# operand_fetch

operand_fetch, cell outlines without signal wires:
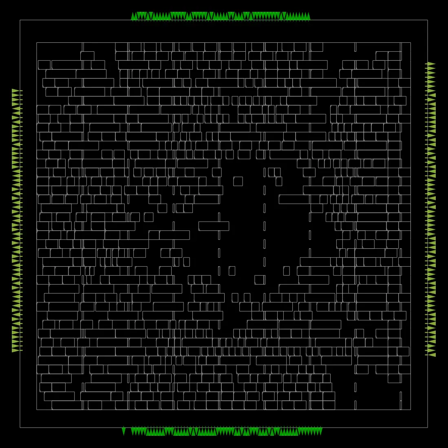

`config.mk`:
```
export PLATFORM = sky130hd
export DESIGN_NAME = operand_fetch
export DESIGN_NICKNAME = d
export VERILOG_FILES = /design/src/rtl/operand_fetch.sv
export SDC_FILE = /design/constraint.sdc
export NUM_CORES = 1
export LEC_CHECK = 0
export ABC_AREA = 0
export CAP_MARGIN = 30
export CORE_MARGIN = 5
export CORE_UTILIZATION = 42
export DETAILED_ROUTE_END_ITERATION = 8
export PLACE_DENSITY = 0.81
export SYNTH_ARGS = -nofsm -noshare
export SYNTH_HDL_FRONTEND = slang
export SYNTH_SLANG_ARGS = --single-unit
```
`constraint.sdc`:
```
create_clock -name clk -period 2.45 [get_ports clk]
set_input_delay 0.245 -clock clk [delete_from_list [all_inputs] [get_ports clk]]
set_output_delay 0.245 -clock clk [all_outputs]
set_load 0.03 [all_outputs]
```
`src/rtl/operand_fetch.sv`:
```
// operand_fetch: decoded-instruction operand fetch stage in front of a
// 16x32 register file, with writeback arbitration and operand forwarding.
module operand_fetch #(
  parameter int ADDR_WIDTH = 4,
  parameter int DATA_WIDTH = 32,
  parameter int TAG_WIDTH  = 8
) (
  input  logic                  clk,
  input  logic                  reset,
  input  logic                  in_valid,
  output logic                  in_ready,
  input  logic [ADDR_WIDTH-1:0] in_rs1,
  input  logic [ADDR_WIDTH-1:0] in_rs2,
  input  logic [ADDR_WIDTH-1:0] in_rd,
  input  logic [TAG_WIDTH-1:0]  in_tag,
  input  logic                  wb_valid,
  input  logic [ADDR_WIDTH-1:0] wb_addr,
  input  logic [DATA_WIDTH-1:0] wb_data,
  output logic                  rf_write,
  output logic [ADDR_WIDTH-1:0] rf_write_addr,
  output logic [DATA_WIDTH-1:0] rf_write_data,
  output logic [ADDR_WIDTH-1:0] rf_read_addr_a,
  output logic [ADDR_WIDTH-1:0] rf_read_addr_b,
  input  logic [DATA_WIDTH-1:0] rf_read_data_a,
  input  logic [DATA_WIDTH-1:0] rf_read_data_b,
  output logic                  out_valid,
  input  logic                  out_ready,
  output logic [DATA_WIDTH-1:0] out_rs1_data,
  output logic [DATA_WIDTH-1:0] out_rs2_data,
  output logic [ADDR_WIDTH-1:0] out_rd,
  output logic [TAG_WIDTH-1:0]  out_tag
);

  typedef enum logic [1:0] {
    IDLE,
    ISSUE,
    CAPTURE,
    OUT
  } state_e;

  state_e state_q, state_d;

  logic [ADDR_WIDTH-1:0] rs1_q, rs1_d;
  logic [ADDR_WIDTH-1:0] rs2_q, rs2_d;
  logic [ADDR_WIDTH-1:0] rd_q, rd_d;
  logic [TAG_WIDTH-1:0]  tag_q, tag_d;

  logic [DATA_WIDTH-1:0] op_a_q, op_a_d;
  logic [DATA_WIDTH-1:0] op_b_q, op_b_d;
  logic [ADDR_WIDTH-1:0] ord_q, ord_d;
  logic [TAG_WIDTH-1:0]  otag_q, otag_d;

  logic commit;
  logic rs1_nz, rs2_nz;
  logic fwd_a, fwd_b;

  // Writeback owns the register file port whenever it is live.
  assign commit        = wb_valid && (wb_addr != '0);
  assign rf_write      = commit;
  assign rf_write_addr = wb_addr;
  assign rf_write_data = wb_data;

  assign rs1_nz = (rs1_q != '0);
  assign rs2_nz = (rs2_q != '0);
  assign fwd_a  = commit && rs1_nz && (wb_addr == rs1_q);
  assign fwd_b  = commit && rs2_nz && (wb_addr == rs2_q);

  assign in_ready     = reset && (state_q == IDLE);
  assign out_valid    = (state_q == OUT);
  assign out_rs1_data = op_a_q;
  assign out_rs2_data = op_b_q;
  assign out_rd       = ord_q;
  assign out_tag      = otag_q;

  always_comb begin
    state_d        = state_q;
    rs1_d          = rs1_q;
    rs2_d          = rs2_q;
    rd_d           = rd_q;
    tag_d          = tag_q;
    op_a_d         = op_a_q;
    op_b_d         = op_b_q;
    ord_d          = ord_q;
    otag_d         = otag_q;
    rf_read_addr_a = '0;
    rf_read_addr_b = '0;
    unique case (state_q)
      IDLE: begin
        if (in_valid) begin
          rs1_d   = in_rs1;
          rs2_d   = in_rs2;
          rd_d    = in_rd;
          tag_d   = in_tag;
          state_d = ISSUE;
        end
      end
      ISSUE: begin
        rf_read_addr_a = rs1_q;
        rf_read_addr_b = rs2_q;
        // The file only samples reads on cycles without a write.
        if (!commit) begin
          state_d = CAPTURE;
        end
      end
      CAPTURE: begin
        op_a_d  = !rs1_nz ? '0 : (fwd_a ? wb_data : rf_read_data_a);
        op_b_d  = !rs2_nz ? '0 : (fwd_b ? wb_data : rf_read_data_b);
        ord_d   = rd_q;
        otag_d  = tag_q;
        state_d = OUT;
      end
      OUT: begin
        if (fwd_a) begin
          op_a_d = wb_data;
        end
        if (fwd_b) begin
          op_b_d = wb_data;
        end
        if (out_ready) begin
          state_d = IDLE;
        end
      end
      default: begin
        state_d = IDLE;
      end
    endcase
  end

  always_ff @(posedge clk or negedge reset) begin
    if (!reset) begin
      state_q <= IDLE;
      rs1_q   <= '0;
      rs2_q   <= '0;
      rd_q    <= '0;
      tag_q   <= '0;
      op_a_q  <= '0;
      op_b_q  <= '0;
      ord_q   <= '0;
      otag_q  <= '0;
    end else begin
      state_q <= state_d;
      rs1_q   <= rs1_d;
      rs2_q   <= rs2_d;
      rd_q    <= rd_d;
      tag_q   <= tag_d;
      op_a_q  <= op_a_d;
      op_b_q  <= op_b_d;
      ord_q   <= ord_d;
      otag_q  <= otag_d;
    end
  end

endmodule

```
# qbus_burst_master

<file path="config.mk">
export PLATFORM = sky130hd
export DESIGN_NAME = qbus_burst_master
export DESIGN_NICKNAME = d
export VERILOG_FILES = /design/src/rtl/qbus_burst_master.sv
export SDC_FILE = /design/constraint.sdc
export NUM_CORES = 1
export LEC_CHECK = 0
export ABC_AREA = 1
export ABC_CLOCK_PERIOD_IN_PS = 5650
export CAP_MARGIN = 20
export CORE_ASPECT_RATIO = 1.5
export CORE_MARGIN = 1
export CORE_UTILIZATION = 56
export CTS_CLUSTER_SIZE = 14
export DETAILED_ROUTE_END_ITERATION = 16
export HOLD_SLACK_MARGIN = 0.03
export PLACE_DENSITY = 0.86
export SLEW_MARGIN = 10
export SYNTH_ARGS = -nofsm -noshare
export SYNTH_HDL_FRONTEND = slang
export SYNTH_SLANG_ARGS = --single-unit
</file>
<file path="constraint.sdc">
create_clock -name qclk -period 5.65 [get_ports qclk]
set_clock_uncertainty 0.1 [all_clocks]
set_input_delay 1.13 -clock qclk [delete_from_list [all_inputs] [get_ports qclk]]
set_output_delay 1.13 -clock qclk [all_outputs]
set_load 0.005 [all_outputs]
</file>
<file path="src/rtl/qbus_burst_master.sv">
// -----------------------------------------------------------------------------
// qbus_burst_master
//   QBUS DMA bus master. Arbitrates for the bus (TDMR/RDMGI/TSACK), runs one
//   DATI or DATO bus cycle per word, and either re-arbitrates after every word
//   or, in block mode, streams up to BURST_MAX words within one TSYNC cycle.
//   A slave that never answers with RRPLY within NXM_TIMEOUT clocks of
//   TDIN/TDOUT is treated as non-existent memory. When that happens, nxm is
//   set and the request is abandoned.
//
//   Configuration macro: QBUS_BLOCK_MODE_EN
//     defined   - block mode. GAP loops back to DATA while the slave keeps
//                 RBS7 high. TWTBT also flags block reads during ADDR.
//     undefined - one word per bus cycle. BURST_MAX and RBS7 have no effect.
//
// Ports
//   qclk, reset_n          clock (20 MHz) and asynchronous active-low reset
//   RSYNC..RBS7            received QBUS lines, asserted-high
//   TSYNC..TWTBT           QBUS driver enables, asserted-high
//   dma_start/write/addr/wc  request: pulse, direction (1=DATO), byte address,
//                          word count (0 = no transfer)
//   cur_addr               address of the word currently on the bus
//   assert_addr/data       datapath drives cur_addr / write word onto DAL
//   read_pulse             capture the DAL read word
//   word_done              one pulse per completed word
//   bus_master             follows TSACK
//   busy                   request in progress
//   dma_complete           end-of-request pulse
//   nxm                    sticky timeout flag
//   All outputs are registered. They are decoded from the next-state values.
// -----------------------------------------------------------------------------
module qbus_burst_master #(
    parameter int WC_W        = 16,
    parameter int BURST_MAX   = 16,
    parameter int ADDR_SETUP  = 3,
    parameter int NXM_TIMEOUT = 200
) (
    input  logic            qclk,
    input  logic            reset_n,
    input  logic            RSYNC,
    input  logic            RRPLY,
    input  logic            RDMR,
    input  logic            RSACK,
    input  logic            RINIT,
    input  logic            RDMGI,
    input  logic            RBS7,
    output logic            TSYNC,
    output logic            TDIN,
    output logic            TDOUT,
    output logic            TDMR,
    output logic            TSACK,
    output logic            TDMGO,
    output logic            TWTBT,
    input  logic            dma_start,
    input  logic            dma_write,
    input  logic [21:0]     dma_addr,
    input  logic [WC_W-1:0] dma_wc,
    output logic [21:0]     cur_addr,
    output logic            assert_addr,
    output logic            assert_data,
    output logic            read_pulse,
    output logic            word_done,
    output logic            bus_master,
    output logic            busy,
    output logic            dma_complete,
    output logic            nxm
);

`ifdef QBUS_BLOCK_MODE_EN
    localparam logic BLOCK_EN = 1'b1;
`else
    localparam logic BLOCK_EN = 1'b0;
`endif

    localparam int CNT_W = $clog2(NXM_TIMEOUT + ADDR_SETUP + 1) + 1;
    localparam int BC_W  = 5;

    typedef enum logic [2:0] {
        ST_IDLE  = 3'd0,
        ST_REQ   = 3'd1,
        ST_GRANT = 3'd2,
        ST_ADDR  = 3'd3,
        ST_SYNC  = 3'd4,
        ST_DATA  = 3'd5,
        ST_GAP   = 3'd6,
        ST_REL   = 3'd7
    } state_t;

    state_t            state_q, state_d;
    logic              dir_q, dir_d;
    logic [21:0]       cur_addr_q, cur_addr_d;
    logic [WC_W-1:0]   wc_q, wc_d;
    logic [CNT_W-1:0]  cnt_q, cnt_d;
    // strobe phase of DATA: TDIN/TDOUT driven, nxm timer running
    logic              strobe_q, strobe_d;
    logic [BC_W-1:0]   burst_q, burst_d;
    logic              bs7_q, bs7_d;
    logic              nxm_q, nxm_d;

    logic tsync_q, tsync_d, tdin_q, tdin_d, tdout_q, tdout_d;
    logic tdmr_q, tdmr_d, tsack_q, tsack_d, tdmgo_q, tdmgo_d, twtbt_q, twtbt_d;
    logic assert_addr_q, assert_addr_d, assert_data_q, assert_data_d;
    logic read_pulse_q, read_pulse_d, word_done_q, word_done_d;
    logic busy_q, busy_d, dma_complete_q, dma_complete_d;

    // Next-state, datapath and registered-output decode
    always_comb begin
        state_d        = state_q;
        dir_d          = dir_q;
        cur_addr_d     = cur_addr_q;
        wc_d           = wc_q;
        cnt_d          = cnt_q;
        strobe_d       = strobe_q;
        burst_d        = burst_q;
        bs7_d          = bs7_q;
        nxm_d          = nxm_q;
        read_pulse_d   = 1'b0;
        word_done_d    = 1'b0;
        dma_complete_d = 1'b0;

        if (RINIT) begin
            // Bus init aborts everything silently; no completion pulse.
            state_d  = ST_IDLE;
            wc_d     = '0;
            cnt_d    = '0;
            strobe_d = 1'b0;
        end else begin
            case (state_q)
                ST_IDLE: begin
                    if (dma_start && !busy_q) begin
                        if (dma_wc != '0) begin
                            dir_d      = dma_write;
                            cur_addr_d = {dma_addr[21:1], 1'b0};
                            wc_d       = dma_wc;
                            nxm_d      = 1'b0;
                            state_d    = ST_REQ;
                        end else begin
                            dma_complete_d = 1'b1;
                        end
                    end else begin
                        state_d = ST_IDLE;
                    end
                end
                ST_REQ: begin
                    if (RDMGI && !RSACK) begin
                        state_d = ST_GRANT;
                    end else begin
                        state_d = ST_REQ;
                    end
                end
                ST_GRANT: begin
                    // Previous bus cycle must be fully finished before taking over.
                    if (!RSYNC && !RRPLY) begin
                        state_d = ST_ADDR;
                        cnt_d   = '0;
                        burst_d = '0;
                    end else begin
                        state_d = ST_GRANT;
                    end
                end
                ST_ADDR: begin
                    if (cnt_q == CNT_W'(ADDR_SETUP - 1)) begin
                        state_d = ST_SYNC;
                        cnt_d   = '0;
                    end else begin
                        cnt_d = cnt_q + CNT_W'(1);
                    end
                end
                ST_SYNC: begin
                    // Reads strobe at once; writes first set up data on DAL.
                    state_d  = ST_DATA;
                    cnt_d    = '0;
                    strobe_d = ~dir_q;
                end
                ST_DATA: begin
                    if (!strobe_q) begin
                        if (cnt_q == CNT_W'(ADDR_SETUP - 1)) begin
                            strobe_d = 1'b1;
                            cnt_d    = '0;
                        end else begin
                            cnt_d = cnt_q + CNT_W'(1);
                        end
                    end else if (RRPLY) begin
                        read_pulse_d = ~dir_q;
                        word_done_d  = 1'b1;
                        bs7_d        = RBS7;
                        strobe_d     = 1'b0;
                        cnt_d        = '0;
                        state_d      = ST_GAP;
                    end else if (cnt_q == CNT_W'(NXM_TIMEOUT - 1)) begin
                        // No slave answered: give up on the whole request.
                        nxm_d    = 1'b1;
                        wc_d     = '0;
                        strobe_d = 1'b0;
                        cnt_d    = '0;
                        state_d  = ST_REL;
                    end else begin
                        cnt_d = cnt_q + CNT_W'(1);
                    end
                end
                ST_GAP: begin
                    if (!RRPLY) begin
                        cur_addr_d = cur_addr_q + 22'd2;
                        wc_d       = wc_q - WC_W'(1);
                        if (wc_q == WC_W'(1)) begin
                            state_d = ST_REL;
                        end else if (BLOCK_EN && bs7_q &&
                                     (burst_q < BC_W'(BURST_MAX - 1))) begin
                            state_d  = ST_DATA;
                            burst_d  = burst_q + BC_W'(1);
                            strobe_d = ~dir_q;
                            cnt_d    = '0;
                        end else begin
                            state_d = ST_REL;
                        end
                    end else begin
                        state_d = ST_GAP;
                    end
                end
                ST_REL: begin
                    if (wc_q != '0) begin
                        state_d = ST_REQ;
                    end else begin
                        state_d        = ST_IDLE;
                        dma_complete_d = 1'b1;
                    end
                end
                default: begin
                    state_d = ST_IDLE;
                end
            endcase
        end

        tdmr_d        = (state_d == ST_REQ);
        tsack_d       = (state_d inside {ST_GRANT, ST_ADDR, ST_SYNC, ST_DATA, ST_GAP});
        tsync_d       = (state_d inside {ST_SYNC, ST_DATA, ST_GAP});
        tdin_d        = (state_d == ST_DATA) && !dir_d && strobe_d;
        tdout_d       = (state_d == ST_DATA) && dir_d && strobe_d;
        assert_addr_d = (state_d inside {ST_ADDR, ST_SYNC});
        assert_data_d = (state_d == ST_DATA) && dir_d;
        twtbt_d       = (dir_d && (state_d inside {ST_ADDR, ST_SYNC, ST_DATA, ST_GAP})) ||
                        (BLOCK_EN && !dir_d && (state_d == ST_ADDR));
        // The grant is forwarded down the chain only when it is not ours.
        tdmgo_d       = RDMGI && (state_q != ST_REQ) && (state_d != ST_REQ) && !RINIT;
        busy_d        = (state_d != ST_IDLE) || dma_complete_d;
    end

    // State, datapath and output registers
    always_ff @(posedge qclk or negedge reset_n) begin
        if (!reset_n) begin
            state_q        <= ST_IDLE;
            dir_q          <= 1'b0;
            cur_addr_q     <= 22'd0;
            wc_q           <= '0;
            cnt_q          <= '0;
            strobe_q       <= 1'b0;
            burst_q        <= '0;
            bs7_q          <= 1'b0;
            nxm_q          <= 1'b0;
            tsync_q        <= 1'b0;
            tdin_q         <= 1'b0;
            tdout_q        <= 1'b0;
            tdmr_q         <= 1'b0;
            tsack_q        <= 1'b0;
            tdmgo_q        <= 1'b0;
            twtbt_q        <= 1'b0;
            assert_addr_q  <= 1'b0;
            assert_data_q  <= 1'b0;
            read_pulse_q   <= 1'b0;
            word_done_q    <= 1'b0;
            busy_q         <= 1'b0;
            dma_complete_q <= 1'b0;
        end else begin
            state_q        <= state_d;
            dir_q          <= dir_d;
            cur_addr_q     <= cur_addr_d;
            wc_q           <= wc_d;
            cnt_q          <= cnt_d;
            strobe_q       <= strobe_d;
            burst_q        <= burst_d;
            bs7_q          <= bs7_d;
            nxm_q          <= nxm_d;
            tsync_q        <= tsync_d;
            tdin_q         <= tdin_d;
            tdout_q        <= tdout_d;
            tdmr_q         <= tdmr_d;
            tsack_q        <= tsack_d;
            tdmgo_q        <= tdmgo_d;
            twtbt_q        <= twtbt_d;
            assert_addr_q  <= assert_addr_d;
            assert_data_q  <= assert_data_d;
            read_pulse_q   <= read_pulse_d;
            word_done_q    <= word_done_d;
            busy_q         <= busy_d;
            dma_complete_q <= dma_complete_d;
        end
    end

    assign TSYNC        = tsync_q;
    assign TDIN         = tdin_q;
    assign TDOUT        = tdout_q;
    assign TDMR         = tdmr_q;
    assign TSACK        = tsack_q;
    assign TDMGO        = tdmgo_q;
    assign TWTBT        = twtbt_q;
    assign cur_addr     = cur_addr_q;
    assign assert_addr  = assert_addr_q;
    assign assert_data  = assert_data_q;
    assign read_pulse   = read_pulse_q;
    assign word_done    = word_done_q;
    assign bus_master   = tsack_q;
    assign busy         = busy_q;
    assign dma_complete = dma_complete_q;
    assign nxm          = nxm_q;

    // RDMR is informational only; another master's request never blocks ours.
    logic rdmr_unused_s;
    assign rdmr_unused_s = RDMR;

endmodule

</file>
# rgb888_to_565_stream

$ cat src/rtl/rgb_stream_pkg.sv
// Shared widths, field offsets and quantisation constants for the RGB888 -> RGB565 stream path.
// Pure definitions: no logic, no latency.
// No flow control.
package rgb_stream_pkg;

    localparam int RGB888_W = 32;
    localparam int RGB565_W = 16;

    localparam int ROUND_TRUNC   = 0;
    localparam int ROUND_NEAREST = 1;

    // Byte lanes inside a 0BGR888 pixel word
    localparam int R_OFF = 0;
    localparam int G_OFF = 8;
    localparam int B_OFF = 16;

    // Field positions inside an RGB565 word ({B5, G6, R5})
    localparam int R5_OFF = 0;
    localparam int G6_OFF = 5;
    localparam int B5_OFF = 11;

    // 2x2 ordered dither: k = {line_parity, column_parity}
    function automatic logic [1:0] dither_off(input logic [1:0] k);
        logic [1:0] d;
        case (k)
            2'd0:    d = 2'd0;
            2'd1:    d = 2'd2;
            2'd2:    d = 2'd3;
            default: d = 2'd1;
        endcase
        return d;
    endfunction

endpackage

$ cat src/rtl/rgb888_to_565_pixel.sv
// Single-pixel 0BGR888 -> RGB565 quantiser: truncate, round-to-nearest or ordered dither.
// Combinational, zero latency.
// No flow control; the parent registers the result.
module rgb888_to_565_pixel
    import rgb_stream_pkg::*;
(
    input  logic [RGB888_W-1:0] i_pix,
    input  logic                i_round,
    input  logic                i_dith_en,
    input  logic [1:0]          i_dith,
    output logic [RGB565_W-1:0] o_pix
);

    logic [7:0] w_add_rb;
    logic [7:0] w_add_g;
    logic [8:0] w_sum_r;
    logic [8:0] w_sum_g;
    logic [8:0] w_sum_b;
    logic [7:0] w_sat_r;
    logic [7:0] w_sat_g;
    logic [7:0] w_sat_b;
    logic       w_unused_bits;

    // Truncation is the zero-offset case of the same add/saturate/shift datapath
    always_comb begin
        w_add_rb = 8'd0;
        w_add_g  = 8'd0;
        if (i_dith_en) begin
            w_add_rb = {5'd0, i_dith, 1'b0};
            w_add_g  = {6'd0, i_dith};
        end else if (i_round) begin
            w_add_rb = 8'd4;
            w_add_g  = 8'd2;
        end
    end

    assign w_sum_r = {1'b0, i_pix[R_OFF +: 8]} + {1'b0, w_add_rb};
    assign w_sum_g = {1'b0, i_pix[G_OFF +: 8]} + {1'b0, w_add_g};
    assign w_sum_b = {1'b0, i_pix[B_OFF +: 8]} + {1'b0, w_add_rb};

    assign w_sat_r = w_sum_r[8] ? 8'hFF : w_sum_r[7:0];
    assign w_sat_g = w_sum_g[8] ? 8'hFF : w_sum_g[7:0];
    assign w_sat_b = w_sum_b[8] ? 8'hFF : w_sum_b[7:0];

    assign o_pix[R5_OFF +: 5] = w_sat_r[7:3];
    assign o_pix[G6_OFF +: 6] = w_sat_g[7:2];
    assign o_pix[B5_OFF +: 5] = w_sat_b[7:3];

    assign w_unused_bits = ^{i_pix[31:24], w_sat_r[2:0], w_sat_g[1:0], w_sat_b[2:0]};

endmodule

$ cat src/rtl/rgb888_to_565_stream.sv
// AXI4-Stream 0BGR888 -> RGB565 packer with line-length checking; optional dither via RGB565_DITHER_EN.
// Latency 1 cycle accept -> m_tvalid, 1 beat/cycle under continuous m_tready.
// Skid register absorbs one beat under stall; s_tready is registered and drops while the skid is full.
module rgb888_to_565_stream
    import rgb_stream_pkg::*;
#(
    parameter int PIXELS_PER_BEAT = 4,
    parameter int ROUND_MODE      = 0,
    parameter int BEATS_PER_LINE  = 0,
    parameter int CNT_W           = 16
) (
    input  logic                                aclk,
    input  logic                                aresetn,
    input  logic                                s_tvalid,
    output logic                                s_tready,
    input  logic                                s_tlast,
    input  logic [RGB888_W*PIXELS_PER_BEAT-1:0] rgb888_in,
    output logic                                m_tvalid,
    input  logic                                m_tready,
    output logic                                m_tlast,
    output logic [RGB565_W*PIXELS_PER_BEAT-1:0] rgb565_out,
    output logic                                tlast_err
);

    localparam int              DW       = RGB565_W * PIXELS_PER_BEAT;
    localparam int              LAST_IDX = (BEATS_PER_LINE > 0) ? BEATS_PER_LINE - 1 : 0;
    localparam logic [CNT_W-1:0] LAST_CNT = CNT_W'(LAST_IDX);
    localparam logic            CHK_EN   = (BEATS_PER_LINE > 0);
    localparam logic            RND_EN   = (ROUND_MODE == ROUND_NEAREST);

    logic [DW-1:0]    w_conv;
    logic             w_accept;
    logic             w_main_free;
    logic             w_at_end;
    logic [DW-1:0]    r_main_dat;
    logic [DW-1:0]    r_skid_dat;
    logic             r_main_vld;
    logic             r_skid_vld;
    logic             r_main_last;
    logic             r_skid_last;
    logic [CNT_W-1:0] r_cnt;
    logic             r_line_par;
    logic             r_err;

    for (genvar g = 0; g < PIXELS_PER_BEAT; g++) begin : g_lane
        logic       w_dith_en;
        logic [1:0] w_dith;
`ifdef RGB565_DITHER_EN
        localparam logic PPB_ODD  = 1'(PIXELS_PER_BEAT % 2);
        localparam logic LANE_ODD = 1'(g % 2);
        // Column parity of beat_count*PPB + lane needs only the LSBs
        assign w_dith_en = 1'b1;
        assign w_dith    = dither_off({r_line_par, (r_cnt[0] & PPB_ODD) ^ LANE_ODD});
`else
        assign w_dith_en = 1'b0;
        assign w_dith    = 2'd0;
`endif
        rgb888_to_565_pixel u_pix (
            .i_pix     (rgb888_in[RGB888_W*g +: RGB888_W]),
            .i_round   (RND_EN),
            .i_dith_en (w_dith_en),
            .i_dith    (w_dith),
            .o_pix     (w_conv[RGB565_W*g +: RGB565_W])
        );
    end

`ifndef RGB565_DITHER_EN
    logic w_unused_par;
    assign w_unused_par = r_line_par;
`endif

    assign s_tready    = ~r_skid_vld;
    assign w_accept    = s_tvalid & ~r_skid_vld;
    assign w_main_free = ~r_main_vld | m_tready;
    assign m_tvalid    = r_main_vld;
    assign m_tlast     = r_main_last;
    assign rgb565_out  = r_main_dat;
    assign tlast_err   = r_err;

    // While the skid is full no beat can be accepted, so it only drains
    always_ff @(posedge aclk or negedge aresetn) begin
        if (!aresetn) begin
            r_main_vld  <= 1'b0;
            r_main_last <= 1'b0;
            r_main_dat  <= '0;
            r_skid_vld  <= 1'b0;
            r_skid_last <= 1'b0;
            r_skid_dat  <= '0;
        end else if (r_skid_vld) begin
            if (m_tready) begin
                r_main_dat  <= r_skid_dat;
                r_main_last <= r_skid_last;
                r_skid_vld  <= 1'b0;
            end
        end else if (w_accept) begin
            if (w_main_free) begin
                r_main_dat  <= w_conv;
                r_main_last <= s_tlast;
                r_main_vld  <= 1'b1;
            end else begin
                r_skid_dat  <= w_conv;
                r_skid_last <= s_tlast;
                r_skid_vld  <= 1'b1;
            end
        end else if (m_tready) begin
            r_main_vld <= 1'b0;
        end
    end

    assign w_at_end = CHK_EN && (r_cnt == LAST_CNT);

    // A missing tlast restarts the count as if the line had ended
    always_ff @(posedge aclk or negedge aresetn) begin
        if (!aresetn) begin
            r_cnt      <= '0;
            r_line_par <= 1'b0;
            r_err      <= 1'b0;
        end else if (w_accept) begin
            r_err <= s_tlast ? (CHK_EN && !w_at_end) : w_at_end;
            r_cnt <= (s_tlast || w_at_end) ? '0 : r_cnt + CNT_W'(1);
            if (s_tlast) begin
                r_line_par <= ~r_line_par;
            end
        end else begin
            r_err <= 1'b0;
        end
    end

endmodule
$ cat config.mk
export PLATFORM = sky130hd
export DESIGN_NAME = rgb888_to_565_stream
export DESIGN_NICKNAME = d
export VERILOG_FILES = /design/src/rtl/rgb_stream_pkg.sv /design/src/rtl/rgb888_to_565_pixel.sv /design/src/rtl/rgb888_to_565_stream.sv
export SDC_FILE = /design/constraint.sdc
export NUM_CORES = 1
export LEC_CHECK = 0
export ABC_AREA = 0
export CORE_ASPECT_RATIO = 1.5
export CORE_MARGIN = 8
export CORE_UTILIZATION = 49
export CTS_CLUSTER_SIZE = 28
export DETAILED_ROUTE_END_ITERATION = 10
export PLACE_DENSITY_LB_ADDON = 0.12
export RECOVER_POWER = 100
export SETUP_SLACK_MARGIN = 0.15
export SLEW_MARGIN = 25
export SYNTH_ARGS = -nofsm -noshare
export SYNTH_HDL_FRONTEND = slang
export SYNTH_HIERARCHICAL = 1
export SYNTH_SLANG_ARGS = --single-unit
$ cat constraint.sdc
create_clock -name aclk -period 1.9 [get_ports aclk]
set_input_delay 0.57 -clock aclk [delete_from_list [all_inputs] [get_ports aclk]]
set_output_delay 0.57 -clock aclk [all_outputs]
set_load 0.01 [all_outputs]
# mux8_rr_arbiter

<file path="src/rtl/mux8_rr_arbiter.sv">
// mux8_rr_arbiter
//   Round-robin arbiter feeding the 8:1 data-select path. Each cycle the
//   output stage can load, one requester is granted (ack_o), and its data is
//   captured into a registered output with a valid/ready handshake. A grantee
//   may keep the channel for up to BURST_LEN consecutive beats.
//
// Ports
//   clk_i    clock, all state on rising edge
//   rst_i    synchronous active-high reset
//   req_i    [N]        per-port request, held with data until acked
//   data_i   [N*WIDTH]  port k data at [k*WIDTH +: WIDTH]
//   ack_o    [N]        one-hot, combinational: port's data captured this cycle
//   sel_o    [SEL_W]    index of the port whose beat is in data_o
//   data_o   [WIDTH]    registered beat
//   valid_o             data_o/sel_o hold a beat
//   ready_i             downstream takes the beat when valid_o && ready_i
//   busy_o              same as valid_o
module mux8_rr_arbiter #(
  parameter int WIDTH     = 8,
  parameter int N         = 8,
  parameter int BURST_LEN = 4,
  localparam int SEL_W    = $clog2(N)
) (
  input  logic               clk_i,
  input  logic               rst_i,
  input  logic [N-1:0]       req_i,
  input  logic [N*WIDTH-1:0] data_i,
  output logic [N-1:0]       ack_o,
  output logic [SEL_W-1:0]   sel_o,
  output logic [WIDTH-1:0]   data_o,
  output logic               valid_o,
  input  logic               ready_i,
  output logic               busy_o
);

  localparam int BC_W = $clog2(BURST_LEN + 1);
  localparam logic [BC_W-1:0]  BURST_MAX = BC_W'(BURST_LEN);
  localparam logic [SEL_W:0]   N_W       = (SEL_W + 1)'(N);
  localparam logic [SEL_W-1:0] LAST_IDX  = SEL_W'(N - 1);

  // IDLE: no beat held. STREAM: beat held, stage loaded last cycle.
  // HOLD: beat held across a stall. valid_o is simply state != IDLE.
  typedef enum logic [1:0] {
    ST_IDLE,
    ST_STREAM,
    ST_HOLD
  } state_t;

  state_t           state_q, state_d;
  logic [SEL_W-1:0] ptr_q;
  logic [SEL_W-1:0] owner_q;
  logic             owner_vld_q;
  logic [BC_W-1:0]  beat_cnt_q;
  logic [SEL_W-1:0] sel_q;
  logic [WIDTH-1:0] data_q;

  logic             load_en;
  logic             win_found;
  logic [SEL_W-1:0] win_idx;
  logic [SEL_W-1:0] ptr_next;
  logic [SEL_W:0]   sum;

  assign valid_o = (state_q != ST_IDLE);
  assign busy_o  = valid_o;
  assign sel_o   = sel_q;
  assign data_o  = data_q;
  assign load_en = !valid_o || ready_i;

  // Winner: continue the current burst if allowed, else first requester
  // at or after ptr, wrapping modulo N.
  always_comb begin
    win_found = 1'b0;
    win_idx   = '0;
    sum       = '0;
    if (owner_vld_q && req_i[owner_q] && (beat_cnt_q < BURST_MAX)) begin
      win_found = 1'b1;
      win_idx   = owner_q;
    end else begin
      for (int unsigned i = 0; i < N; i++) begin
        sum = {1'b0, ptr_q} + (SEL_W + 1)'(i);
        if (sum >= N_W) begin
          sum = sum - N_W;
        end
        if (!win_found && req_i[sum[SEL_W-1:0]]) begin
          win_found = 1'b1;
          win_idx   = sum[SEL_W-1:0];
        end
      end
    end
  end

  assign ptr_next = (win_idx == LAST_IDX) ? '0 : win_idx + 1'b1;

  always_comb begin
    state_d = state_q;
    ack_o   = '0;
    if (load_en) begin
      state_d = win_found ? ST_STREAM : ST_IDLE;
      if (win_found && !rst_i) begin
        ack_o[win_idx] = 1'b1;
      end
    end else begin
      state_d = ST_HOLD;
    end
  end

  always_ff @(posedge clk_i) begin
    if (rst_i) begin
      state_q     <= ST_IDLE;
      ptr_q       <= '0;
      owner_q     <= '0;
      owner_vld_q <= 1'b0;
      beat_cnt_q  <= '0;
      sel_q       <= '0;
      data_q      <= '0;
    end else begin
      state_q <= state_d;
      if (load_en) begin
        if (win_found) begin
          data_q <= data_i[win_idx*WIDTH +: WIDTH];
          sel_q  <= win_idx;
          ptr_q  <= ptr_next;
          if (owner_vld_q && (win_idx == owner_q)) begin
            beat_cnt_q <= beat_cnt_q + 1'b1;
          end else begin
            owner_q     <= win_idx;
            owner_vld_q <= 1'b1;
            beat_cnt_q  <= BC_W'(1);
          end
        end else begin
          owner_vld_q <= 1'b0;
        end
      end
    end
  end

endmodule

</file>
<file path="config.mk">
export PLATFORM = sky130hd
export DESIGN_NAME = mux8_rr_arbiter
export DESIGN_NICKNAME = d
export VERILOG_FILES = /design/src/rtl/mux8_rr_arbiter.sv
export SDC_FILE = /design/constraint.sdc
export NUM_CORES = 1
export LEC_CHECK = 0
export ABC_CLOCK_PERIOD_IN_PS = 6160
export CAP_MARGIN = 0
export CORE_MARGIN = 2
export CORE_UTILIZATION = 40
export CTS_BUF_LIST = sky130_fd_sc_hd__clkbuf_4
export CTS_CLUSTER_DIAMETER = 80
export DETAILED_ROUTE_END_ITERATION = 10
export PLACE_DENSITY = 0.71
export SLEW_MARGIN = 20
export SYNTH_ARGS = -nofsm -noshare
export SYNTH_HDL_FRONTEND = slang
export SYNTH_SLANG_ARGS = --single-unit
export TNS_END_PERCENT = 10
</file>
<file path="constraint.sdc">
create_clock -name clk_i -period 6.16 [get_ports clk_i]
set_input_delay 0.616 -clock clk_i [delete_from_list [all_inputs] [get_ports clk_i]]
set_output_delay 0.616 -clock clk_i [all_outputs]
set_load 0.05 [all_outputs]
</file>
operand_fetch, cell classes on the final placement:
(2 px per µm) Fill, decap, tap and diode cells in gray.
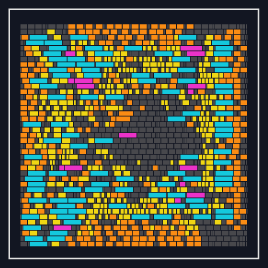
- clock drivers and dummy loads: magenta (cells 16)
- flops: cyan (cells 98)
- other buffers and delay cells: orange (cells 270)
- combinational and other logic: yellow (cells 339)

Notes on 'cell outlines without signal wires' of operand_fetch above:
flop count: 98
# fillers: 1038
post-route insts no fill: 895
core area: 0.0127 mm²

==> metrics.csv, operand_fetch <==
stage,metric,value,unit
yosys,Post-synth top cells,"dfrtp_1, and2_1, o21ai_0, a221o_1, nor3_1",
grt,global route overflow,0,
route,routed length on met2,8950,µm
timing,final setup margin,177,ps
floorplanning,FP Rows,41,
route,vias after detailed routing,5016,
power_and_ir_drop,net switching power,4.69,mW
yosys,Top cells by area,"dfrtp_1, a221o_1, and2_1, mux2_2, o21ai_0",
yosys,number of cells in Yosys stat,522,
run_status,status,"complete, no violations",
cts,Post-CTS Resized,0,
route,top sig layer,met4,
cts,Root Buffer,clkbuf_16,
grt,GRT met1 Usage,29.5,%
route,vias per std cell,5.60,
finish,most frequent cells in the layout,"clkdlybuf4s50_1, dfrtp_1, and2_1, o21ai_0",
yosys,main flop type,dfrtp_1,
critical_path,cell family with most CP delay,buffers and inverters,
critical_path,CP Launch Point,state_q[1]$_DFFE_PN0P_,
timing,"Slew Viols, Final",0,
finish,Non-clk invs,5,
power_and_ir_drop,sequential logic power,2.97,mW
finish,Non-clock buffer share,33.0,%
yosys,Largest logic family,AND-OR/OR-AND gates,
grt,global-route wire length before repair,27700,µm
run,OpenROAD warning count,30,
place,dpl cells,879,
power_and_ir_drop,P_leak,3.20,nW
yosys,yosys aoi share,19.4,%
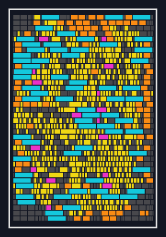
qbus_burst_master: cell classes on the final placement
(2 px per µm) Fill, decap, tap and diode cells in gray.
- combinational and other logic: yellow (cells 522)
- other buffers and delay cells: orange (cells 82)
- flops: cyan (cells 65)
- clock drivers and dummy loads: magenta (cells 16)
core area: 0.00727 mm²
Final Cell Area: 0.00522 mm²
fraction of area in registers: 31.1%

==> metrics.csv, qbus_burst_master <==
stage,metric,value,unit
finish,Comb/total area,43.4,%
critical_path,"most used cell, CP",nand2_1,
timing,Period minus WS final,3110,ps
hold_path,worst hold path type,reg -> reg,
critical_path,reg2reg start,state_q[0]$_DFF_PN0_,
cts,Root Buffer,clkbuf_8,
cts,number of hold buffers added after CTS,0,
place,RePlAce Congestion,0.904,
place,Post-DP Area,0.00505,mm²
cts,H-tree depth,3,
power_and_ir_drop,switching portion of total power,39.5,%
route,met3 WL post-DR,508,µm
timing,FMAX,322,MHz
place,hpwl dp,8210,µm
finish,most frequent cells in the layout,"nand2_1, clkdlybuf4s50_1, nor2_1, dfrtp_1, inv_1",
critical_path,"Slowest-stage cell, CP",clkdlybuf4s50_1,
run,OpenROAD warning count,31,
finish,comb_multi_in,464,
run_status,status,"complete, no violations",
power_and_ir_drop,net switching power,678,µW
place,Place WS,2210,ps
cts,TritonCTS clock tree,yes,
timing,Setup TNS Final,0,ps
finish,post-route insts no fill,785,
cts,CTS Buffer Depth,2,
yosys,count of different cell masters after synthesis,46,
route,first-pass iteration count of the detailed router,6,
finish,Gate Area,0.00227,mm²
yosys,Mapped Area,0.00422,mm²
grt,vias in the first global route,4081,
grt,global route overflow,0,
critical_path,arrival time worst endpoint,3260,ps
yosys,main flop type,dfrtp_1,
yosys,YS chip area,0.00422,mm²
yosys,Synth Area per Inst,7.00,µm²
grt,met2 GRT Util,55.7,%
hold_path,hold path start,dir_q$_DFF_PN0_,
yosys,number of nets at floorplan,657,
yosys,register share after synthesis,38.5,%
yosys,largest area contributor in the netlist,dfrtp_1,
yosys,yosys simple share,37.7,%
route,drt initial violations,393,
critical_path,critical path class,in -> reg,
finish,dominant class by area,multi-input combinational cells,
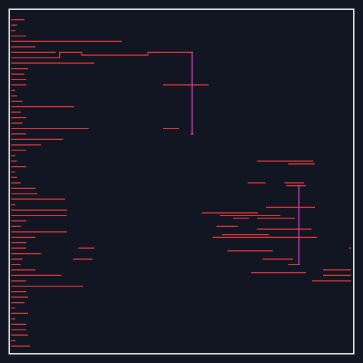
mux8_rr_arbiter: signal wires by layer
(4 px per µm) Two of the layers only.
- metal 4: magenta (wire length 40.1 µm)
- metal 3: red (wire length 607 µm)

==> metrics.csv, mux8_rr_arbiter <==
stage,metric,value,unit
run_status,status,"complete, no violations",
run,OpenROAD warning count,27,
yosys,number of nets at floorplan,403,
hold_path,worst hold stages,2,
yosys,yosys aoi share,24.6,%
power_and_ir_drop,net switching power,961,µW
critical_path,Critical Path Stages,13,
timing,clock skew,9.18,ps
yosys,Post-Syn Instances,323,
critical_path,Worst Setup EP,ack_o[3],
finish,fraction of area in registers,12.5,%
cts,worst skew pair latency,310,ps
route,# DRC,0,
floorplanning,core area,0.00642,mm²
grt,met3 usage,4.62,%
finish,# fillers,584,
critical_path,CP bufs+invs,3,
yosys,Post-synth top cells,"mux2i_1, nor2_1, dfxtp_1, a21oi_1, nand2_1",
yosys,Synth Warn #,0,
grt,Total GRT Usage,22.6,%
floorplanning,FP Util,41.6,%
cts,number of hold buffers added after CTS,0,
power_and_ir_drop,Int Pwr,870,µW
floorplanning,Die X,85.7,µm
power_and_ir_drop,worst vdd ir,0.369,mV
cts,Clock Sink Count,23,
yosys,Synth Area per Inst,8.27,µm²
timing,Fin Hold WS,469,ps
route,met3 WL post-DR,607,µm
yosys,Area leader share,17.2,%
finish,clkbuf count,3,
finish,Layout Nets,480,
timing,Final setup violation count,0,
cts,post-CTS setup buffers,0,
yosys,number of cells in Yosys stat,323,
finish,Final Cell Area,0.00367,mm²
grt,met2 GRT Util,40.1,%
yosys,post-synthesis xor/xnor area fraction,1.31,%
yosys,yosys simple share,19.2,%
finish,Non-clk invs,10,
power_and_ir_drop,sequential logic power,246,µW
rgb888_to_565_stream, routed clock nets over the placement:
(3 px per µm)
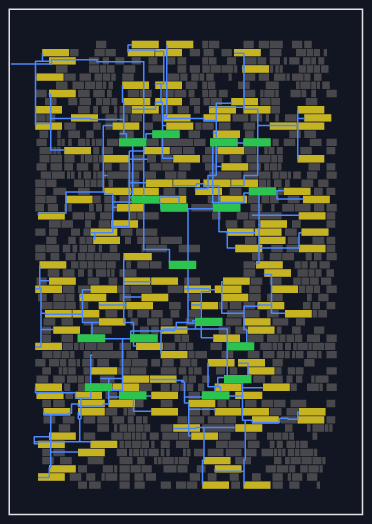
- flip-flops: yellow (count 132)
- clock drivers: green (count 17)
- clock wires: blue (length 1740 µm)
- flops lie: all over the die

==> metrics.csv, rgb888_to_565_stream <==
stage,metric,value,unit
place,dpl cells,1036,
finish,clk tree area frac,6.86,%
route,first-pass iteration count of the detailed router,4,
finish,area grow syn2layout,40.1,%
yosys,main flop type,dfrtp_1,
timing,Final setup violation count,0,
cts,post-CTS setup buffers,0,
timing,worst slew pin tran,1150,ps
floorplanning,core area,0.0151,mm²
power_and_ir_drop,Int Pwr,8.30,mW
cts,CTS Buffer Depth,2,
critical_path,critical path class,in -> reg,
run_status,status,"complete, no violations",
critical_path,arrival time worst endpoint,2060,ps
yosys,yosys aoi share,9.06,%
timing,final setup margin,124,ps
grt,GRT Max-Usage Layer,met2,
grt,global-route wire length before repair,31800,µm
cts,Clock Pin Slew Worst Setup and Hold Paths,60,ps
yosys,MUX area fraction,34.6,%
finish,Comb/total area,38.9,%
critical_path,crit start category,primary input,
finish,post-route insts no fill,1069,
critical_path,Worst Setup EP,rgb565_out[6]$_DFFE_PN0P_,
grt,met2 GRT Util,38.1,%
yosys,post-synthesis xor/xnor area fraction,0,%
cts,Clock Sink Count,132,
finish,Layout Nets,1001,
yosys,Synth Area per Inst,12.9,µm²
power_and_ir_drop,sequential logic power,4.15,mW
power_and_ir_drop,combinational fraction of design power,28.1,%
floorplanning,TAP cells,199,
power_and_ir_drop,overall power,11.3,mW
place,Place WS,-270,ps
yosys,Synth Warn #,6,
route,routed length on met2,10600,µm
floorplanning,FP Rows,55,
yosys,register share after synthesis,43.8,%

## Gallery

Supply network.
image #1
(3 px per µm) Pins as bars on the die edge.
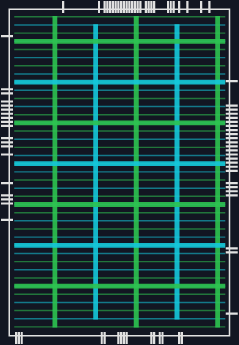
image #2
(4 px per µm) Pins as bars on the die edge.
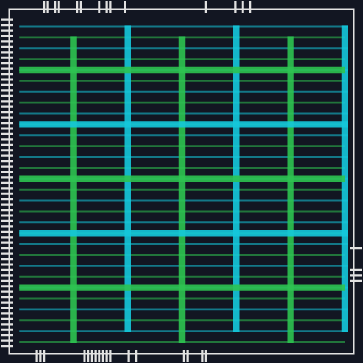
image #3
(2 px per µm) Pins as bars on the die edge.
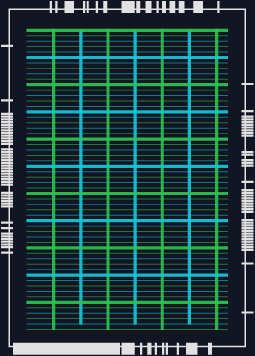
image #4
(3 px per µm) Pins as bars on the die edge.
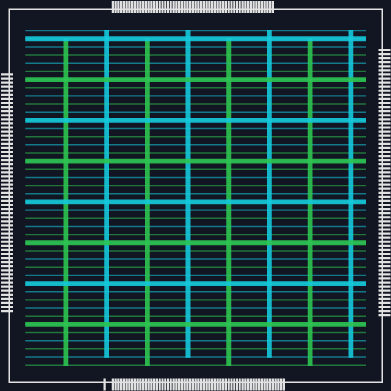
Of these, largest die: image #3
Of these, most pins: image #4
- image #4 = operand_fetch
- image #3 = rgb888_to_565_stream
- image #1 = qbus_burst_master
- image #2 = mux8_rr_arbiter

Key to image #1:
- VDD: cyan
- VSS: green
- signal pins: 86
- rows: 38


# nibble_sub_16

nibble_sub_16, signal wires by layer:
(4 px per µm) Two of the layers only.
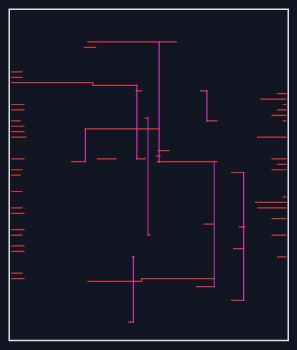

===== config.mk =====
export PLATFORM = sky130hd
export DESIGN_NAME = nibble_sub_16
export DESIGN_NICKNAME = d
export VERILOG_FILES = /design/src/rtl/nibble_sub_pkg.sv /design/src/rtl/add_slice.sv /design/src/rtl/nibble_sub_16.sv
export SDC_FILE = /design/constraint.sdc
export NUM_CORES = 1
export LEC_CHECK = 0
export CAP_MARGIN = 40
export CORE_ASPECT_RATIO = 1.2
export CORE_MARGIN = 2
export CORE_UTILIZATION = 55
export CTS_CLUSTER_SIZE = 10
export DETAILED_ROUTE_END_ITERATION = 7
export MAX_ROUTING_LAYER = met4
export PLACE_DENSITY = 0.84
export SETUP_SLACK_MARGIN = 0.2
export SYNTH_ARGS = -nofsm -noshare
export SYNTH_HDL_FRONTEND = slang
export SYNTH_SLANG_ARGS = --single-unit
export TNS_END_PERCENT = 5

===== constraint.sdc =====
create_clock -name clk -period 4.3 [get_ports clk]
set_input_delay 1.29 -clock clk [delete_from_list [all_inputs] [get_ports clk]]
set_output_delay 1.29 -clock clk [all_outputs]
set_load 0.01 [all_outputs]

===== src/rtl/nibble_sub_pkg.sv =====
// Shared constants for the nibble-serial add/subtract unit.
// Holds FSM state encodings and default operand geometry.
package nibble_sub_pkg;

    localparam int WIDTH_DEF = 16;
    localparam int SLICE_DEF = 4;

    localparam logic [1:0] IDLE = 2'd0;
    localparam logic [1:0] BUSY = 2'd1;
    localparam logic [1:0] DONE = 2'd2;

endpackage


===== src/rtl/add_slice.sv =====
// Combinational SLICE-bit adder with generate/propagate lookahead.
// Exposes carry into the MSB so the caller can derive signed overflow.
module add_slice #(
    parameter int SLICE = 4
) (
    input  logic [SLICE-1:0] a,
    input  logic [SLICE-1:0] b,
    input  logic             cin,
    output logic [SLICE-1:0] sum,
    output logic             cout,
    output logic             c_msb
);

    logic [SLICE-1:0] g;
    logic [SLICE-1:0] p;
    logic [SLICE:0]   c;

    assign g = a & b;
    assign p = a ^ b;

    // Each carry is the flat OR of every generate term propagated up to it.
    always_comb begin
        logic t;
        c    = '0;
        t    = 1'b0;
        c[0] = cin;
        for (int i = 0; i < SLICE; i++) begin
            t = cin;
            for (int k = 0; k <= i; k++) t = t & p[k];
            c[i+1] = t;
            for (int j = 0; j <= i; j++) begin
                t = g[j];
                for (int k = j + 1; k <= i; k++) t = t & p[k];
                c[i+1] = c[i+1] | t;
            end
        end
    end

    assign sum   = p ^ c[SLICE-1:0];
    assign cout  = c[SLICE];
    assign c_msb = c[SLICE-1];

endmodule


===== src/rtl/nibble_sub_16.sv =====
// Slice-serial add/subtract: one SLICE-bit chunk per clock.
// Flags are registered on the final slice and held until consumed.
module nibble_sub_16
    import nibble_sub_pkg::*;
#(
    parameter int WIDTH = WIDTH_DEF,
    parameter int SLICE = SLICE_DEF
) (
    input  logic             clk,
    input  logic             rst,
    input  logic             in_valid,
    output logic             in_ready,
    input  logic             op,
    input  logic [WIDTH-1:0] a,
    input  logic [WIDTH-1:0] b,
    output logic             out_valid,
    input  logic             out_ready,
    output logic [WIDTH-1:0] res,
    output logic             cf,
    output logic             ovf,
    output logic             zero
);

    localparam int NS = WIDTH / SLICE;
    localparam int CW = (NS > 1) ? $clog2(NS) : 1;

    logic [1:0]       state;
    logic [WIDTH-1:0] a_q;
    logic [WIDTH-1:0] b_q;
    logic [WIDTH-1:0] res_nxt;
    logic             op_q;
    logic             carry;
    logic [CW-1:0]    cnt;
    logic [SLICE-1:0] s_sum;
    logic             s_cout;
    logic             s_msb;
    logic             last;

    add_slice #(.SLICE(SLICE)) u_slice (
        .a     (a_q[cnt*SLICE +: SLICE]),
        .b     (b_q[cnt*SLICE +: SLICE]),
        .cin   (carry),
        .sum   (s_sum),
        .cout  (s_cout),
        .c_msb (s_msb)
    );

    assign last      = (cnt == CW'(NS - 1));
    assign in_ready  = (state == IDLE);
    assign out_valid = (state == DONE);

    always_comb begin
        res_nxt = res;
        res_nxt[cnt*SLICE +: SLICE] = s_sum;
    end

    always_ff @(posedge clk) begin
        if (rst) begin
            state <= IDLE;
            a_q   <= '0;
            b_q   <= '0;
            op_q  <= 1'b0;
            carry <= 1'b0;
            cnt   <= '0;
            res   <= '0;
            cf    <= 1'b0;
            ovf   <= 1'b0;
            zero  <= 1'b0;
        end else begin
            case (state)
                IDLE: begin
                    if (in_valid) begin
                        a_q   <= a;
                        b_q   <= op ? ~b : b;
                        op_q  <= op;
                        carry <= op;
                        cnt   <= '0;
                        state <= BUSY;
                    end
                end
                BUSY: begin
                    res   <= res_nxt;
                    carry <= s_cout;
                    cnt   <= cnt + CW'(1);
                    if (last) begin
                        // Subtract reports borrow, i.e. inverted carry-out.
                        cf    <= op_q ^ s_cout;
                        ovf   <= s_msb ^ s_cout;
                        zero  <= (res_nxt == '0);
                        state <= DONE;
                    end
                end
                DONE: begin
                    if (out_ready) state <= IDLE;
                end
                default: state <= IDLE;
            endcase
        end
    end

endmodule


# id_ex_stage

$ cat config.mk
export PLATFORM = sky130hd
export DESIGN_NAME = id_ex_stage
export DESIGN_NICKNAME = d
export VERILOG_FILES = /design/src/rtl/id_ex_stage.sv
export SDC_FILE = /design/constraint.sdc
export NUM_CORES = 1
export LEC_CHECK = 0
export ABC_CLOCK_PERIOD_IN_PS = 4650
export CAP_MARGIN = 15
export CORE_MARGIN = 8
export CORE_UTILIZATION = 44
export DETAILED_ROUTE_END_ITERATION = 12
export PLACE_DENSITY = 0.93
export SYNTH_ARGS = -nofsm -noshare
export SYNTH_HDL_FRONTEND = slang
export SYNTH_SLANG_ARGS = --single-unit
$ cat constraint.sdc
create_clock -name clk -period 4.65 [get_ports clk]
set_input_delay 1.1625 -clock clk [delete_from_list [all_inputs] [get_ports clk]]
set_output_delay 1.1625 -clock clk [all_outputs]
set_load 0.02 [all_outputs]
$ cat src/rtl/id_ex_stage.sv
// rtl/id_ex_stage.sv - ID/EX pipeline register with load-use bubbles, flush and stall counter
module id_ex_stage #(
   parameter int CTRL_W     = 10,
   parameter int LU_BUBBLES = 1,
   parameter int CNT_W      = 16
) (
   input  logic              clk,
   input  logic              rst_n,
   input  logic              id_valid,
   input  logic [CTRL_W-1:0] id_ctrl,
   input  logic [5:0]        id_rs,
   input  logic [5:0]        id_rt,
   input  logic [5:0]        id_rd,
   input  logic [31:0]       id_rs_data,
   input  logic [31:0]       id_rt_data,
   input  logic [31:0]       id_const,
   input  logic [31:0]       id_pc,
   input  logic              flush,
   input  logic              ex_ready,
   output logic              ex_valid,
   output logic [CTRL_W-1:0] ex_ctrl,
   output logic [5:0]        ex_rs,
   output logic [5:0]        ex_rt,
   output logic [5:0]        ex_rd,
   output logic [31:0]       ex_rs_data,
   output logic [31:0]       ex_rt_data,
   output logic [31:0]       ex_const,
   output logic [31:0]       ex_pc,
   output logic              stall_id,
   output logic [CNT_W-1:0]  stall_cnt
);

   localparam int                BCNT_W    = 2;
   localparam logic [BCNT_W-1:0] BCNT_INIT = BCNT_W'(LU_BUBBLES - 1);

   typedef enum logic [0:0] {
      ST_RUN    = 1'b0,
      ST_BUBBLE = 1'b1
   } state_t;

   state_t              state_q, state_d;
   logic [BCNT_W-1:0]   bcnt_q, bcnt_d;

   logic                valid_q, valid_d;
   logic [CTRL_W-1:0]   ctrl_q, ctrl_d;
   logic [5:0]          rs_q, rs_d;
   logic [5:0]          rt_q, rt_d;
   logic [5:0]          rd_q, rd_d;
   logic [31:0]         rs_data_q, rs_data_d;
   logic [31:0]         rt_data_q, rt_data_d;
   logic [31:0]         const_q, const_d;
   logic [31:0]         pc_q, pc_d;

   logic [CNT_W-1:0]    cnt_q, cnt_d;

   logic                haz;
   logic                stall_c;
   logic                capture;

   // Load in EX whose destination feeds a source of the decode instruction.
   // During a bubble sequence the EX fields are held, so rd_q keeps the
   // load's destination index even though ex_valid is low.
   always_comb begin
      haz = valid_q & ctrl_q[1] & ctrl_q[0] & id_valid &
            ((id_rs == rd_q) | (id_rt == rd_q));
   end

   // Next-state and stall decision; flush overrides back-pressure and hazards.
   always_comb begin
      state_d = state_q;
      bcnt_d  = bcnt_q;
      valid_d = valid_q;
      capture = 1'b0;
      stall_c = 1'b0;

      if (flush) begin
         state_d = ST_RUN;
         bcnt_d  = '0;
         valid_d = 1'b0;
      end else if (!ex_ready) begin
         stall_c = 1'b1;
      end else begin
         case (state_q)
            ST_RUN: begin
               if (haz) begin
                  stall_c = 1'b1;
                  valid_d = 1'b0;
                  bcnt_d  = BCNT_INIT;
                  state_d = (LU_BUBBLES > 1) ? ST_BUBBLE : ST_RUN;
               end else begin
                  capture = 1'b1;
                  valid_d = id_valid;
               end
            end
            ST_BUBBLE: begin
               stall_c = 1'b1;
               valid_d = 1'b0;
               bcnt_d  = bcnt_q - 2'd1;
               // Leave once this bubble brings the count to zero.
               if (bcnt_q <= 2'd1) begin
                  bcnt_d  = '0;
                  state_d = ST_RUN;
               end
            end
            default: begin
               state_d = ST_RUN;
               bcnt_d  = '0;
               valid_d = 1'b0;
            end
         endcase
      end
   end

   // Payload fields load only on a normal advance; bubbles and flushes keep them.
   always_comb begin
      ctrl_d    = ctrl_q;
      rs_d      = rs_q;
      rt_d      = rt_q;
      rd_d      = rd_q;
      rs_data_d = rs_data_q;
      rt_data_d = rt_data_q;
      const_d   = const_q;
      pc_d      = pc_q;
      if (capture) begin
         ctrl_d    = id_ctrl;
         rs_d      = id_rs;
         rt_d      = id_rt;
         rd_d      = id_rd;
         rs_data_d = id_rs_data;
         rt_data_d = id_rt_data;
         const_d   = id_const;
         pc_d      = id_pc;
      end
   end

   // Saturating count of cycles in which fetch/decode is held.
   always_comb begin
      cnt_d = cnt_q;
      if (stall_c && (cnt_q != {CNT_W{1'b1}})) begin
         cnt_d = cnt_q + CNT_W'(1);
      end
   end

   // Hazard FSM state and remaining-bubble counter.
   always_ff @(posedge clk or negedge rst_n) begin
      if (!rst_n) begin
         state_q <= ST_RUN;
         bcnt_q  <= '0;
      end else begin
         state_q <= state_d;
         bcnt_q  <= bcnt_d;
      end
   end

   // EX slot registers.
   always_ff @(posedge clk or negedge rst_n) begin
      if (!rst_n) begin
         valid_q   <= 1'b0;
         ctrl_q    <= '0;
         rs_q      <= '0;
         rt_q      <= '0;
         rd_q      <= '0;
         rs_data_q <= '0;
         rt_data_q <= '0;
         const_q   <= '0;
         pc_q      <= '0;
      end else begin
         valid_q   <= valid_d;
         ctrl_q    <= ctrl_d;
         rs_q      <= rs_d;
         rt_q      <= rt_d;
         rd_q      <= rd_d;
         rs_data_q <= rs_data_d;
         rt_data_q <= rt_data_d;
         const_q   <= const_d;
         pc_q      <= pc_d;
      end
   end

   // Stall counter register.
   always_ff @(posedge clk or negedge rst_n) begin
      if (!rst_n) begin
         cnt_q <= '0;
      end else begin
         cnt_q <= cnt_d;
      end
   end

   // Stall is forced low while reset is held, even if ex_ready is low.
   assign stall_id   = rst_n & stall_c;
   assign stall_cnt  = cnt_q;

   assign ex_valid   = valid_q;
   assign ex_ctrl    = ctrl_q;
   assign ex_rs      = rs_q;
   assign ex_rt      = rt_q;
   assign ex_rd      = rd_q;
   assign ex_rs_data = rs_data_q;
   assign ex_rt_data = rt_data_q;
   assign ex_const   = const_q;
   assign ex_pc      = pc_q;

endmodule


==> screenshots <==
Routed clock nets over the placement.
(a)
(4 px per µm)
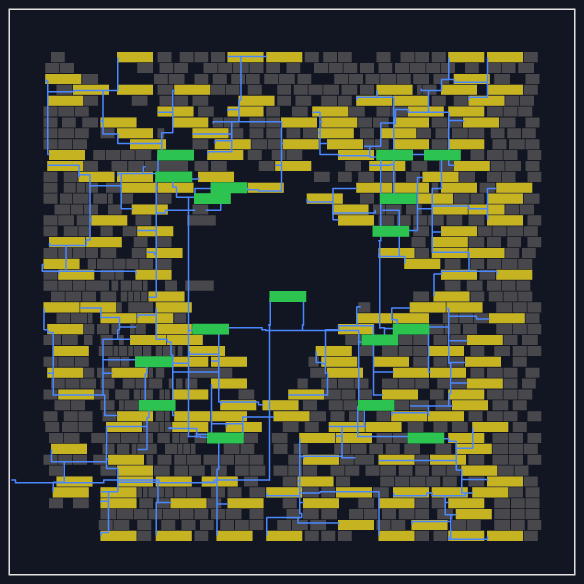
(b)
(6 px per µm)
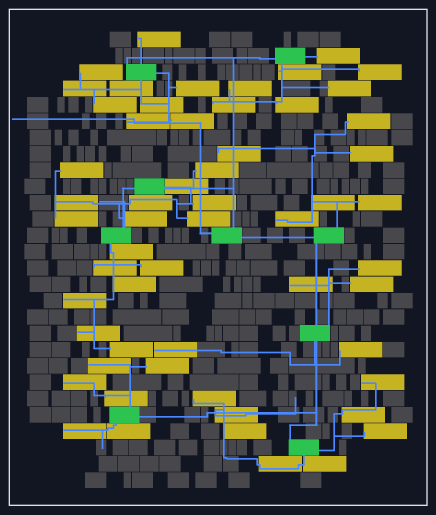
(a): id_ex_stage
(b): nibble_sub_16
The one with the most sequential cells is (a).

Key to (a):
- clock drivers: green (count 17)
- clock wires: blue (length 1960 µm)
- flip-flops: yellow (count 176)
- flops lie: all over the die

id_ex_stage, cell outlines without signal wires:
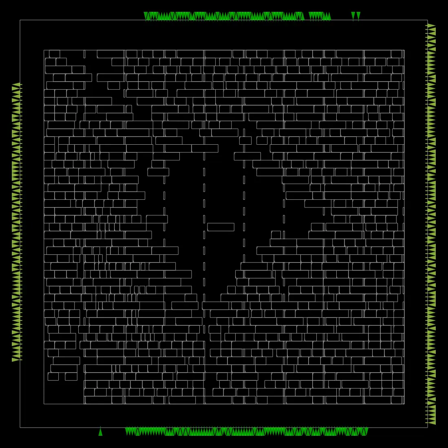
FP Rows: 45
post-route insts no fill: 1000
core area: 0.0153 mm²
TAP cells: 211

==> metrics.csv, id_ex_stage <==
stage,metric,value,unit
run_status,status,"complete, no violations",
yosys,#FFs+latches synth,176,
finish,# fillers,951,
yosys,Post-synth top cells,"dfrtp_1, mux2_1, xor2_1, mux2_2, buf_4",
finish,dominant class by area,flip-flops and latches,
yosys,main flop type,dfrtp_1,
route,met3 WL post-DR,1730,µm
critical_path,"Slowest-stage cell, CP",clkdlybuf4s50_1,
route,top sig layer,met4,
grt,global-route wire length before repair,32500,µm
grt,largest net degree at the start of global routing,76,
finish,fraction of area in registers,40.0,%
timing,Period minus WS final,4190,ps
cts,number of hold buffers added after CTS,0,
grt,GRT Max-Usage Layer,met2,
critical_path,crit end category,output pin,
yosys,number of cells in Yosys stat,436,
critical_path,CP Cell Sequence,clkdlybuf4s50_1 > xnor2_1 > nand4_1 > o41ai_2 > nor2_1 > nor3b_1 > dlymetal6s2s_1,
route,first-pass iteration count of the detailed router,6,
critical_path,CP Launch Point,id_rs[3],
timing,Setup TNS Final,0,ps
critical_path,reg-to-reg setup timing slack,2050,ps
cts,Root Buffer,clkbuf_16,
cts,Clock Sink Count,176,
finish,area grow syn2layout,60.3,%
finish,Final Cell Area,0.0110,mm²
yosys,register share after synthesis,64.1,%
finish,Gate Area,0.00233,mm²
place,RePlAce Congestion,0.798,
yosys,Synth Area per Inst,15.8,µm²
yosys,post-synthesis xor/xnor area fraction,3.44,%
power_and_ir_drop,worst vdd ir,0.245,mV
yosys,largest area contributor in the netlist,dfrtp_1,
cts,CTS Buffer Depth,2,
grt,met2 GRT Util,38.4,%
place,Place WS,-14.1,ps
yosys,yosys simple share,3.35,%
cts,worst skew pair latency,410,ps
critical_path,crit path max fanout,3,
yosys,yosys adder share,0.182,%
floorplanning,Die ar.,0.0199,mm²
nibble_sub_16, supply network:
(4 px per µm) Pins as bars on the die edge.
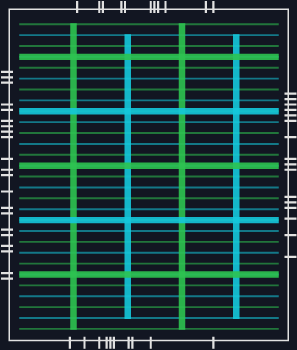
- VSS: green
- VDD: cyan
- met5 straps: 5
- met1 rails: 29

About 'signal wires by layer' of nibble_sub_16:
- metal 4: magenta (wire length 173 µm)
- metal 3: red (wire length 271 µm)

==> metrics.csv, nibble_sub_16 <==
stage,metric,value,unit
yosys,main flop type,dfxtp_1,
power_and_ir_drop,P_leak,1.29,nW
cts,worst skew pair latency,340,ps
grt,GRT met1 Usage,25.1,%
yosys,yosys simple share,19.0,%
grt,antenna violations before repair,0,
power_and_ir_drop,overall power,1.33,mW
route,# DRC,0,
grt,global route overflow,0,
finish,biggest regs,"a_q x16, b_q x16, res x16",
hold_path,worst hold path type,reg -> reg,
timing,Final setup violation count,0,
critical_path,crit path max fanout,10,
finish,flop count,57,
power_and_ir_drop,clock network power,499,µW
hold_path,hold path start,a_q[7]$_SDFFE_PP0P_,
finish,share of post-route cells with drive strength above 1,9.26,%
finish,Finished Core Util,73.0,%
run_status,status,"complete, no violations",
power_and_ir_drop,clock power share,37.6,%
yosys,Yosys top cell by instances,dfxtp_1,
power_and_ir_drop,worst vdd ir,0.235,mV
timing,fin crit share,67.5,%
yosys,#FFs+latches synth,57,
floorplanning,Die X,69.4,µm
route,Routed Antenna Nets,0,
cts,Post-CTS Resized,0,
finish,Final Cell Area,0.00360,mm²
critical_path,reg2reg start,cnt[0]$_SDFFE_PP0P_,
yosys,largest area contributor in the netlist,dfxtp_1,
floorplanning,Die ar.,0.00572,mm²
grt,global-route wire length before repair,10100,µm
place,dpl cells,412,
place,RePlAce Congestion,0.836,
critical_path,Worst Setup EP,zero$_SDFFE_PP0P_,
timing,Max-slew headroom,40.9,%
cts,Clock Sink Count,57,

# pipeline_hazard_ctrl

pipeline_hazard_ctrl, routed clock nets over the placement:
(10 px per µm)
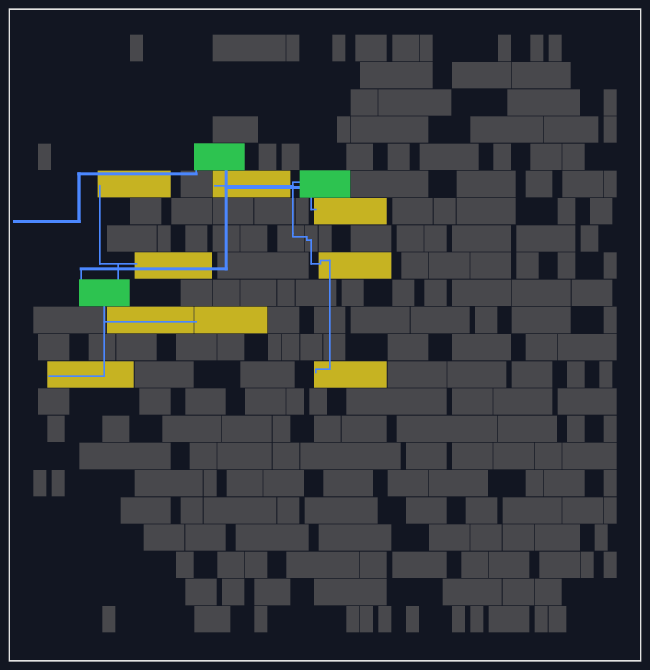

File: config.mk
export PLATFORM = sky130hd
export DESIGN_NAME = pipeline_hazard_ctrl
export DESIGN_NICKNAME = d
export VERILOG_FILES = /design/src/rtl/pipeline_hazard_ctrl.sv
export SDC_FILE = /design/constraint.sdc
export NUM_CORES = 1
export LEC_CHECK = 0
export ABC_AREA = 0
export CAP_MARGIN = 40
export CORE_AREA = 2 2 61 63
export CTS_BUF_LIST = sky130_fd_sc_hd__clkbuf_8
export CTS_CLUSTER_DIAMETER = 150
export DETAILED_ROUTE_END_ITERATION = 8
export DIE_AREA = 0 0 63 65
export PLACE_DENSITY = 0.76
export SYNTH_ARGS = -nofsm -noshare
export SYNTH_HDL_FRONTEND = slang
export SYNTH_SLANG_ARGS = --single-unit
File: constraint.sdc
create_clock -name clk -period 1.2 [get_ports clk]
set_clock_uncertainty 0.05 [all_clocks]
set_input_delay 0.18 -clock clk [delete_from_list [all_inputs] [get_ports clk]]
set_output_delay 0.18 -clock clk [all_outputs]
set_load 0.05 [all_outputs]
File: src/rtl/pipeline_hazard_ctrl.sv
// pipeline_hazard_ctrl: hazard and sequencing control for the deco/exe/mem/wb pipeline.
// It drives the EXE operand forwarding selects and inserts load-use bubbles.
// It flushes the pipeline on a taken branch.
// It sequences the multi-cycle trig unit, stalling the front end until the unit reports done.
// Optional build macro HAZARD_PERF_CNT_EN adds a saturating stall-cycle counter on stall_count.
// Without that macro, stall_count is tied to zero.
module pipeline_hazard_ctrl #(
  parameter int unsigned TRIG_TIMEOUT = 64,
  parameter logic [3:0]  PC_REG       = 4'd15
) (
  input  logic        clk,
  input  logic        rst,
  input  logic        d_valid,
  input  logic [3:0]  d_rn,
  input  logic [3:0]  d_rs,
  input  logic        e_valid,
  input  logic [3:0]  e_rd,
  input  logic        e_reg_write,
  input  logic [1:0]  e_mem_to_reg,
  input  logic        e_trig_select,
  input  logic        e_pc_src,
  input  logic [3:0]  m_rd,
  input  logic        m_reg_write,
  input  logic [3:0]  w_rd,
  input  logic        w_reg_write,
  input  logic        trig_done,
  output logic        trig_start,
  output logic [1:0]  fwd_a,
  output logic [1:0]  fwd_b,
  output logic        stall_f,
  output logic        stall_d,
  output logic        stall_e,
  output logic        flush_d,
  output logic        flush_e,
  output logic        trig_timeout,
  output logic [31:0] stall_count
);

  localparam int unsigned CNT_W = (TRIG_TIMEOUT > 1) ? $clog2(TRIG_TIMEOUT) : 1;
  localparam logic [CNT_W-1:0] CNT_LAST = CNT_W'(TRIG_TIMEOUT - 1);

  localparam logic [1:0] ST_IDLE = 2'd0;
  localparam logic [1:0] ST_BUSY = 2'd1;
  localparam logic [1:0] ST_ERR  = 2'd2;

  logic [1:0]       state_d, state_q;
  logic [CNT_W-1:0] cnt_d, cnt_q;
  logic             timeout_d, timeout_q;

  logic trig_go;
  logic trig_start_c;
  logic trig_stall;
  logic err_flush;
  logic lu;
  logic branch;

  // MEM result has priority over WB; the PC alias register is never forwarded.
  function automatic logic [1:0] fwd_sel(input logic [3:0] src,
                                         input logic [3:0] mrd, input logic mwe,
                                         input logic [3:0] wrd, input logic wwe);
    if (mwe && (mrd == src) && (mrd != PC_REG))
      return 2'b10;
    else if (wwe && (wrd == src) && (wrd != PC_REG))
      return 2'b01;
    else
      return 2'b00;
  endfunction

  // Hazard detection: load-use dependency and taken branch in EXE.
  always_comb begin
    lu      = d_valid && e_valid && e_reg_write && (e_mem_to_reg == 2'b01) &&
              ((e_rd == d_rn) || (e_rd == d_rs));
    branch  = e_valid && e_pc_src;
    trig_go = e_valid && e_trig_select && !e_pc_src;
  end

  // Trig sequencer next state: start, wait for done or time out, then one error cycle.
  always_comb begin
    state_d      = state_q;
    cnt_d        = cnt_q;
    timeout_d    = timeout_q;
    trig_start_c = 1'b0;
    trig_stall   = 1'b0;
    err_flush    = 1'b0;
    case (state_q)
      ST_IDLE: begin
        if (trig_go) begin
          trig_start_c = 1'b1;
          trig_stall   = 1'b1;
          cnt_d        = '0;
          state_d      = ST_BUSY;
        end
      end
      ST_BUSY: begin
        cnt_d = cnt_q + 1'b1;
        if (trig_done) begin
          state_d = ST_IDLE;
        end else begin
          trig_stall = 1'b1;
          if (cnt_q == CNT_LAST) begin
            state_d   = ST_ERR;
            timeout_d = 1'b1;
          end
        end
      end
      ST_ERR: begin
        err_flush = 1'b1;
        state_d   = ST_IDLE;
      end
      default: state_d = ST_IDLE;
    endcase
  end

  // Sequencer registers with synchronous reset.
  always_ff @(posedge clk) begin
    if (rst) begin
      state_q   <= ST_IDLE;
      cnt_q     <= '0;
      timeout_q <= 1'b0;
    end else begin
      state_q   <= state_d;
      cnt_q     <= cnt_d;
      timeout_q <= timeout_d;
    end
  end

  // Output merge: a trig stall masks load-use, and a branch cancels the load-use stall of fetch/deco.
  always_comb begin
    fwd_a        = 2'b00;
    fwd_b        = 2'b00;
    stall_f      = 1'b0;
    stall_d      = 1'b0;
    stall_e      = 1'b0;
    flush_d      = 1'b0;
    flush_e      = 1'b0;
    trig_start   = 1'b0;
    trig_timeout = 1'b0;
    if (!rst) begin
      fwd_a        = fwd_sel(d_rn, m_rd, m_reg_write, w_rd, w_reg_write);
      fwd_b        = fwd_sel(d_rs, m_rd, m_reg_write, w_rd, w_reg_write);
      stall_e      = trig_stall;
      stall_f      = trig_stall || (lu && !trig_stall && !branch);
      stall_d      = trig_stall || (lu && !trig_stall && !branch);
      flush_d      = branch;
      flush_e      = branch || (lu && !trig_stall) || err_flush;
      trig_start   = trig_start_c;
      trig_timeout = timeout_q;
    end
  end

`ifdef HAZARD_PERF_CNT_EN
  logic [31:0] stall_cnt_d, stall_cnt_q;

  // Saturating count of cycles with fetch stalled.
  always_comb begin
    stall_cnt_d = stall_cnt_q;
    if (stall_f && (stall_cnt_q != '1))
      stall_cnt_d = stall_cnt_q + 32'd1;
  end

  // Stall counter register.
  always_ff @(posedge clk) begin
    if (rst) stall_cnt_q <= '0;
    else     stall_cnt_q <= stall_cnt_d;
  end

  assign stall_count = rst ? '0 : stall_cnt_q;
`else
  assign stall_count = '0;
`endif

endmodule
# hazard_scoreboard

$ cat config.mk
export PLATFORM = sky130hd
export DESIGN_NAME = hazard_scoreboard
export DESIGN_NICKNAME = d
export VERILOG_FILES = /design/src/rtl/hazard_scoreboard.sv
export SDC_FILE = /design/constraint.sdc
export NUM_CORES = 1
export LEC_CHECK = 0
export CORE_MARGIN = 10
export CORE_UTILIZATION = 60
export CTS_CLUSTER_DIAMETER = 60
export CTS_CLUSTER_SIZE = 30
export DETAILED_ROUTE_END_ITERATION = 8
export DONT_BUFFER_PORTS = 1
export MAX_ROUTING_LAYER = met4
export PLACE_DENSITY = 0.78
export SLEW_MARGIN = 20
export SYNTH_ARGS = -nofsm -noshare
export SYNTH_HDL_FRONTEND = slang
export SYNTH_SLANG_ARGS = --single-unit
export TNS_END_PERCENT = 100
$ cat constraint.sdc
create_clock -name clk -period 6.7 [get_ports clk]
set_input_delay 0.67 -clock clk [delete_from_list [all_inputs] [get_ports clk]]
set_output_delay 0.67 -clock clk [all_outputs]
set_load 0.01 [all_outputs]
$ cat src/rtl/hazard_scoreboard.sv
// Per-register hazard scoreboard beside DE: RAW stall/forward, WAW ordering,
// writeback-port collision avoidance and branch flush for variable-latency producers.
module hazard_scoreboard #(
    parameter  int NREGS  = 32,
    parameter  int LAT_W  = 3,
    parameter  int CNT_W  = 16,
    localparam int RA_W   = $clog2(NREGS),
    localparam int MAXLAT = (1 << LAT_W) - 1
) (
    input  logic             clk,
    input  logic             reset,
    input  logic             de_valid,
    input  logic [RA_W-1:0]  de_rs1,
    input  logic [RA_W-1:0]  de_rs2,
    input  logic             de_rs1_used,
    input  logic             de_rs2_used,
    input  logic [RA_W-1:0]  de_rd,
    input  logic             de_reg_wr,
    input  logic [LAT_W-1:0] de_lat,
    input  logic             branchTaken,
    output logic             stallDE,
    output logic             issue,
    output logic             forwA,
    output logic             forwB,
    output logic             flush,
    output logic             sb_busy,
    output logic [CNT_W-1:0] stall_cnt
);

    logic [LAT_W-1:0]  cnt [NREGS];
    logic [MAXLAT:1]   slot;
    logic [MAXLAT:1]   slot_nxt;
    logic [MAXLAT+1:0] slot_x;
    logic [LAT_W-1:0]  lat;
    logic [LAT_W:0]    lat_p1;
    logic              raw1;
    logic              raw2;
    logic              waw;
    logic              coll;
    logic              hazard;
    logic              live;
    logic              wr_ok;

    always_comb begin
        lat    = (de_lat == '0) ? LAT_W'(1) : de_lat;
        lat_p1 = {1'b0, lat} + (LAT_W + 1)'(1);
        // Padded copy: index MAXLAT+1 reads a constant 0, so the top
        // latency never reports a collision beyond range.
        slot_x = {1'b0, slot, 1'b0};
        raw1   = de_rs1_used && (de_rs1 != '0) && (cnt[de_rs1] > LAT_W'(1));
        raw2   = de_rs2_used && (de_rs2 != '0) && (cnt[de_rs2] > LAT_W'(1));
        waw    = de_reg_wr && (de_rd != '0) && (cnt[de_rd] > lat);
        coll   = de_reg_wr && slot_x[lat_p1];
        hazard = raw1 || raw2 || waw || coll;
        live   = !reset && de_valid && !branchTaken;
        stallDE = live && hazard;
        issue   = live && !hazard;
        flush   = !reset && branchTaken;
        forwA = !reset && de_rs1_used && (de_rs1 != '0) && (cnt[de_rs1] == LAT_W'(1));
        forwB = !reset && de_rs2_used && (de_rs2 != '0) && (cnt[de_rs2] == LAT_W'(1));
        wr_ok = issue && de_reg_wr && (de_rd != '0);
    end

    always_comb begin
        slot_nxt = slot >> 1;
        if (wr_ok) slot_nxt[lat] = 1'b1;
    end

    always_ff @(posedge clk) begin
        if (reset) begin
            for (int i = 0; i < NREGS; i++) cnt[i] <= '0;
            slot      <= '0;
            stall_cnt <= '0;
        end else begin
            for (int i = 0; i < NREGS; i++) begin
                if (wr_ok && (de_rd == RA_W'(i)))
                    cnt[i] <= lat;
                else if (cnt[i] != '0)
                    cnt[i] <= cnt[i] - LAT_W'(1);
            end
            slot <= slot_nxt;
            if (stallDE && (stall_cnt != '1))
                stall_cnt <= stall_cnt + CNT_W'(1);
        end
    end

    assign sb_busy = |slot;

endmodule
pipeline_hazard_ctrl, cell outlines without signal wires:
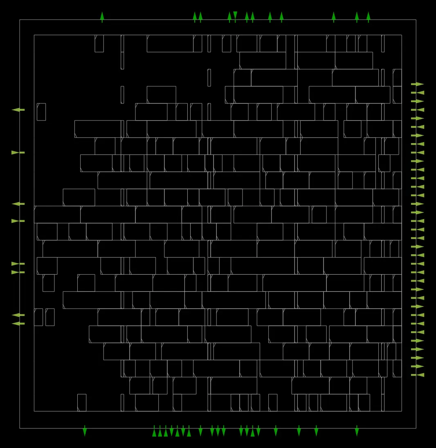
# fillers: 275
FP Rows: 22
post-route insts no fill: 261
flop count: 9

## Picture notes: 'routed clock nets over the placement' of pipeline_hazard_ctrl
- clock drivers: green (count 3)
- clock wires: blue (length 141 µm)
- flip-flops: yellow (count 9)
- routed clock nets: 4

==> metrics.csv, pipeline_hazard_ctrl <==
stage,metric,value,unit
hold_path,Hold Crit Endpoint,cnt_q[0]$_SDFFE_PP0P_,
finish,dominant class by area,multi-input combinational cells,
finish,Gate Area,0.00119,mm²
yosys,number of synthesized flops with an enable pin,0,
cts,Clock Sink Count,9,
critical_path,Worst Setup EP,stall_d,
grt,largest net degree at the start of global routing,14,
power_and_ir_drop,clock power share,23.0,%
place,Place WS,-875,ps
grt,met3 usage,4.51,%
power_and_ir_drop,P_leak,0.977,nW
cts,post-CTS setup buffers,5,
power_and_ir_drop,net switching power,631,µW
timing,Final setup violation count,12,
critical_path,critical path class,in -> out,
floorplanning,Die Height,65,µm
critical_path,"Slowest-stage cell, CP",o32ai_4,
cts,worst skew pair latency,230,ps
critical_path,CP bufs+invs,2,
yosys,Area leader share,23.3,%
cts,Root Buffer,clkbuf_8,
yosys,yosys adder share,1.18,%
cts,TritonCTS clock tree,yes,
timing,final setup margin,-471,ps
critical_path,R2R depth,6,
finish,biggest regs,"cnt_q x6, state_q x2, timeout_q x1",
run,OpenROAD warning count,29,
critical_path,max incr delay on CP,410,ps
finish,Comb/total area,51.6,%
finish,comb_multi_in,124,
place,dpl cells,250,
route,routed length on met2,2150,µm
floorplanning,io pins,75,
run_status,failing checks,setup timing,
route,met3 WL post-DR,231,µm
timing,Hold Fails Final Rpt,0,
grt,global-route wire length before repair,5550,µm
run_status,status,"complete, but fails checks",
grt,GRT met1 Usage,17.4,%
route,DR WL/cell,14.4,µm
finish,Finished Core Util,65.9,%
hazard_scoreboard, signal wires by layer:
(2 px per µm) Two of the layers only.
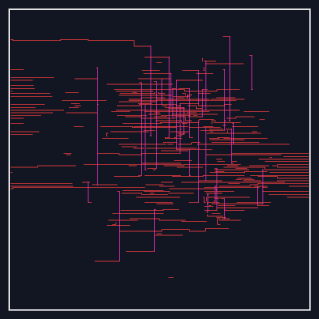
- metal 4: magenta (wire length 799 µm)
- metal 3: red (wire length 3360 µm)

==> metrics.csv, hazard_scoreboard <==
stage,metric,value,unit
grt,global-route wire length before repair,41800,µm
timing,Max-slew headroom,36.4,%
timing,worst slew pin tran,954,ps
finish,Non-clock buffer share,0.211,%
grt,antenna violations before repair,0,
grt,global route overflow,0,
floorplanning,io pins,47,
route,DR WL/cell,22.1,µm
route,Routed Antenna Nets,0,
critical_path,CP Launch Point,cnt[31][1]$_SDFFCE_PP0P_,
finish,Gate Area,0.00618,mm²
yosys,Largest logic family,multiplexers,
route,first-pass iteration count of the detailed router,6,
finish,Finished Core Util,64.7,%
grt,Total GRT Usage,24.3,%
grt,GRT met1 Usage,29.8,%
yosys,Post-synth top cells,"nor2_1, edfxtp_1, inv_1, ha_1, mux2_2",
run_status,status,"complete, no violations",
floorplanning,core area,0.0165,mm²
yosys,Synth Warn #,0,
finish,Antenna diodes,0,
cts,worst skew pair latency,430,ps
yosys,yosys simple share,19.1,%
critical_path,crit path max fanout,14,
finish,dominant logic cell type in the layout,nor2_1,
yosys,Mapped Area,0.0101,mm²
finish,post-route insts no fill,1186,
cts,TritonCTS clock tree,yes,
cts,CTS Buffer Depth,2,
cts,Clock Sink Count,119,
yosys,number of cells in Yosys stat,988,
yosys,MUX area fraction,24.6,%
place,IO Port Bufs,0,
yosys,YS chip area,0.0101,mm²

# score_group

score_group, cell classes on the final placement:
(1 px per µm) Fill, decap, tap and diode cells in gray.
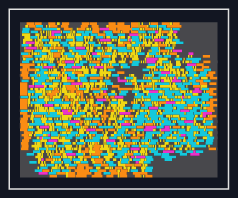

### src/rtl/corner_detector_pkg.sv
// Shared corner detector parameters: score width, group size, group index width, max stage latency.
// Latency: n/a (constants and helpers only).
// Backpressure: n/a.
package corner_detector_pkg;

  localparam int unsigned SCORE_W = 8;
  localparam int unsigned GROUP_L = 16;
  localparam int unsigned GRP_W   = 8;
  localparam int unsigned MAX_LAT = GROUP_L - 1;

  // Counter width able to hold 0..n-1, never narrower than one bit.
  function automatic int unsigned idx_width(input int unsigned n);
    return (n > 1) ? $clog2(n) : 1;
  endfunction

endpackage

### src/rtl/tag_delay.sv
// Fixed-depth shift line for a small tag (valid + index), cleared by reset.
// Latency: DEPTH cycles from d to q; DEPTH=0 is a wire.
// Backpressure: none, accepts a new entry every cycle.
module tag_delay #(
  parameter int unsigned WIDTH = 9,
  parameter int unsigned DEPTH = 15
) (
  input  logic             c,
  input  logic             r,
  input  logic [WIDTH-1:0] d,
  output logic [WIDTH-1:0] q
);

  generate
    if (DEPTH == 0) begin : g_wire
      assign q = d;
    end else begin : g_pipe
      logic [WIDTH-1:0] stage [DEPTH];

      // Shift one stage per cycle; reset empties every stage.
      always_ff @(posedge c) begin
        if (r) begin
          for (int i = 0; i < int'(DEPTH); i++) stage[i] <= '0;
        end else begin
          stage[0] <= d;
          for (int i = 1; i < int'(DEPTH); i++) stage[i] <= stage[i-1];
        end
      end

      assign q = stage[DEPTH-1];
    end
  endgenerate

endmodule

### src/rtl/score_group.sv
// Collects L corner scores into a packed group and presents it to the max stage with a group index.
// Latency: out_stb 1 cycle after the last sample's edge; q_valid/q_grp LAT cycles after out_stb.
// Backpressure: none; downstream must take every out_stb, input accepted on every in_valid.
module score_group
  import corner_detector_pkg::*;
#(
  parameter int unsigned W   = SCORE_W,
  parameter int unsigned L   = GROUP_L,
  parameter int unsigned G   = GRP_W,
  parameter int unsigned LAT = MAX_LAT
) (
  input  logic           c,
  input  logic           r,
  input  logic           in_valid,
  input  logic [W-1:0]   in_score,
  input  logic           in_sof,
  output logic [L*W-1:0] out_d,
  output logic           out_stb,
  output logic [G-1:0]   out_grp,
  output logic           q_valid,
  output logic [G-1:0]   q_grp,
  output logic           drop
);

  localparam int unsigned   FW        = idx_width(L);
  localparam logic [FW-1:0] FILL_LAST = FW'(L - 1);

  logic [FW-1:0]  fill;
  logic [L*W-1:0] col;
  logic [G-1:0]   grp_cnt;

  logic [FW-1:0]  wr_idx;
  logic [L*W-1:0] col_nxt;
  logic           done;
  logic [G-1:0]   grp_cur;
  logic [G:0]     tag_q;

  // Slot/index for this sample: start of frame restarts at element 0 and group 0.
  always_comb begin
    wr_idx  = in_sof ? '0 : fill;
    grp_cur = in_sof ? '0 : grp_cnt;
    done    = (wr_idx == FILL_LAST);
    col_nxt = col;
    for (int k = 0; k < int'(L); k++) begin
      if (wr_idx == FW'(k)) col_nxt[k*W +: W] = in_score;
    end
  end

  // Collection, group hand-off and drop reporting; reset wins over any sample.
  always_ff @(posedge c) begin
    if (r) begin
      fill    <= '0;
      col     <= '0;
      grp_cnt <= '0;
      out_d   <= '0;
      out_stb <= 1'b0;
      out_grp <= '0;
      drop    <= 1'b0;
    end else begin
      out_stb <= 1'b0;
      drop    <= 1'b0;
      if (in_valid) begin
        col  <= col_nxt;
        drop <= in_sof && (fill != '0);
        if (done) begin
          out_d   <= col_nxt;
          out_stb <= 1'b1;
          out_grp <= grp_cur;
          grp_cnt <= grp_cur + 1'b1;
          fill    <= '0;
        end else begin
          fill    <= wr_idx + 1'b1;
          grp_cnt <= grp_cur;
        end
      end
    end
  end

  tag_delay #(
    .WIDTH(G + 1),
    .DEPTH(LAT)
  ) u_tag_delay (
    .c(c),
    .r(r),
    .d({out_stb, out_grp}),
    .q(tag_q)
  );

  assign q_valid = tag_q[G];
  assign q_grp   = tag_q[G-1:0];

endmodule

### config.mk
export PLATFORM = sky130hd
export DESIGN_NAME = score_group
export DESIGN_NICKNAME = d
export VERILOG_FILES = /design/src/rtl/corner_detector_pkg.sv /design/src/rtl/tag_delay.sv /design/src/rtl/score_group.sv
export SDC_FILE = /design/constraint.sdc
export NUM_CORES = 1
export LEC_CHECK = 0
export ABC_AREA = 1
export CAP_MARGIN = 25
export CORE_ASPECT_RATIO = 0.8
export CORE_MARGIN = 10
export CORE_UTILIZATION = 51
export CTS_CLUSTER_DIAMETER = 40
export DETAILED_ROUTE_END_ITERATION = 16
export GPL_TIMING_DRIVEN = 1
export MAX_ROUTING_LAYER = met4
export PLACE_DENSITY = 0.8
export SYNTH_ARGS = -nofsm -noshare
export SYNTH_HDL_FRONTEND = slang
export SYNTH_SLANG_ARGS = --single-unit
### constraint.sdc
create_clock -name c -period 1.9 [get_ports c]
set_input_delay 0.475 -clock c [delete_from_list [all_inputs] [get_ports c]]
set_output_delay 0.475 -clock c [all_outputs]
set_load 0.1 [all_outputs]
# decode_execute_pipe

--- src/rtl/decode_execute_pipe.sv ---
// Decode-to-execute pipeline register with a per-register pending-write
// scoreboard that stalls issue on RAW and counter-saturation hazards.
module decode_execute_pipe #(
    parameter int registerSize = 32,
    parameter int vecSize      = 4,
    parameter int selBits      = 5,
    parameter int aluOpBits    = 4,
    parameter int cntBits      = 2
) (
    input  logic                             clk,
    input  logic                             reset,
    input  logic                             in_valid,
    output logic                             in_ready,
    input  logic [selBits-1:0]               in_rSel1,
    input  logic [selBits-1:0]               in_rSel2,
    input  logic [1:0]                       in_srcEn,
    input  logic [vecSize*registerSize-1:0]  in_operand1,
    input  logic [vecSize*registerSize-1:0]  in_operand2,
    input  logic [aluOpBits-1:0]             in_aluOp,
    input  logic [selBits-1:0]               in_regToWrite,
    input  logic                             in_regWrEnSc,
    input  logic                             in_regWrEnVec,
    output logic                             out_valid,
    input  logic                             out_ready,
    output logic [vecSize*registerSize-1:0]  out_operand1,
    output logic [vecSize*registerSize-1:0]  out_operand2,
    output logic [aluOpBits-1:0]             out_aluOp,
    output logic [selBits-1:0]               out_regToWrite,
    output logic                             out_regWrEnSc,
    output logic                             out_regWrEnVec,
    input  logic                             wb_en,
    input  logic [selBits-1:0]               wb_reg,
    input  logic                             wb_isVec,
    input  logic                             flush,
    output logic                             hazard_stall,
    output logic                             sb_error
);
    localparam int CW = cntBits + 1;
    localparam logic [cntBits-1:0] CMAX = '1;

    logic [cntBits-1:0] sc_cnt  [16];
    logic [cntBits-1:0] vec_cnt [4];
    logic [cntBits-1:0] sc_nxt  [16];
    logic [cntBits-1:0] vec_nxt [4];
    logic [cntBits-1:0] cnt1, cnt2;
    logic               raw, sat, hazard, accept, squash, err_nxt;
    logic               unused_wb;

    assign unused_wb = wb_reg[selBits-1];

    assign cnt1 = in_rSel1[selBits-1] ? sc_cnt[in_rSel1[3:0]]
                                      : vec_cnt[in_rSel1[1:0]];
    assign cnt2 = in_rSel2[selBits-1] ? sc_cnt[in_rSel2[3:0]]
                                      : vec_cnt[in_rSel2[1:0]];

    assign raw = (in_srcEn[0] & (|cnt1)) | (in_srcEn[1] & (|cnt2));
    assign sat = (in_regWrEnSc  & (sc_cnt[in_regToWrite[3:0]]  == CMAX))
               | (in_regWrEnVec & (vec_cnt[in_regToWrite[1:0]] == CMAX));
    assign hazard       = raw | sat;
    assign hazard_stall = in_valid & hazard;
    assign in_ready     = !hazard & !flush & (!out_valid | out_ready);
    assign accept       = in_valid & in_ready;
    assign squash       = flush & out_valid;

    // MSB of the result flags an underflow; the count then floors at zero.
    function automatic logic [CW-1:0] upd(
        input logic [cntBits-1:0] cur,
        input logic               inc,
        input logic               d0,
        input logic               d1
    );
        logic [CW-1:0] up, dn;
        up = {1'b0, cur} + CW'(inc);
        dn = CW'(d0) + CW'(d1);
        if (up < dn)
            return {1'b1, {cntBits{1'b0}}};
        return {1'b0, cntBits'(up - dn)};
    endfunction

    always_comb begin
        logic [CW-1:0] r;
        r       = '0;
        err_nxt = 1'b0;
        for (int i = 0; i < 16; i++) begin
            r = upd(sc_cnt[i],
                    accept & in_regWrEnSc & (in_regToWrite[3:0] == 4'(i)),
                    wb_en & !wb_isVec & (wb_reg[3:0] == 4'(i)),
                    squash & out_regWrEnSc & (out_regToWrite[3:0] == 4'(i)));
            sc_nxt[i] = r[cntBits-1:0];
            err_nxt   = err_nxt | r[cntBits];
        end
        for (int i = 0; i < 4; i++) begin
            r = upd(vec_cnt[i],
                    accept & in_regWrEnVec & (in_regToWrite[1:0] == 2'(i)),
                    wb_en & wb_isVec & (wb_reg[1:0] == 2'(i)),
                    squash & out_regWrEnVec & (out_regToWrite[1:0] == 2'(i)));
            vec_nxt[i] = r[cntBits-1:0];
            err_nxt    = err_nxt | r[cntBits];
        end
    end

    always_ff @(posedge clk) begin
        if (reset) begin
            out_valid      <= 1'b0;
            out_operand1   <= '0;
            out_operand2   <= '0;
            out_aluOp      <= '0;
            out_regToWrite <= '0;
            out_regWrEnSc  <= 1'b0;
            out_regWrEnVec <= 1'b0;
            sc_cnt         <= '{default: '0};
            vec_cnt        <= '{default: '0};
            sb_error       <= 1'b0;
        end else begin
            sc_cnt  <= sc_nxt;
            vec_cnt <= vec_nxt;
            if (err_nxt)
                sb_error <= 1'b1;
            if (accept) begin
                out_valid      <= 1'b1;
                out_operand1   <= in_operand1;
                out_operand2   <= in_operand2;
                out_aluOp      <= in_aluOp;
                out_regToWrite <= in_regToWrite;
                out_regWrEnSc  <= in_regWrEnSc;
                out_regWrEnVec <= in_regWrEnVec;
            end else if (flush | out_ready) begin
                out_valid <= 1'b0;
            end
        end
    end
endmodule

--- config.mk ---
export PLATFORM = sky130hd
export DESIGN_NAME = decode_execute_pipe
export DESIGN_NICKNAME = d
export VERILOG_FILES = /design/src/rtl/decode_execute_pipe.sv
export SDC_FILE = /design/constraint.sdc
export NUM_CORES = 1
export LEC_CHECK = 0
export ABC_AREA = 1
export CORE_MARGIN = 3
export CORE_UTILIZATION = 24
export DETAILED_ROUTE_END_ITERATION = 10
export GPL_ROUTABILITY_DRIVEN = 0
export MAX_ROUTING_LAYER = met4
export PLACE_DENSITY_LB_ADDON = 0.08
export SYNTH_ARGS = -nofsm -noshare
export SYNTH_HDL_FRONTEND = slang
export SYNTH_SLANG_ARGS = --single-unit
--- constraint.sdc ---
create_clock -name clk -period 10.92 [get_ports clk]
set_input_delay 1.638 -clock clk [delete_from_list [all_inputs] [get_ports clk]]
set_output_delay 1.638 -clock clk [all_outputs]
set_load 0.03 [all_outputs]
decode_execute_pipe, signal wires by layer:
(1.5 px per µm) Two of the layers only.
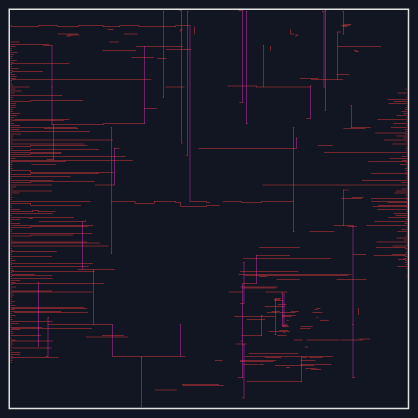
- metal 4: magenta (wire length 1610 µm)
- metal 3: red (wire length 5770 µm)
vias after detailed routing: 17000
Total GRT Usage: 19.4%
DR WL/cell: 18.4 µm
Total Wirelength: 69000 µm

==> metrics.csv, decode_execute_pipe <==
stage,metric,value,unit
timing,RSZ-0062 raised after global routing,no,
run_status,status,"complete, no violations",
power_and_ir_drop,sequential power share,37.5,%
cts,CTS Buffer Depth,3,
yosys,Synth Warn #,0,
yosys,number of synthesized flops with an enable pin,0,
cts,Clock Pin Slew Worst Setup and Hold Paths,50,ps
critical_path,arrival time worst endpoint,7560,ps
critical_path,R2R depth,21,
timing,Setup TNS Final,0,ps
finish,biggest regs,"out_operand1 x128, out_operand2 x128, sc_cnt x32",
critical_path,crit start category,primary input,
power_and_ir_drop,overall power,3.33,mW
cts,number of hold buffers added after CTS,0,
cts,post-CTS setup buffers,0,
yosys,YS chip area,0.0161,mm²
run,max cap viols,0,
yosys,yosys simple share,37.2,%
critical_path,CP Cell Sequence,clkdlybuf4s50_1 > nand2_1 > inv_1 > nand2_1 > nand2_1 > o21ai_0 > nand2_1 > inv_1 > nand2_1 > nand3_1 > nand2_1 > nor2_4 > buf_4 > nand4_1 > nor3_1 > ha_1 > inv_1 > fa_1 > o31ai_1 > nand4_1 > nor4_1 > a21oi_1,
timing,Max-slew headroom,20.7,%
critical_path,crit path max fanout,50,
grt,met2 GRT Util,31.9,%
route,met3 WL post-DR,5770,µm
critical_path,max incr delay on CP,860,ps
grt,largest net degree at the start of global routing,162,
cts,TritonCTS clock tree,yes,
cts,H-tree depth,2,
finish,flop count,309,
yosys,main flop type,dfxtp_1,
finish,Non-clk invs,361,
cts,Inserted Clock Buffers,43,
finish,Non-clock buffer share,24.3,%
score_group, supply network:
(1.5 px per µm) Pins as bars on the die edge.
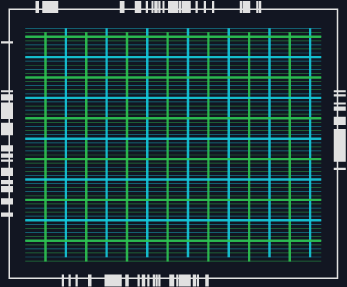
- VDD: cyan
- VSS: green
- met5 straps: 11
- met1 rails: 58
- rows: 57
- signal pins: 159

## Picture notes: 'cell classes on the final placement' of score_group
- flops: cyan (cells 405)
- combinational and other logic: yellow (cells 1848)
- other buffers and delay cells: orange (cells 256)
- clock drivers and dummy loads: magenta (cells 74)
Final Cell Area: 0.0218 mm²
core area: 0.0306 mm²
FP Rows: 57
fraction of area in registers: 37.3%
Finished Core Util: 71.1%

==> metrics.csv, score_group <==
stage,metric,value,unit
run_status,status,"complete, no violations",
power_and_ir_drop,sequential logic power,8.75,mW
finish,Non-clock buffer share,19.4,%
floorplanning,Die Height,178,µm
power_and_ir_drop,clock power share,46.8,%
power_and_ir_drop,Int Pwr,14.2,mW
timing,Setup TNS Final,0,ps
critical_path,CP Cell Sequence,inv_1 > nor2_4 > ha_4 > nand2_2 > nor2_4 > buf_12 > buf_6 > buf_12 > nand3_1 > nand2_1 > inv_1,
yosys,largest area contributor in the netlist,dfxtp_1,
power_and_ir_drop,sequential power share,47.4,%
yosys,yosys aoi share,3.98,%
route,DR WL/cell,14.5,µm
grt,largest net degree at the start of global routing,88,
place,hpwl dp,27900,µm
place,Post-DP Area,0.0200,mm²
finish,most frequent cells in the layout,"nor2_1, nand2_1, dfxtp_1, inv_1, buf_12",
critical_path,crit end category,flop,
timing,clock skew,14.6,ps

## Gallery

Routed clock nets over the placement.
(2 px per µm)
panel A
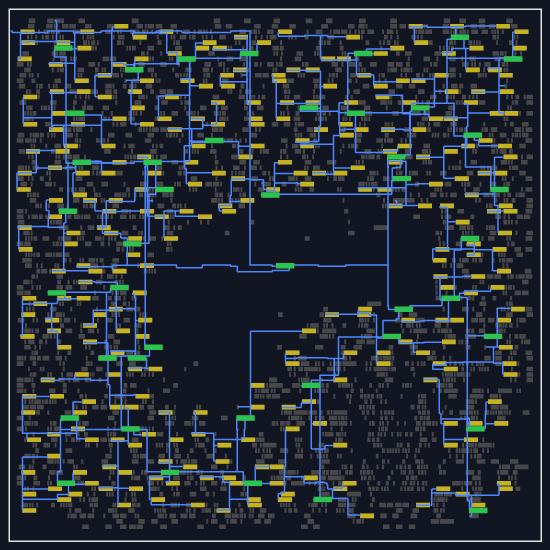
panel B
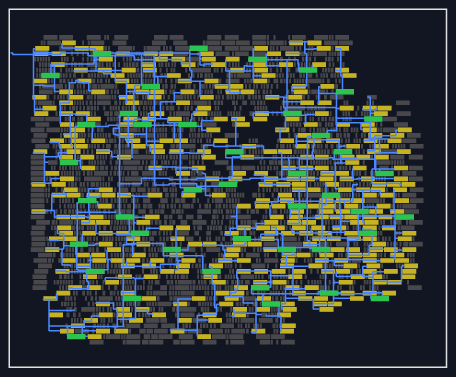
Of these, most sequential cells: panel B
Of these, largest die: panel A
score_group: panel B
decode_execute_pipe: panel A


# rgb_stream_unpacker

$ cat src/rtl/rgb_stream_unpacker.sv
// Serial-to-parallel unpacker: gathers R, G, B channel words from a valid/ready
// stream into one parallel pixel, with SOF-based frame alignment and a pixel counter.
module rgb_stream_unpacker #(
    parameter int DATA_W      = 32,
    parameter int CNT_W       = 16,
    parameter bit REQUIRE_SOF = 1'b1
) (
    input  logic              CLK,
    input  logic              CLEAR,
    input  logic              ENABLE,
    input  logic [DATA_W-1:0] In_Data,
    input  logic              In_Valid,
    input  logic              In_Sof,
    output logic              In_Ready,
    output logic [DATA_W-1:0] Out0,
    output logic [DATA_W-1:0] Out1,
    output logic [DATA_W-1:0] Out2,
    output logic              Out_Valid,
    input  logic              Out_Ready,
    output logic              Resync_Err,
    output logic [CNT_W-1:0]  Pixel_Count
);

    typedef enum logic [1:0] {
        IDX_R = 2'd0,
        IDX_G = 2'd1,
        IDX_B = 2'd2
    } idx_t;

    idx_t              r_idx;
    idx_t              w_idx_next;
    logic [DATA_W-1:0] r_s0;
    logic [DATA_W-1:0] r_s1;
    logic [DATA_W-1:0] r_out0;
    logic [DATA_W-1:0] r_out1;
    logic [DATA_W-1:0] r_out2;
    logic              r_out_valid;
    logic              r_synced;
    logic              r_resync_err;
    logic [CNT_W-1:0]  r_pixel_count;

    logic w_in_ready;
    logic w_in_xfer;
    logic w_out_xfer;
    logic w_synced_ok;
    logic w_s0_we;
    logic w_s1_we;
    logic w_load;
    logic w_set_synced;
    logic w_set_err;

    // Only a B word that would overwrite an unconsumed pixel is refused; a SOF
    // word restarts the triplet and never touches the output register.
    assign w_in_ready  = ENABLE && !(r_idx == IDX_B && !In_Sof && r_out_valid && !Out_Ready);
    assign w_in_xfer   = In_Valid && w_in_ready;
    assign w_out_xfer  = r_out_valid && Out_Ready && ENABLE;
    assign w_synced_ok = !REQUIRE_SOF || r_synced;

    always_comb begin
        // NOTE: every combinational output gets a default first so no path infers a latch.
        w_idx_next   = r_idx;
        w_s0_we      = 1'b0;
        w_s1_we      = 1'b0;
        w_load       = 1'b0;
        w_set_synced = 1'b0;
        w_set_err    = 1'b0;
        if (w_in_xfer) begin
            if (In_Sof) begin
                w_idx_next   = IDX_G;
                w_s0_we      = 1'b1;
                w_set_synced = 1'b1;
                w_set_err    = (r_idx != IDX_R);
            end else if (w_synced_ok) begin
                unique case (r_idx)
                    IDX_R: begin
                        w_s0_we    = 1'b1;
                        w_idx_next = IDX_G;
                    end
                    IDX_G: begin
                        w_s1_we    = 1'b1;
                        w_idx_next = IDX_B;
                    end
                    IDX_B: begin
                        w_load     = 1'b1;
                        w_idx_next = IDX_R;
                    end
                    default: w_idx_next = IDX_R;
                endcase
            end
        end
    end

    always_ff @(posedge CLK) begin
        if (!CLEAR) begin
            r_idx         <= IDX_R;
            r_s0          <= '0;
            r_s1          <= '0;
            r_out0        <= '0;
            r_out1        <= '0;
            r_out2        <= '0;
            r_out_valid   <= 1'b0;
            r_synced      <= 1'b0;
            r_resync_err  <= 1'b0;
            r_pixel_count <= '0;
        end else begin
            r_idx <= w_idx_next;
            if (w_s0_we)      r_s0         <= In_Data;
            if (w_s1_we)      r_s1         <= In_Data;
            if (w_set_synced) r_synced     <= 1'b1;
            if (w_set_err)    r_resync_err <= 1'b1;
            // A completing triplet reloads the output even while the old pixel leaves.
            if (w_load) begin
                r_out0      <= r_s0;
                r_out1      <= r_s1;
                r_out2      <= In_Data;
                r_out_valid <= 1'b1;
            end else if (w_out_xfer) begin
                r_out_valid <= 1'b0;
            end
            if (w_out_xfer) r_pixel_count <= r_pixel_count + CNT_W'(1);
        end
    end

    assign In_Ready    = w_in_ready;
    assign Out0        = r_out0;
    assign Out1        = r_out1;
    assign Out2        = r_out2;
    assign Out_Valid   = r_out_valid;
    assign Resync_Err  = r_resync_err;
    assign Pixel_Count = r_pixel_count;

endmodule
$ cat config.mk
export PLATFORM = sky130hd
export DESIGN_NAME = rgb_stream_unpacker
export DESIGN_NICKNAME = d
export VERILOG_FILES = /design/src/rtl/rgb_stream_unpacker.sv
export SDC_FILE = /design/constraint.sdc
export NUM_CORES = 1
export LEC_CHECK = 0
export ABC_CLOCK_PERIOD_IN_PS = 2600
export CAP_MARGIN = 0
export CORE_ASPECT_RATIO = 2
export CORE_UTILIZATION = 48
export CTS_CLUSTER_SIZE = 28
export DETAILED_ROUTE_END_ITERATION = 16
export GPL_TIMING_DRIVEN = 1
export PLACE_DENSITY = 0.76
export RECOVER_POWER = 100
export SYNTH_ARGS = -nofsm -noshare
export SYNTH_HDL_FRONTEND = slang
export SYNTH_SLANG_ARGS = --single-unit
$ cat constraint.sdc
create_clock -name CLK -period 2.6 [get_ports CLK]
set_clock_uncertainty 0.2 [all_clocks]
set_input_delay 0.39 -clock CLK [delete_from_list [all_inputs] [get_ports CLK]]
set_output_delay 0.39 -clock CLK [all_outputs]
set_load 0.01 [all_outputs]
# uart_tx_fpga

<file path="src/rtl/uart_tx_fpga.sv">
// uart_tx_fpga
// Serial UART transmitter feeding the FPGA UART receiver. Bytes arrive over a
// valid/ready handshake. One byte can wait in a single-entry buffer, so
// consecutive frames go out with no idle gap between them.
// Frame on the line: start(0), even parity, d0..d7 (LSB first), stop(1).
// Each bit is held for clksPerBit clock cycles.
//
// Ports:
//   i_clkTx    transmit clock; all logic runs on its rising edge
//   i_rstTx    synchronous, active-high reset
//   i_txValid  a byte is offered on i_txBits
//   i_txBits   byte to transmit
//   o_txReady  buffer can take a byte (combinational, !bufFull)
//   o_txBit    registered serial line, idles high
//   o_txBusy   registered, high while a frame is being shifted out
//   o_txDone   registered one-cycle pulse at the end of each stop bit
module uart_tx_fpga #(
  parameter int clksPerBit = 234
) (
  input  logic       i_clkTx,
  input  logic       i_rstTx,
  input  logic       i_txValid,
  input  logic [7:0] i_txBits,
  output logic       o_txReady,
  output logic       o_txBit,
  output logic       o_txBusy,
  output logic       o_txDone
);

  typedef enum logic [2:0] {
    s_idleTx   = 3'd0,
    s_startTx  = 3'd1,
    s_parityTx = 3'd2,
    s_dataTx   = 3'd3,
    s_stopTx   = 3'd4
  } txState_t;

  localparam logic [7:0] lastCount = 8'(clksPerBit - 1);

  txState_t   state, stateNext;
  logic [7:0] clkCount, clkCountNext;
  logic [3:0] bitIndex, bitIndexNext;
  logic [7:0] shiftData, shiftDataNext;
  logic       parityBit, parityBitNext;
  logic [7:0] bufData, bufDataNext;
  logic       bufFull, bufFullNext;
  logic       lineNext;
  logic       doneNext;
  logic       accept;
  logic       bitEnd;

  assign o_txReady = !bufFull;
  assign accept    = i_txValid && !bufFull;
  assign bitEnd    = (clkCount == lastCount);

  // Next-state logic. The serial line is registered, so its next value is
  // derived from the next state and next shifter contents. That way the line
  // changes in the same cycle as the state does.
  always_comb begin
    stateNext     = state;
    clkCountNext  = clkCount;
    bitIndexNext  = bitIndex;
    shiftDataNext = shiftData;
    parityBitNext = parityBit;
    bufDataNext   = bufData;
    bufFullNext   = bufFull;
    doneNext      = 1'b0;

    // While the shifter is busy, an accepted byte is parked in the buffer.
    // The stop-bit case below may take it straight into the shifter instead.
    if (accept && state != s_idleTx) begin
      bufDataNext = i_txBits;
      bufFullNext = 1'b1;
    end

    case (state)
      s_idleTx: begin
        clkCountNext = 8'd0;
        if (accept) begin
          shiftDataNext = i_txBits;
          parityBitNext = ^i_txBits;
          stateNext     = s_startTx;
        end
      end
      s_startTx: begin
        clkCountNext = bitEnd ? 8'd0 : clkCount + 8'd1;
        if (bitEnd) stateNext = s_parityTx;
      end
      s_parityTx: begin
        clkCountNext = bitEnd ? 8'd0 : clkCount + 8'd1;
        if (bitEnd) begin
          stateNext    = s_dataTx;
          bitIndexNext = 4'd0;
        end
      end
      s_dataTx: begin
        clkCountNext = bitEnd ? 8'd0 : clkCount + 8'd1;
        if (bitEnd) begin
          if (bitIndex == 4'd7) stateNext = s_stopTx;
          else bitIndexNext = bitIndex + 4'd1;
        end
      end
      s_stopTx: begin
        clkCountNext = bitEnd ? 8'd0 : clkCount + 8'd1;
        if (bitEnd) begin
          doneNext = 1'b1;
          if (bufFull) begin
            shiftDataNext = bufData;
            parityBitNext = ^bufData;
            bufFullNext   = 1'b0;
            stateNext     = s_startTx;
          end else if (accept) begin
            // A byte accepted on the very last stop cycle would otherwise sit
            // in the buffer behind an idle shifter. Load it directly instead.
            shiftDataNext = i_txBits;
            parityBitNext = ^i_txBits;
            bufFullNext   = 1'b0;
            stateNext     = s_startTx;
          end else begin
            stateNext = s_idleTx;
          end
        end
      end
      default: begin
        stateNext    = s_idleTx;
        clkCountNext = 8'd0;
      end
    endcase

    case (stateNext)
      s_startTx:  lineNext = 1'b0;
      s_parityTx: lineNext = parityBitNext;
      s_dataTx:   lineNext = shiftDataNext[bitIndexNext[2:0]];
      default:    lineNext = 1'b1;
    endcase
  end

  // State and output registers. Reset abandons any frame in flight and drops
  // the buffered byte.
  always_ff @(posedge i_clkTx) begin
    if (i_rstTx) begin
      state     <= s_idleTx;
      clkCount  <= 8'd0;
      bitIndex  <= 4'd0;
      shiftData <= 8'd0;
      parityBit <= 1'b0;
      bufData   <= 8'd0;
      bufFull   <= 1'b0;
      o_txBit   <= 1'b1;
      o_txBusy  <= 1'b0;
      o_txDone  <= 1'b0;
    end else begin
      state     <= stateNext;
      clkCount  <= clkCountNext;
      bitIndex  <= bitIndexNext;
      shiftData <= shiftDataNext;
      parityBit <= parityBitNext;
      bufData   <= bufDataNext;
      bufFull   <= bufFullNext;
      o_txBit   <= lineNext;
      o_txBusy  <= (stateNext != s_idleTx);
      o_txDone  <= doneNext;
    end
  end

endmodule

</file>
<file path="config.mk">
export PLATFORM = sky130hd
export DESIGN_NAME = uart_tx_fpga
export DESIGN_NICKNAME = d
export VERILOG_FILES = /design/src/rtl/uart_tx_fpga.sv
export SDC_FILE = /design/constraint.sdc
export NUM_CORES = 1
export LEC_CHECK = 0
export ABC_AREA = 1
export CAP_MARGIN = 20
export CORE_UTILIZATION = 53
export DETAILED_ROUTE_END_ITERATION = 7
export PLACE_DENSITY_LB_ADDON = 0.15
export SETUP_SLACK_MARGIN = 0.15
export SLEW_MARGIN = 15
export SYNTH_ARGS = -nofsm -noshare
export SYNTH_HDL_FRONTEND = slang
export SYNTH_SLANG_ARGS = --single-unit
</file>
<file path="constraint.sdc">
create_clock -name i_clkTx -period 1.8 [get_ports i_clkTx]
set_input_delay 0.18 -clock i_clkTx [delete_from_list [all_inputs] [get_ports i_clkTx]]
set_output_delay 0.18 -clock i_clkTx [all_outputs]
set_load 0.02 [all_outputs]
</file>

## Gallery

Signal wires by layer.
picture 1
(3 px per µm) Two of the layers only.
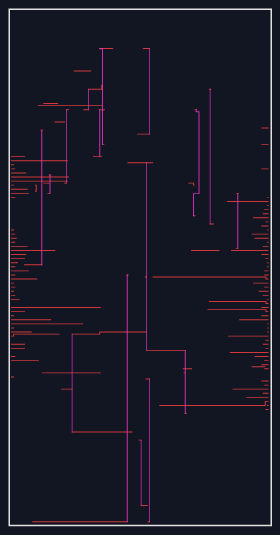
picture 2
(6 px per µm) Two of the layers only.
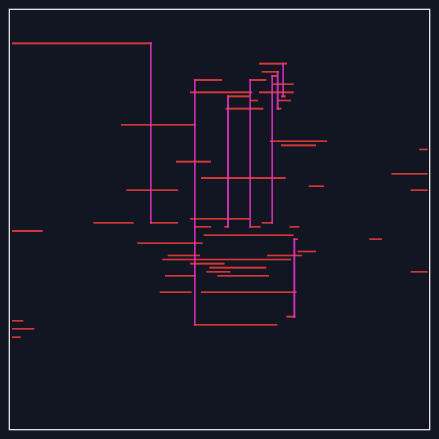
| picture | from |
|---|---|
| picture 2 | uart_tx_fpga |
| picture 1 | rgb_stream_unpacker |
- most wire: picture 1
- largest die: picture 1

Key to picture 1:
- metal 3: red (wire length 734 µm)
- metal 4: magenta (wire length 529 µm)

rgb_stream_unpacker, routed clock nets over the placement:
(4 px per µm)
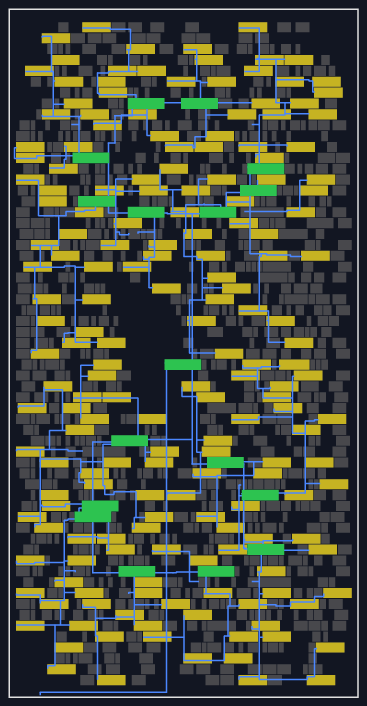
- clock wires: blue (length 1980 µm)
- flip-flops: yellow (count 181)
- clock drivers: green (count 17)
- routed clock nets: 18
worst skew pair latency: 420 ps
clock network power: 2.64 mW
clock power share: 46.6%

==> metrics.csv, rgb_stream_unpacker <==
stage,metric,value,unit
cts,TritonCTS clock tree,yes,
grt,largest net degree at the start of global routing,109,
critical_path,Critical Path Stages,6,
critical_path,cell family with most CP delay,simple AND/OR/NAND/NOR gates,
yosys,YS chip area,0.00690,mm²
critical_path,crit path max fanout,39,
floorplanning,Die ar.,0.0149,mm²
cts,Inserted Clock Buffers,17,
power_and_ir_drop,combinational fraction of design power,3.8,%
critical_path,CP Launch Point,In_Sof,
finish,clk tree area frac,6.59,%
timing,Final setup violation count,0,
yosys,count of different cell masters after synthesis,37,
grt,global route overflow,0,
run_status,status,"complete, no violations",
floorplanning,io pins,153,
timing,FMAX,409,MHz
finish,share of post-route cells with drive strength above 1,5.37,%
floorplanning,core area,0.0140,mm²
power_and_ir_drop,switching portion of total power,21.8,%
power_and_ir_drop,Int Pwr,4.43,mW
uart_tx_fpga, cell classes on the final placement:
(4 px per µm) Fill, decap, tap and diode cells in gray.
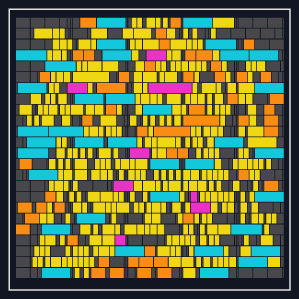
- flops: cyan (cells 36)
- combinational and other logic: yellow (cells 338)
- other buffers and delay cells: orange (cells 52)
- clock drivers and dummy loads: magenta (cells 8)

uart_tx_fpga, supply network:
(6 px per µm) Pins as bars on the die edge.
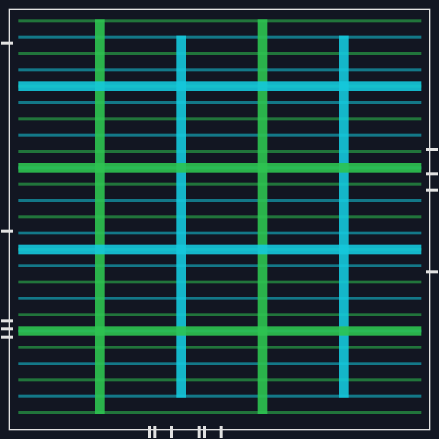
- VDD: cyan
- VSS: green
- met4 straps: 4
- met1 rails: 25
Die Height: 69.8 µm
core area: 0.00438 mm²

==> metrics.csv, uart_tx_fpga <==
stage,metric,value,unit
yosys,Synth Area per Inst,6.27,µm²
place,Place WS,-22.4,ps
route,wire length on met1,2960,µm
yosys,Mapped Area,0.00244,mm²
power_and_ir_drop,largest power group,registers,
cts,TritonCTS clock tree,yes,
yosys,Synth Warn #,0,
timing,FMAX,544,MHz
run_status,failing checks,setup timing,
place,Post-DP Area,0.00279,mm²
run_status,status,"complete, but fails checks",
critical_path,Critical Path Stages,16,
timing,Final setup violation count,1,
timing,worst slew pin tran,319,ps
yosys,Async SR Flop Fraction,0,%
timing,RSZ-0062 raised after global routing,yes,
timing,final setup margin,-38.3,ps
yosys,YS chip area,0.00244,mm²

# sram_arbiter

sram_arbiter, routed clock nets over the placement:
(6 px per µm)
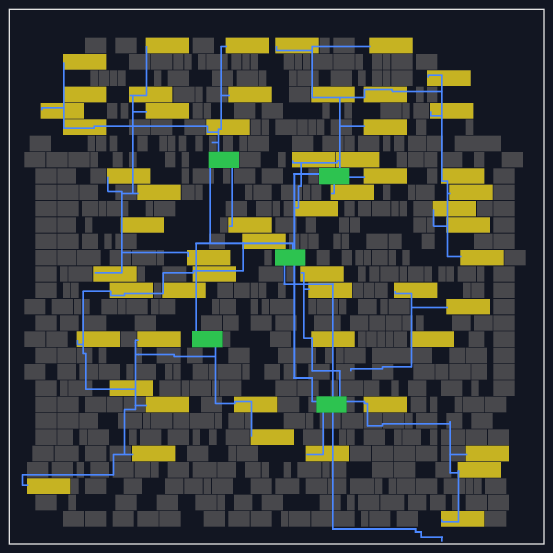

$ cat config.mk
export PLATFORM = sky130hd
export DESIGN_NAME = sram_arbiter
export DESIGN_NICKNAME = d
export VERILOG_FILES = /design/src/rtl/sram_arbiter.sv
export SDC_FILE = /design/constraint.sdc
export NUM_CORES = 1
export LEC_CHECK = 0
export CORE_MARGIN = 2
export CORE_UTILIZATION = 40
export CTS_BUF_LIST = sky130_fd_sc_hd__clkbuf_8
export DETAILED_ROUTE_END_ITERATION = 8
export GPL_TIMING_DRIVEN = 0
export PLACE_DENSITY = 0.81
export SYNTH_ARGS = -nofsm -noshare
export SYNTH_HDL_FRONTEND = slang
export SYNTH_SLANG_ARGS = --single-unit
export TNS_END_PERCENT = 1
$ cat constraint.sdc
create_clock -name sram_clk -period 5.05 [get_ports sram_clk]
set_input_delay 0.7575 -clock sram_clk [delete_from_list [all_inputs] [get_ports sram_clk]]
set_output_delay 0.7575 -clock sram_clk [all_outputs]
set_load 0.02 [all_outputs]
$ cat src/rtl/sram_arbiter.sv
// -----------------------------------------------------------------------------
// sram_arbiter
//
// Round-robin arbiter that funnels NUM_REQ requesters onto a single SRAM
// controller command/response channel. Only one transaction is in flight at a
// time. The FSM walks IDLE -> ISSUE -> WAIT_RSP -> IDLE.
//
// Optional feature macro: SRAM_ARB_WDOG_EN
//   When defined, a response watchdog is added. If the controller does not
//   answer within WDOG_CYCLES cycles of entering WAIT_RSP, the transaction is
//   closed with a done_o pulse and a one-cycle wdog_err_o pulse.
//
// Ports
//   sram_clk     in   sole clock, rising edge
//   rst          in   synchronous active-high reset
//   req_i        in   per-requester request level
//   wr_en_i      in   per-requester write(1)/read(0)
//   addr_i       in   packed addresses, requester k at slice k
//   wdata_i      in   packed write data, requester k at slice k
//   gnt_o        out  one-hot owner of the current transaction, 0 when idle
//   done_o       out  one-cycle completion pulse to the owner
//   rdata_o      out  last read data
//   cmd_valid_o  out  command valid to the controller
//   cmd_ready_i  in   controller accepts the command
//   cmd_wr_en_o  out  registered command write enable
//   cmd_addr_o   out  registered command address
//   cmd_wdata_o  out  registered command write data
//   wdog_err_o   out  watchdog expiry pulse (SRAM_ARB_WDOG_EN only)
//   rsp_valid_i  in   controller completion pulse
//   rsp_rdata_i  in   controller read data
// -----------------------------------------------------------------------------
module sram_arbiter #(
   parameter int NUM_REQ     = 4,
   parameter int ADDR_WIDTH  = 8,
   parameter int DATA_WIDTH  = 16,
   parameter int WDOG_CYCLES = 255
) (
   input  logic                          sram_clk,
   input  logic                          rst,
   input  logic [NUM_REQ-1:0]            req_i,
   input  logic [NUM_REQ-1:0]            wr_en_i,
   input  logic [NUM_REQ*ADDR_WIDTH-1:0] addr_i,
   input  logic [NUM_REQ*DATA_WIDTH-1:0] wdata_i,
   output logic [NUM_REQ-1:0]            gnt_o,
   output logic [NUM_REQ-1:0]            done_o,
   output logic [DATA_WIDTH-1:0]         rdata_o,
   output logic                          cmd_valid_o,
   input  logic                          cmd_ready_i,
   output logic                          cmd_wr_en_o,
   output logic [ADDR_WIDTH-1:0]         cmd_addr_o,
   output logic [DATA_WIDTH-1:0]         cmd_wdata_o,
`ifdef SRAM_ARB_WDOG_EN
   output logic                          wdog_err_o,
`endif
   input  logic                          rsp_valid_i,
   input  logic [DATA_WIDTH-1:0]         rsp_rdata_i
);

   localparam int IDX_W = (NUM_REQ > 1) ? $clog2(NUM_REQ) : 1;

   typedef enum logic [1:0] {
      IDLE     = 2'd0,
      ISSUE    = 2'd1,
      WAIT_RSP = 2'd2
   } state_t;

   state_t                 state_q;
   logic [IDX_W-1:0]       owner_q;
   logic [IDX_W-1:0]       last_owner_q;
   logic [NUM_REQ-1:0]     gnt_q;
   logic [NUM_REQ-1:0]     done_q;
   logic [DATA_WIDTH-1:0]  rdata_q;
   logic                   cmd_valid_q;
   logic                   cmd_wr_en_q;
   logic [ADDR_WIDTH-1:0]  cmd_addr_q;
   logic [DATA_WIDTH-1:0]  cmd_wdata_q;

   // Arbitration result for the next grant (combinational).
   logic                   win_valid_d;
   logic [IDX_W-1:0]       win_idx_d;

   // Unpacked per-requester views of the packed buses.
   logic [ADDR_WIDTH-1:0]  addr_arr [NUM_REQ];
   logic [DATA_WIDTH-1:0]  wdata_arr [NUM_REQ];

   genvar gi;
   generate
      for (gi = 0; gi < NUM_REQ; gi++) begin : g_unpack
         assign addr_arr[gi]  = addr_i[gi*ADDR_WIDTH +: ADDR_WIDTH];
         assign wdata_arr[gi] = wdata_i[gi*DATA_WIDTH +: DATA_WIDTH];
      end
   endgenerate

   // Round-robin search starting at last_owner+1. The loop runs from the
   // farthest offset down to the nearest so the nearest requesting index is
   // the last assignment and therefore wins.
   always_comb begin
      win_valid_d = 1'b0;
      win_idx_d   = '0;
      for (int i = NUM_REQ; i >= 1; i--) begin
         int cand;
         cand = (int'(last_owner_q) + i) % NUM_REQ;
         if (req_i[IDX_W'(cand)]) begin
            win_valid_d = 1'b1;
            win_idx_d   = IDX_W'(cand);
         end
      end
   end

`ifdef SRAM_ARB_WDOG_EN
   localparam int WDOG_W = $clog2(WDOG_CYCLES + 1);
   logic [WDOG_W-1:0] wdog_cnt_q;
   logic              wdog_err_q;
   assign wdog_err_o = wdog_err_q;
`else
   logic wdog_unused;
   assign wdog_unused = |WDOG_CYCLES;
`endif

   always_ff @(posedge sram_clk) begin
      if (rst) begin
         state_q      <= IDLE;
         owner_q      <= '0;
         last_owner_q <= IDX_W'(NUM_REQ - 1);
         gnt_q        <= '0;
         done_q       <= '0;
         rdata_q      <= '0;
         cmd_valid_q  <= 1'b0;
         cmd_wr_en_q  <= 1'b0;
         cmd_addr_q   <= '0;
         cmd_wdata_q  <= '0;
`ifdef SRAM_ARB_WDOG_EN
         wdog_cnt_q   <= '0;
         wdog_err_q   <= 1'b0;
`endif
      end else begin
         done_q <= '0;
`ifdef SRAM_ARB_WDOG_EN
         wdog_err_q <= 1'b0;
`endif
         case (state_q)
            IDLE: begin
               // The cycle carrying the done pulse is spent idle, so a new
               // command can rise no earlier than two cycles after done.
               if (win_valid_d && (done_q == '0)) begin
                  owner_q     <= win_idx_d;
                  gnt_q       <= NUM_REQ'(1) << win_idx_d;
                  cmd_valid_q <= 1'b1;
                  cmd_wr_en_q <= wr_en_i[win_idx_d];
                  cmd_addr_q  <= addr_arr[win_idx_d];
                  cmd_wdata_q <= wdata_arr[win_idx_d];
                  state_q     <= ISSUE;
               end
            end
            ISSUE: begin
               if (cmd_ready_i) begin
                  cmd_valid_q <= 1'b0;
                  state_q     <= WAIT_RSP;
`ifdef SRAM_ARB_WDOG_EN
                  wdog_cnt_q  <= '0;
`endif
               end
            end
            WAIT_RSP: begin
               if (rsp_valid_i) begin
                  done_q[owner_q] <= 1'b1;
                  if (!cmd_wr_en_q) begin
                     rdata_q <= rsp_rdata_i;
                  end
                  last_owner_q <= owner_q;
                  gnt_q        <= '0;
                  state_q      <= IDLE;
               end
`ifdef SRAM_ARB_WDOG_EN
               else if (wdog_cnt_q == WDOG_W'(WDOG_CYCLES - 1)) begin
                  // Give up on the controller: close the transaction without
                  // touching rdata.
                  done_q[owner_q] <= 1'b1;
                  wdog_err_q      <= 1'b1;
                  last_owner_q    <= owner_q;
                  gnt_q           <= '0;
                  state_q         <= IDLE;
               end else begin
                  wdog_cnt_q <= wdog_cnt_q + 1'b1;
               end
`endif
            end
            default: begin
               state_q     <= IDLE;
               gnt_q       <= '0;
               cmd_valid_q <= 1'b0;
            end
         endcase
      end
   end

   assign gnt_o       = gnt_q;
   assign done_o      = done_q;
   assign rdata_o     = rdata_q;
   assign cmd_valid_o = cmd_valid_q;
   assign cmd_wr_en_o = cmd_wr_en_q;
   assign cmd_addr_o  = cmd_addr_q;
   assign cmd_wdata_o = cmd_wdata_q;

endmodule

# nd_tx_sched

===== src/rtl/usb_tx_pkg.sv =====
`default_nettype none
// +----------------------------------------------------------------------------+
// | Package  : usb_tx_pkg                                                      |
// | Purpose  : Shared types and constants for the USB transmit scheduler.      |
// |            Provides the scheduler state type, the source-select encodings, |
// |            the default maximum packet length, and a length check helper.   |
// | Revision : 1.0 - initial release                                           |
// +----------------------------------------------------------------------------+
package usb_tx_pkg;

  typedef enum logic [1:0] {
    IDLE   = 2'd0,
    LOAD   = 2'd1,
    STREAM = 2'd2
  } sched_state_t;

  localparam logic SRC_ND   = 1'b0;
  localparam logic SRC_DATA = 1'b1;

  localparam int MAX_LEN_DEFAULT = 64;

  // A length byte is legal when it is non-zero and no larger than max_len.
  function automatic logic len_legal(input logic [7:0] len, input logic [7:0] max_len);
    return (len != 8'd0) && (len <= max_len);
  endfunction

endpackage
`default_nettype wire


===== src/rtl/nd_tx_mux.sv =====
`default_nettype none
// +----------------------------------------------------------------------------+
// | Module   : nd_tx_mux                                                       |
// | Purpose  : Combinational 2:1 source select for the TX scheduler. Presents  |
// |            the selected FIFO's head byte / empty flag and steers the pop   |
// |            strobe to the selected FIFO only.                               |
// | Ports    : src        - selected source (SRC_ND / SRC_DATA)                |
// |            nd_*, d_*  - FIFO head byte and empty flag of each source       |
// |            pop        - request to pop the selected FIFO                   |
// |            sel_data   - head byte of the selected FIFO                     |
// |            sel_empty  - empty flag of the selected FIFO                    |
// |            nd_r_enable, d_r_enable - per-FIFO pop strobes                  |
// | Revision : 1.0 - initial release                                           |
// +----------------------------------------------------------------------------+
module nd_tx_mux
  import usb_tx_pkg::*;
(
  input  logic       src,
  input  logic [7:0] nd_r_data,
  input  logic       nd_empty,
  input  logic [7:0] d_r_data,
  input  logic       d_empty,
  input  logic       pop,
  output logic [7:0] sel_data,
  output logic       sel_empty,
  output logic       nd_r_enable,
  output logic       d_r_enable
);

  always_comb begin
    sel_data    = (src == SRC_DATA) ? d_r_data : nd_r_data;
    sel_empty   = (src == SRC_DATA) ? d_empty  : nd_empty;
    // Empty gating makes a pop of an empty FIFO impossible regardless of caller.
    nd_r_enable = pop && (src == SRC_ND)   && !nd_empty;
    d_r_enable  = pop && (src == SRC_DATA) && !d_empty;
  end

endmodule
`default_nettype wire


===== src/rtl/nd_tx_sched.sv =====
`default_nettype none
// +----------------------------------------------------------------------------+
// | Module   : nd_tx_sched                                                     |
// | Purpose  : Packet-atomic scheduler sharing the USB TX byte path between    |
// |            the non-data FIFO and the encrypted-data FIFO. Packets are a    |
// |            length byte N followed by N payload bytes. Non-data has         |
// |            priority; a starvation counter forces a data packet after       |
// |            STARVE_LIMIT consecutive non-data packets while data waits.     |
// | Ports    : clk, n_rst           - clock, async active-low reset            |
// |            nd_r_data/nd_empty   - non-data FIFO head (FWFT) / empty        |
// |            nd_r_enable          - pop non-data FIFO                        |
// |            d_r_data/d_empty     - data FIFO head (FWFT) / empty            |
// |            d_r_enable           - pop data FIFO                            |
// |            tx_ready/tx_valid    - TX encoder handshake                     |
// |            tx_data/tx_last      - payload byte / final byte of packet      |
// |            tx_src               - source of current packet (0 nd, 1 data)  |
// |            frame_err            - one-cycle pulse on illegal length byte   |
// |            busy                 - scheduler not idle                       |
// | Revision : 1.0 - initial release                                           |
// +----------------------------------------------------------------------------+
module nd_tx_sched
  import usb_tx_pkg::*;
#(
  parameter int MAX_LEN      = MAX_LEN_DEFAULT,
  parameter int STARVE_LIMIT = 4,
  parameter int CNT_W        = 7
) (
  input  logic       clk,
  input  logic       n_rst,
  input  logic [7:0] nd_r_data,
  input  logic       nd_empty,
  output logic       nd_r_enable,
  input  logic [7:0] d_r_data,
  input  logic       d_empty,
  output logic       d_r_enable,
  input  logic       tx_ready,
  output logic       tx_valid,
  output logic [7:0] tx_data,
  output logic       tx_last,
  output logic       tx_src,
  output logic       frame_err,
  output logic       busy
);

  localparam int         ST_W      = (STARVE_LIMIT < 1) ? 1 : $clog2(STARVE_LIMIT + 1);
  localparam logic [7:0] MAX_LEN_B = 8'(MAX_LEN);

  sched_state_t     state;
  logic [CNT_W-1:0] count;
  logic [ST_W-1:0]  starve;

  logic [7:0] sel_data;
  logic       sel_empty;
  logic       pop;
  logic       xfer;
  logic       grant_data;

  nd_tx_mux u_mux (
    .src         (tx_src),
    .nd_r_data   (nd_r_data),
    .nd_empty    (nd_empty),
    .d_r_data    (d_r_data),
    .d_empty     (d_empty),
    .pop         (pop),
    .sel_data    (sel_data),
    .sel_empty   (sel_empty),
    .nd_r_enable (nd_r_enable),
    .d_r_enable  (d_r_enable)
  );

  always_comb begin
    tx_valid   = (state == STREAM) && !sel_empty;
    tx_data    = (state == STREAM) ? sel_data : 8'h00;
    tx_last    = tx_valid && (count == CNT_W'(1));
    xfer       = tx_valid && tx_ready;
    // LOAD consumes the length byte; STREAM pops only on an accepted transfer.
    pop        = (state == LOAD) || xfer;
    busy       = (state != IDLE);
    grant_data = !d_empty && (nd_empty || (starve == ST_W'(STARVE_LIMIT)));
  end

  always_ff @(posedge clk or negedge n_rst) begin
    if (!n_rst) begin
      state     <= IDLE;
      count     <= '0;
      starve    <= '0;
      tx_src    <= SRC_ND;
      frame_err <= 1'b0;
    end else begin
      frame_err <= 1'b0;
      case (state)
        IDLE: begin
          if (!nd_empty || !d_empty) begin
            tx_src <= grant_data ? SRC_DATA : SRC_ND;
            state  <= LOAD;
          end
        end
        LOAD: begin
          count <= CNT_W'(sel_data);
          if (len_legal(sel_data, MAX_LEN_B)) begin
            state <= STREAM;
          end else begin
            frame_err <= 1'b1;
            state     <= IDLE;
          end
        end
        STREAM: begin
          if (xfer) begin
            count <= count - CNT_W'(1);
            if (count == CNT_W'(1)) begin
              state <= IDLE;
              // Only a non-data packet finishing while data waits builds pressure.
              if (tx_src == SRC_ND && !d_empty) begin
                if (starve != ST_W'(STARVE_LIMIT)) starve <= starve + ST_W'(1);
              end else begin
                starve <= '0;
              end
            end
          end
        end
        default: state <= IDLE;
      endcase
    end
  end

endmodule
`default_nettype wire

===== config.mk =====
export PLATFORM = sky130hd
export DESIGN_NAME = nd_tx_sched
export DESIGN_NICKNAME = d
export VERILOG_FILES = /design/src/rtl/usb_tx_pkg.sv /design/src/rtl/nd_tx_mux.sv /design/src/rtl/nd_tx_sched.sv
export SDC_FILE = /design/constraint.sdc
export NUM_CORES = 1
export LEC_CHECK = 0
export CORE_UTILIZATION = 40
export DETAILED_ROUTE_END_ITERATION = 8
export PLACE_DENSITY = 0.79
export RECOVER_POWER = 100
export SETUP_SLACK_MARGIN = 0.3
export SLEW_MARGIN = 20
export SYNTH_ARGS = -nofsm -noshare
export SYNTH_HDL_FRONTEND = slang
export SYNTH_SLANG_ARGS = --single-unit

===== constraint.sdc =====
create_clock -name clk -period 1.55 [get_ports clk]
set_input_delay 0.2325 -clock clk [delete_from_list [all_inputs] [get_ports clk]]
set_output_delay 0.2325 -clock clk [all_outputs]
set_load 0.005 [all_outputs]

sram_arbiter, cell outlines without signal wires:
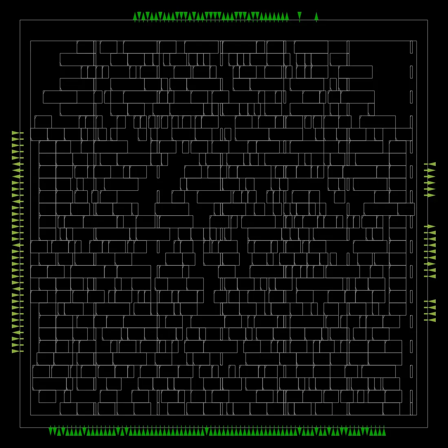
fraction of area in registers: 23.3%
TAP cells: 96

About 'routed clock nets over the placement' of sram_arbiter:
- flip-flops: yellow (count 56)
- clock wires: blue (length 722 µm)
- clock drivers: green (count 5)
- routed clock nets: 6
- flops lie: all over the die

==> metrics.csv, sram_arbiter <==
stage,metric,value,unit
run_status,status,"complete, no violations",
yosys,Synth Warn #,0,
finish,Non-clock buffer share,38.6,%
grt,met2 GRT Util,46.7,%
power_and_ir_drop,Int Pwr,794,µW
hold_path,worst hold path type,reg -> reg,
yosys,count of different cell masters after synthesis,39,
power_and_ir_drop,clock power share,21.6,%
route,drt initial violations,106,
floorplanning,FP Util,41.9,%
place,IO Port Bufs,172,
grt,global route overflow,0,
finish,flop count,56,
cts,Clock Sink Count,56,
hold_path,worst hold stages,2,
floorplanning,io pins,174,
yosys,yosys simple share,22.6,%
route,first-pass iteration count of the detailed router,4,
hold_path,Hold Crit Endpoint,rdata_o[14]$_SDFFE_PP0P_,
grt,Total GRT Usage,26.5,%
critical_path,cell family with most CP delay,buffers and inverters,
finish,bufs w/o clock,202,
cts,H-tree depth,2,
critical_path,RR Endpoint,cmd_wdata_o[5]$_SDFFE_PP0P_,
finish,# fillers,577,
place,hpwl dp,8220,µm
nd_tx_sched, supply network:
(8 px per µm) Pins as bars on the die edge.
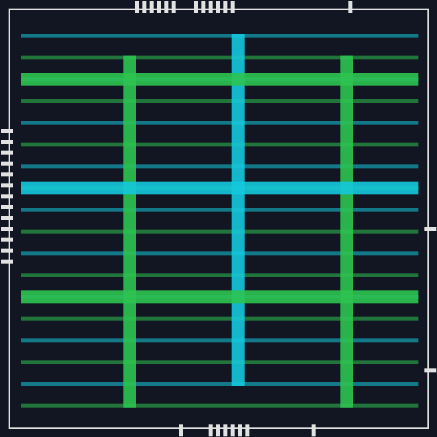
- VSS: green
- VDD: cyan
- met4 straps: 3
- met5 straps: 3

==> metrics.csv, nd_tx_sched <==
stage,metric,value,unit
cts,Clock Pin Slew Worst Setup and Hold Paths,80,ps
grt,met2 GRT Util,54.9,%
timing,"Slew Viols, Final",0,
place,Place WS,-526,ps
yosys,Mapped Area,0.00101,mm²
yosys,Post-Syn Instances,121,
hold_path,worst hold path type,in -> async,
critical_path,cell family with most CP delay,buffers and inverters,
run_status,status,"complete, but fails checks",
run_status,failing checks,setup timing,
critical_path,Critical Path Stages,7,
timing,final setup margin,-374,ps
finish,comb_multi_in,96,
finish,clkbuf count,3,
timing,Final setup violation count,24,
critical_path,crit path max fanout,6,
route,top sig layer,met4,
finish,Biggest register,count,
power_and_ir_drop,switching portion of total power,40.9,%
yosys,yosys aoi share,20.9,%
yosys,#FFs+latches synth,14,
finish,Layout Nets,242,
finish,most frequent cells in the layout,"buf_4, buf_6, nor2_1, clkdlybuf4s50_1, dfrtp_1",
route,wire length on met1,1960,µm

==> gallery <==
Cell classes on the final placement.
shot_01.png
(3 px per µm) Fill, decap, tap and diode cells in gray.
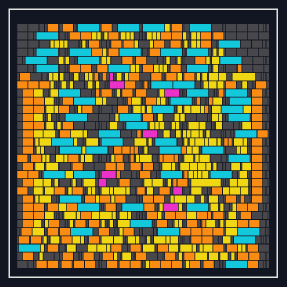
shot_02.png
(6 px per µm) Fill, decap, tap and diode cells in gray.
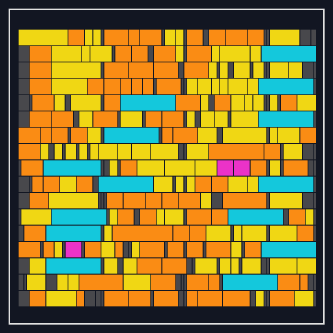
shot_01.png is sram_arbiter.
shot_02.png is nd_tx_sched.
Of these, highest utilization: shot_02.png
Of these, most sequential cells: shot_01.png

Key to shot_01.png:
- clock drivers and dummy loads: magenta (cells 8)
- combinational and other logic: yellow (cells 269)
- other buffers and delay cells: orange (cells 202)
- flops: cyan (cells 56)


# ops_seq

ops_seq, signal wires by layer:
(3 px per µm) Two of the layers only.
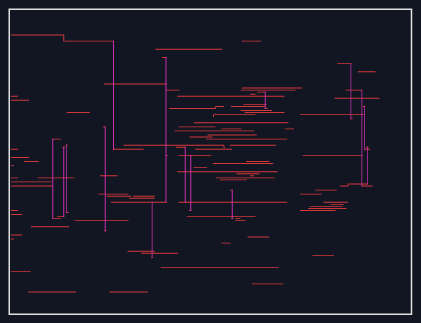

<file path="src/rtl/ops_seq_pkg.sv">
// Shared definitions for the ops issue/capture stage: opcodes and the command entry layout.
package ops_seq_pkg;

    localparam logic [1:0] OP_ADD = 2'd0;
    localparam logic [1:0] OP_MOD = 2'd1;
    localparam logic [1:0] OP_AND = 2'd2;
    localparam logic [1:0] OP_OR  = 2'd3;

    localparam int unsigned CMD_W = 18;

    typedef struct packed {
        logic [1:0] op;
        logic [7:0] b;
        logic [7:0] a;
    } cmd_t;

endpackage

</file>
<file path="src/rtl/ops.sv">
// Existing combinational 8-bit ops unit: add / mod / and / or.
module ops
    import ops_seq_pkg::*;
(
    input  logic [7:0] a,
    input  logic [7:0] b,
    input  logic [1:0] op,
    output logic [7:0] y
);

    // Result for mod with b == 0 is undefined here; callers must guard it.
    always_comb begin
        y = '0;
        unique case (op)
            OP_ADD:  y = a + b;
            OP_MOD:  y = a % b;
            OP_AND:  y = a & b;
            OP_OR:   y = a | b;
            default: y = '0;
        endcase
    end

endmodule

</file>
<file path="src/rtl/ops_cmd_fifo.sv">
// Synchronous command FIFO with registered pointers and occupancy count.
module ops_cmd_fifo
    import ops_seq_pkg::*;
#(
    parameter int unsigned DEPTH = 4
) (
    input  logic             clk,
    input  logic             rst_n,
    input  logic             push,
    input  logic             pop,
    input  logic [CMD_W-1:0] wr_data,
    output logic [CMD_W-1:0] rd_data,
    output logic             full,
    output logic             empty
);

    localparam int unsigned PTR_W = $clog2(DEPTH);
    localparam int unsigned CNT_W = $clog2(DEPTH + 1);

    logic [CMD_W-1:0] mem [DEPTH];
    logic [PTR_W-1:0] wr_ptr;
    logic [PTR_W-1:0] rd_ptr;
    logic [CNT_W-1:0] count;
    logic             do_push;
    logic             do_pop;

    assign full    = (count == CNT_W'(DEPTH));
    assign empty   = (count == '0);
    assign do_push = push && !full;
    assign do_pop  = pop && !empty;
    assign rd_data = mem[rd_ptr];

    // DEPTH is a power of two, so pointers wrap by natural overflow.
    always_ff @(posedge clk) begin
        if (!rst_n) begin
            wr_ptr <= '0;
            rd_ptr <= '0;
            count  <= '0;
        end else begin
            if (do_push) wr_ptr <= wr_ptr + PTR_W'(1);
            if (do_pop)  rd_ptr <= rd_ptr + PTR_W'(1);
            if (do_push && !do_pop)      count <= count + CNT_W'(1);
            else if (do_pop && !do_push) count <= count - CNT_W'(1);
        end
    end

    always_ff @(posedge clk) begin
        if (do_push) mem[wr_ptr] <= wr_data;
    end

endmodule

</file>
<file path="src/rtl/ops_seq.sv">
// Issue stage for the ops unit: buffers commands, issues one per cycle and
// registers the result behind a valid/ready handshake with a mod-by-zero guard.
module ops_seq
    import ops_seq_pkg::*;
#(
    parameter int unsigned DEPTH = 4,
    parameter int unsigned CNT_W = 16
) (
    input  logic             clk,
    input  logic             rst_n,
    input  logic             in_valid,
    output logic             in_ready,
    input  logic [7:0]       in_a,
    input  logic [7:0]       in_b,
    input  logic [1:0]       in_op,
    output logic             out_valid,
    input  logic             out_ready,
    output logic [7:0]       out_data,
    output logic             out_err,
    output logic             busy,
    output logic [CNT_W-1:0] done_cnt
);

    logic             full;
    logic             empty;
    logic             issue;
    logic [CMD_W-1:0] rd_data;
    cmd_t             head;
    logic [7:0]       ops_y;
    logic             div_zero;

    assign in_ready = rst_n && !full;
    assign issue    = !empty && (!out_valid || out_ready);
    assign head     = cmd_t'(rd_data);
    assign div_zero = (head.op == OP_MOD) && (head.b == 8'd0);
    assign busy     = !empty || out_valid;

    ops_cmd_fifo #(
        .DEPTH (DEPTH)
    ) u_fifo (
        .clk     (clk),
        .rst_n   (rst_n),
        .push    (in_valid && in_ready),
        .pop     (issue),
        .wr_data ({in_op, in_b, in_a}),
        .rd_data (rd_data),
        .full    (full),
        .empty   (empty)
    );

    ops u_ops (
        .a  (head.a),
        .b  (head.b),
        .op (head.op),
        .y  (ops_y)
    );

    always_ff @(posedge clk) begin
        if (!rst_n) begin
            out_valid <= 1'b0;
            out_data  <= '0;
            out_err   <= 1'b0;
            done_cnt  <= '0;
        end else begin
            if (out_valid && out_ready) done_cnt <= done_cnt + CNT_W'(1);
            if (issue) begin
                out_valid <= 1'b1;
                out_data  <= div_zero ? 8'h00 : ops_y;
                out_err   <= div_zero;
            end else if (out_ready) begin
                out_valid <= 1'b0;
            end
        end
    end

endmodule

</file>
<file path="config.mk">
export PLATFORM = sky130hd
export DESIGN_NAME = ops_seq
export DESIGN_NICKNAME = d
export VERILOG_FILES = /design/src/rtl/ops_seq_pkg.sv /design/src/rtl/ops.sv /design/src/rtl/ops_cmd_fifo.sv /design/src/rtl/ops_seq.sv
export SDC_FILE = /design/constraint.sdc
export NUM_CORES = 1
export LEC_CHECK = 0
export CORE_ASPECT_RATIO = 0.75
export CORE_MARGIN = 2
export CORE_UTILIZATION = 54
export DETAILED_ROUTE_END_ITERATION = 7
export PLACE_DENSITY = 0.77
export SYNTH_ARGS = -nofsm -noshare
export SYNTH_HDL_FRONTEND = slang
export SYNTH_HIERARCHICAL = 1
export SYNTH_SLANG_ARGS = --single-unit
export TNS_END_PERCENT = 1
</file>
<file path="constraint.sdc">
create_clock -name clk -period 10.64 [get_ports clk]
set_input_delay 1.064 -clock clk [delete_from_list [all_inputs] [get_ports clk]]
set_output_delay 1.064 -clock clk [all_outputs]
set_load 0.02 [all_outputs]
</file>
# glitch_cmd_ctrl

`config.mk`:
```
export PLATFORM = sky130hd
export DESIGN_NAME = glitch_cmd_ctrl
export DESIGN_NICKNAME = d
export VERILOG_FILES = /design/src/rtl/glitch_cmd_ctrl.sv
export SDC_FILE = /design/constraint.sdc
export NUM_CORES = 1
export LEC_CHECK = 0
export CAP_MARGIN = 30
export CELL_PAD_IN_SITES_DETAIL_PLACEMENT = 0
export CELL_PAD_IN_SITES_GLOBAL_PLACEMENT = 1
export CORE_UTILIZATION = 25
export DETAILED_ROUTE_END_ITERATION = 10
export PLACE_DENSITY = 0.66
export SYNTH_ARGS = -nofsm -noshare
export SYNTH_HDL_FRONTEND = slang
export SYNTH_SLANG_ARGS = --single-unit
```
`constraint.sdc`:
```
create_clock -name clk -period 2.2 [get_ports clk]
set_input_delay 0.55 -clock clk [delete_from_list [all_inputs] [get_ports clk]]
set_output_delay 0.55 -clock clk [all_outputs]
set_load 0.02 [all_outputs]
```
`src/rtl/glitch_cmd_ctrl.sv`:
```
// Host command decoder and sequencer for the glitch datapath.
// Decodes configuration writes, control strobes and length-prefixed
// passthrough packets from the host byte stream.
module glitch_cmd_ctrl #(
  parameter int unsigned DELAY_BYTES      = 4,
  parameter int unsigned BOARD_RST_CYCLES = 1200
) (
  input  logic                     clk,
  input  logic                     rst,
  input  logic [7:0]               rx_data,
  input  logic                     rx_valid,
  output logic [7:0]               pt_data,
  output logic                     pt_en,
  input  logic                     pt_rdy,
  output logic [7:0]               width,
  output logic [7:0]               pulse_count,
  output logic [8*DELAY_BYTES-1:0] delay,
  output logic                     glitch_arm,
  output logic                     board_rst,
  output logic                     soft_rst,
  output logic                     cmd_err
);

  // Counter holds the remaining high cycles minus one.
  localparam int unsigned CntW = (BOARD_RST_CYCLES > 1) ? $clog2(BOARD_RST_CYCLES) : 1;

  typedef enum logic [1:0] {StIdle, StCmd, StArg, StPt} state_e;

  state_e          state;
  logic [7:0]      opcode;
  logic [7:0]      len;
  logic [7:0]      hold_data;
  logic            hold_full;
  logic            pt_ok;
  logic [CntW-1:0] brst_cnt;
  logic            pt_send;

  function automatic logic is_delay_op(input logic [7:0] b);
    return (32'(b) >= 32'h20) && (32'(b) < 32'h20 + DELAY_BYTES);
  endfunction

  // Launch the held byte once the transmitter is ready and has cycled rdy since the last strobe.
  always_comb begin
    pt_send = hold_full && pt_rdy && pt_ok;
  end

  // Command FSM, holding register, passthrough strobe and board reset timer.
  always_ff @(posedge clk) begin
    if (!rst) begin
      state       <= StIdle;
      opcode      <= 8'h00;
      len         <= 8'h00;
      hold_data   <= 8'h00;
      hold_full   <= 1'b0;
      pt_ok       <= 1'b1;
      brst_cnt    <= '0;
      pt_data     <= 8'h00;
      pt_en       <= 1'b0;
      width       <= 8'h00;
      pulse_count <= 8'h00;
      delay       <= '0;
      glitch_arm  <= 1'b0;
      board_rst   <= 1'b0;
      soft_rst    <= 1'b0;
      cmd_err     <= 1'b0;
    end else begin
      glitch_arm <= 1'b0;
      soft_rst   <= 1'b0;
      cmd_err    <= 1'b0;
      pt_en      <= 1'b0;

      // A low rdy means the transmitter took the previous byte.
      if (!pt_rdy) pt_ok <= 1'b1;

      if (pt_send) begin
        pt_en     <= 1'b1;
        pt_data   <= hold_data;
        hold_full <= 1'b0;
        pt_ok     <= 1'b0;
      end

      if (board_rst) begin
        if (brst_cnt == '0) board_rst <= 1'b0;
        else                brst_cnt  <= brst_cnt - 1'b1;
      end

      if (rx_valid) begin
        case (state)
          StIdle: begin
            if (rx_data == 8'h00) begin
              state <= StCmd;
            end else begin
              len   <= rx_data;
              state <= StPt;
            end
          end
          StCmd: begin
            state <= StIdle;
            if (rx_data == 8'h00) begin
              glitch_arm <= 1'b1;
            end else if (rx_data == 8'hfe) begin
              // Later assignment restarts an active countdown.
              board_rst <= 1'b1;
              brst_cnt  <= CntW'(BOARD_RST_CYCLES - 1);
            end else if (rx_data == 8'hff) begin
              soft_rst    <= 1'b1;
              width       <= 8'h00;
              pulse_count <= 8'h00;
              delay       <= '0;
            end else if (rx_data == 8'h10 || rx_data == 8'h11 || is_delay_op(rx_data)) begin
              opcode <= rx_data;
              state  <= StArg;
            end else begin
              cmd_err <= 1'b1;
            end
          end
          StArg: begin
            state <= StIdle;
            if (opcode == 8'h10) width <= rx_data;
            if (opcode == 8'h11) pulse_count <= rx_data;
            for (int unsigned k = 0; k < DELAY_BYTES; k++) begin
              if (opcode == 8'(8'h20 + k)) delay[8*k +: 8] <= rx_data;
            end
          end
          StPt: begin
            // Byte overruns a still-occupied holding register: drop it but keep framing.
            if (hold_full && !pt_send) begin
              cmd_err <= 1'b1;
            end else begin
              hold_data <= rx_data;
              hold_full <= 1'b1;
            end
            len <= len - 8'd1;
            if (len == 8'd1) state <= StIdle;
          end
          default: state <= StIdle;
        endcase
      end
    end
  end

endmodule

```
# piso_serializer_flat

### config.mk
export PLATFORM = sky130hd
export DESIGN_NAME = piso_serializer_flat
export DESIGN_NICKNAME = d
export VERILOG_FILES = /design/src/rtl/piso_serializer_if.sv /design/src/rtl/piso_serializer.sv /design/src/flat_wrapper.sv
export SDC_FILE = /design/constraint.sdc
export NUM_CORES = 1
export LEC_CHECK = 0
export CELL_PAD_IN_SITES_DETAIL_PLACEMENT = 1
export CELL_PAD_IN_SITES_GLOBAL_PLACEMENT = 2
export CORE_UTILIZATION = 27
export CTS_CLUSTER_SIZE = 28
export DETAILED_ROUTE_END_ITERATION = 7
export GPL_TIMING_DRIVEN = 0
export PLACE_DENSITY = 0.75
export SLEW_MARGIN = 15
export SYNTH_ARGS = -nofsm -noshare
export SYNTH_HDL_FRONTEND = slang
export SYNTH_SLANG_ARGS = --single-unit
export TNS_END_PERCENT = 1
### constraint.sdc
create_clock -name clk -period 2.2 [get_ports clk]
set_clock_uncertainty 0.05 [all_clocks]
set_input_delay 0.22 -clock clk [delete_from_list [all_inputs] [get_ports clk]]
set_output_delay 0.22 -clock clk [all_outputs]
set_load 0.05 [all_outputs]
### src/rtl/piso_serializer_if.sv
// Word handshake plus serial output bundle for piso_serializer.
// master drives words in and watches the serial side; slave is the serializer.
interface piso_serializer_if #(
   parameter int unsigned WIDTH = 16
) ();
   logic [WIDTH-1:0] in_data;
   logic             in_valid;
   logic             in_ready;
   logic             out;
   logic             out_valid;
   logic             frame_start;
   logic             frame_last;

   modport master (
      output in_data,
      output in_valid,
      input  in_ready,
      input  out,
      input  out_valid,
      input  frame_start,
      input  frame_last
   );

   modport slave (
      input  in_data,
      input  in_valid,
      output in_ready,
      output out,
      output out_valid,
      output frame_start,
      output frame_last
   );
endinterface

### src/rtl/piso_serializer.sv
// Parallel-in serial-out transmitter: streams WIDTH-bit words one bit per clock,
// back-to-back words with no idle bits so the receiver's free-running framing stays aligned.
module piso_serializer #(
   parameter int unsigned WIDTH     = 16,
   parameter bit          MSB_FIRST = 1'b1
) (
   input logic            clk,
   input logic            reset,
   piso_serializer_if.slave bus
);
   localparam int unsigned     CW   = $clog2(WIDTH);
   localparam logic [CW-1:0]   LAST = CW'(WIDTH - 1);

   typedef enum logic {
      StIdle,
      StShift
   } state_t;

   state_t           state;
   logic [WIDTH-1:0] sh;
   logic [CW-1:0]    cnt;
   logic             accept;

   // Ready during the last bit of a word lets the next word follow with zero gap.
   assign bus.in_ready = !reset && ((state == StIdle) || (cnt == LAST));
   assign accept       = bus.in_valid && bus.in_ready;

   always_ff @(posedge clk or posedge reset) begin
      if (reset) begin
         state <= StIdle;
         sh    <= '0;
         cnt   <= '0;
      end else if (accept) begin
         state <= StShift;
         sh    <= bus.in_data;
         cnt   <= '0;
      end else if (state == StShift) begin
         if (cnt == LAST) begin
            state <= StIdle;
            sh    <= '0;
            cnt   <= '0;
         end else begin
            cnt <= cnt + 1'b1;
            if (MSB_FIRST) begin
               sh <= {sh[WIDTH-2:0], 1'b0};
            end else begin
               sh <= {1'b0, sh[WIDTH-1:1]};
            end
         end
      end
   end

   assign bus.out         = (state == StShift) && (MSB_FIRST ? sh[WIDTH-1] : sh[0]);
   assign bus.out_valid   = (state == StShift);
   assign bus.frame_start = (state == StShift) && (cnt == '0);
   assign bus.frame_last  = (state == StShift) && (cnt == LAST);
endmodule

### src/flat_wrapper.sv
// flat-port wrapper written by rule: the top's interface ports become plain ports
module piso_serializer_flat 
#(
   parameter int unsigned WIDTH     = 16,
   parameter bit          MSB_FIRST = 1'b1
)
  (clk, reset, bus_in_data, bus_in_valid, bus_in_ready, bus_out, bus_out_valid, bus_frame_start, bus_frame_last);
  piso_serializer_if #(.WIDTH(WIDTH)) bus_i ();
  input logic clk;
  input logic reset;
  input wire logic [$bits(bus_i.in_data)-1:0] bus_in_data;
  input wire logic [$bits(bus_i.in_valid)-1:0] bus_in_valid;
  output wire logic [$bits(bus_i.in_ready)-1:0] bus_in_ready;
  output wire logic [$bits(bus_i.out)-1:0] bus_out;
  output wire logic [$bits(bus_i.out_valid)-1:0] bus_out_valid;
  output wire logic [$bits(bus_i.frame_start)-1:0] bus_frame_start;
  output wire logic [$bits(bus_i.frame_last)-1:0] bus_frame_last;
  assign bus_i.in_data = bus_in_data;
  assign bus_i.in_valid = bus_in_valid;
  assign bus_in_ready = bus_i.in_ready;
  assign bus_out = bus_i.out;
  assign bus_out_valid = bus_i.out_valid;
  assign bus_frame_start = bus_i.frame_start;
  assign bus_frame_last = bus_i.frame_last;
  piso_serializer #(.WIDTH(WIDTH), .MSB_FIRST(MSB_FIRST)) u_core (.clk(clk), .reset(reset), .bus(bus_i));
endmodule
# booth8_seq_ctrl

===== src/rtl/booth8_seq_ctrl.sv =====
// Radix-8 Booth multiplier sequencer: accepts (x,a), strobes the external forming logic,
// accumulates N signed digit multiples with 3-bit arithmetic shifts, returns the 2K-bit product.
//  state  | meaning
//  S_IDLE | ready for operands, fl_start follows in_valid
//  S_RUN  | one digit multiple accumulated per cycle, N cycles
//  S_DONE | product valid, held until out_ready
module booth8_seq_ctrl #(
    parameter int K = 4
) (
    input  logic           clk,
    input  logic           rst,
    input  logic           in_valid,
    output logic           in_ready,
    input  logic [K-1:0]   x,
    input  logic [K-1:0]   a,
    output logic           fl_start,
    output logic [K-1:0]   fl_x,
    output logic [K-1:0]   fl_a,
    input  logic [K+2:0]   srcA,
    output logic           out_valid,
    input  logic           out_ready,
    output logic [2*K-1:0] product,
    output logic           busy
);
    localparam int N  = (K + 2) / 3;
    localparam int CW = $clog2(N + 1);
    localparam int HW = K + 4;
    localparam int LW = 3 * N;

    typedef enum logic [1:0] {
        S_IDLE,
        S_RUN,
        S_DONE
    } state_t;

    state_t                state, state_nx;
    logic [CW-1:0]         cnt;
    logic signed [HW-1:0]  h;
    logic [LW-1:0]         l;
    logic signed [HW-1:0]  s;
    logic signed [HW-1:0]  h_nx;
    logic [LW+2:0]         l_ext;
    logic [LW-1:0]         l_nx;
    logic [HW+LW-1:0]      hl_nx;
    logic                  last_digit;

    assign fl_x = x;
    assign fl_a = a;

    // Shifted-out sum bits enter L from the top; generic for N=1 as well.
    always_comb begin
        s          = h + {srcA[K+2], srcA};
        h_nx       = s >>> 3;
        l_ext      = {s[2:0], l};
        l_nx       = l_ext[LW+2:3];
        hl_nx      = {h_nx, l_nx};
        last_digit = (cnt == CW'(N - 1));
    end

    always_comb begin
        state_nx = state;
        in_ready = 1'b0;
        fl_start = 1'b0;
        busy     = (state != S_IDLE);
        case (state)
            S_IDLE: begin
                in_ready = 1'b1;
                fl_start = in_valid;
                if (in_valid) state_nx = S_RUN;
            end
            S_RUN: begin
                if (last_digit) state_nx = S_DONE;
            end
            S_DONE: begin
                if (out_ready) state_nx = S_IDLE;
            end
            default: state_nx = S_IDLE;
        endcase
    end

    always_ff @(posedge clk or negedge rst) begin
        if (!rst) begin
            state     <= S_IDLE;
            cnt       <= '0;
            h         <= '0;
            l         <= '0;
            out_valid <= 1'b0;
            product   <= '0;
        end else begin
            state <= state_nx;
            case (state)
                S_IDLE: begin
                    if (in_valid) begin
                        h   <= '0;
                        l   <= '0;
                        cnt <= '0;
                    end
                end
                S_RUN: begin
                    h   <= h_nx;
                    l   <= l_nx;
                    cnt <= cnt + CW'(1);
                    if (last_digit) begin
                        product   <= hl_nx[2*K-1:0];
                        out_valid <= 1'b1;
                    end
                end
                S_DONE: begin
                    if (out_ready) out_valid <= 1'b0;
                end
                default: ;
            endcase
        end
    end
endmodule

===== config.mk =====
export PLATFORM = sky130hd
export DESIGN_NAME = booth8_seq_ctrl
export DESIGN_NICKNAME = d
export VERILOG_FILES = /design/src/rtl/booth8_seq_ctrl.sv
export SDC_FILE = /design/constraint.sdc
export NUM_CORES = 1
export LEC_CHECK = 0
export CORE_MARGIN = 3
export CORE_UTILIZATION = 46
export DETAILED_ROUTE_END_ITERATION = 10
export PLACE_DENSITY = 0.79
export SETUP_SLACK_MARGIN = 0.05
export SYNTH_ARGS = -nofsm -noshare
export SYNTH_HDL_FRONTEND = slang
export SYNTH_SLANG_ARGS = --single-unit
export TNS_END_PERCENT = 50

===== constraint.sdc =====
create_clock -name clk -period 2.2 [get_ports clk]
set_clock_uncertainty 0.15 [all_clocks]
set_input_delay 0.22 -clock clk [delete_from_list [all_inputs] [get_ports clk]]
set_output_delay 0.22 -clock clk [all_outputs]
set_load 0.01 [all_outputs]

glitch_cmd_ctrl, routed clock nets over the placement:
(4 px per µm)
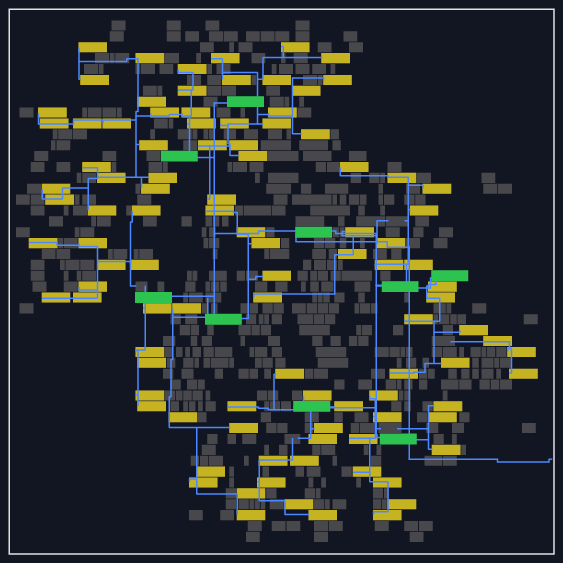
- flip-flops: yellow (count 100)
- clock drivers: green (count 9)
- clock wires: blue (length 1290 µm)
- routed clock nets: 10
worst skew pair latency: 350 ps
clock skew: 8.19 ps

glitch_cmd_ctrl, cell classes on the final placement:
(2 px per µm) Fill, decap, tap and diode cells in gray.
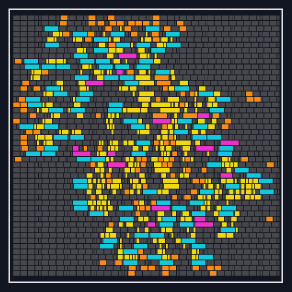
- combinational and other logic: yellow (cells 334)
- flops: cyan (cells 100)
- clock drivers and dummy loads: magenta (cells 16)
- other buffers and delay cells: orange (cells 116)
Finished Core Util: 34.7%
fraction of area in registers: 33.1%
core area: 0.0174 mm²
Final Cell Area: 0.00605 mm²

==> metrics.csv, glitch_cmd_ctrl <==
stage,metric,value,unit
finish,Reg area,0.00200,mm²
critical_path,CP Launch Point,rx_data[1],
finish,Non-clk invs,8,
route,routed length on met2,5370,µm
finish,Gate Area,0.00232,mm²
yosys,yosys adder share,0.839,%
route,wire length on met1,5450,µm
finish,max reg flops,32,
timing,"Slew Viols, Final",0,
run,OpenROAD warning count,27,
grt,GRT Max-Usage Layer,met2,
timing,Period minus WS final,2080,ps
yosys,Post-synth top cells,"dfxtp_1, nand2_1, mux2i_1, clkbuf_1",
cts,number of hold buffers added after CTS,0,
floorplanning,FP Util,25.7,%
critical_path,Critical Path Stages,6,
critical_path,R2R depth,4,
critical_path,reg2reg start,state[1]$_SDFFE_PN0P_,
finish,# fillers,1777,
run_status,status,"complete, no violations",
critical_path,CP Cell Sequence,clkdlybuf4s50_1 > nor4_4 > a21boi_2 > buf_12 > a22oi_4 > mux2i_1,
hold_path,worst hold path type,reg -> reg,
yosys,#FFs+latches synth,100,
grt,GRT met1 Usage,17.2,%
cts,H-tree depth,3,
yosys,Synth Area per Inst,9.73,µm²
cts,Clock Sink Count,100,
timing,Final setup violation count,0,
critical_path,RR Endpoint,delay[11]$_SDFFE_PN0P_,
finish,dominant logic cell type in the layout,dfxtp_1,
yosys,Top cells by area,"dfxtp_1, mux2i_1, nand2_1, a21boi_0, nor2b_1",
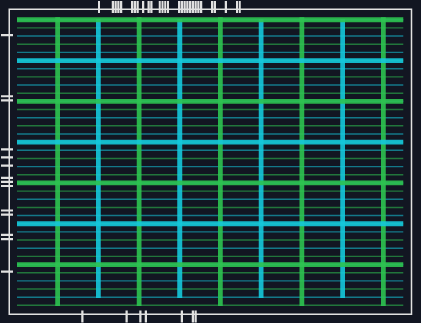
ops_seq: supply network
(3 px per µm) Pins as bars on the die edge.
- VDD: cyan
- VSS: green
- rows: 35
- met5 straps: 7
- met4 straps: 9
- signal pins: 50
- met1 rails: 36

## Picture notes: 'signal wires by layer' of ops_seq
- metal 3: red (wire length 1060 µm)
- metal 4: magenta (wire length 338 µm)
Total Wirelength: 17400 µm
Total GRT Usage: 26.4%
vias after detailed routing: 5596
DR WL/cell: 18.4 µm

==> metrics.csv, ops_seq <==
stage,metric,value,unit
run_status,status,"complete, but fails checks",
run_status,failing checks,setup timing,
run,OpenROAD warning count,42,
yosys,yosys aoi share,14.5,%
yosys,YS chip area,0.00680,mm²
yosys,Yosys top cell by instances,edfxtp_1,
timing,final setup margin,-630,ps
route,Routed Antenna Nets,0,
hold_path,worst hold stages,2,
finish,fraction of area in registers,33.1,%
timing,fin crit share,106,%
floorplanning,core area,0.0123,mm²
timing,worst slew pin tran,1000,ps
yosys,Area leader share,31.8,%
yosys,post-synthesis xor/xnor area fraction,3.48,%
cts,Post-CTS Resized,10,
place,IO Port Bufs,49,
floorplanning,TAP cells,166,
grt,global route overflow,0,
cts,worst skew pair latency,340,ps
yosys,number of nets at floorplan,716,
finish,comb_multi_in,465,
yosys,number of cells in Yosys stat,632,
critical_path,critical path class,reg -> reg,
cts,Inserted Clock Buffers,9,
critical_path,R2R depth,49,
critical_path,CP bufs+invs,3,
yosys,largest area contributor in the netlist,edfxtp_1,
cts,TritonCTS clock tree,yes,
yosys,Post-Syn Instances,632,
yosys,Mapped Area,0.00680,mm²
place,RePlAce Congestion,0.973,
yosys,yosys adder share,11.7,%
timing,Final setup violation count,8,
critical_path,arrival time worst endpoint,11480,ps
booth8_seq_ctrl, cell classes on the final placement:
(4 px per µm) Fill, decap, tap and diode cells in gray.
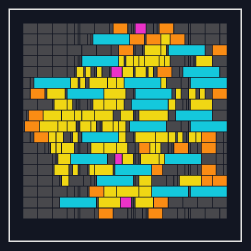
- other buffers and delay cells: orange (cells 25)
- flops: cyan (cells 21)
- clock drivers and dummy loads: magenta (cells 4)
- combinational and other logic: yellow (cells 84)

==> metrics.csv, booth8_seq_ctrl <==
stage,metric,value,unit
run_status,status,"complete, no violations",
timing,"Slew Viols, Final",0,
cts,Inserted Clock Buffers,3,
timing,final setup margin,176,ps
floorplanning,Die X,57.7,µm
critical_path,Critical Path Stages,3,
place,hpwl dp,1750,µm
critical_path,crit path DRT,1830,ps
critical_path,reg2reg start,h[0]$_DFFE_PN0P_,
finish,area grow syn2layout,18.0,%
finish,bufs w/o clock,25,
route,first-pass iteration count of the detailed router,4,
yosys,Yosys top cell by instances,dfrtp_1,
yosys,number of nets at floorplan,144,
timing,Setup TNS Final,0,ps
finish,clk tree area frac,1.90,%
floorplanning,FP Rows,18,
run,OpenROAD warning count,26,
piso_serializer_flat, routed clock nets over the placement:
(10 px per µm)
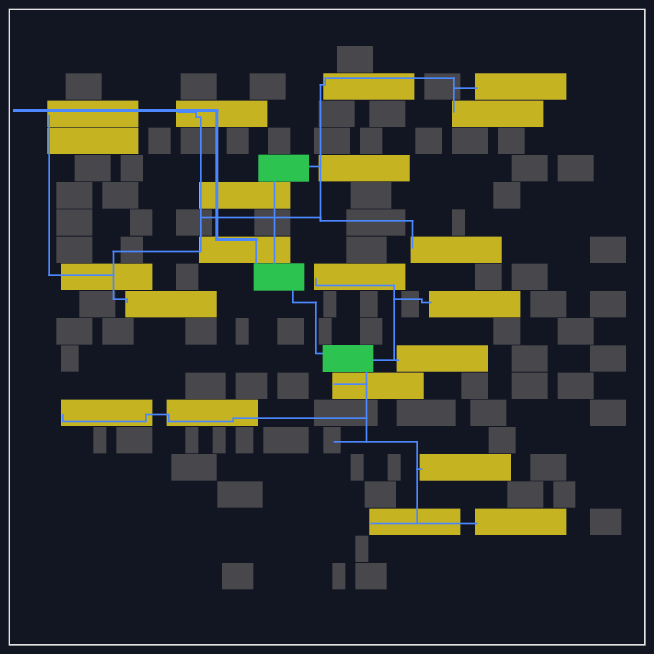
- flip-flops: yellow (count 21)
- clock drivers: green (count 3)
- clock wires: blue (length 274 µm)
- routed clock nets: 4

==> metrics.csv, piso_serializer_flat <==
stage,metric,value,unit
run_status,status,"complete, no violations",
finish,Layout Nets,132,
critical_path,crit path max fanout,10,
cts,Inserted Clock Buffers,3,
finish,Non-clk invs,3,
cts,H-tree depth,1,
finish,bufs w/o clock,28,
critical_path,max incr delay on CP,520,ps
route,Total Wirelength,2250,µm
yosys,Area leader share,51.6,%
yosys,yosys aoi share,18.9,%
route,vias after detailed routing,774,
route,# DRC,0,
timing,Period minus WS final,2100,ps
finish,Biggest register,u_core.sh,
timing,Max-slew headroom,66.6,%
floorplanning,Die Height,63.4,µm
grt,GRT Max-Usage Layer,met1,
place,dpl cells,152,
route,top sig layer,met4,
place,Post-DP Area,0.00131,mm²
yosys,Yosys top cell by instances,dfrtp_1,
yosys,main flop type,dfrtp_1,
route,met3 WL post-DR,102,µm
critical_path,CP bufs+invs,2,
finish,Finished Core Util,39.1,%
finish,comb_multi_in,54,
timing,FMAX,477,MHz

==> notes/layouts.md <==
Pictures saved along the way, in no particular order.

Cell outlines without signal wires.
Plate I
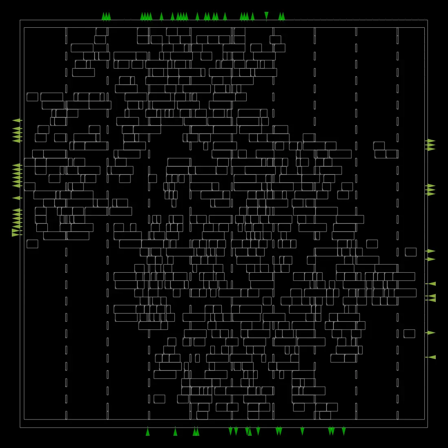
Plate II
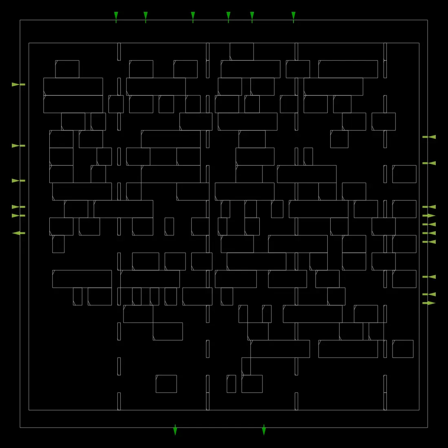
Plate III
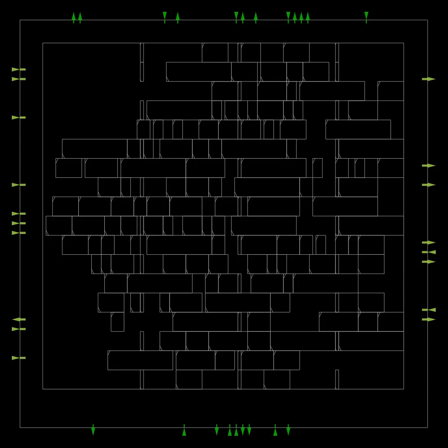
Plate IV
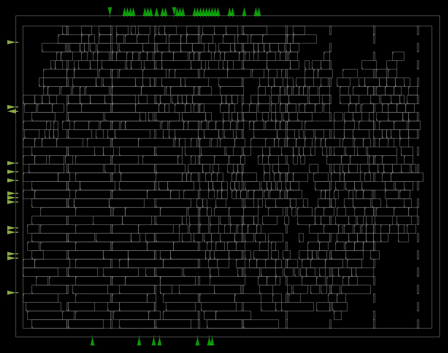
- highest utilization: Plate IV
- most cells: Plate IV
| from | picture |
|---|---|
| booth8_seq_ctrl | Plate III |
| ops_seq | Plate IV |
| piso_serializer_flat | Plate II |
| glitch_cmd_ctrl | Plate I |


# seq_mul_16

seq_mul_16, supply network:
(4 px per µm) Pins as bars on the die edge.
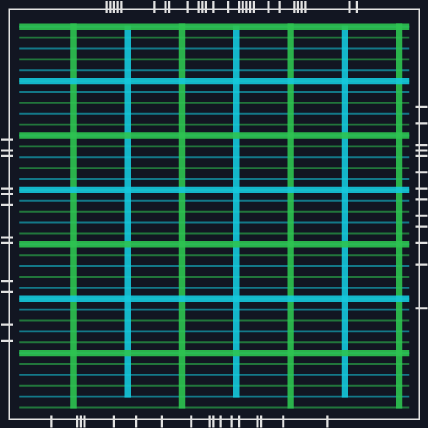

## src/rtl/seq_mul_pkg.sv

```systemverilog
// Shared types and constants for the 16-bit sequential shift-and-add multiplier.
package seq_mul_pkg;

  typedef enum logic [1:0] {
    IDLE = 2'd0,
    RUN  = 2'd1,
    DONE = 2'd2
  } state_t;

  localparam int unsigned W = 16;
  localparam int unsigned CNT_W = 4;
  localparam logic [CNT_W-1:0] LAST_CNT = 4'd15;

endpackage

```

## src/rtl/Adder_16.sv

```systemverilog
// Existing 16-bit ripple-style adder block: F = A + B + Cin, Cout is the carry-out.
module Adder_16 (
  output logic [15:0] F,
  output logic        Cout,
  input  logic [15:0] A,
  input  logic [15:0] B,
  input  logic        Cin
);

  assign {Cout, F} = {1'b0, A} + {1'b0, B} + {16'd0, Cin};

endmodule

```

## src/rtl/seq_mul_16.sv

```systemverilog
// Iterative unsigned 16x16 multiplier: one shift-and-add step per clock, 16 steps per product.
module seq_mul_16 #(
  parameter int W = 16
) (
  input  logic           clk,
  input  logic           rst_n,
  input  logic           start,
  input  logic [W-1:0]   a,
  input  logic [W-1:0]   b,
  output logic           busy,
  output logic           done,
  output logic [2*W-1:0] product
);
  import seq_mul_pkg::*;

  state_t           r_state;
  logic [W-1:0]     r_mcand;
  logic [W-1:0]     r_mult;
  logic [W-1:0]     r_acc;
  logic [CNT_W-1:0] r_cnt;
  logic             r_busy;
  logic             r_done;
  logic [2*W-1:0]   r_product;

  logic [W-1:0]     w_addend;
  logic [W:0]       w_sum;
  logic             w_accept;

  assign w_addend = r_mult[0] ? r_mcand : '0;
  assign w_accept = start && (r_state != RUN);

  Adder_16 u_add (
    .F    (w_sum[W-1:0]),
    .Cout (w_sum[W]),
    .A    (r_acc),
    .B    (w_addend),
    .Cin  (1'b0)
  );

  always_ff @(posedge clk or negedge rst_n) begin
    if (!rst_n) begin
      r_state   <= IDLE;
      r_mcand   <= '0;
      r_mult    <= '0;
      r_acc     <= '0;
      r_cnt     <= '0;
      r_busy    <= 1'b0;
      r_done    <= 1'b0;
      r_product <= '0;
    end else begin
      case (r_state)
        IDLE, DONE: begin
          r_done <= 1'b0;
          if (w_accept) begin
            r_mcand <= a;
            r_mult  <= b;
            r_acc   <= '0;
            r_cnt   <= '0;
            r_busy  <= 1'b1;
            r_state <= RUN;
          end else begin
            r_busy  <= 1'b0;
            r_state <= IDLE;
          end
        end
        RUN: begin
          // 33-bit {carry, acc, mult} shifted right by one: carry lands in acc[15]
          {r_acc, r_mult} <= {w_sum, r_mult[W-1:1]};
          r_cnt <= r_cnt + 4'd1;
          if (r_cnt == LAST_CNT) begin
            r_product <= {w_sum, r_mult[W-1:1]};
            r_busy    <= 1'b0;
            r_done    <= 1'b1;
            r_state   <= DONE;
          end
        end
        default: begin
          r_busy  <= 1'b0;
          r_done  <= 1'b0;
          r_state <= IDLE;
        end
      endcase
    end
  end

  assign busy    = r_busy;
  assign done    = r_done;
  assign product = r_product;

endmodule
```

## config.mk

```make
export PLATFORM = sky130hd
export DESIGN_NAME = seq_mul_16
export DESIGN_NICKNAME = d
export VERILOG_FILES = /design/src/rtl/seq_mul_pkg.sv /design/src/rtl/Adder_16.sv /design/src/rtl/seq_mul_16.sv
export SDC_FILE = /design/constraint.sdc
export NUM_CORES = 1
export LEC_CHECK = 0
export CAP_MARGIN = 20
export CORE_MARGIN = 2
export CORE_UTILIZATION = 46
export CTS_CLUSTER_DIAMETER = 40
export DETAILED_ROUTE_END_ITERATION = 10
export PLACE_DENSITY = 0.7
export SLEW_MARGIN = 20
export SYNTH_ARGS = -nofsm -noshare
export SYNTH_HDL_FRONTEND = slang
export SYNTH_HIERARCHICAL = 1
export SYNTH_SLANG_ARGS = --single-unit
```

## constraint.sdc

```tcl
create_clock -name clk -period 3.65 [get_ports clk]
set_input_delay 1.095 -clock clk [delete_from_list [all_inputs] [get_ports clk]]
set_output_delay 1.095 -clock clk [all_outputs]
set_load 0.005 [all_outputs]
```

# if_stage_flat

File: config.mk
export PLATFORM = sky130hd
export DESIGN_NAME = if_stage_flat
export DESIGN_NICKNAME = d
export VERILOG_FILES = /design/src/rtl/mips_pkg.sv /design/src/rtl/if_stage_if.sv /design/src/rtl/if_stage.sv /design/src/flat_wrapper.sv
export SDC_FILE = /design/constraint.sdc
export NUM_CORES = 1
export LEC_CHECK = 0
export CELL_PAD_IN_SITES_DETAIL_PLACEMENT = 1
export CELL_PAD_IN_SITES_GLOBAL_PLACEMENT = 1
export CORE_UTILIZATION = 30
export CTS_CLUSTER_DIAMETER = 40
export DETAILED_ROUTE_END_ITERATION = 6
export PLACE_DENSITY_LB_ADDON = 0.1
export SKIP_CTS_REPAIR_TIMING = 1
export SLEW_MARGIN = 10
export SYNTH_ARGS = -nofsm -noshare
export SYNTH_HDL_FRONTEND = slang
export SYNTH_SLANG_ARGS = --single-unit
File: constraint.sdc
create_clock -name clock -period 2 [get_ports clock]
set_input_delay 0.2 -clock clock [delete_from_list [all_inputs] [get_ports clock]]
set_output_delay 0.2 -clock clock [all_outputs]
set_load 0.01 [all_outputs]
File: src/rtl/mips_pkg.sv
// mips_pkg: shared widths, NOP encoding and fetch-stage defaults for the MIPS core.
package mips_pkg;
    localparam int INST_W = 32;
    localparam int ADDR_W = 32;
    localparam logic [INST_W-1:0] NOP_INST = 32'h0000_0000;
    localparam logic [ADDR_W-1:0] DEFAULT_RESET_PC = 32'h0000_0000;
    localparam int DEFAULT_ROM_WORDS = 64;
    localparam int ROM_IDX_W = $clog2(DEFAULT_ROM_WORDS);
endpackage

File: src/rtl/if_stage_if.sv
// if_stage_if: ROM, hazard/redirect and IF/ID signals of the fetch stage.
interface if_stage_if;
    import mips_pkg::*;
    logic              stall;
    logic              redirect_valid;
    logic [ADDR_W-1:0] redirect_pc;
    logic [ADDR_W-1:0] rom_addr;
    logic [INST_W-1:0] rom_inst;
    logic              id_valid;
    logic [INST_W-1:0] id_inst;
    logic [ADDR_W-1:0] id_pc;
    logic [ADDR_W-1:0] id_pc4;
    logic              id_badaddr;
    logic              align_err;
    logic [31:0]       fetch_count;
    modport master (
        input  stall, redirect_valid, redirect_pc, rom_inst,
        output rom_addr, id_valid, id_inst, id_pc, id_pc4, id_badaddr, align_err, fetch_count
    );
    modport slave (
        output stall, redirect_valid, redirect_pc, rom_inst,
        input  rom_addr, id_valid, id_inst, id_pc, id_pc4, id_badaddr, align_err, fetch_count
    );
endinterface

File: src/rtl/if_stage.sv
// if_stage: program counter, ROM fetch and IF/ID register with stall, redirect and range checks.
module if_stage
    import mips_pkg::*;
#(
    parameter logic [ADDR_W-1:0] RESET_PC = DEFAULT_RESET_PC,
    parameter int ROM_WORDS = DEFAULT_ROM_WORDS
) (
    input logic clock,
    input logic reset,
    if_stage_if.master bus
);
    localparam logic [ADDR_W-3:0] ROM_LIM = (ADDR_W-2)'(ROM_WORDS);
    logic [ADDR_W-1:0] pc;
    logic [ADDR_W-1:0] pc4;
    logic              oor;
    assign pc4 = pc + ADDR_W'(4);
    assign oor = pc[ADDR_W-1:2] >= ROM_LIM;
    assign bus.rom_addr = pc;
    // Redirect beats stall so a taken branch is never lost behind a hazard hold.
    always_ff @(posedge clock) begin
        if (reset) begin
            pc              <= RESET_PC;
            bus.id_valid    <= 1'b0;
            bus.id_inst     <= NOP_INST;
            bus.id_pc       <= '0;
            bus.id_pc4      <= '0;
            bus.id_badaddr  <= 1'b0;
            bus.align_err   <= 1'b0;
            bus.fetch_count <= '0;
        end else if (bus.redirect_valid) begin
            pc             <= {bus.redirect_pc[ADDR_W-1:2], 2'b00};
            bus.id_valid   <= 1'b0;
            bus.id_inst    <= NOP_INST;
            bus.id_badaddr <= 1'b0;
            if (bus.redirect_pc[1:0] != 2'b00) bus.align_err <= 1'b1;
        end else if (!bus.stall) begin
            pc              <= pc4;
            bus.id_valid    <= 1'b1;
            bus.id_inst     <= oor ? NOP_INST : bus.rom_inst;
            bus.id_pc       <= pc;
            bus.id_pc4      <= pc4;
            bus.id_badaddr  <= oor;
            bus.fetch_count <= bus.fetch_count + 32'd1;
        end
    end
endmodule

File: src/flat_wrapper.sv
// flat-port wrapper written by rule: the top's interface ports become plain ports
module if_stage_flat import mips_pkg::*;
#(
    parameter logic [ADDR_W-1:0] RESET_PC = DEFAULT_RESET_PC,
    parameter int ROM_WORDS = DEFAULT_ROM_WORDS
)
  (clock, reset, bus_stall, bus_redirect_valid, bus_redirect_pc, bus_rom_inst, bus_rom_addr, bus_id_valid, bus_id_inst, bus_id_pc, bus_id_pc4, bus_id_badaddr, bus_align_err, bus_fetch_count);
  if_stage_if bus_i ();
  input logic clock;
  input logic reset;
  input wire logic [$bits(bus_i.stall)-1:0] bus_stall;
  input wire logic [$bits(bus_i.redirect_valid)-1:0] bus_redirect_valid;
  input wire logic [$bits(bus_i.redirect_pc)-1:0] bus_redirect_pc;
  input wire logic [$bits(bus_i.rom_inst)-1:0] bus_rom_inst;
  output wire logic [$bits(bus_i.rom_addr)-1:0] bus_rom_addr;
  output wire logic [$bits(bus_i.id_valid)-1:0] bus_id_valid;
  output wire logic [$bits(bus_i.id_inst)-1:0] bus_id_inst;
  output wire logic [$bits(bus_i.id_pc)-1:0] bus_id_pc;
  output wire logic [$bits(bus_i.id_pc4)-1:0] bus_id_pc4;
  output wire logic [$bits(bus_i.id_badaddr)-1:0] bus_id_badaddr;
  output wire logic [$bits(bus_i.align_err)-1:0] bus_align_err;
  output wire logic [$bits(bus_i.fetch_count)-1:0] bus_fetch_count;
  assign bus_i.stall = bus_stall;
  assign bus_i.redirect_valid = bus_redirect_valid;
  assign bus_i.redirect_pc = bus_redirect_pc;
  assign bus_i.rom_inst = bus_rom_inst;
  assign bus_rom_addr = bus_i.rom_addr;
  assign bus_id_valid = bus_i.id_valid;
  assign bus_id_inst = bus_i.id_inst;
  assign bus_id_pc = bus_i.id_pc;
  assign bus_id_pc4 = bus_i.id_pc4;
  assign bus_id_badaddr = bus_i.id_badaddr;
  assign bus_align_err = bus_i.align_err;
  assign bus_fetch_count = bus_i.fetch_count;
  if_stage #(.RESET_PC(RESET_PC), .ROM_WORDS(ROM_WORDS)) u_core (.clock(clock), .reset(reset), .bus(bus_i));
endmodule

==> notes/layouts.md <==
Pictures saved along the way, in no particular order.

Cell classes on the final placement.
shot_01.png
(3 px per µm) Fill, decap, tap and diode cells in gray.
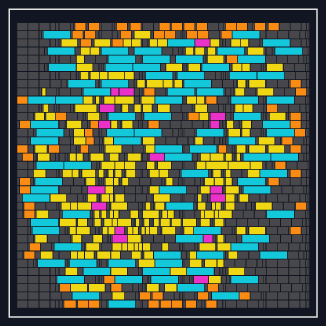
shot_02.png
(1.5 px per µm) Fill, decap, tap and diode cells in gray.
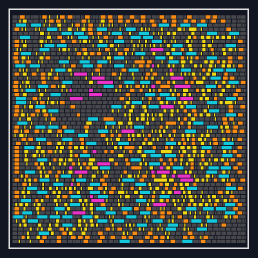
shot_02.png -> if_stage_flat
shot_01.png -> seq_mul_16
- most sequential cells: shot_02.png

if_stage_flat, cell outlines without signal wires:
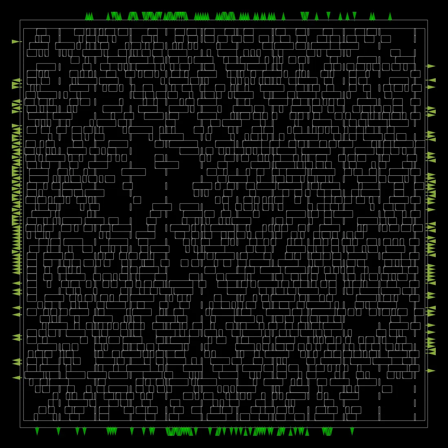
post-route insts no fill: 1501
TAP cells: 319
FP Rows: 56

==> metrics.csv, if_stage_flat <==
stage,metric,value,unit
yosys,Synth Warn #,0,
power_and_ir_drop,worst vdd ir,0.479,mV
critical_path,crit end category,flop,
finish,Non-clock buffer share,27.6,%
critical_path,RR Endpoint,u_core.bus.rom_addr[26]$_SDFFE_PP0P_,
cts,TritonCTS clock tree,yes,
yosys,MUX area fraction,0.136,%
run_status,status,"complete, no violations",
cts,H-tree depth,4,
yosys,Post-synth top cells,"dfxtp_1, nand2_1, nor2_1, clkbuf_1, a21oi_1",
yosys,main flop type,dfxtp_1,
critical_path,reg2reg start,u_core.bus.rom_addr[3]$_SDFFE_PP0P_,
route,Total Wirelength,25800,µm
finish,flop count,157,
timing,Final setup violation count,0,
power_and_ir_drop,Int Pwr,5.62,mW
critical_path,critical path class,reg -> reg,
cts,Clock Sink Count,157,
finish,dominant class by area,multi-input combinational cells,
place,Post-DP Area,0.0104,mm²
place,hpwl dp,18200,µm
finish,share of post-route cells with drive strength above 1,14.1,%
power_and_ir_drop,sequential power share,43.3,%
place,RePlAce Congestion,0.771,
seq_mul_16, signal wires by layer:
(4 px per µm) Two of the layers only.
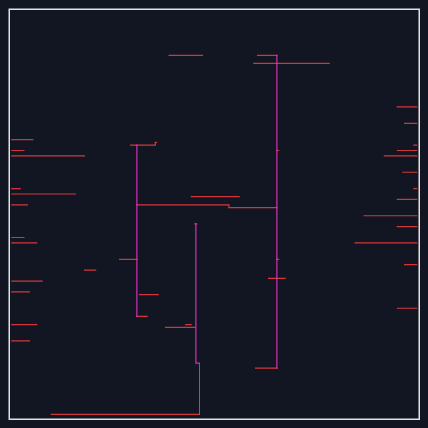
- metal 3: red (wire length 308 µm)
- metal 4: magenta (wire length 170 µm)

seq_mul_16, cell outlines without signal wires:
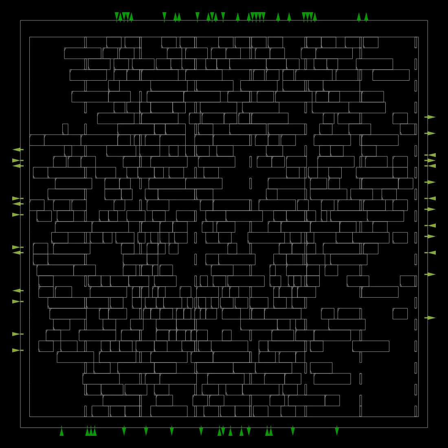
core area: 0.00928 mm²
FP Rows: 35

About 'supply network' of seq_mul_16:
- VDD: cyan
- VSS: green
- met4 straps: 7
- met1 rails: 36
- met5 straps: 7
- rows: 35
- signal pins: 69

==> metrics.csv, seq_mul_16 <==
stage,metric,value,unit
finish,Reg area,0.00220,mm²
yosys,Mapped Area,0.00443,mm²
route,met3 WL post-DR,308,µm
timing,clock skew,19.9,ps
floorplanning,Die X,102,µm
yosys,Top cells by area,"dfrtp_1, mux2_4, a22o_1, ha_1, mux2_1",
critical_path,RR Endpoint,product[31]$_DFFE_PN0P_,
finish,Finished Core Util,57.7,%
timing,worst slew pin tran,822,ps
grt,global route overflow,0,
yosys,Area leader share,49.7,%
yosys,Post-Syn Instances,324,
timing,Hold Fails Final Rpt,0,
critical_path,cell family with most CP delay,AND-OR/OR-AND gates,
route,Routed Antenna Nets,0,
power_and_ir_drop,largest power group,combinational logic,
timing,Period minus WS final,2960,ps
timing,final setup margin,692,ps
route,first-pass iteration count of the detailed router,4,
finish,Non-clock buffer share,13.4,%
run_status,status,"complete, no violations",
finish,max reg flops,32,
yosys,Yosys top cell by instances,dfrtp_1,
critical_path,Worst Setup EP,product[31]$_DFFE_PN0P_,
floorplanning,io pins,69,
timing,Max-slew headroom,45.2,%
timing,Fin Hold WS,488,ps
hold_path,hold path start,r_mcand[10]$_DFFE_PN0P_,
power_and_ir_drop,overall power,4.87,mW
grt,antenna violations before repair,0,
yosys,largest area contributor in the netlist,dfrtp_1,
critical_path,crit end category,flop,

# instr_fetch_unit

instr_fetch_unit, routed clock nets over the placement:
(8 px per µm)
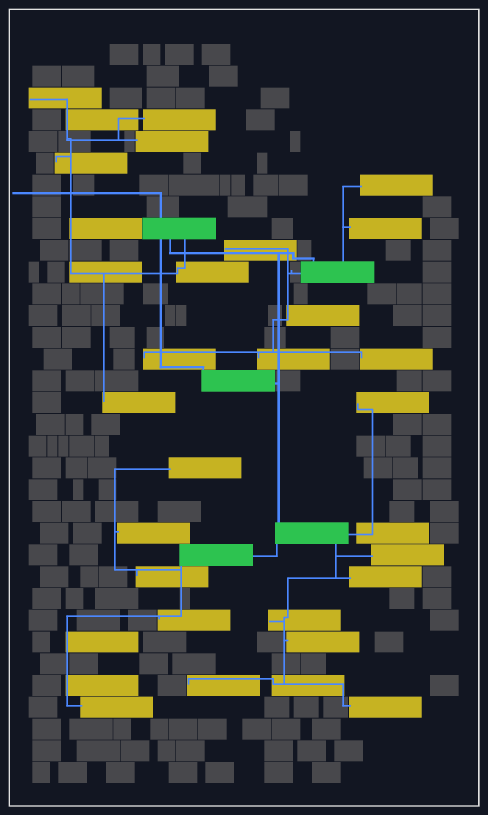

File: config.mk
export PLATFORM = sky130hd
export DESIGN_NAME = instr_fetch_unit
export DESIGN_NICKNAME = d
export VERILOG_FILES = /design/src/rtl/cpu_pkg.sv /design/src/rtl/call_stack.sv /design/src/rtl/instr_fetch_unit.sv
export SDC_FILE = /design/constraint.sdc
export NUM_CORES = 1
export LEC_CHECK = 0
export CAP_MARGIN = 5
export CORE_ASPECT_RATIO = 1.75
export CORE_MARGIN = 2
export CORE_UTILIZATION = 30
export CTS_BUF_LIST = sky130_fd_sc_hd__clkbuf_16
export DETAILED_ROUTE_END_ITERATION = 10
export PLACE_DENSITY = 0.75
export SLEW_MARGIN = 40
export SYNTH_ARGS = -nofsm -noshare
export SYNTH_HDL_FRONTEND = slang
export SYNTH_SLANG_ARGS = --single-unit
File: constraint.sdc
create_clock -name clk -period 2.98 [get_ports clk]
set_input_delay 0.447 -clock clk [delete_from_list [all_inputs] [get_ports clk]]
set_output_delay 0.447 -clock clk [all_outputs]
set_load 0.05 [all_outputs]
File: src/rtl/cpu_pkg.sv
// Shared CPU definitions: opcodes, PC-operation encoding, branch conditions, fetch states.
package cpu_pkg;

  typedef enum logic [1:0] {
    COP_SEQ = 2'b00,
    COP_JMP = 2'b01,
    COP_RET = 2'b10,
    COP_BR  = 2'b11
  } coper_e;

  typedef enum logic [1:0] {
    FS_REQ,
    FS_WAIT,
    FS_VALID
  } fetch_st_e;

  localparam logic [3:0] OP_JMP  = 4'hC;
  localparam logic [3:0] OP_CALL = 4'hD;
  localparam logic [3:0] OP_RET  = 4'hE;
  localparam logic [3:0] OP_BR   = 4'hF;

  localparam logic [1:0] BC_ALWAYS = 2'b00;
  localparam logic [1:0] BC_ZERO   = 2'b01;
  localparam logic [1:0] BC_CARRY  = 2'b10;
  localparam logic [1:0] BC_NZERO  = 2'b11;

  function automatic logic br_taken(input logic [1:0] cond, input logic z, input logic c);
    case (cond)
      BC_ALWAYS: br_taken = 1'b1;
      BC_ZERO:   br_taken = z;
      BC_CARRY:  br_taken = c;
      default:   br_taken = !z;
    endcase
  endfunction

endpackage

File: src/rtl/call_stack.sv
// LIFO of return addresses; pushes when full and pops when empty are ignored here.
module call_stack #(
  parameter int DEPTH = 8,
  parameter int W     = 12
) (
  input  logic         clk,
  input  logic         rst_n,
  input  logic         push_i,
  input  logic         pop_i,
  input  logic [W-1:0] data_i,
  output logic [W-1:0] top_o,
  output logic         full_o,
  output logic         empty_o
);
  import cpu_pkg::*;

  localparam int CW = $clog2(DEPTH + 1);
  localparam int AW = (DEPTH > 1) ? $clog2(DEPTH) : 1;

  logic [W-1:0]  mem_q [DEPTH];
  logic [CW-1:0] cnt_q;
  logic [AW-1:0] top_sel;

  assign full_o  = (cnt_q == CW'(DEPTH));
  assign empty_o = (cnt_q == '0);
  assign top_sel = empty_o ? '0 : AW'(cnt_q - CW'(1));
  assign top_o   = mem_q[top_sel];

  always_ff @(posedge clk) begin
    if (push_i && !full_o) mem_q[cnt_q[AW-1:0]] <= data_i;
  end

  always_ff @(posedge clk or negedge rst_n) begin
    if (!rst_n) begin
      cnt_q <= '0;
    end else if (push_i && !full_o) begin
      cnt_q <= cnt_q + CW'(1);
    end else if (pop_i && !empty_o) begin
      cnt_q <= cnt_q - CW'(1);
    end
  end

endmodule

File: src/rtl/instr_fetch_unit.sv
// Instruction fetch: memory handshake FSM, PC register, control-flow decode, interrupt entry.
// Define CALL_STACK_EN to add a hardware call stack for CALL/RET/interrupt return addresses.
module instr_fetch_unit #(
  parameter logic [11:0] INT_VECTOR = 12'h004,
  parameter int          STK_DEPTH  = 8
) (
  input  logic        clk,
  input  logic        rst_n,
  output logic        mem_req_o,
  output logic [11:0] mem_addr_o,
  input  logic        mem_ack_i,
  input  logic [15:0] mem_rdata_i,
  output logic [15:0] instr_o,
  output logic        instr_valid_o,
  input  logic        instr_ready_i,
  input  logic        zero_i,
  input  logic        carry_i,
  input  logic        int_i,
  output logic [11:0] pc_o,
  output logic [1:0]  coper_o,
  output logic [7:0]  branch_off_o,
  output logic [11:0] jump_addr_o,
  input  logic [11:0] pc_next_i,
  output logic        stk_err_o
);
  import cpu_pkg::*;

  fetch_st_e   st_q, st_d;
  logic        run_q;
  logic [11:0] pc_q, pc_d;
  logic [15:0] instr_q;
  logic        pend_q, pend_d;
  logic [3:0]  opc;
  logic        accept, capture, service;
  coper_e      coper;
  logic [11:0] jaddr;

  assign opc           = instr_q[15:12];
  // run_q keeps the request low during reset and until the first edge after release
  assign mem_req_o     = run_q && (st_q != FS_VALID);
  assign capture       = mem_req_o && mem_ack_i;
  assign instr_valid_o = (st_q == FS_VALID);
  assign accept        = instr_valid_o && instr_ready_i;
  assign service       = accept && pend_q && (opc < OP_JMP);
  assign pend_d        = int_i || (pend_q && !service);
  assign pc_d          = service ? INT_VECTOR : pc_next_i;

  assign mem_addr_o    = pc_q;
  assign pc_o          = pc_q;
  assign instr_o       = instr_q;
  assign branch_off_o  = instr_q[7:0];
  assign coper_o       = coper;
  assign jump_addr_o   = jaddr;

  always_comb begin
    st_d = st_q;
    case (st_q)
      FS_REQ:   if (run_q) st_d = mem_ack_i ? FS_VALID : FS_WAIT;
      FS_WAIT:  if (mem_ack_i) st_d = FS_VALID;
      FS_VALID: if (accept) st_d = FS_REQ;
      default:  st_d = FS_REQ;
    endcase
  end

  always_ff @(posedge clk or negedge rst_n) begin
    if (!rst_n) begin
      st_q    <= FS_REQ;
      run_q   <= 1'b0;
      pc_q    <= 12'h000;
      instr_q <= 16'h0000;
      pend_q  <= 1'b0;
    end else begin
      st_q   <= st_d;
      run_q  <= 1'b1;
      pend_q <= pend_d;
      if (capture) instr_q <= mem_rdata_i;
      if (accept)  pc_q    <= pc_d;
    end
  end

`ifdef CALL_STACK_EN
  logic        stk_push, stk_pop, stk_full, stk_empty, err_q;
  logic [11:0] stk_top, stk_din;

  // An interrupt saves the address the interrupted flow would have continued at
  assign stk_push  = accept && ((opc == OP_CALL) || service);
  assign stk_pop   = accept && (opc == OP_RET) && !stk_empty;
  assign stk_din   = service ? pc_next_i : pc_q + 12'd1;
  assign stk_err_o = err_q;

  call_stack #(.DEPTH(STK_DEPTH), .W(12)) u_call_stack (
    .clk     (clk),
    .rst_n   (rst_n),
    .push_i  (stk_push),
    .pop_i   (stk_pop),
    .data_i  (stk_din),
    .top_o   (stk_top),
    .full_o  (stk_full),
    .empty_o (stk_empty)
  );

  always_ff @(posedge clk or negedge rst_n) begin
    if (!rst_n) err_q <= 1'b0;
    else if ((stk_push && stk_full) || (accept && (opc == OP_RET) && stk_empty)) err_q <= 1'b1;
  end
`else
  assign stk_err_o = 1'b0;
`endif

  always_comb begin
    coper = COP_SEQ;
    jaddr = instr_q[11:0];
    case (opc)
      OP_JMP:  coper = COP_JMP;
      OP_CALL: coper = COP_JMP;
      OP_RET: begin
`ifdef CALL_STACK_EN
        if (stk_empty) begin
          jaddr = 12'h000;
        end else begin
          coper = COP_JMP;
          jaddr = stk_top;
        end
`else
        coper = COP_RET;
        jaddr = 12'h000;
`endif
      end
      OP_BR:   if (br_taken(instr_q[9:8], zero_i, carry_i)) coper = COP_BR;
      default: coper = COP_SEQ;
    endcase
    if (!instr_valid_o) coper = COP_SEQ;
  end

endmodule

# clk_gate_ctrl

<file path="src/rtl/clk_gate_ctrl_pkg.sv">
// ============================================================================
// Module  : glbl_clk_gate_ctrl_pkg
// Brief   : Shared state encoding and widths for the clock-gate controller.
// Revision: 1.0 - initial release
// ============================================================================
`default_nettype none

package glbl_clk_gate_ctrl_pkg;

  typedef enum logic [1:0] {
    ST_RUN   = 2'd0,
    ST_COUNT = 2'd1,
    ST_OFF   = 2'd2,
    ST_WAKE  = 2'd3
  } clk_gate_state_e;

  localparam int WakeCntWidth = 8;

endpackage

`default_nettype wire

</file>
<file path="src/rtl/clk_gate_ctrl.sv">
// ============================================================================
// Module  : clk_gate_ctrl
// Brief   : Idle-detect FSM driving clk_gate.ena_i, with four-phase wake
//           handshake. Optional DFT force port under GLBL_CLK_GATE_CTRL_DFT_EN.
// Revision: 1.0 - initial release
// ============================================================================
`default_nettype none

module clk_gate_ctrl
  import glbl_clk_gate_ctrl_pkg::*;
#(
  parameter int IdleWidth = 8,
  parameter int WakeDelay = 2
) (
  input  logic                 clk_i,
  input  logic                 rst_i,
  input  logic                 busy_i,
  input  logic [IdleWidth-1:0] idle_thresh_i,
  input  logic                 wake_req_i,
`ifdef GLBL_CLK_GATE_CTRL_DFT_EN
  input  logic                 dft_force_i,
`endif
  output logic                 wake_ack_o,
  output logic                 ena_o,
  output logic [1:0]           state_o
);

  generate
    if (WakeDelay < 1 || WakeDelay > 255) begin : g_bad_wake_delay
      $error("clk_gate_ctrl: WakeDelay must be in 1..255");
    end
  endgenerate

  localparam logic [WakeCntWidth-1:0] WakeLast = WakeCntWidth'(WakeDelay - 1);

  clk_gate_state_e             state_q, state_d;
  logic [IdleWidth-1:0]        cnt_q, cnt_d;
  logic [WakeCntWidth-1:0]     wcnt_q, wcnt_d;
  logic                        ena_q, ena_d;
  logic                        ack_q, ack_d;
  logic                        wake_cond;

  assign wake_cond = busy_i | wake_req_i;

  always_comb begin
    state_d = state_q;
    cnt_d   = cnt_q;
    wcnt_d  = wcnt_q;
    case (state_q)
      ST_RUN: begin
        if (!wake_cond && (idle_thresh_i != '0)) begin
          state_d = ST_COUNT;
          cnt_d   = '0;
        end
      end
      ST_COUNT: begin
        // A zero threshold means gating was disabled mid-count: fall back to RUN.
        if (wake_cond || (idle_thresh_i == '0)) begin
          state_d = ST_RUN;
          cnt_d   = '0;
        end else if (cnt_q >= idle_thresh_i - IdleWidth'(1)) begin
          state_d = ST_OFF;
        end else begin
          cnt_d = cnt_q + IdleWidth'(1);
        end
      end
      ST_OFF: begin
        if (wake_cond) begin
          state_d = ST_WAKE;
          wcnt_d  = '0;
        end
      end
      ST_WAKE: begin
        if (wcnt_q == WakeLast) begin
          state_d = ST_RUN;
        end else begin
          wcnt_d = wcnt_q + WakeCntWidth'(1);
        end
      end
      default: state_d = ST_RUN;
    endcase
`ifdef GLBL_CLK_GATE_CTRL_DFT_EN
    if (dft_force_i) begin
      state_d = ST_RUN;
      cnt_d   = '0;
      wcnt_d  = '0;
    end
`endif
    ena_d = (state_d != ST_OFF);
    ack_d = wake_req_i & (state_d == ST_RUN);
  end

  always_ff @(posedge clk_i or posedge rst_i) begin
    if (rst_i) begin
      state_q <= ST_RUN;
      cnt_q   <= '0;
      wcnt_q  <= '0;
      ena_q   <= 1'b1;
      ack_q   <= 1'b0;
    end else begin
      state_q <= state_d;
      cnt_q   <= cnt_d;
      wcnt_q  <= wcnt_d;
      ena_q   <= ena_d;
      ack_q   <= ack_d;
    end
  end

`ifdef GLBL_CLK_GATE_CTRL_DFT_EN
  assign ena_o = ena_q | dft_force_i;
`else
  assign ena_o = ena_q;
`endif
  assign wake_ack_o = ack_q;
  assign state_o    = state_q;

endmodule

`default_nettype wire
</file>
<file path="config.mk">
export PLATFORM = sky130hd
export DESIGN_NAME = clk_gate_ctrl
export DESIGN_NICKNAME = d
export VERILOG_FILES = /design/src/rtl/clk_gate_ctrl_pkg.sv /design/src/rtl/clk_gate_ctrl.sv
export SDC_FILE = /design/constraint.sdc
export NUM_CORES = 1
export LEC_CHECK = 0
export CAP_MARGIN = 20
export CORE_MARGIN = 2
export CORE_UTILIZATION = 30
export DETAILED_ROUTE_END_ITERATION = 16
export PLACE_DENSITY = 0.56
export SLEW_MARGIN = 15
export SYNTH_ARGS = -nofsm -noshare
export SYNTH_HDL_FRONTEND = slang
export SYNTH_SLANG_ARGS = --single-unit
</file>
<file path="constraint.sdc">
create_clock -name clk_i -period 5.31 [get_ports clk_i]
set_input_delay 1.593 -clock clk_i [delete_from_list [all_inputs] [get_ports clk_i]]
set_output_delay 1.593 -clock clk_i [all_outputs]
set_load 0.02 [all_outputs]
</file>
# mem_access_stage_flat

$ cat config.mk
export PLATFORM = sky130hd
export DESIGN_NAME = mem_access_stage_flat
export DESIGN_NICKNAME = d
export VERILOG_FILES = /design/src/rtl/mem_access_stage_if.sv /design/src/rtl/mem_access_stage.sv /design/src/flat_wrapper.sv
export SDC_FILE = /design/constraint.sdc
export NUM_CORES = 1
export LEC_CHECK = 0
export CORE_UTILIZATION = 46
export DETAILED_ROUTE_END_ITERATION = 8
export GPL_ROUTABILITY_DRIVEN = 0
export GPL_TIMING_DRIVEN = 0
export PLACE_DENSITY = 0.86
export SYNTH_ARGS = -nofsm -noshare
export SYNTH_HDL_FRONTEND = slang
export SYNTH_SLANG_ARGS = --single-unit
$ cat constraint.sdc
create_clock -name clk_i -period 2.75 [get_ports clk_i]
set_input_delay 0.55 -clock clk_i [delete_from_list [all_inputs] [get_ports clk_i]]
set_output_delay 0.55 -clock clk_i [all_outputs]
set_load 0.005 [all_outputs]
$ cat src/rtl/mem_access_stage_if.sv
`default_nettype none
// ============================================================================
//  Module   : mem_access_stage_if
//  Purpose  : Data-memory request/acknowledge bus between the MEM stage
//             (master) and the data memory (slave).
//  Revision : 1.0 - initial release
// ============================================================================
interface mem_access_stage_if;
  logic        mem_req_o;    // request, held high until ack or abort
  logic        mem_we_o;     // 1 = write, valid with req
  logic [31:0] mem_addr_o;   // word-aligned address, valid with req
  logic [31:0] mem_wdata_o;  // store data, valid with req
  logic        mem_ack_i;    // single-cycle completion strobe
  logic [31:0] mem_rdata_i;  // read data, valid with ack on reads

  modport master (
    output mem_req_o, mem_we_o, mem_addr_o, mem_wdata_o,
    input  mem_ack_i, mem_rdata_i
  );

  modport slave (
    input  mem_req_o, mem_we_o, mem_addr_o, mem_wdata_o,
    output mem_ack_i, mem_rdata_i
  );
endinterface
`default_nettype wire

$ cat src/rtl/mem_access_stage.sv
`default_nettype none
// ============================================================================
//  Module   : mem_access_stage
//  Purpose  : MEM pipeline stage. Issues data-memory accesses, stalls the
//             upstream pipe while an access is outstanding, flags misaligned
//             accesses and aborts accesses that wait too long for an ack.
//  Revision : 1.0 - initial release
// ============================================================================
module mem_access_stage #(
  parameter int TIMEOUT = 16,  // max WAIT cycles without ack (1..255)
  parameter int CNT_W   = 8    // wait counter width, must hold TIMEOUT
) (
  input  wire logic        clk_i,
  input  wire logic        rst_i,      // asynchronous, active-low
  input  wire logic [1:0]  WB_i,       // [1]=RegWrite, [0]=MemtoReg
  input  wire logic [1:0]  M_i,        // [1]=MemRead,  [0]=MemWrite
  input  wire logic [31:0] DMaddr_i,
  input  wire logic [31:0] DMdata_i,
  input  wire logic [4:0]  RDaddr_i,
  mem_access_stage_if.master mem,
  output logic             stall_o,
  output logic [1:0]       WB_o,
  output logic [31:0]      MEMdata_o,
  output logic [31:0]      ALUres_o,
  output logic [4:0]       RDaddr_o,
  output logic             err_o
);

  typedef enum logic [0:0] {
    S_IDLE = 1'b0,
    S_WAIT = 1'b1
  } state_t;

  localparam logic [CNT_W-1:0] C_LAST_WAIT = CNT_W'(TIMEOUT - 1);

  state_t           r_state;
  logic [CNT_W-1:0] r_cnt;
  logic             r_req;
  logic             r_we;
  logic [31:0]      r_addr;
  logic [31:0]      r_wdata;

  logic w_op;
  logic w_mis;
  logic w_timeout;

  // Decode the EX/MEM control: M_i=11 counts as a write (MemWrite wins).
  assign w_op      = M_i[1] | M_i[0];
  assign w_mis     = w_op & (DMaddr_i[1:0] != 2'b00);
  assign w_timeout = (r_cnt == C_LAST_WAIT);

  // Stall while an aligned access is being launched or is still pending;
  // released on the cycle the access completes or is aborted.
  always_comb begin
    stall_o = 1'b0;
    if (rst_i) begin
      if (r_state == S_IDLE) begin
        stall_o = w_op & ~w_mis;
      end else begin
        stall_o = ~(mem.mem_ack_i | w_timeout);
      end
    end
  end

  // Access FSM plus MEM/WB pipeline register; all outputs registered.
  always_ff @(posedge clk_i or negedge rst_i) begin
    if (!rst_i) begin
      r_state   <= S_IDLE;
      r_cnt     <= '0;
      r_req     <= 1'b0;
      r_we      <= 1'b0;
      r_addr    <= '0;
      r_wdata   <= '0;
      WB_o      <= 2'b00;
      MEMdata_o <= '0;
      ALUres_o  <= '0;
      RDaddr_o  <= '0;
      err_o     <= 1'b0;
    end else begin
      err_o <= 1'b0;
      unique case (r_state)
        S_IDLE: begin
          if (w_mis) begin
            // Misaligned: no request, squash writeback, report error.
            err_o    <= 1'b1;
            WB_o     <= 2'b00;
            ALUres_o <= DMaddr_i;
            RDaddr_o <= RDaddr_i;
          end else if (w_op) begin
            // Launch the access; MEM/WB sees a bubble meanwhile.
            r_state <= S_WAIT;
            r_cnt   <= '0;
            r_req   <= 1'b1;
            r_we    <= M_i[0];
            r_addr  <= {DMaddr_i[31:2], 2'b00};
            r_wdata <= DMdata_i;
            WB_o    <= 2'b00;
          end else begin
            // Plain ALU result passes straight through.
            WB_o     <= WB_i;
            ALUres_o <= DMaddr_i;
            RDaddr_o <= RDaddr_i;
          end
        end
        S_WAIT: begin
          if (mem.mem_ack_i) begin
            r_state  <= S_IDLE;
            r_req    <= 1'b0;
            WB_o     <= WB_i;
            ALUres_o <= DMaddr_i;
            RDaddr_o <= RDaddr_i;
            if (!M_i[0]) begin
              MEMdata_o <= mem.mem_rdata_i;
            end
          end else if (w_timeout) begin
            // Give up on the access and squash the instruction.
            r_state <= S_IDLE;
            r_req   <= 1'b0;
            err_o   <= 1'b1;
            WB_o    <= 2'b00;
          end else begin
            r_cnt <= r_cnt + 1'b1;
            WB_o  <= 2'b00;
          end
        end
        default: begin
          r_state <= S_IDLE;
          r_req   <= 1'b0;
        end
      endcase
    end
  end

  assign mem.mem_req_o   = r_req;
  assign mem.mem_we_o    = r_we;
  assign mem.mem_addr_o  = r_addr;
  assign mem.mem_wdata_o = r_wdata;

endmodule
`default_nettype wire

$ cat src/flat_wrapper.sv
// flat-port wrapper written by rule: the top's interface ports become plain ports
module mem_access_stage_flat 
#(
  parameter int TIMEOUT = 16,                                         
  parameter int CNT_W   = 8                                            
)
  (clk_i, rst_i, WB_i, M_i, DMaddr_i, DMdata_i, RDaddr_i, stall_o, WB_o, MEMdata_o, ALUres_o, RDaddr_o, err_o, mem_mem_req_o, mem_mem_we_o, mem_mem_addr_o, mem_mem_wdata_o, mem_mem_ack_i, mem_mem_rdata_i);
  mem_access_stage_if mem_i ();
  input  wire logic clk_i;
  input  wire logic rst_i;
  input  wire logic [1:0] WB_i;
  input  wire logic [1:0] M_i;
  input  wire logic [31:0] DMaddr_i;
  input  wire logic [31:0] DMdata_i;
  input  wire logic [4:0] RDaddr_i;
  output logic stall_o;
  output logic [1:0] WB_o;
  output logic [31:0] MEMdata_o;
  output logic [31:0] ALUres_o;
  output logic [4:0] RDaddr_o;
  output logic err_o;
  output wire logic [$bits(mem_i.mem_req_o)-1:0] mem_mem_req_o;
  output wire logic [$bits(mem_i.mem_we_o)-1:0] mem_mem_we_o;
  output wire logic [$bits(mem_i.mem_addr_o)-1:0] mem_mem_addr_o;
  output wire logic [$bits(mem_i.mem_wdata_o)-1:0] mem_mem_wdata_o;
  input wire logic [$bits(mem_i.mem_ack_i)-1:0] mem_mem_ack_i;
  input wire logic [$bits(mem_i.mem_rdata_i)-1:0] mem_mem_rdata_i;
  assign mem_mem_req_o = mem_i.mem_req_o;
  assign mem_mem_we_o = mem_i.mem_we_o;
  assign mem_mem_addr_o = mem_i.mem_addr_o;
  assign mem_mem_wdata_o = mem_i.mem_wdata_o;
  assign mem_i.mem_ack_i = mem_mem_ack_i;
  assign mem_i.mem_rdata_i = mem_mem_rdata_i;
  mem_access_stage #(.TIMEOUT(TIMEOUT), .CNT_W(CNT_W)) u_core (.clk_i(clk_i), .rst_i(rst_i), .WB_i(WB_i), .M_i(M_i), .DMaddr_i(DMaddr_i), .DMdata_i(DMdata_i), .RDaddr_i(RDaddr_i), .mem(mem_i), .stall_o(stall_o), .WB_o(WB_o), .MEMdata_o(MEMdata_o), .ALUres_o(ALUres_o), .RDaddr_o(RDaddr_o), .err_o(err_o));
endmodule
# vt_encoder

--- src/rtl/vt_pkg.sv ---
`default_nettype none
// ============================================================================
// Module      : vt_pkg
// Description : Shared types and elaboration-time helpers for the
//               Varshamov-Tenengolts encoder and its companion blocks.
//               - is_pow2         : position is a parity slot (1, 2, 4, ...)
//               - vt_parity_count : number of parity slots for length n
//               - vt_msg_len      : number of message bits for length n
//               - vt_enc_state_t  : encoder FSM state encoding
// Revision    : 1.0 - initial release
// ============================================================================
package vt_pkg;

    typedef enum logic [1:0] {
        ST_IDLE   = 2'd0,
        ST_ACCUM  = 2'd1,
        ST_PARITY = 2'd2,
        ST_HOLD   = 2'd3
    } vt_enc_state_t;

    function automatic logic is_pow2(input int x);
        return (x > 0) && ((x & (x - 1)) == 0);
    endfunction

    // floor(log2 n) + 1, i.e. the bit length of n.
    function automatic int vt_parity_count(input int n);
        int p;
        p = 0;
        for (int v = n; v > 0; v = v >> 1) begin
            p++;
        end
        return p;
    endfunction

    function automatic int vt_msg_len(input int n);
        return n - vt_parity_count(n);
    endfunction

endpackage : vt_pkg
`default_nettype wire

--- src/rtl/vt_mod_accum.sv ---
`default_nettype none
// ============================================================================
// Module      : vt_mod_accum
// Description : Registered modulo-M accumulator with synchronous clear.
//               sum <= (sum + add_val) mod M when add_en is high.
//               add_val must be below M so one conditional subtract suffices.
// Ports       : clk     - rising-edge clock
//               rst_n   - asynchronous active-low reset (sum -> 0)
//               clr     - synchronous clear, has priority over add_en
//               add_en  - accumulate add_val this cycle
//               add_val - addend, 0 .. M-1
//               sum     - registered running sum, 0 .. M-1
// Revision    : 1.0 - initial release
// ============================================================================
module vt_mod_accum #(
    parameter int M = 11,
    parameter int W = $clog2(M)
) (
    input  logic         clk,
    input  logic         rst_n,
    input  logic         clr,
    input  logic         add_en,
    input  logic [W-1:0] add_val,
    output logic [W-1:0] sum
);

    // One extra bit holds sum + add_val, which is at most 2M-2.
    logic [W:0]   raw;
    logic [W-1:0] wrapped;

    assign raw = {1'b0, sum} + {1'b0, add_val};

    always_comb begin
        wrapped = W'(raw);
        if (raw >= (W + 1)'(M)) begin
            wrapped = W'(raw - (W + 1)'(M));
        end
    end

    always_ff @(posedge clk or negedge rst_n) begin
        if (!rst_n) begin
            sum <= '0;
        end else if (clr) begin
            sum <= '0;
        end else if (add_en) begin
            sum <= wrapped;
        end
    end

endmodule : vt_mod_accum
`default_nettype wire

--- src/rtl/vt_encoder.sv ---
`default_nettype none
// ============================================================================
// Module      : vt_encoder
// Description : Sequential Varshamov-Tenengolts encoder. Places K message
//               bits on the non-power-of-two positions of an N-bit codeword,
//               one position per cycle, accumulating sum(i*x_i) mod (N+1),
//               then fills the power-of-two positions with the binary digits
//               of d = (A - s) mod (N+1) so the codeword checksum equals A.
// Ports       : clk       - rising-edge clock
//               rst_n     - asynchronous active-low reset
//               msg_valid - msg carries a message
//               msg       - K message bits, msg[0] -> lowest data position
//               msg_ready - encoder idle, message will be accepted
//               strand    - codeword, x_i on strand[i-1], upper bits zero
//               cw_valid  - strand holds a valid codeword
//               cw_ready  - downstream accepts the codeword
// Revision    : 1.0 - initial release
// ============================================================================
module vt_encoder
    import vt_pkg::*;
#(
    parameter  int DATA_WIDTH = 32,
    parameter  int N          = 10,
    parameter  int A          = 0,
    localparam int K          = vt_msg_len(N),
    localparam int P          = vt_parity_count(N),
    localparam int SW         = $clog2(N + 1)
) (
    input  logic                  clk,
    input  logic                  rst_n,
    input  logic                  msg_valid,
    input  logic [K-1:0]          msg,
    output logic                  msg_ready,
    output logic [DATA_WIDTH-1:0] strand,
    output logic                  cw_valid,
    input  logic                  cw_ready
);

    generate
        if (A < 0 || A > N) begin : g_bad_syndrome
            $error("vt_encoder: syndrome A=%0d outside 0..N=%0d", A, N);
        end
        if (DATA_WIDTH < N) begin : g_bad_width
            $error("vt_encoder: DATA_WIDTH=%0d smaller than N=%0d", DATA_WIDTH, N);
        end
    endgenerate

    vt_enc_state_t state;
    vt_enc_state_t state_nxt;

    logic [SW-1:0] pos;       // current codeword position i (1..N)
    logic [K-1:0]  msg_sh;    // unused message bits, next one at bit 0
    logic [N-1:0]  cw;        // codeword shifted in from the top, x_1 ends at bit 0
    logic [SW-1:0] s;         // running checksum mod N+1
    logic [SW-1:0] d;         // parity value (A - s) mod N+1
    logic [N-1:0]  cw_par;    // codeword with parity slots filled

    logic accept;
    logic pos_pow2;
    logic x_bit;
    logic add_en;

    assign accept   = (state == ST_IDLE) && msg_valid && msg_ready;
    assign pos_pow2 = is_pow2(int'(pos));
    assign x_bit    = pos_pow2 ? 1'b0 : msg_sh[0];
    assign add_en   = (state == ST_ACCUM) && x_bit;

    vt_mod_accum #(
        .M (N + 1),
        .W (SW)
    ) u_accum (
        .clk     (clk),
        .rst_n   (rst_n),
        .clr     (accept),
        .add_en  (add_en),
        .add_val (pos),
        .sum     (s)
    );

    // Arithmetic wraps mod 2^SW; the true result is always in 0..N, which
    // fits in SW bits, so any intermediate overflow cancels out.
    always_comb begin
        d = SW'(A) - s;
        if (s > SW'(A)) begin
            d = SW'(A) + SW'(N + 1) - s;
        end
    end

    // Parity slots in cw are zero after accumulation, so overwrite them.
    always_comb begin
        cw_par = cw;
        for (int j = 0; j < P; j++) begin
            cw_par[(1 << j) - 1] = d[j];
        end
    end

    // ------------------------------------------------------------------
    // FSM
    // ------------------------------------------------------------------
    always_ff @(posedge clk or negedge rst_n) begin
        if (!rst_n) begin
            state <= ST_IDLE;
        end else begin
            state <= state_nxt;
        end
    end

    always_comb begin
        state_nxt = state;
        case (state)
            ST_IDLE: begin
                if (accept) begin
                    state_nxt = ST_ACCUM;
                end
            end
            ST_ACCUM: begin
                if (pos == SW'(N)) begin
                    state_nxt = ST_PARITY;
                end
            end
            ST_PARITY: begin
                state_nxt = ST_HOLD;
            end
            ST_HOLD: begin
                if (cw_valid && cw_ready) begin
                    state_nxt = ST_IDLE;
                end
            end
            default: begin
                state_nxt = ST_IDLE;
            end
        endcase
    end

    // ------------------------------------------------------------------
    // Datapath and registered outputs
    // ------------------------------------------------------------------
    always_ff @(posedge clk or negedge rst_n) begin
        if (!rst_n) begin
            pos       <= '0;
            msg_sh    <= '0;
            cw        <= '0;
            strand    <= '0;
            cw_valid  <= 1'b0;
            msg_ready <= 1'b1;
        end else begin
            case (state)
                ST_IDLE: begin
                    if (accept) begin
                        msg_sh    <= msg;
                        cw        <= '0;
                        pos       <= SW'(1);
                        msg_ready <= 1'b0;
                    end
                end
                ST_ACCUM: begin
                    cw <= {x_bit, cw[N-1:1]};
                    if (!pos_pow2) begin
                        msg_sh <= msg_sh >> 1;
                    end
                    // Stop at N so the counter never wraps when N+1 = 2^SW.
                    if (pos != SW'(N)) begin
                        pos <= pos + SW'(1);
                    end
                end
                ST_PARITY: begin
                    strand   <= DATA_WIDTH'(cw_par);
                    cw_valid <= 1'b1;
                end
                ST_HOLD: begin
                    if (cw_valid && cw_ready) begin
                        cw_valid  <= 1'b0;
                        msg_ready <= 1'b1;
                        pos       <= '0;
                    end
                end
                default: begin
                    cw_valid  <= 1'b0;
                    msg_ready <= 1'b1;
                end
            endcase
        end
    end

endmodule : vt_encoder
`default_nettype wire

--- config.mk ---
export PLATFORM = sky130hd
export DESIGN_NAME = vt_encoder
export DESIGN_NICKNAME = d
export VERILOG_FILES = /design/src/rtl/vt_pkg.sv /design/src/rtl/vt_mod_accum.sv /design/src/rtl/vt_encoder.sv
export SDC_FILE = /design/constraint.sdc
export NUM_CORES = 1
export LEC_CHECK = 0
export CORE_UTILIZATION = 35
export CTS_BUF_LIST = sky130_fd_sc_hd__clkbuf_16
export DETAILED_ROUTE_END_ITERATION = 8
export PLACE_DENSITY = 0.54
export SYNTH_ARGS = -nofsm -noshare
export SYNTH_HDL_FRONTEND = slang
export SYNTH_SLANG_ARGS = --single-unit
--- constraint.sdc ---
create_clock -name clk -period 3.1 [get_ports clk]
set_clock_uncertainty 0.1 [all_clocks]
set_input_delay 0.31 -clock clk [delete_from_list [all_inputs] [get_ports clk]]
set_output_delay 0.31 -clock clk [all_outputs]
set_load 0.01 [all_outputs]

==> gallery <==
Signal wires by layer.
shot_01.png
(4 px per µm) Two of the layers only.
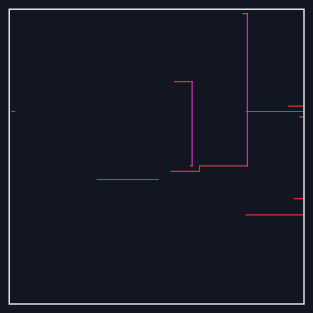
shot_02.png
(4 px per µm) Two of the layers only.
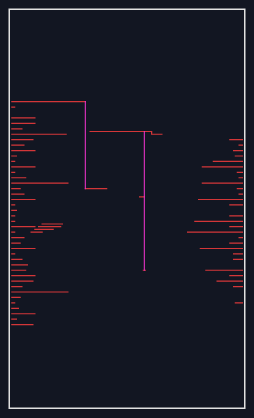
shot_03.png
(3 px per µm) Two of the layers only.
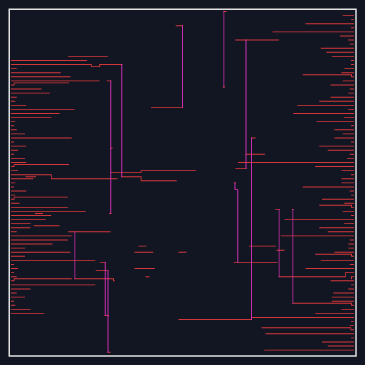
shot_04.png
(4 px per µm) Two of the layers only.
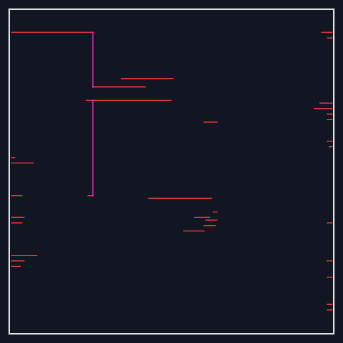
Of these, least wire: shot_01.png
Of these, most wire: shot_03.png
shot_03.png -> mem_access_stage_flat
shot_04.png -> vt_encoder
shot_01.png -> clk_gate_ctrl
shot_02.png -> instr_fetch_unit

clk_gate_ctrl, cell outlines without signal wires:
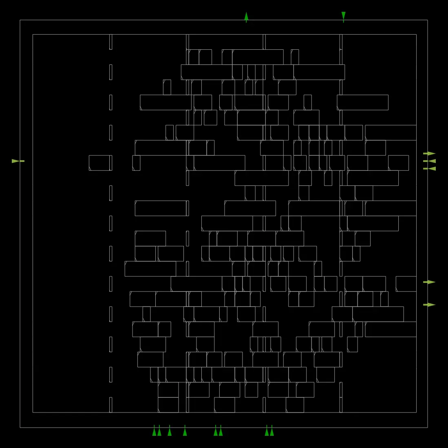
FP Rows: 25
Finished Core Util: 35.9%
# fillers: 492
flop count: 20
TAP cells: 54

==> metrics.csv, clk_gate_ctrl <==
stage,metric,value,unit
timing,final setup margin,926,ps
finish,area grow syn2layout,16.8,%
route,first-pass iteration count of the detailed router,4,
power_and_ir_drop,P_leak,0.711,nW
finish,Gate Area,857,µm²
critical_path,cell family with most CP delay,simple AND/OR/NAND/NOR gates,
run_status,status,"complete, no violations",
power_and_ir_drop,sequential logic power,187,µW
finish,post-route insts no fill,226,
finish,Non-clk invs,12,
yosys,number of synthesized flops with an enable pin,0,
power_and_ir_drop,worst vdd ir,0.0902,mV
yosys,Post-synth top cells,"dfrtp_1, ha_1, nand2_1, inv_1, nor2_1",
finish,bufs w/o clock,16,
critical_path,RR Endpoint,cnt_q[6]$_DFFE_PP0P_,
timing,RSZ-0062 raised after global routing,no,
finish,comb_multi_in,120,
timing,FMAX,228,MHz
cts,Clock Sink Count,20,
floorplanning,Die X,73.3,µm
power_and_ir_drop,clock power share,30.9,%
finish,clkbuf count,4,
cts,number of hold buffers added after CTS,0,
critical_path,reg2reg start,cnt_q[0]$_DFFE_PP0P_,
power_and_ir_drop,largest power group,registers,
timing,Hold Fails Final Rpt,0,
grt,met2 GRT Util,17.6,%
finish,Layout Nets,198,
power_and_ir_drop,overall power,384,µW
grt,vias in the first global route,1069,
yosys,Synth Area per Inst,9.24,µm²
grt,global-route wire length before repair,5110,µm
yosys,Largest logic family,AND-OR/OR-AND gates,
floorplanning,FP Util,30.7,%
vt_encoder, supply network:
(4 px per µm) Pins as bars on the die edge.
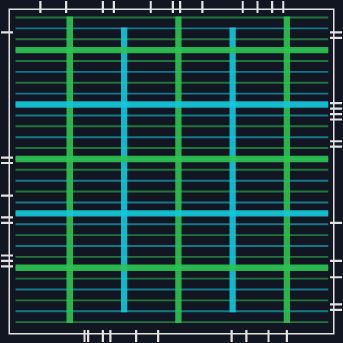
- VSS: green
- VDD: cyan
- signal pins: 44
- rows: 28
- met5 straps: 5
- met1 rails: 29
- met4 straps: 5

vt_encoder, cell outlines without signal wires:
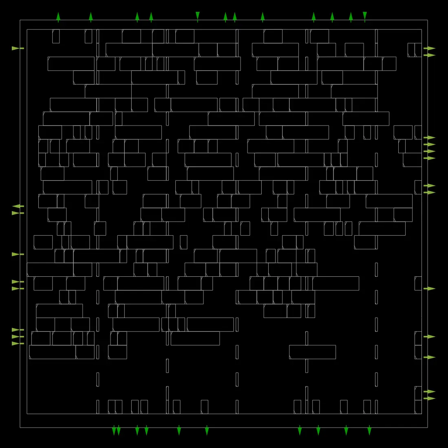
fraction of area in registers: 35.7%
FP Rows: 28
Finished Core Util: 42.4%
TAP cells: 75

==> metrics.csv, vt_encoder <==
stage,metric,value,unit
yosys,Area leader share,40.3,%
yosys,Top cells by area,"dfrtp_1, ha_1, buf_4, mux2_2, a22o_1",
yosys,MUX area fraction,8.93,%
power_and_ir_drop,largest power group,the clock network,
place,Place WS,620,ps
grt,Total GRT Usage,13.6,%
critical_path,reg-to-reg setup timing slack,600,ps
yosys,YS chip area,0.00217,mm²
finish,comb_multi_in,154,
critical_path,crit path max fanout,8,
yosys,Largest logic family,AND-OR/OR-AND gates,
critical_path,crit path DRT,3180,ps
finish,biggest regs,"strand x10, cw x8, msg_sh x6",
route,met3 WL post-DR,148,µm
finish,max reg flops,10,
finish,flop count,36,
place,RePlAce Congestion,0.801,
cts,post-CTS setup buffers,0,
timing,FMAX,400,MHz
cts,Clock Sink Count,36,
timing,"Slew Viols, Final",0,
finish,# fillers,598,
critical_path,max incr delay on CP,530,ps
timing,Fin Hold WS,352,ps
yosys,#FFs+latches synth,36,
finish,Non-clock buffer share,9.21,%
route,top sig layer,met4,
yosys,post-synthesis xor/xnor area fraction,1.21,%
run_status,status,"complete, no violations",
power_and_ir_drop,sequential logic power,470,µW
cts,Root Buffer,clkbuf_16,
timing,Max-slew headroom,52.9,%
critical_path,CP Cell Sequence,ha_1 > fa_1 > ha_1 > a211oi_1 > o31ai_2 > and3_4 > nor4_2,
floorplanning,core area,0.00596,mm²
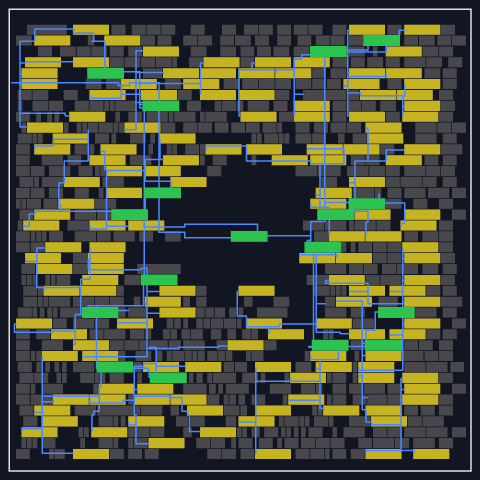
mem_access_stage_flat: routed clock nets over the placement
(4 px per µm)
- clock drivers: green (count 17)
- flip-flops: yellow (count 145)
- clock wires: blue (length 1670 µm)
- routed clock nets: 18
clock network power: 2.40 mW
worst skew pair latency: 410 ps
clock skew: 6.77 ps
clock power share: 32.9%

==> metrics.csv, mem_access_stage_flat <==
stage,metric,value,unit
run_status,status,"complete, no violations",
critical_path,cell family with most CP delay,buffers and inverters,
timing,FMAX,385,MHz
timing,Period minus WS final,2600,ps
grt,met3 usage,10.4,%
floorplanning,TAP cells,168,
yosys,post-synthesis xor/xnor area fraction,0.149,%
floorplanning,FP Rows,40,
floorplanning,Die Height,115,µm
finish,comb_multi_in,261,
floorplanning,Die X,115,µm
route,DR WL/cell,18.1,µm
power_and_ir_drop,sequential logic power,2.88,mW
timing,Fin Hold WS,124,ps
critical_path,critical path class,in -> out,
critical_path,reg-to-reg setup timing slack,1020,ps
critical_path,arrival time worst endpoint,2050,ps
yosys,Top cells by area,"dfrtp_1, mux2_4, nand2_1, mux2_2, buf_6",
finish,clk tree area frac,6.76,%
yosys,Async SR Flop Fraction,100,%
critical_path,Critical Path Stages,6,
critical_path,CP Cell Sequence,clkdlybuf4s50_1 > and2b_1 > a21oi_4 > a21oi_4 > and2_1 > dlygate4sd2_1,
yosys,main flop type,dfrtp_1,
critical_path,CP bufs+invs,2,
yosys,Area leader share,61.7,%
timing,Setup TNS Final,0,ps
instr_fetch_unit, cell outlines without signal wires:
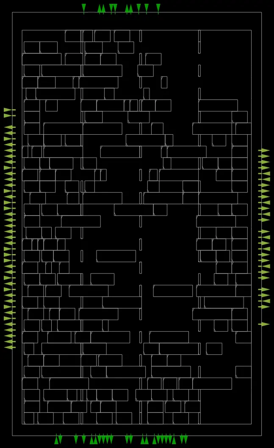
Finished Core Util: 51.5%
flop count: 32
TAP cells: 54
post-route insts no fill: 260
fraction of area in registers: 31.3%

Notes on 'routed clock nets over the placement' of instr_fetch_unit above:
- clock wires: blue (length 430 µm)
- clock drivers: green (count 5)
- flip-flops: yellow (count 32)
- routed clock nets: 6
- flops lie: all over the die
worst skew pair latency: 270 ps
clock network power: 463 µW
clock skew: 2.01 ps

==> metrics.csv, instr_fetch_unit <==
stage,metric,value,unit
floorplanning,Die Height,99.4,µm
yosys,Synth Area per Inst,12.5,µm²
power_and_ir_drop,combinational fraction of design power,57.9,%
yosys,yosys adder share,0,%
floorplanning,io pins,100,
critical_path,crit path max fanout,12,
finish,bufs w/o clock,99,
finish,dominant logic cell type in the layout,clkdlybuf4s50_1,
floorplanning,FP Rows,34,
yosys,number of synthesized flops with an enable pin,0,
finish,max reg flops,16,
grt,largest net degree at the start of global routing,33,
critical_path,reg2reg start,st_q[0]$_DFFE_PN0P_,
route,top sig layer,met4,
yosys,#FFs+latches synth,32,
critical_path,"Slowest-stage cell, CP",clkdlybuf4s50_1,
cts,post-CTS setup buffers,0,
finish,Antenna diodes,0,
grt,met2 GRT Util,25.5,%
yosys,Async SR Flop Fraction,100,%
route,Total Wirelength,3820,µm
cts,H-tree depth,2,
timing,"Slew Viols, Final",0,
yosys,yosys simple share,11.0,%
power_and_ir_drop,sequential logic power,639,µW
yosys,MUX area fraction,14.0,%
yosys,Top cells by area,"dfrtp_1, buf_4, mux2_4, a22o_1, and2_1",
hold_path,worst hold stages,1,
yosys,yosys aoi share,10.4,%
grt,antenna violations before repair,0,
yosys,Mapped Area,0.00156,mm²
critical_path,reg-to-reg setup timing slack,1280,ps
timing,Fin Hold WS,499,ps
critical_path,Critical Path Stages,3,
grt,met3 usage,4.29,%
finish,Non-clock buffer share,38.5,%
floorplanning,Die ar.,0.00582,mm²
yosys,Synth Warn #,0,
grt,global route overflow,0,
timing,Final setup violation count,0,
yosys,count of different cell masters after synthesis,29,
run_status,status,"complete, no violations",
critical_path,CP bufs+invs,1,
yosys,Largest logic family,multiplexers,
timing,Max-slew headroom,63.8,%

# alu_dispatch

alu_dispatch, supply network:
(2 px per µm) Pins as bars on the die edge.
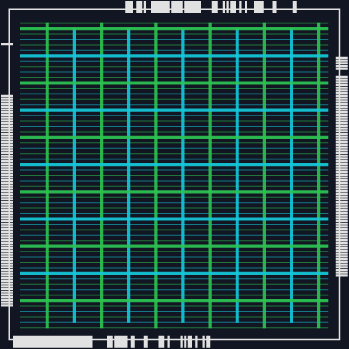
alu_dispatch, cell classes on the final placement:
(1.5 px per µm) Fill, decap, tap and diode cells in gray.
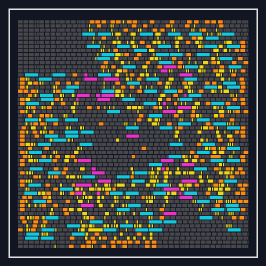
**src/rtl/alu_dispatch.sv**
```systemverilog
// Decode/dispatch front end for a combinational RV32 ALU: accepts one request,
// holds operands and a one-hot op through EXEC, then presents the response.
//
// state | meaning
// IDLE  | ready for a request
// EXEC  | operands and op driven to the ALU, down-counter running
// RESP  | response held until rsp_ready
module alu_dispatch #(
    parameter int MULDIV_LAT = 4
) (
    input  logic        clk,
    input  logic        rst,
    input  logic        req_valid,
    output logic        req_ready,
    input  logic [31:0] instr,
    input  logic [31:0] rs1_val,
    input  logic [31:0] rs2_val,
    output logic [31:0] alu_in1,
    output logic [31:0] alu_in2,
    output logic [15:0] alu_instructions,
    input  logic [63:0] alu_result,
    output logic        rsp_valid,
    input  logic        rsp_ready,
    output logic [31:0] rsp_data,
    output logic        rsp_illegal
);

    typedef enum logic [1:0] {IDLE, EXEC, RESP} state_t;

    localparam logic [3:0] MD_LOAD = 4'(MULDIV_LAT - 1);

    state_t      state, state_nxt;
    logic [15:0] op_q;
    logic [3:0]  cnt_q;
    logic [15:0] dec_op;
    logic        dec_ill;
    logic [31:0] dec_in2;
    logic        dec_muldiv;
    logic        accept;
    logic [31:0] exec_result;
    logic        unused_hi;

    wire [6:0] opcode = instr[6:0];
    wire [2:0] funct3 = instr[14:12];
    wire [6:0] funct7 = instr[31:25];

    assign unused_hi = ^alu_result[63:32];

    function automatic logic [15:0] base_op(input logic [2:0] f3);
        case (f3)
            3'b000:  base_op = 16'd1;
            3'b100:  base_op = 16'd4;
            3'b110:  base_op = 16'd8;
            3'b111:  base_op = 16'd16;
            3'b001:  base_op = 16'd32;
            3'b101:  base_op = 16'd64;
            3'b010:  base_op = 16'd256;
            default: base_op = 16'd512;
        endcase
    endfunction

    always_comb begin
        dec_op  = '0;
        dec_ill = 1'b1;
        dec_in2 = rs2_val;
        case (opcode)
            7'b0110011: begin
                case (funct7)
                    7'b0000000: begin
                        dec_op  = base_op(funct3);
                        dec_ill = 1'b0;
                    end
                    7'b0100000: begin
                        if (funct3 == 3'b000) begin
                            dec_op  = 16'd2;
                            dec_ill = 1'b0;
                        end else if (funct3 == 3'b101) begin
                            dec_op  = 16'd128;
                            dec_ill = 1'b0;
                        end
                    end
                    7'b0000001: begin
                        dec_ill = 1'b0;
                        case (funct3)
                            3'b000:  dec_op = 16'd1024;
                            3'b100:  dec_op = 16'd2048;
                            3'b110:  dec_op = 16'd4096;
                            default: dec_ill = 1'b1;
                        endcase
                    end
                    default: dec_ill = 1'b1;
                endcase
            end
            7'b0010011: begin
                dec_in2 = {{20{instr[31]}}, instr[31:20]};
                // Shift immediates carry funct7 in the upper imm bits; only srai may set bit 30
                case (funct3)
                    3'b001: begin
                        if (funct7 == 7'b0000000) begin
                            dec_op  = 16'd32;
                            dec_ill = 1'b0;
                        end
                    end
                    3'b101: begin
                        if (funct7 == 7'b0000000) begin
                            dec_op  = 16'd64;
                            dec_ill = 1'b0;
                        end else if (funct7 == 7'b0100000) begin
                            dec_op  = 16'd128;
                            dec_ill = 1'b0;
                        end
                    end
                    default: begin
                        dec_op  = base_op(funct3);
                        dec_ill = 1'b0;
                    end
                endcase
            end
            default: dec_ill = 1'b1;
        endcase
    end

    assign dec_muldiv = |dec_op[12:10];
    assign accept     = req_valid && (state == IDLE);

    // Divide-by-zero results follow RISC-V semantics regardless of the ALU
    always_comb begin
        exec_result = alu_result[31:0];
        if (op_q[11] && (alu_in2 == '0))
            exec_result = 32'hFFFF_FFFF;
        else if (op_q[12] && (alu_in2 == '0))
            exec_result = alu_in1;
    end

    always_ff @(posedge clk or posedge rst) begin
        if (rst) begin
            state       <= IDLE;
            op_q        <= '0;
            cnt_q       <= '0;
            alu_in1     <= '0;
            alu_in2     <= '0;
            rsp_data    <= '0;
            rsp_illegal <= 1'b0;
        end else begin
            state <= state_nxt;
            if (accept) begin
                op_q        <= dec_ill ? 16'd0 : dec_op;
                alu_in1     <= rs1_val;
                alu_in2     <= dec_in2;
                cnt_q       <= dec_muldiv ? MD_LOAD : 4'd0;
                rsp_illegal <= dec_ill;
                rsp_data    <= '0;
            end else if (state == EXEC) begin
                if (cnt_q == 4'd0)
                    rsp_data <= exec_result;
                else
                    cnt_q <= cnt_q - 4'd1;
            end
        end
    end

    always_comb begin
        state_nxt        = state;
        req_ready        = 1'b0;
        rsp_valid        = 1'b0;
        alu_instructions = '0;
        case (state)
            IDLE: begin
                req_ready = !rst;
                if (req_valid)
                    state_nxt = dec_ill ? RESP : EXEC;
            end
            EXEC: begin
                alu_instructions = op_q;
                if (cnt_q == 4'd0)
                    state_nxt = RESP;
            end
            RESP: begin
                rsp_valid = 1'b1;
                if (rsp_ready)
                    state_nxt = IDLE;
            end
            default: state_nxt = IDLE;
        endcase
    end

endmodule

```
**config.mk**
```make
export PLATFORM = sky130hd
export DESIGN_NAME = alu_dispatch
export DESIGN_NICKNAME = d
export VERILOG_FILES = /design/src/rtl/alu_dispatch.sv
export SDC_FILE = /design/constraint.sdc
export NUM_CORES = 1
export LEC_CHECK = 0
export CORE_MARGIN = 5
export CORE_UTILIZATION = 25
export CTS_CLUSTER_DIAMETER = 100
export DETAILED_ROUTE_END_ITERATION = 10
export MAX_ROUTING_LAYER = met4
export PLACE_DENSITY_LB_ADDON = 0.15
export SETUP_SLACK_MARGIN = 0.1
export SYNTH_ARGS = -nofsm -noshare
export SYNTH_HDL_FRONTEND = slang
export SYNTH_SLANG_ARGS = --single-unit
export TNS_END_PERCENT = 10
```
**constraint.sdc**
```tcl
create_clock -name clk -period 5 [get_ports clk]
set_input_delay 1.5 -clock clk [delete_from_list [all_inputs] [get_ports clk]]
set_output_delay 1.5 -clock clk [all_outputs]
set_load 0.01 [all_outputs]
```
==> metrics.csv <==
stage,metric,value,unit
route,drt initial violations,296,
timing,Fin Hold WS,475,ps
grt,antenna violations before repair,2,
place,dpl cells,1162,
critical_path,R2R depth,5,
cts,Clock Pin Slew Worst Setup and Hold Paths,60,ps
grt,global-route wire length before repair,34000,µm
critical_path,max incr delay on CP,570,ps
finish,clkbuf count,20,
power_and_ir_drop,clock network power,1.33,mW
yosys,Mapped Area,0.00595,mm²
critical_path,arrival time worst endpoint,2700,ps
route,met3 WL post-DR,2170,µm
cts,H-tree depth,4,
floorplanning,FP Util,25.4,%
run_status,status,"complete, no violations",
timing,Max-slew headroom,42.6,%
cts,CTS Buffer Depth,2,
route,Routed Antenna Nets,0,
timing,FMAX,238,MHz
place,Post-DP Area,0.00854,mm²
yosys,Largest logic family,simple AND/OR/NAND/NOR gates,
cts,post-CTS setup buffers,0,
About 'supply network' of alu_dispatch:
- VSS: green
- VDD: cyan
- met5 straps: 11
- rows: 56
- signal pins: 279
- met4 straps: 11
Die Height: 164 µm
core area: 0.0235 mm²
worst vdd ir: 0.173 mV
Die X: 164 µm

About 'cell classes on the final placement' of alu_dispatch:
- combinational and other logic: yellow (cells 482)
- clock drivers and dummy loads: magenta (cells 32)
- flops: cyan (cells 116)
- other buffers and delay cells: orange (cells 245)
Final Cell Area: 0.00918 mm²
FP Rows: 56
fraction of area in registers: 31.6%
Finished Core Util: 39.1%



## Gallery

Cell outlines without signal wires.
picture 1
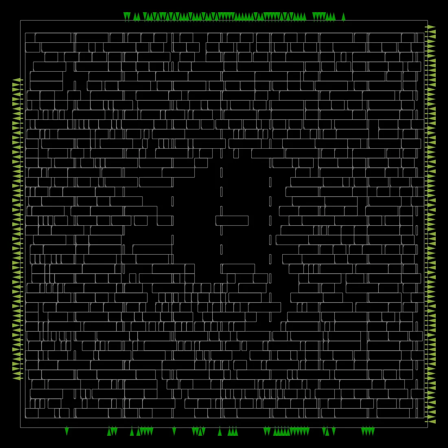
picture 2
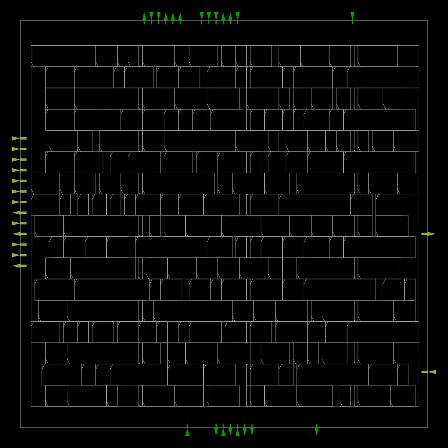
picture 3
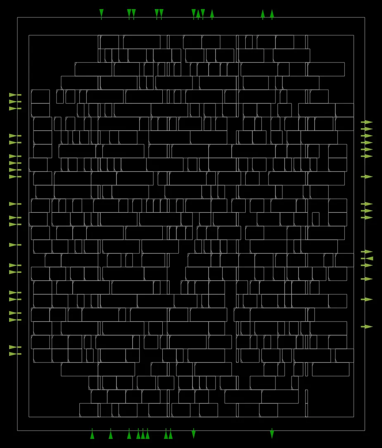
picture 4
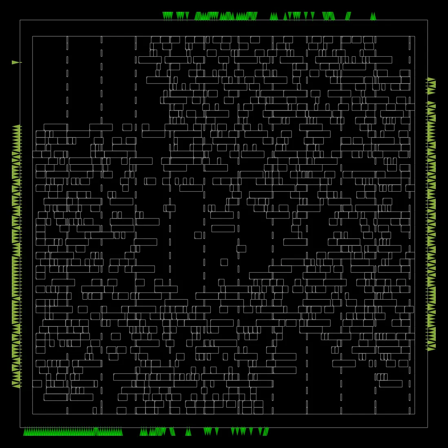
picture 5
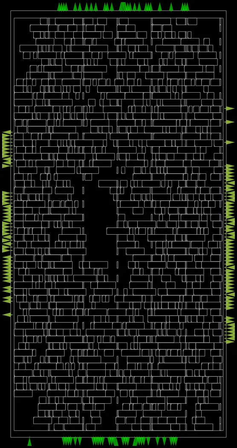
picture 6
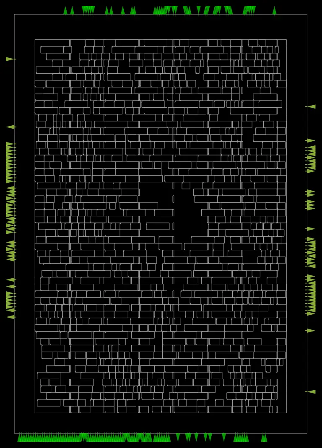
alu_dispatch is picture 4.
nibble_sub_16 is picture 3.
nd_tx_sched is picture 2.
mem_access_stage_flat is picture 1.
rgb_stream_unpacker is picture 5.
rgb888_to_565_stream is picture 6.
- fewest cells: picture 2
- fewest sequential cells: picture 2


==> layout pictures side by side <==
Supply network.
shot_01.png
(2 px per µm) Pins as bars on the die edge.
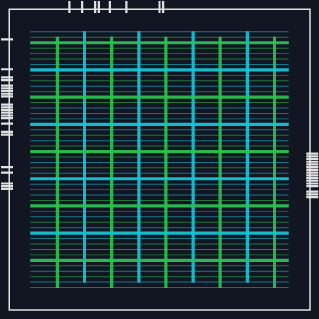
shot_02.png
(4 px per µm) Pins as bars on the die edge.
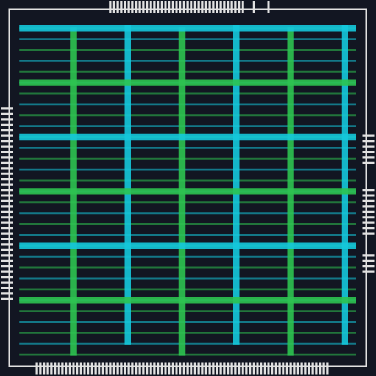
shot_03.png
(6 px per µm) Pins as bars on the die edge.
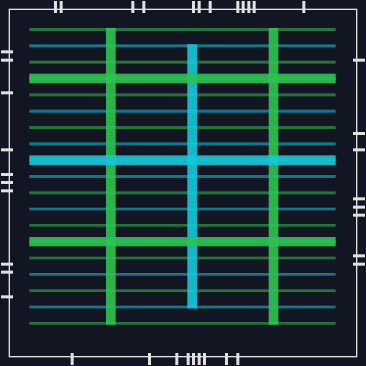
shot_04.png
(6 px per µm) Pins as bars on the die edge.
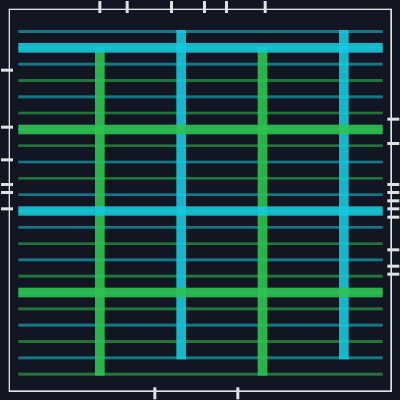
shot_05.png
(3 px per µm) Pins as bars on the die edge.
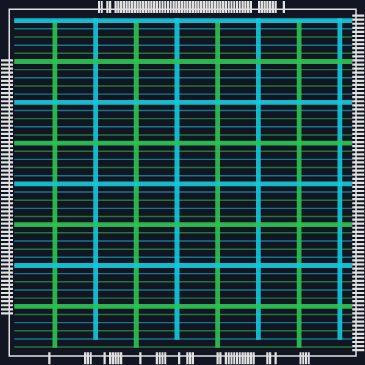
shot_06.png
(1.5 px per µm) Pins as bars on the die edge.
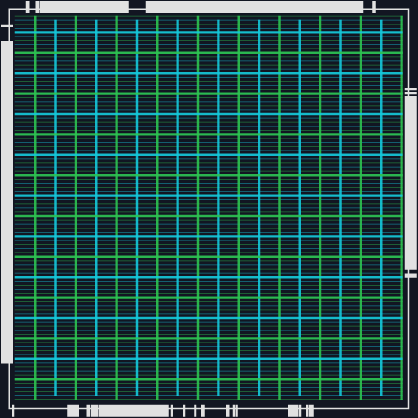
shot_01.png: hazard_scoreboard
shot_05.png: mem_access_stage_flat
shot_06.png: decode_execute_pipe
shot_02.png: sram_arbiter
shot_04.png: piso_serializer_flat
shot_03.png: booth8_seq_ctrl

Key to shot_01.png:
- VDD: cyan
- VSS: green
- met5 straps: 9
- met1 rails: 48
- met4 straps: 9

Power is estimated from default activity; no workload was simulated.
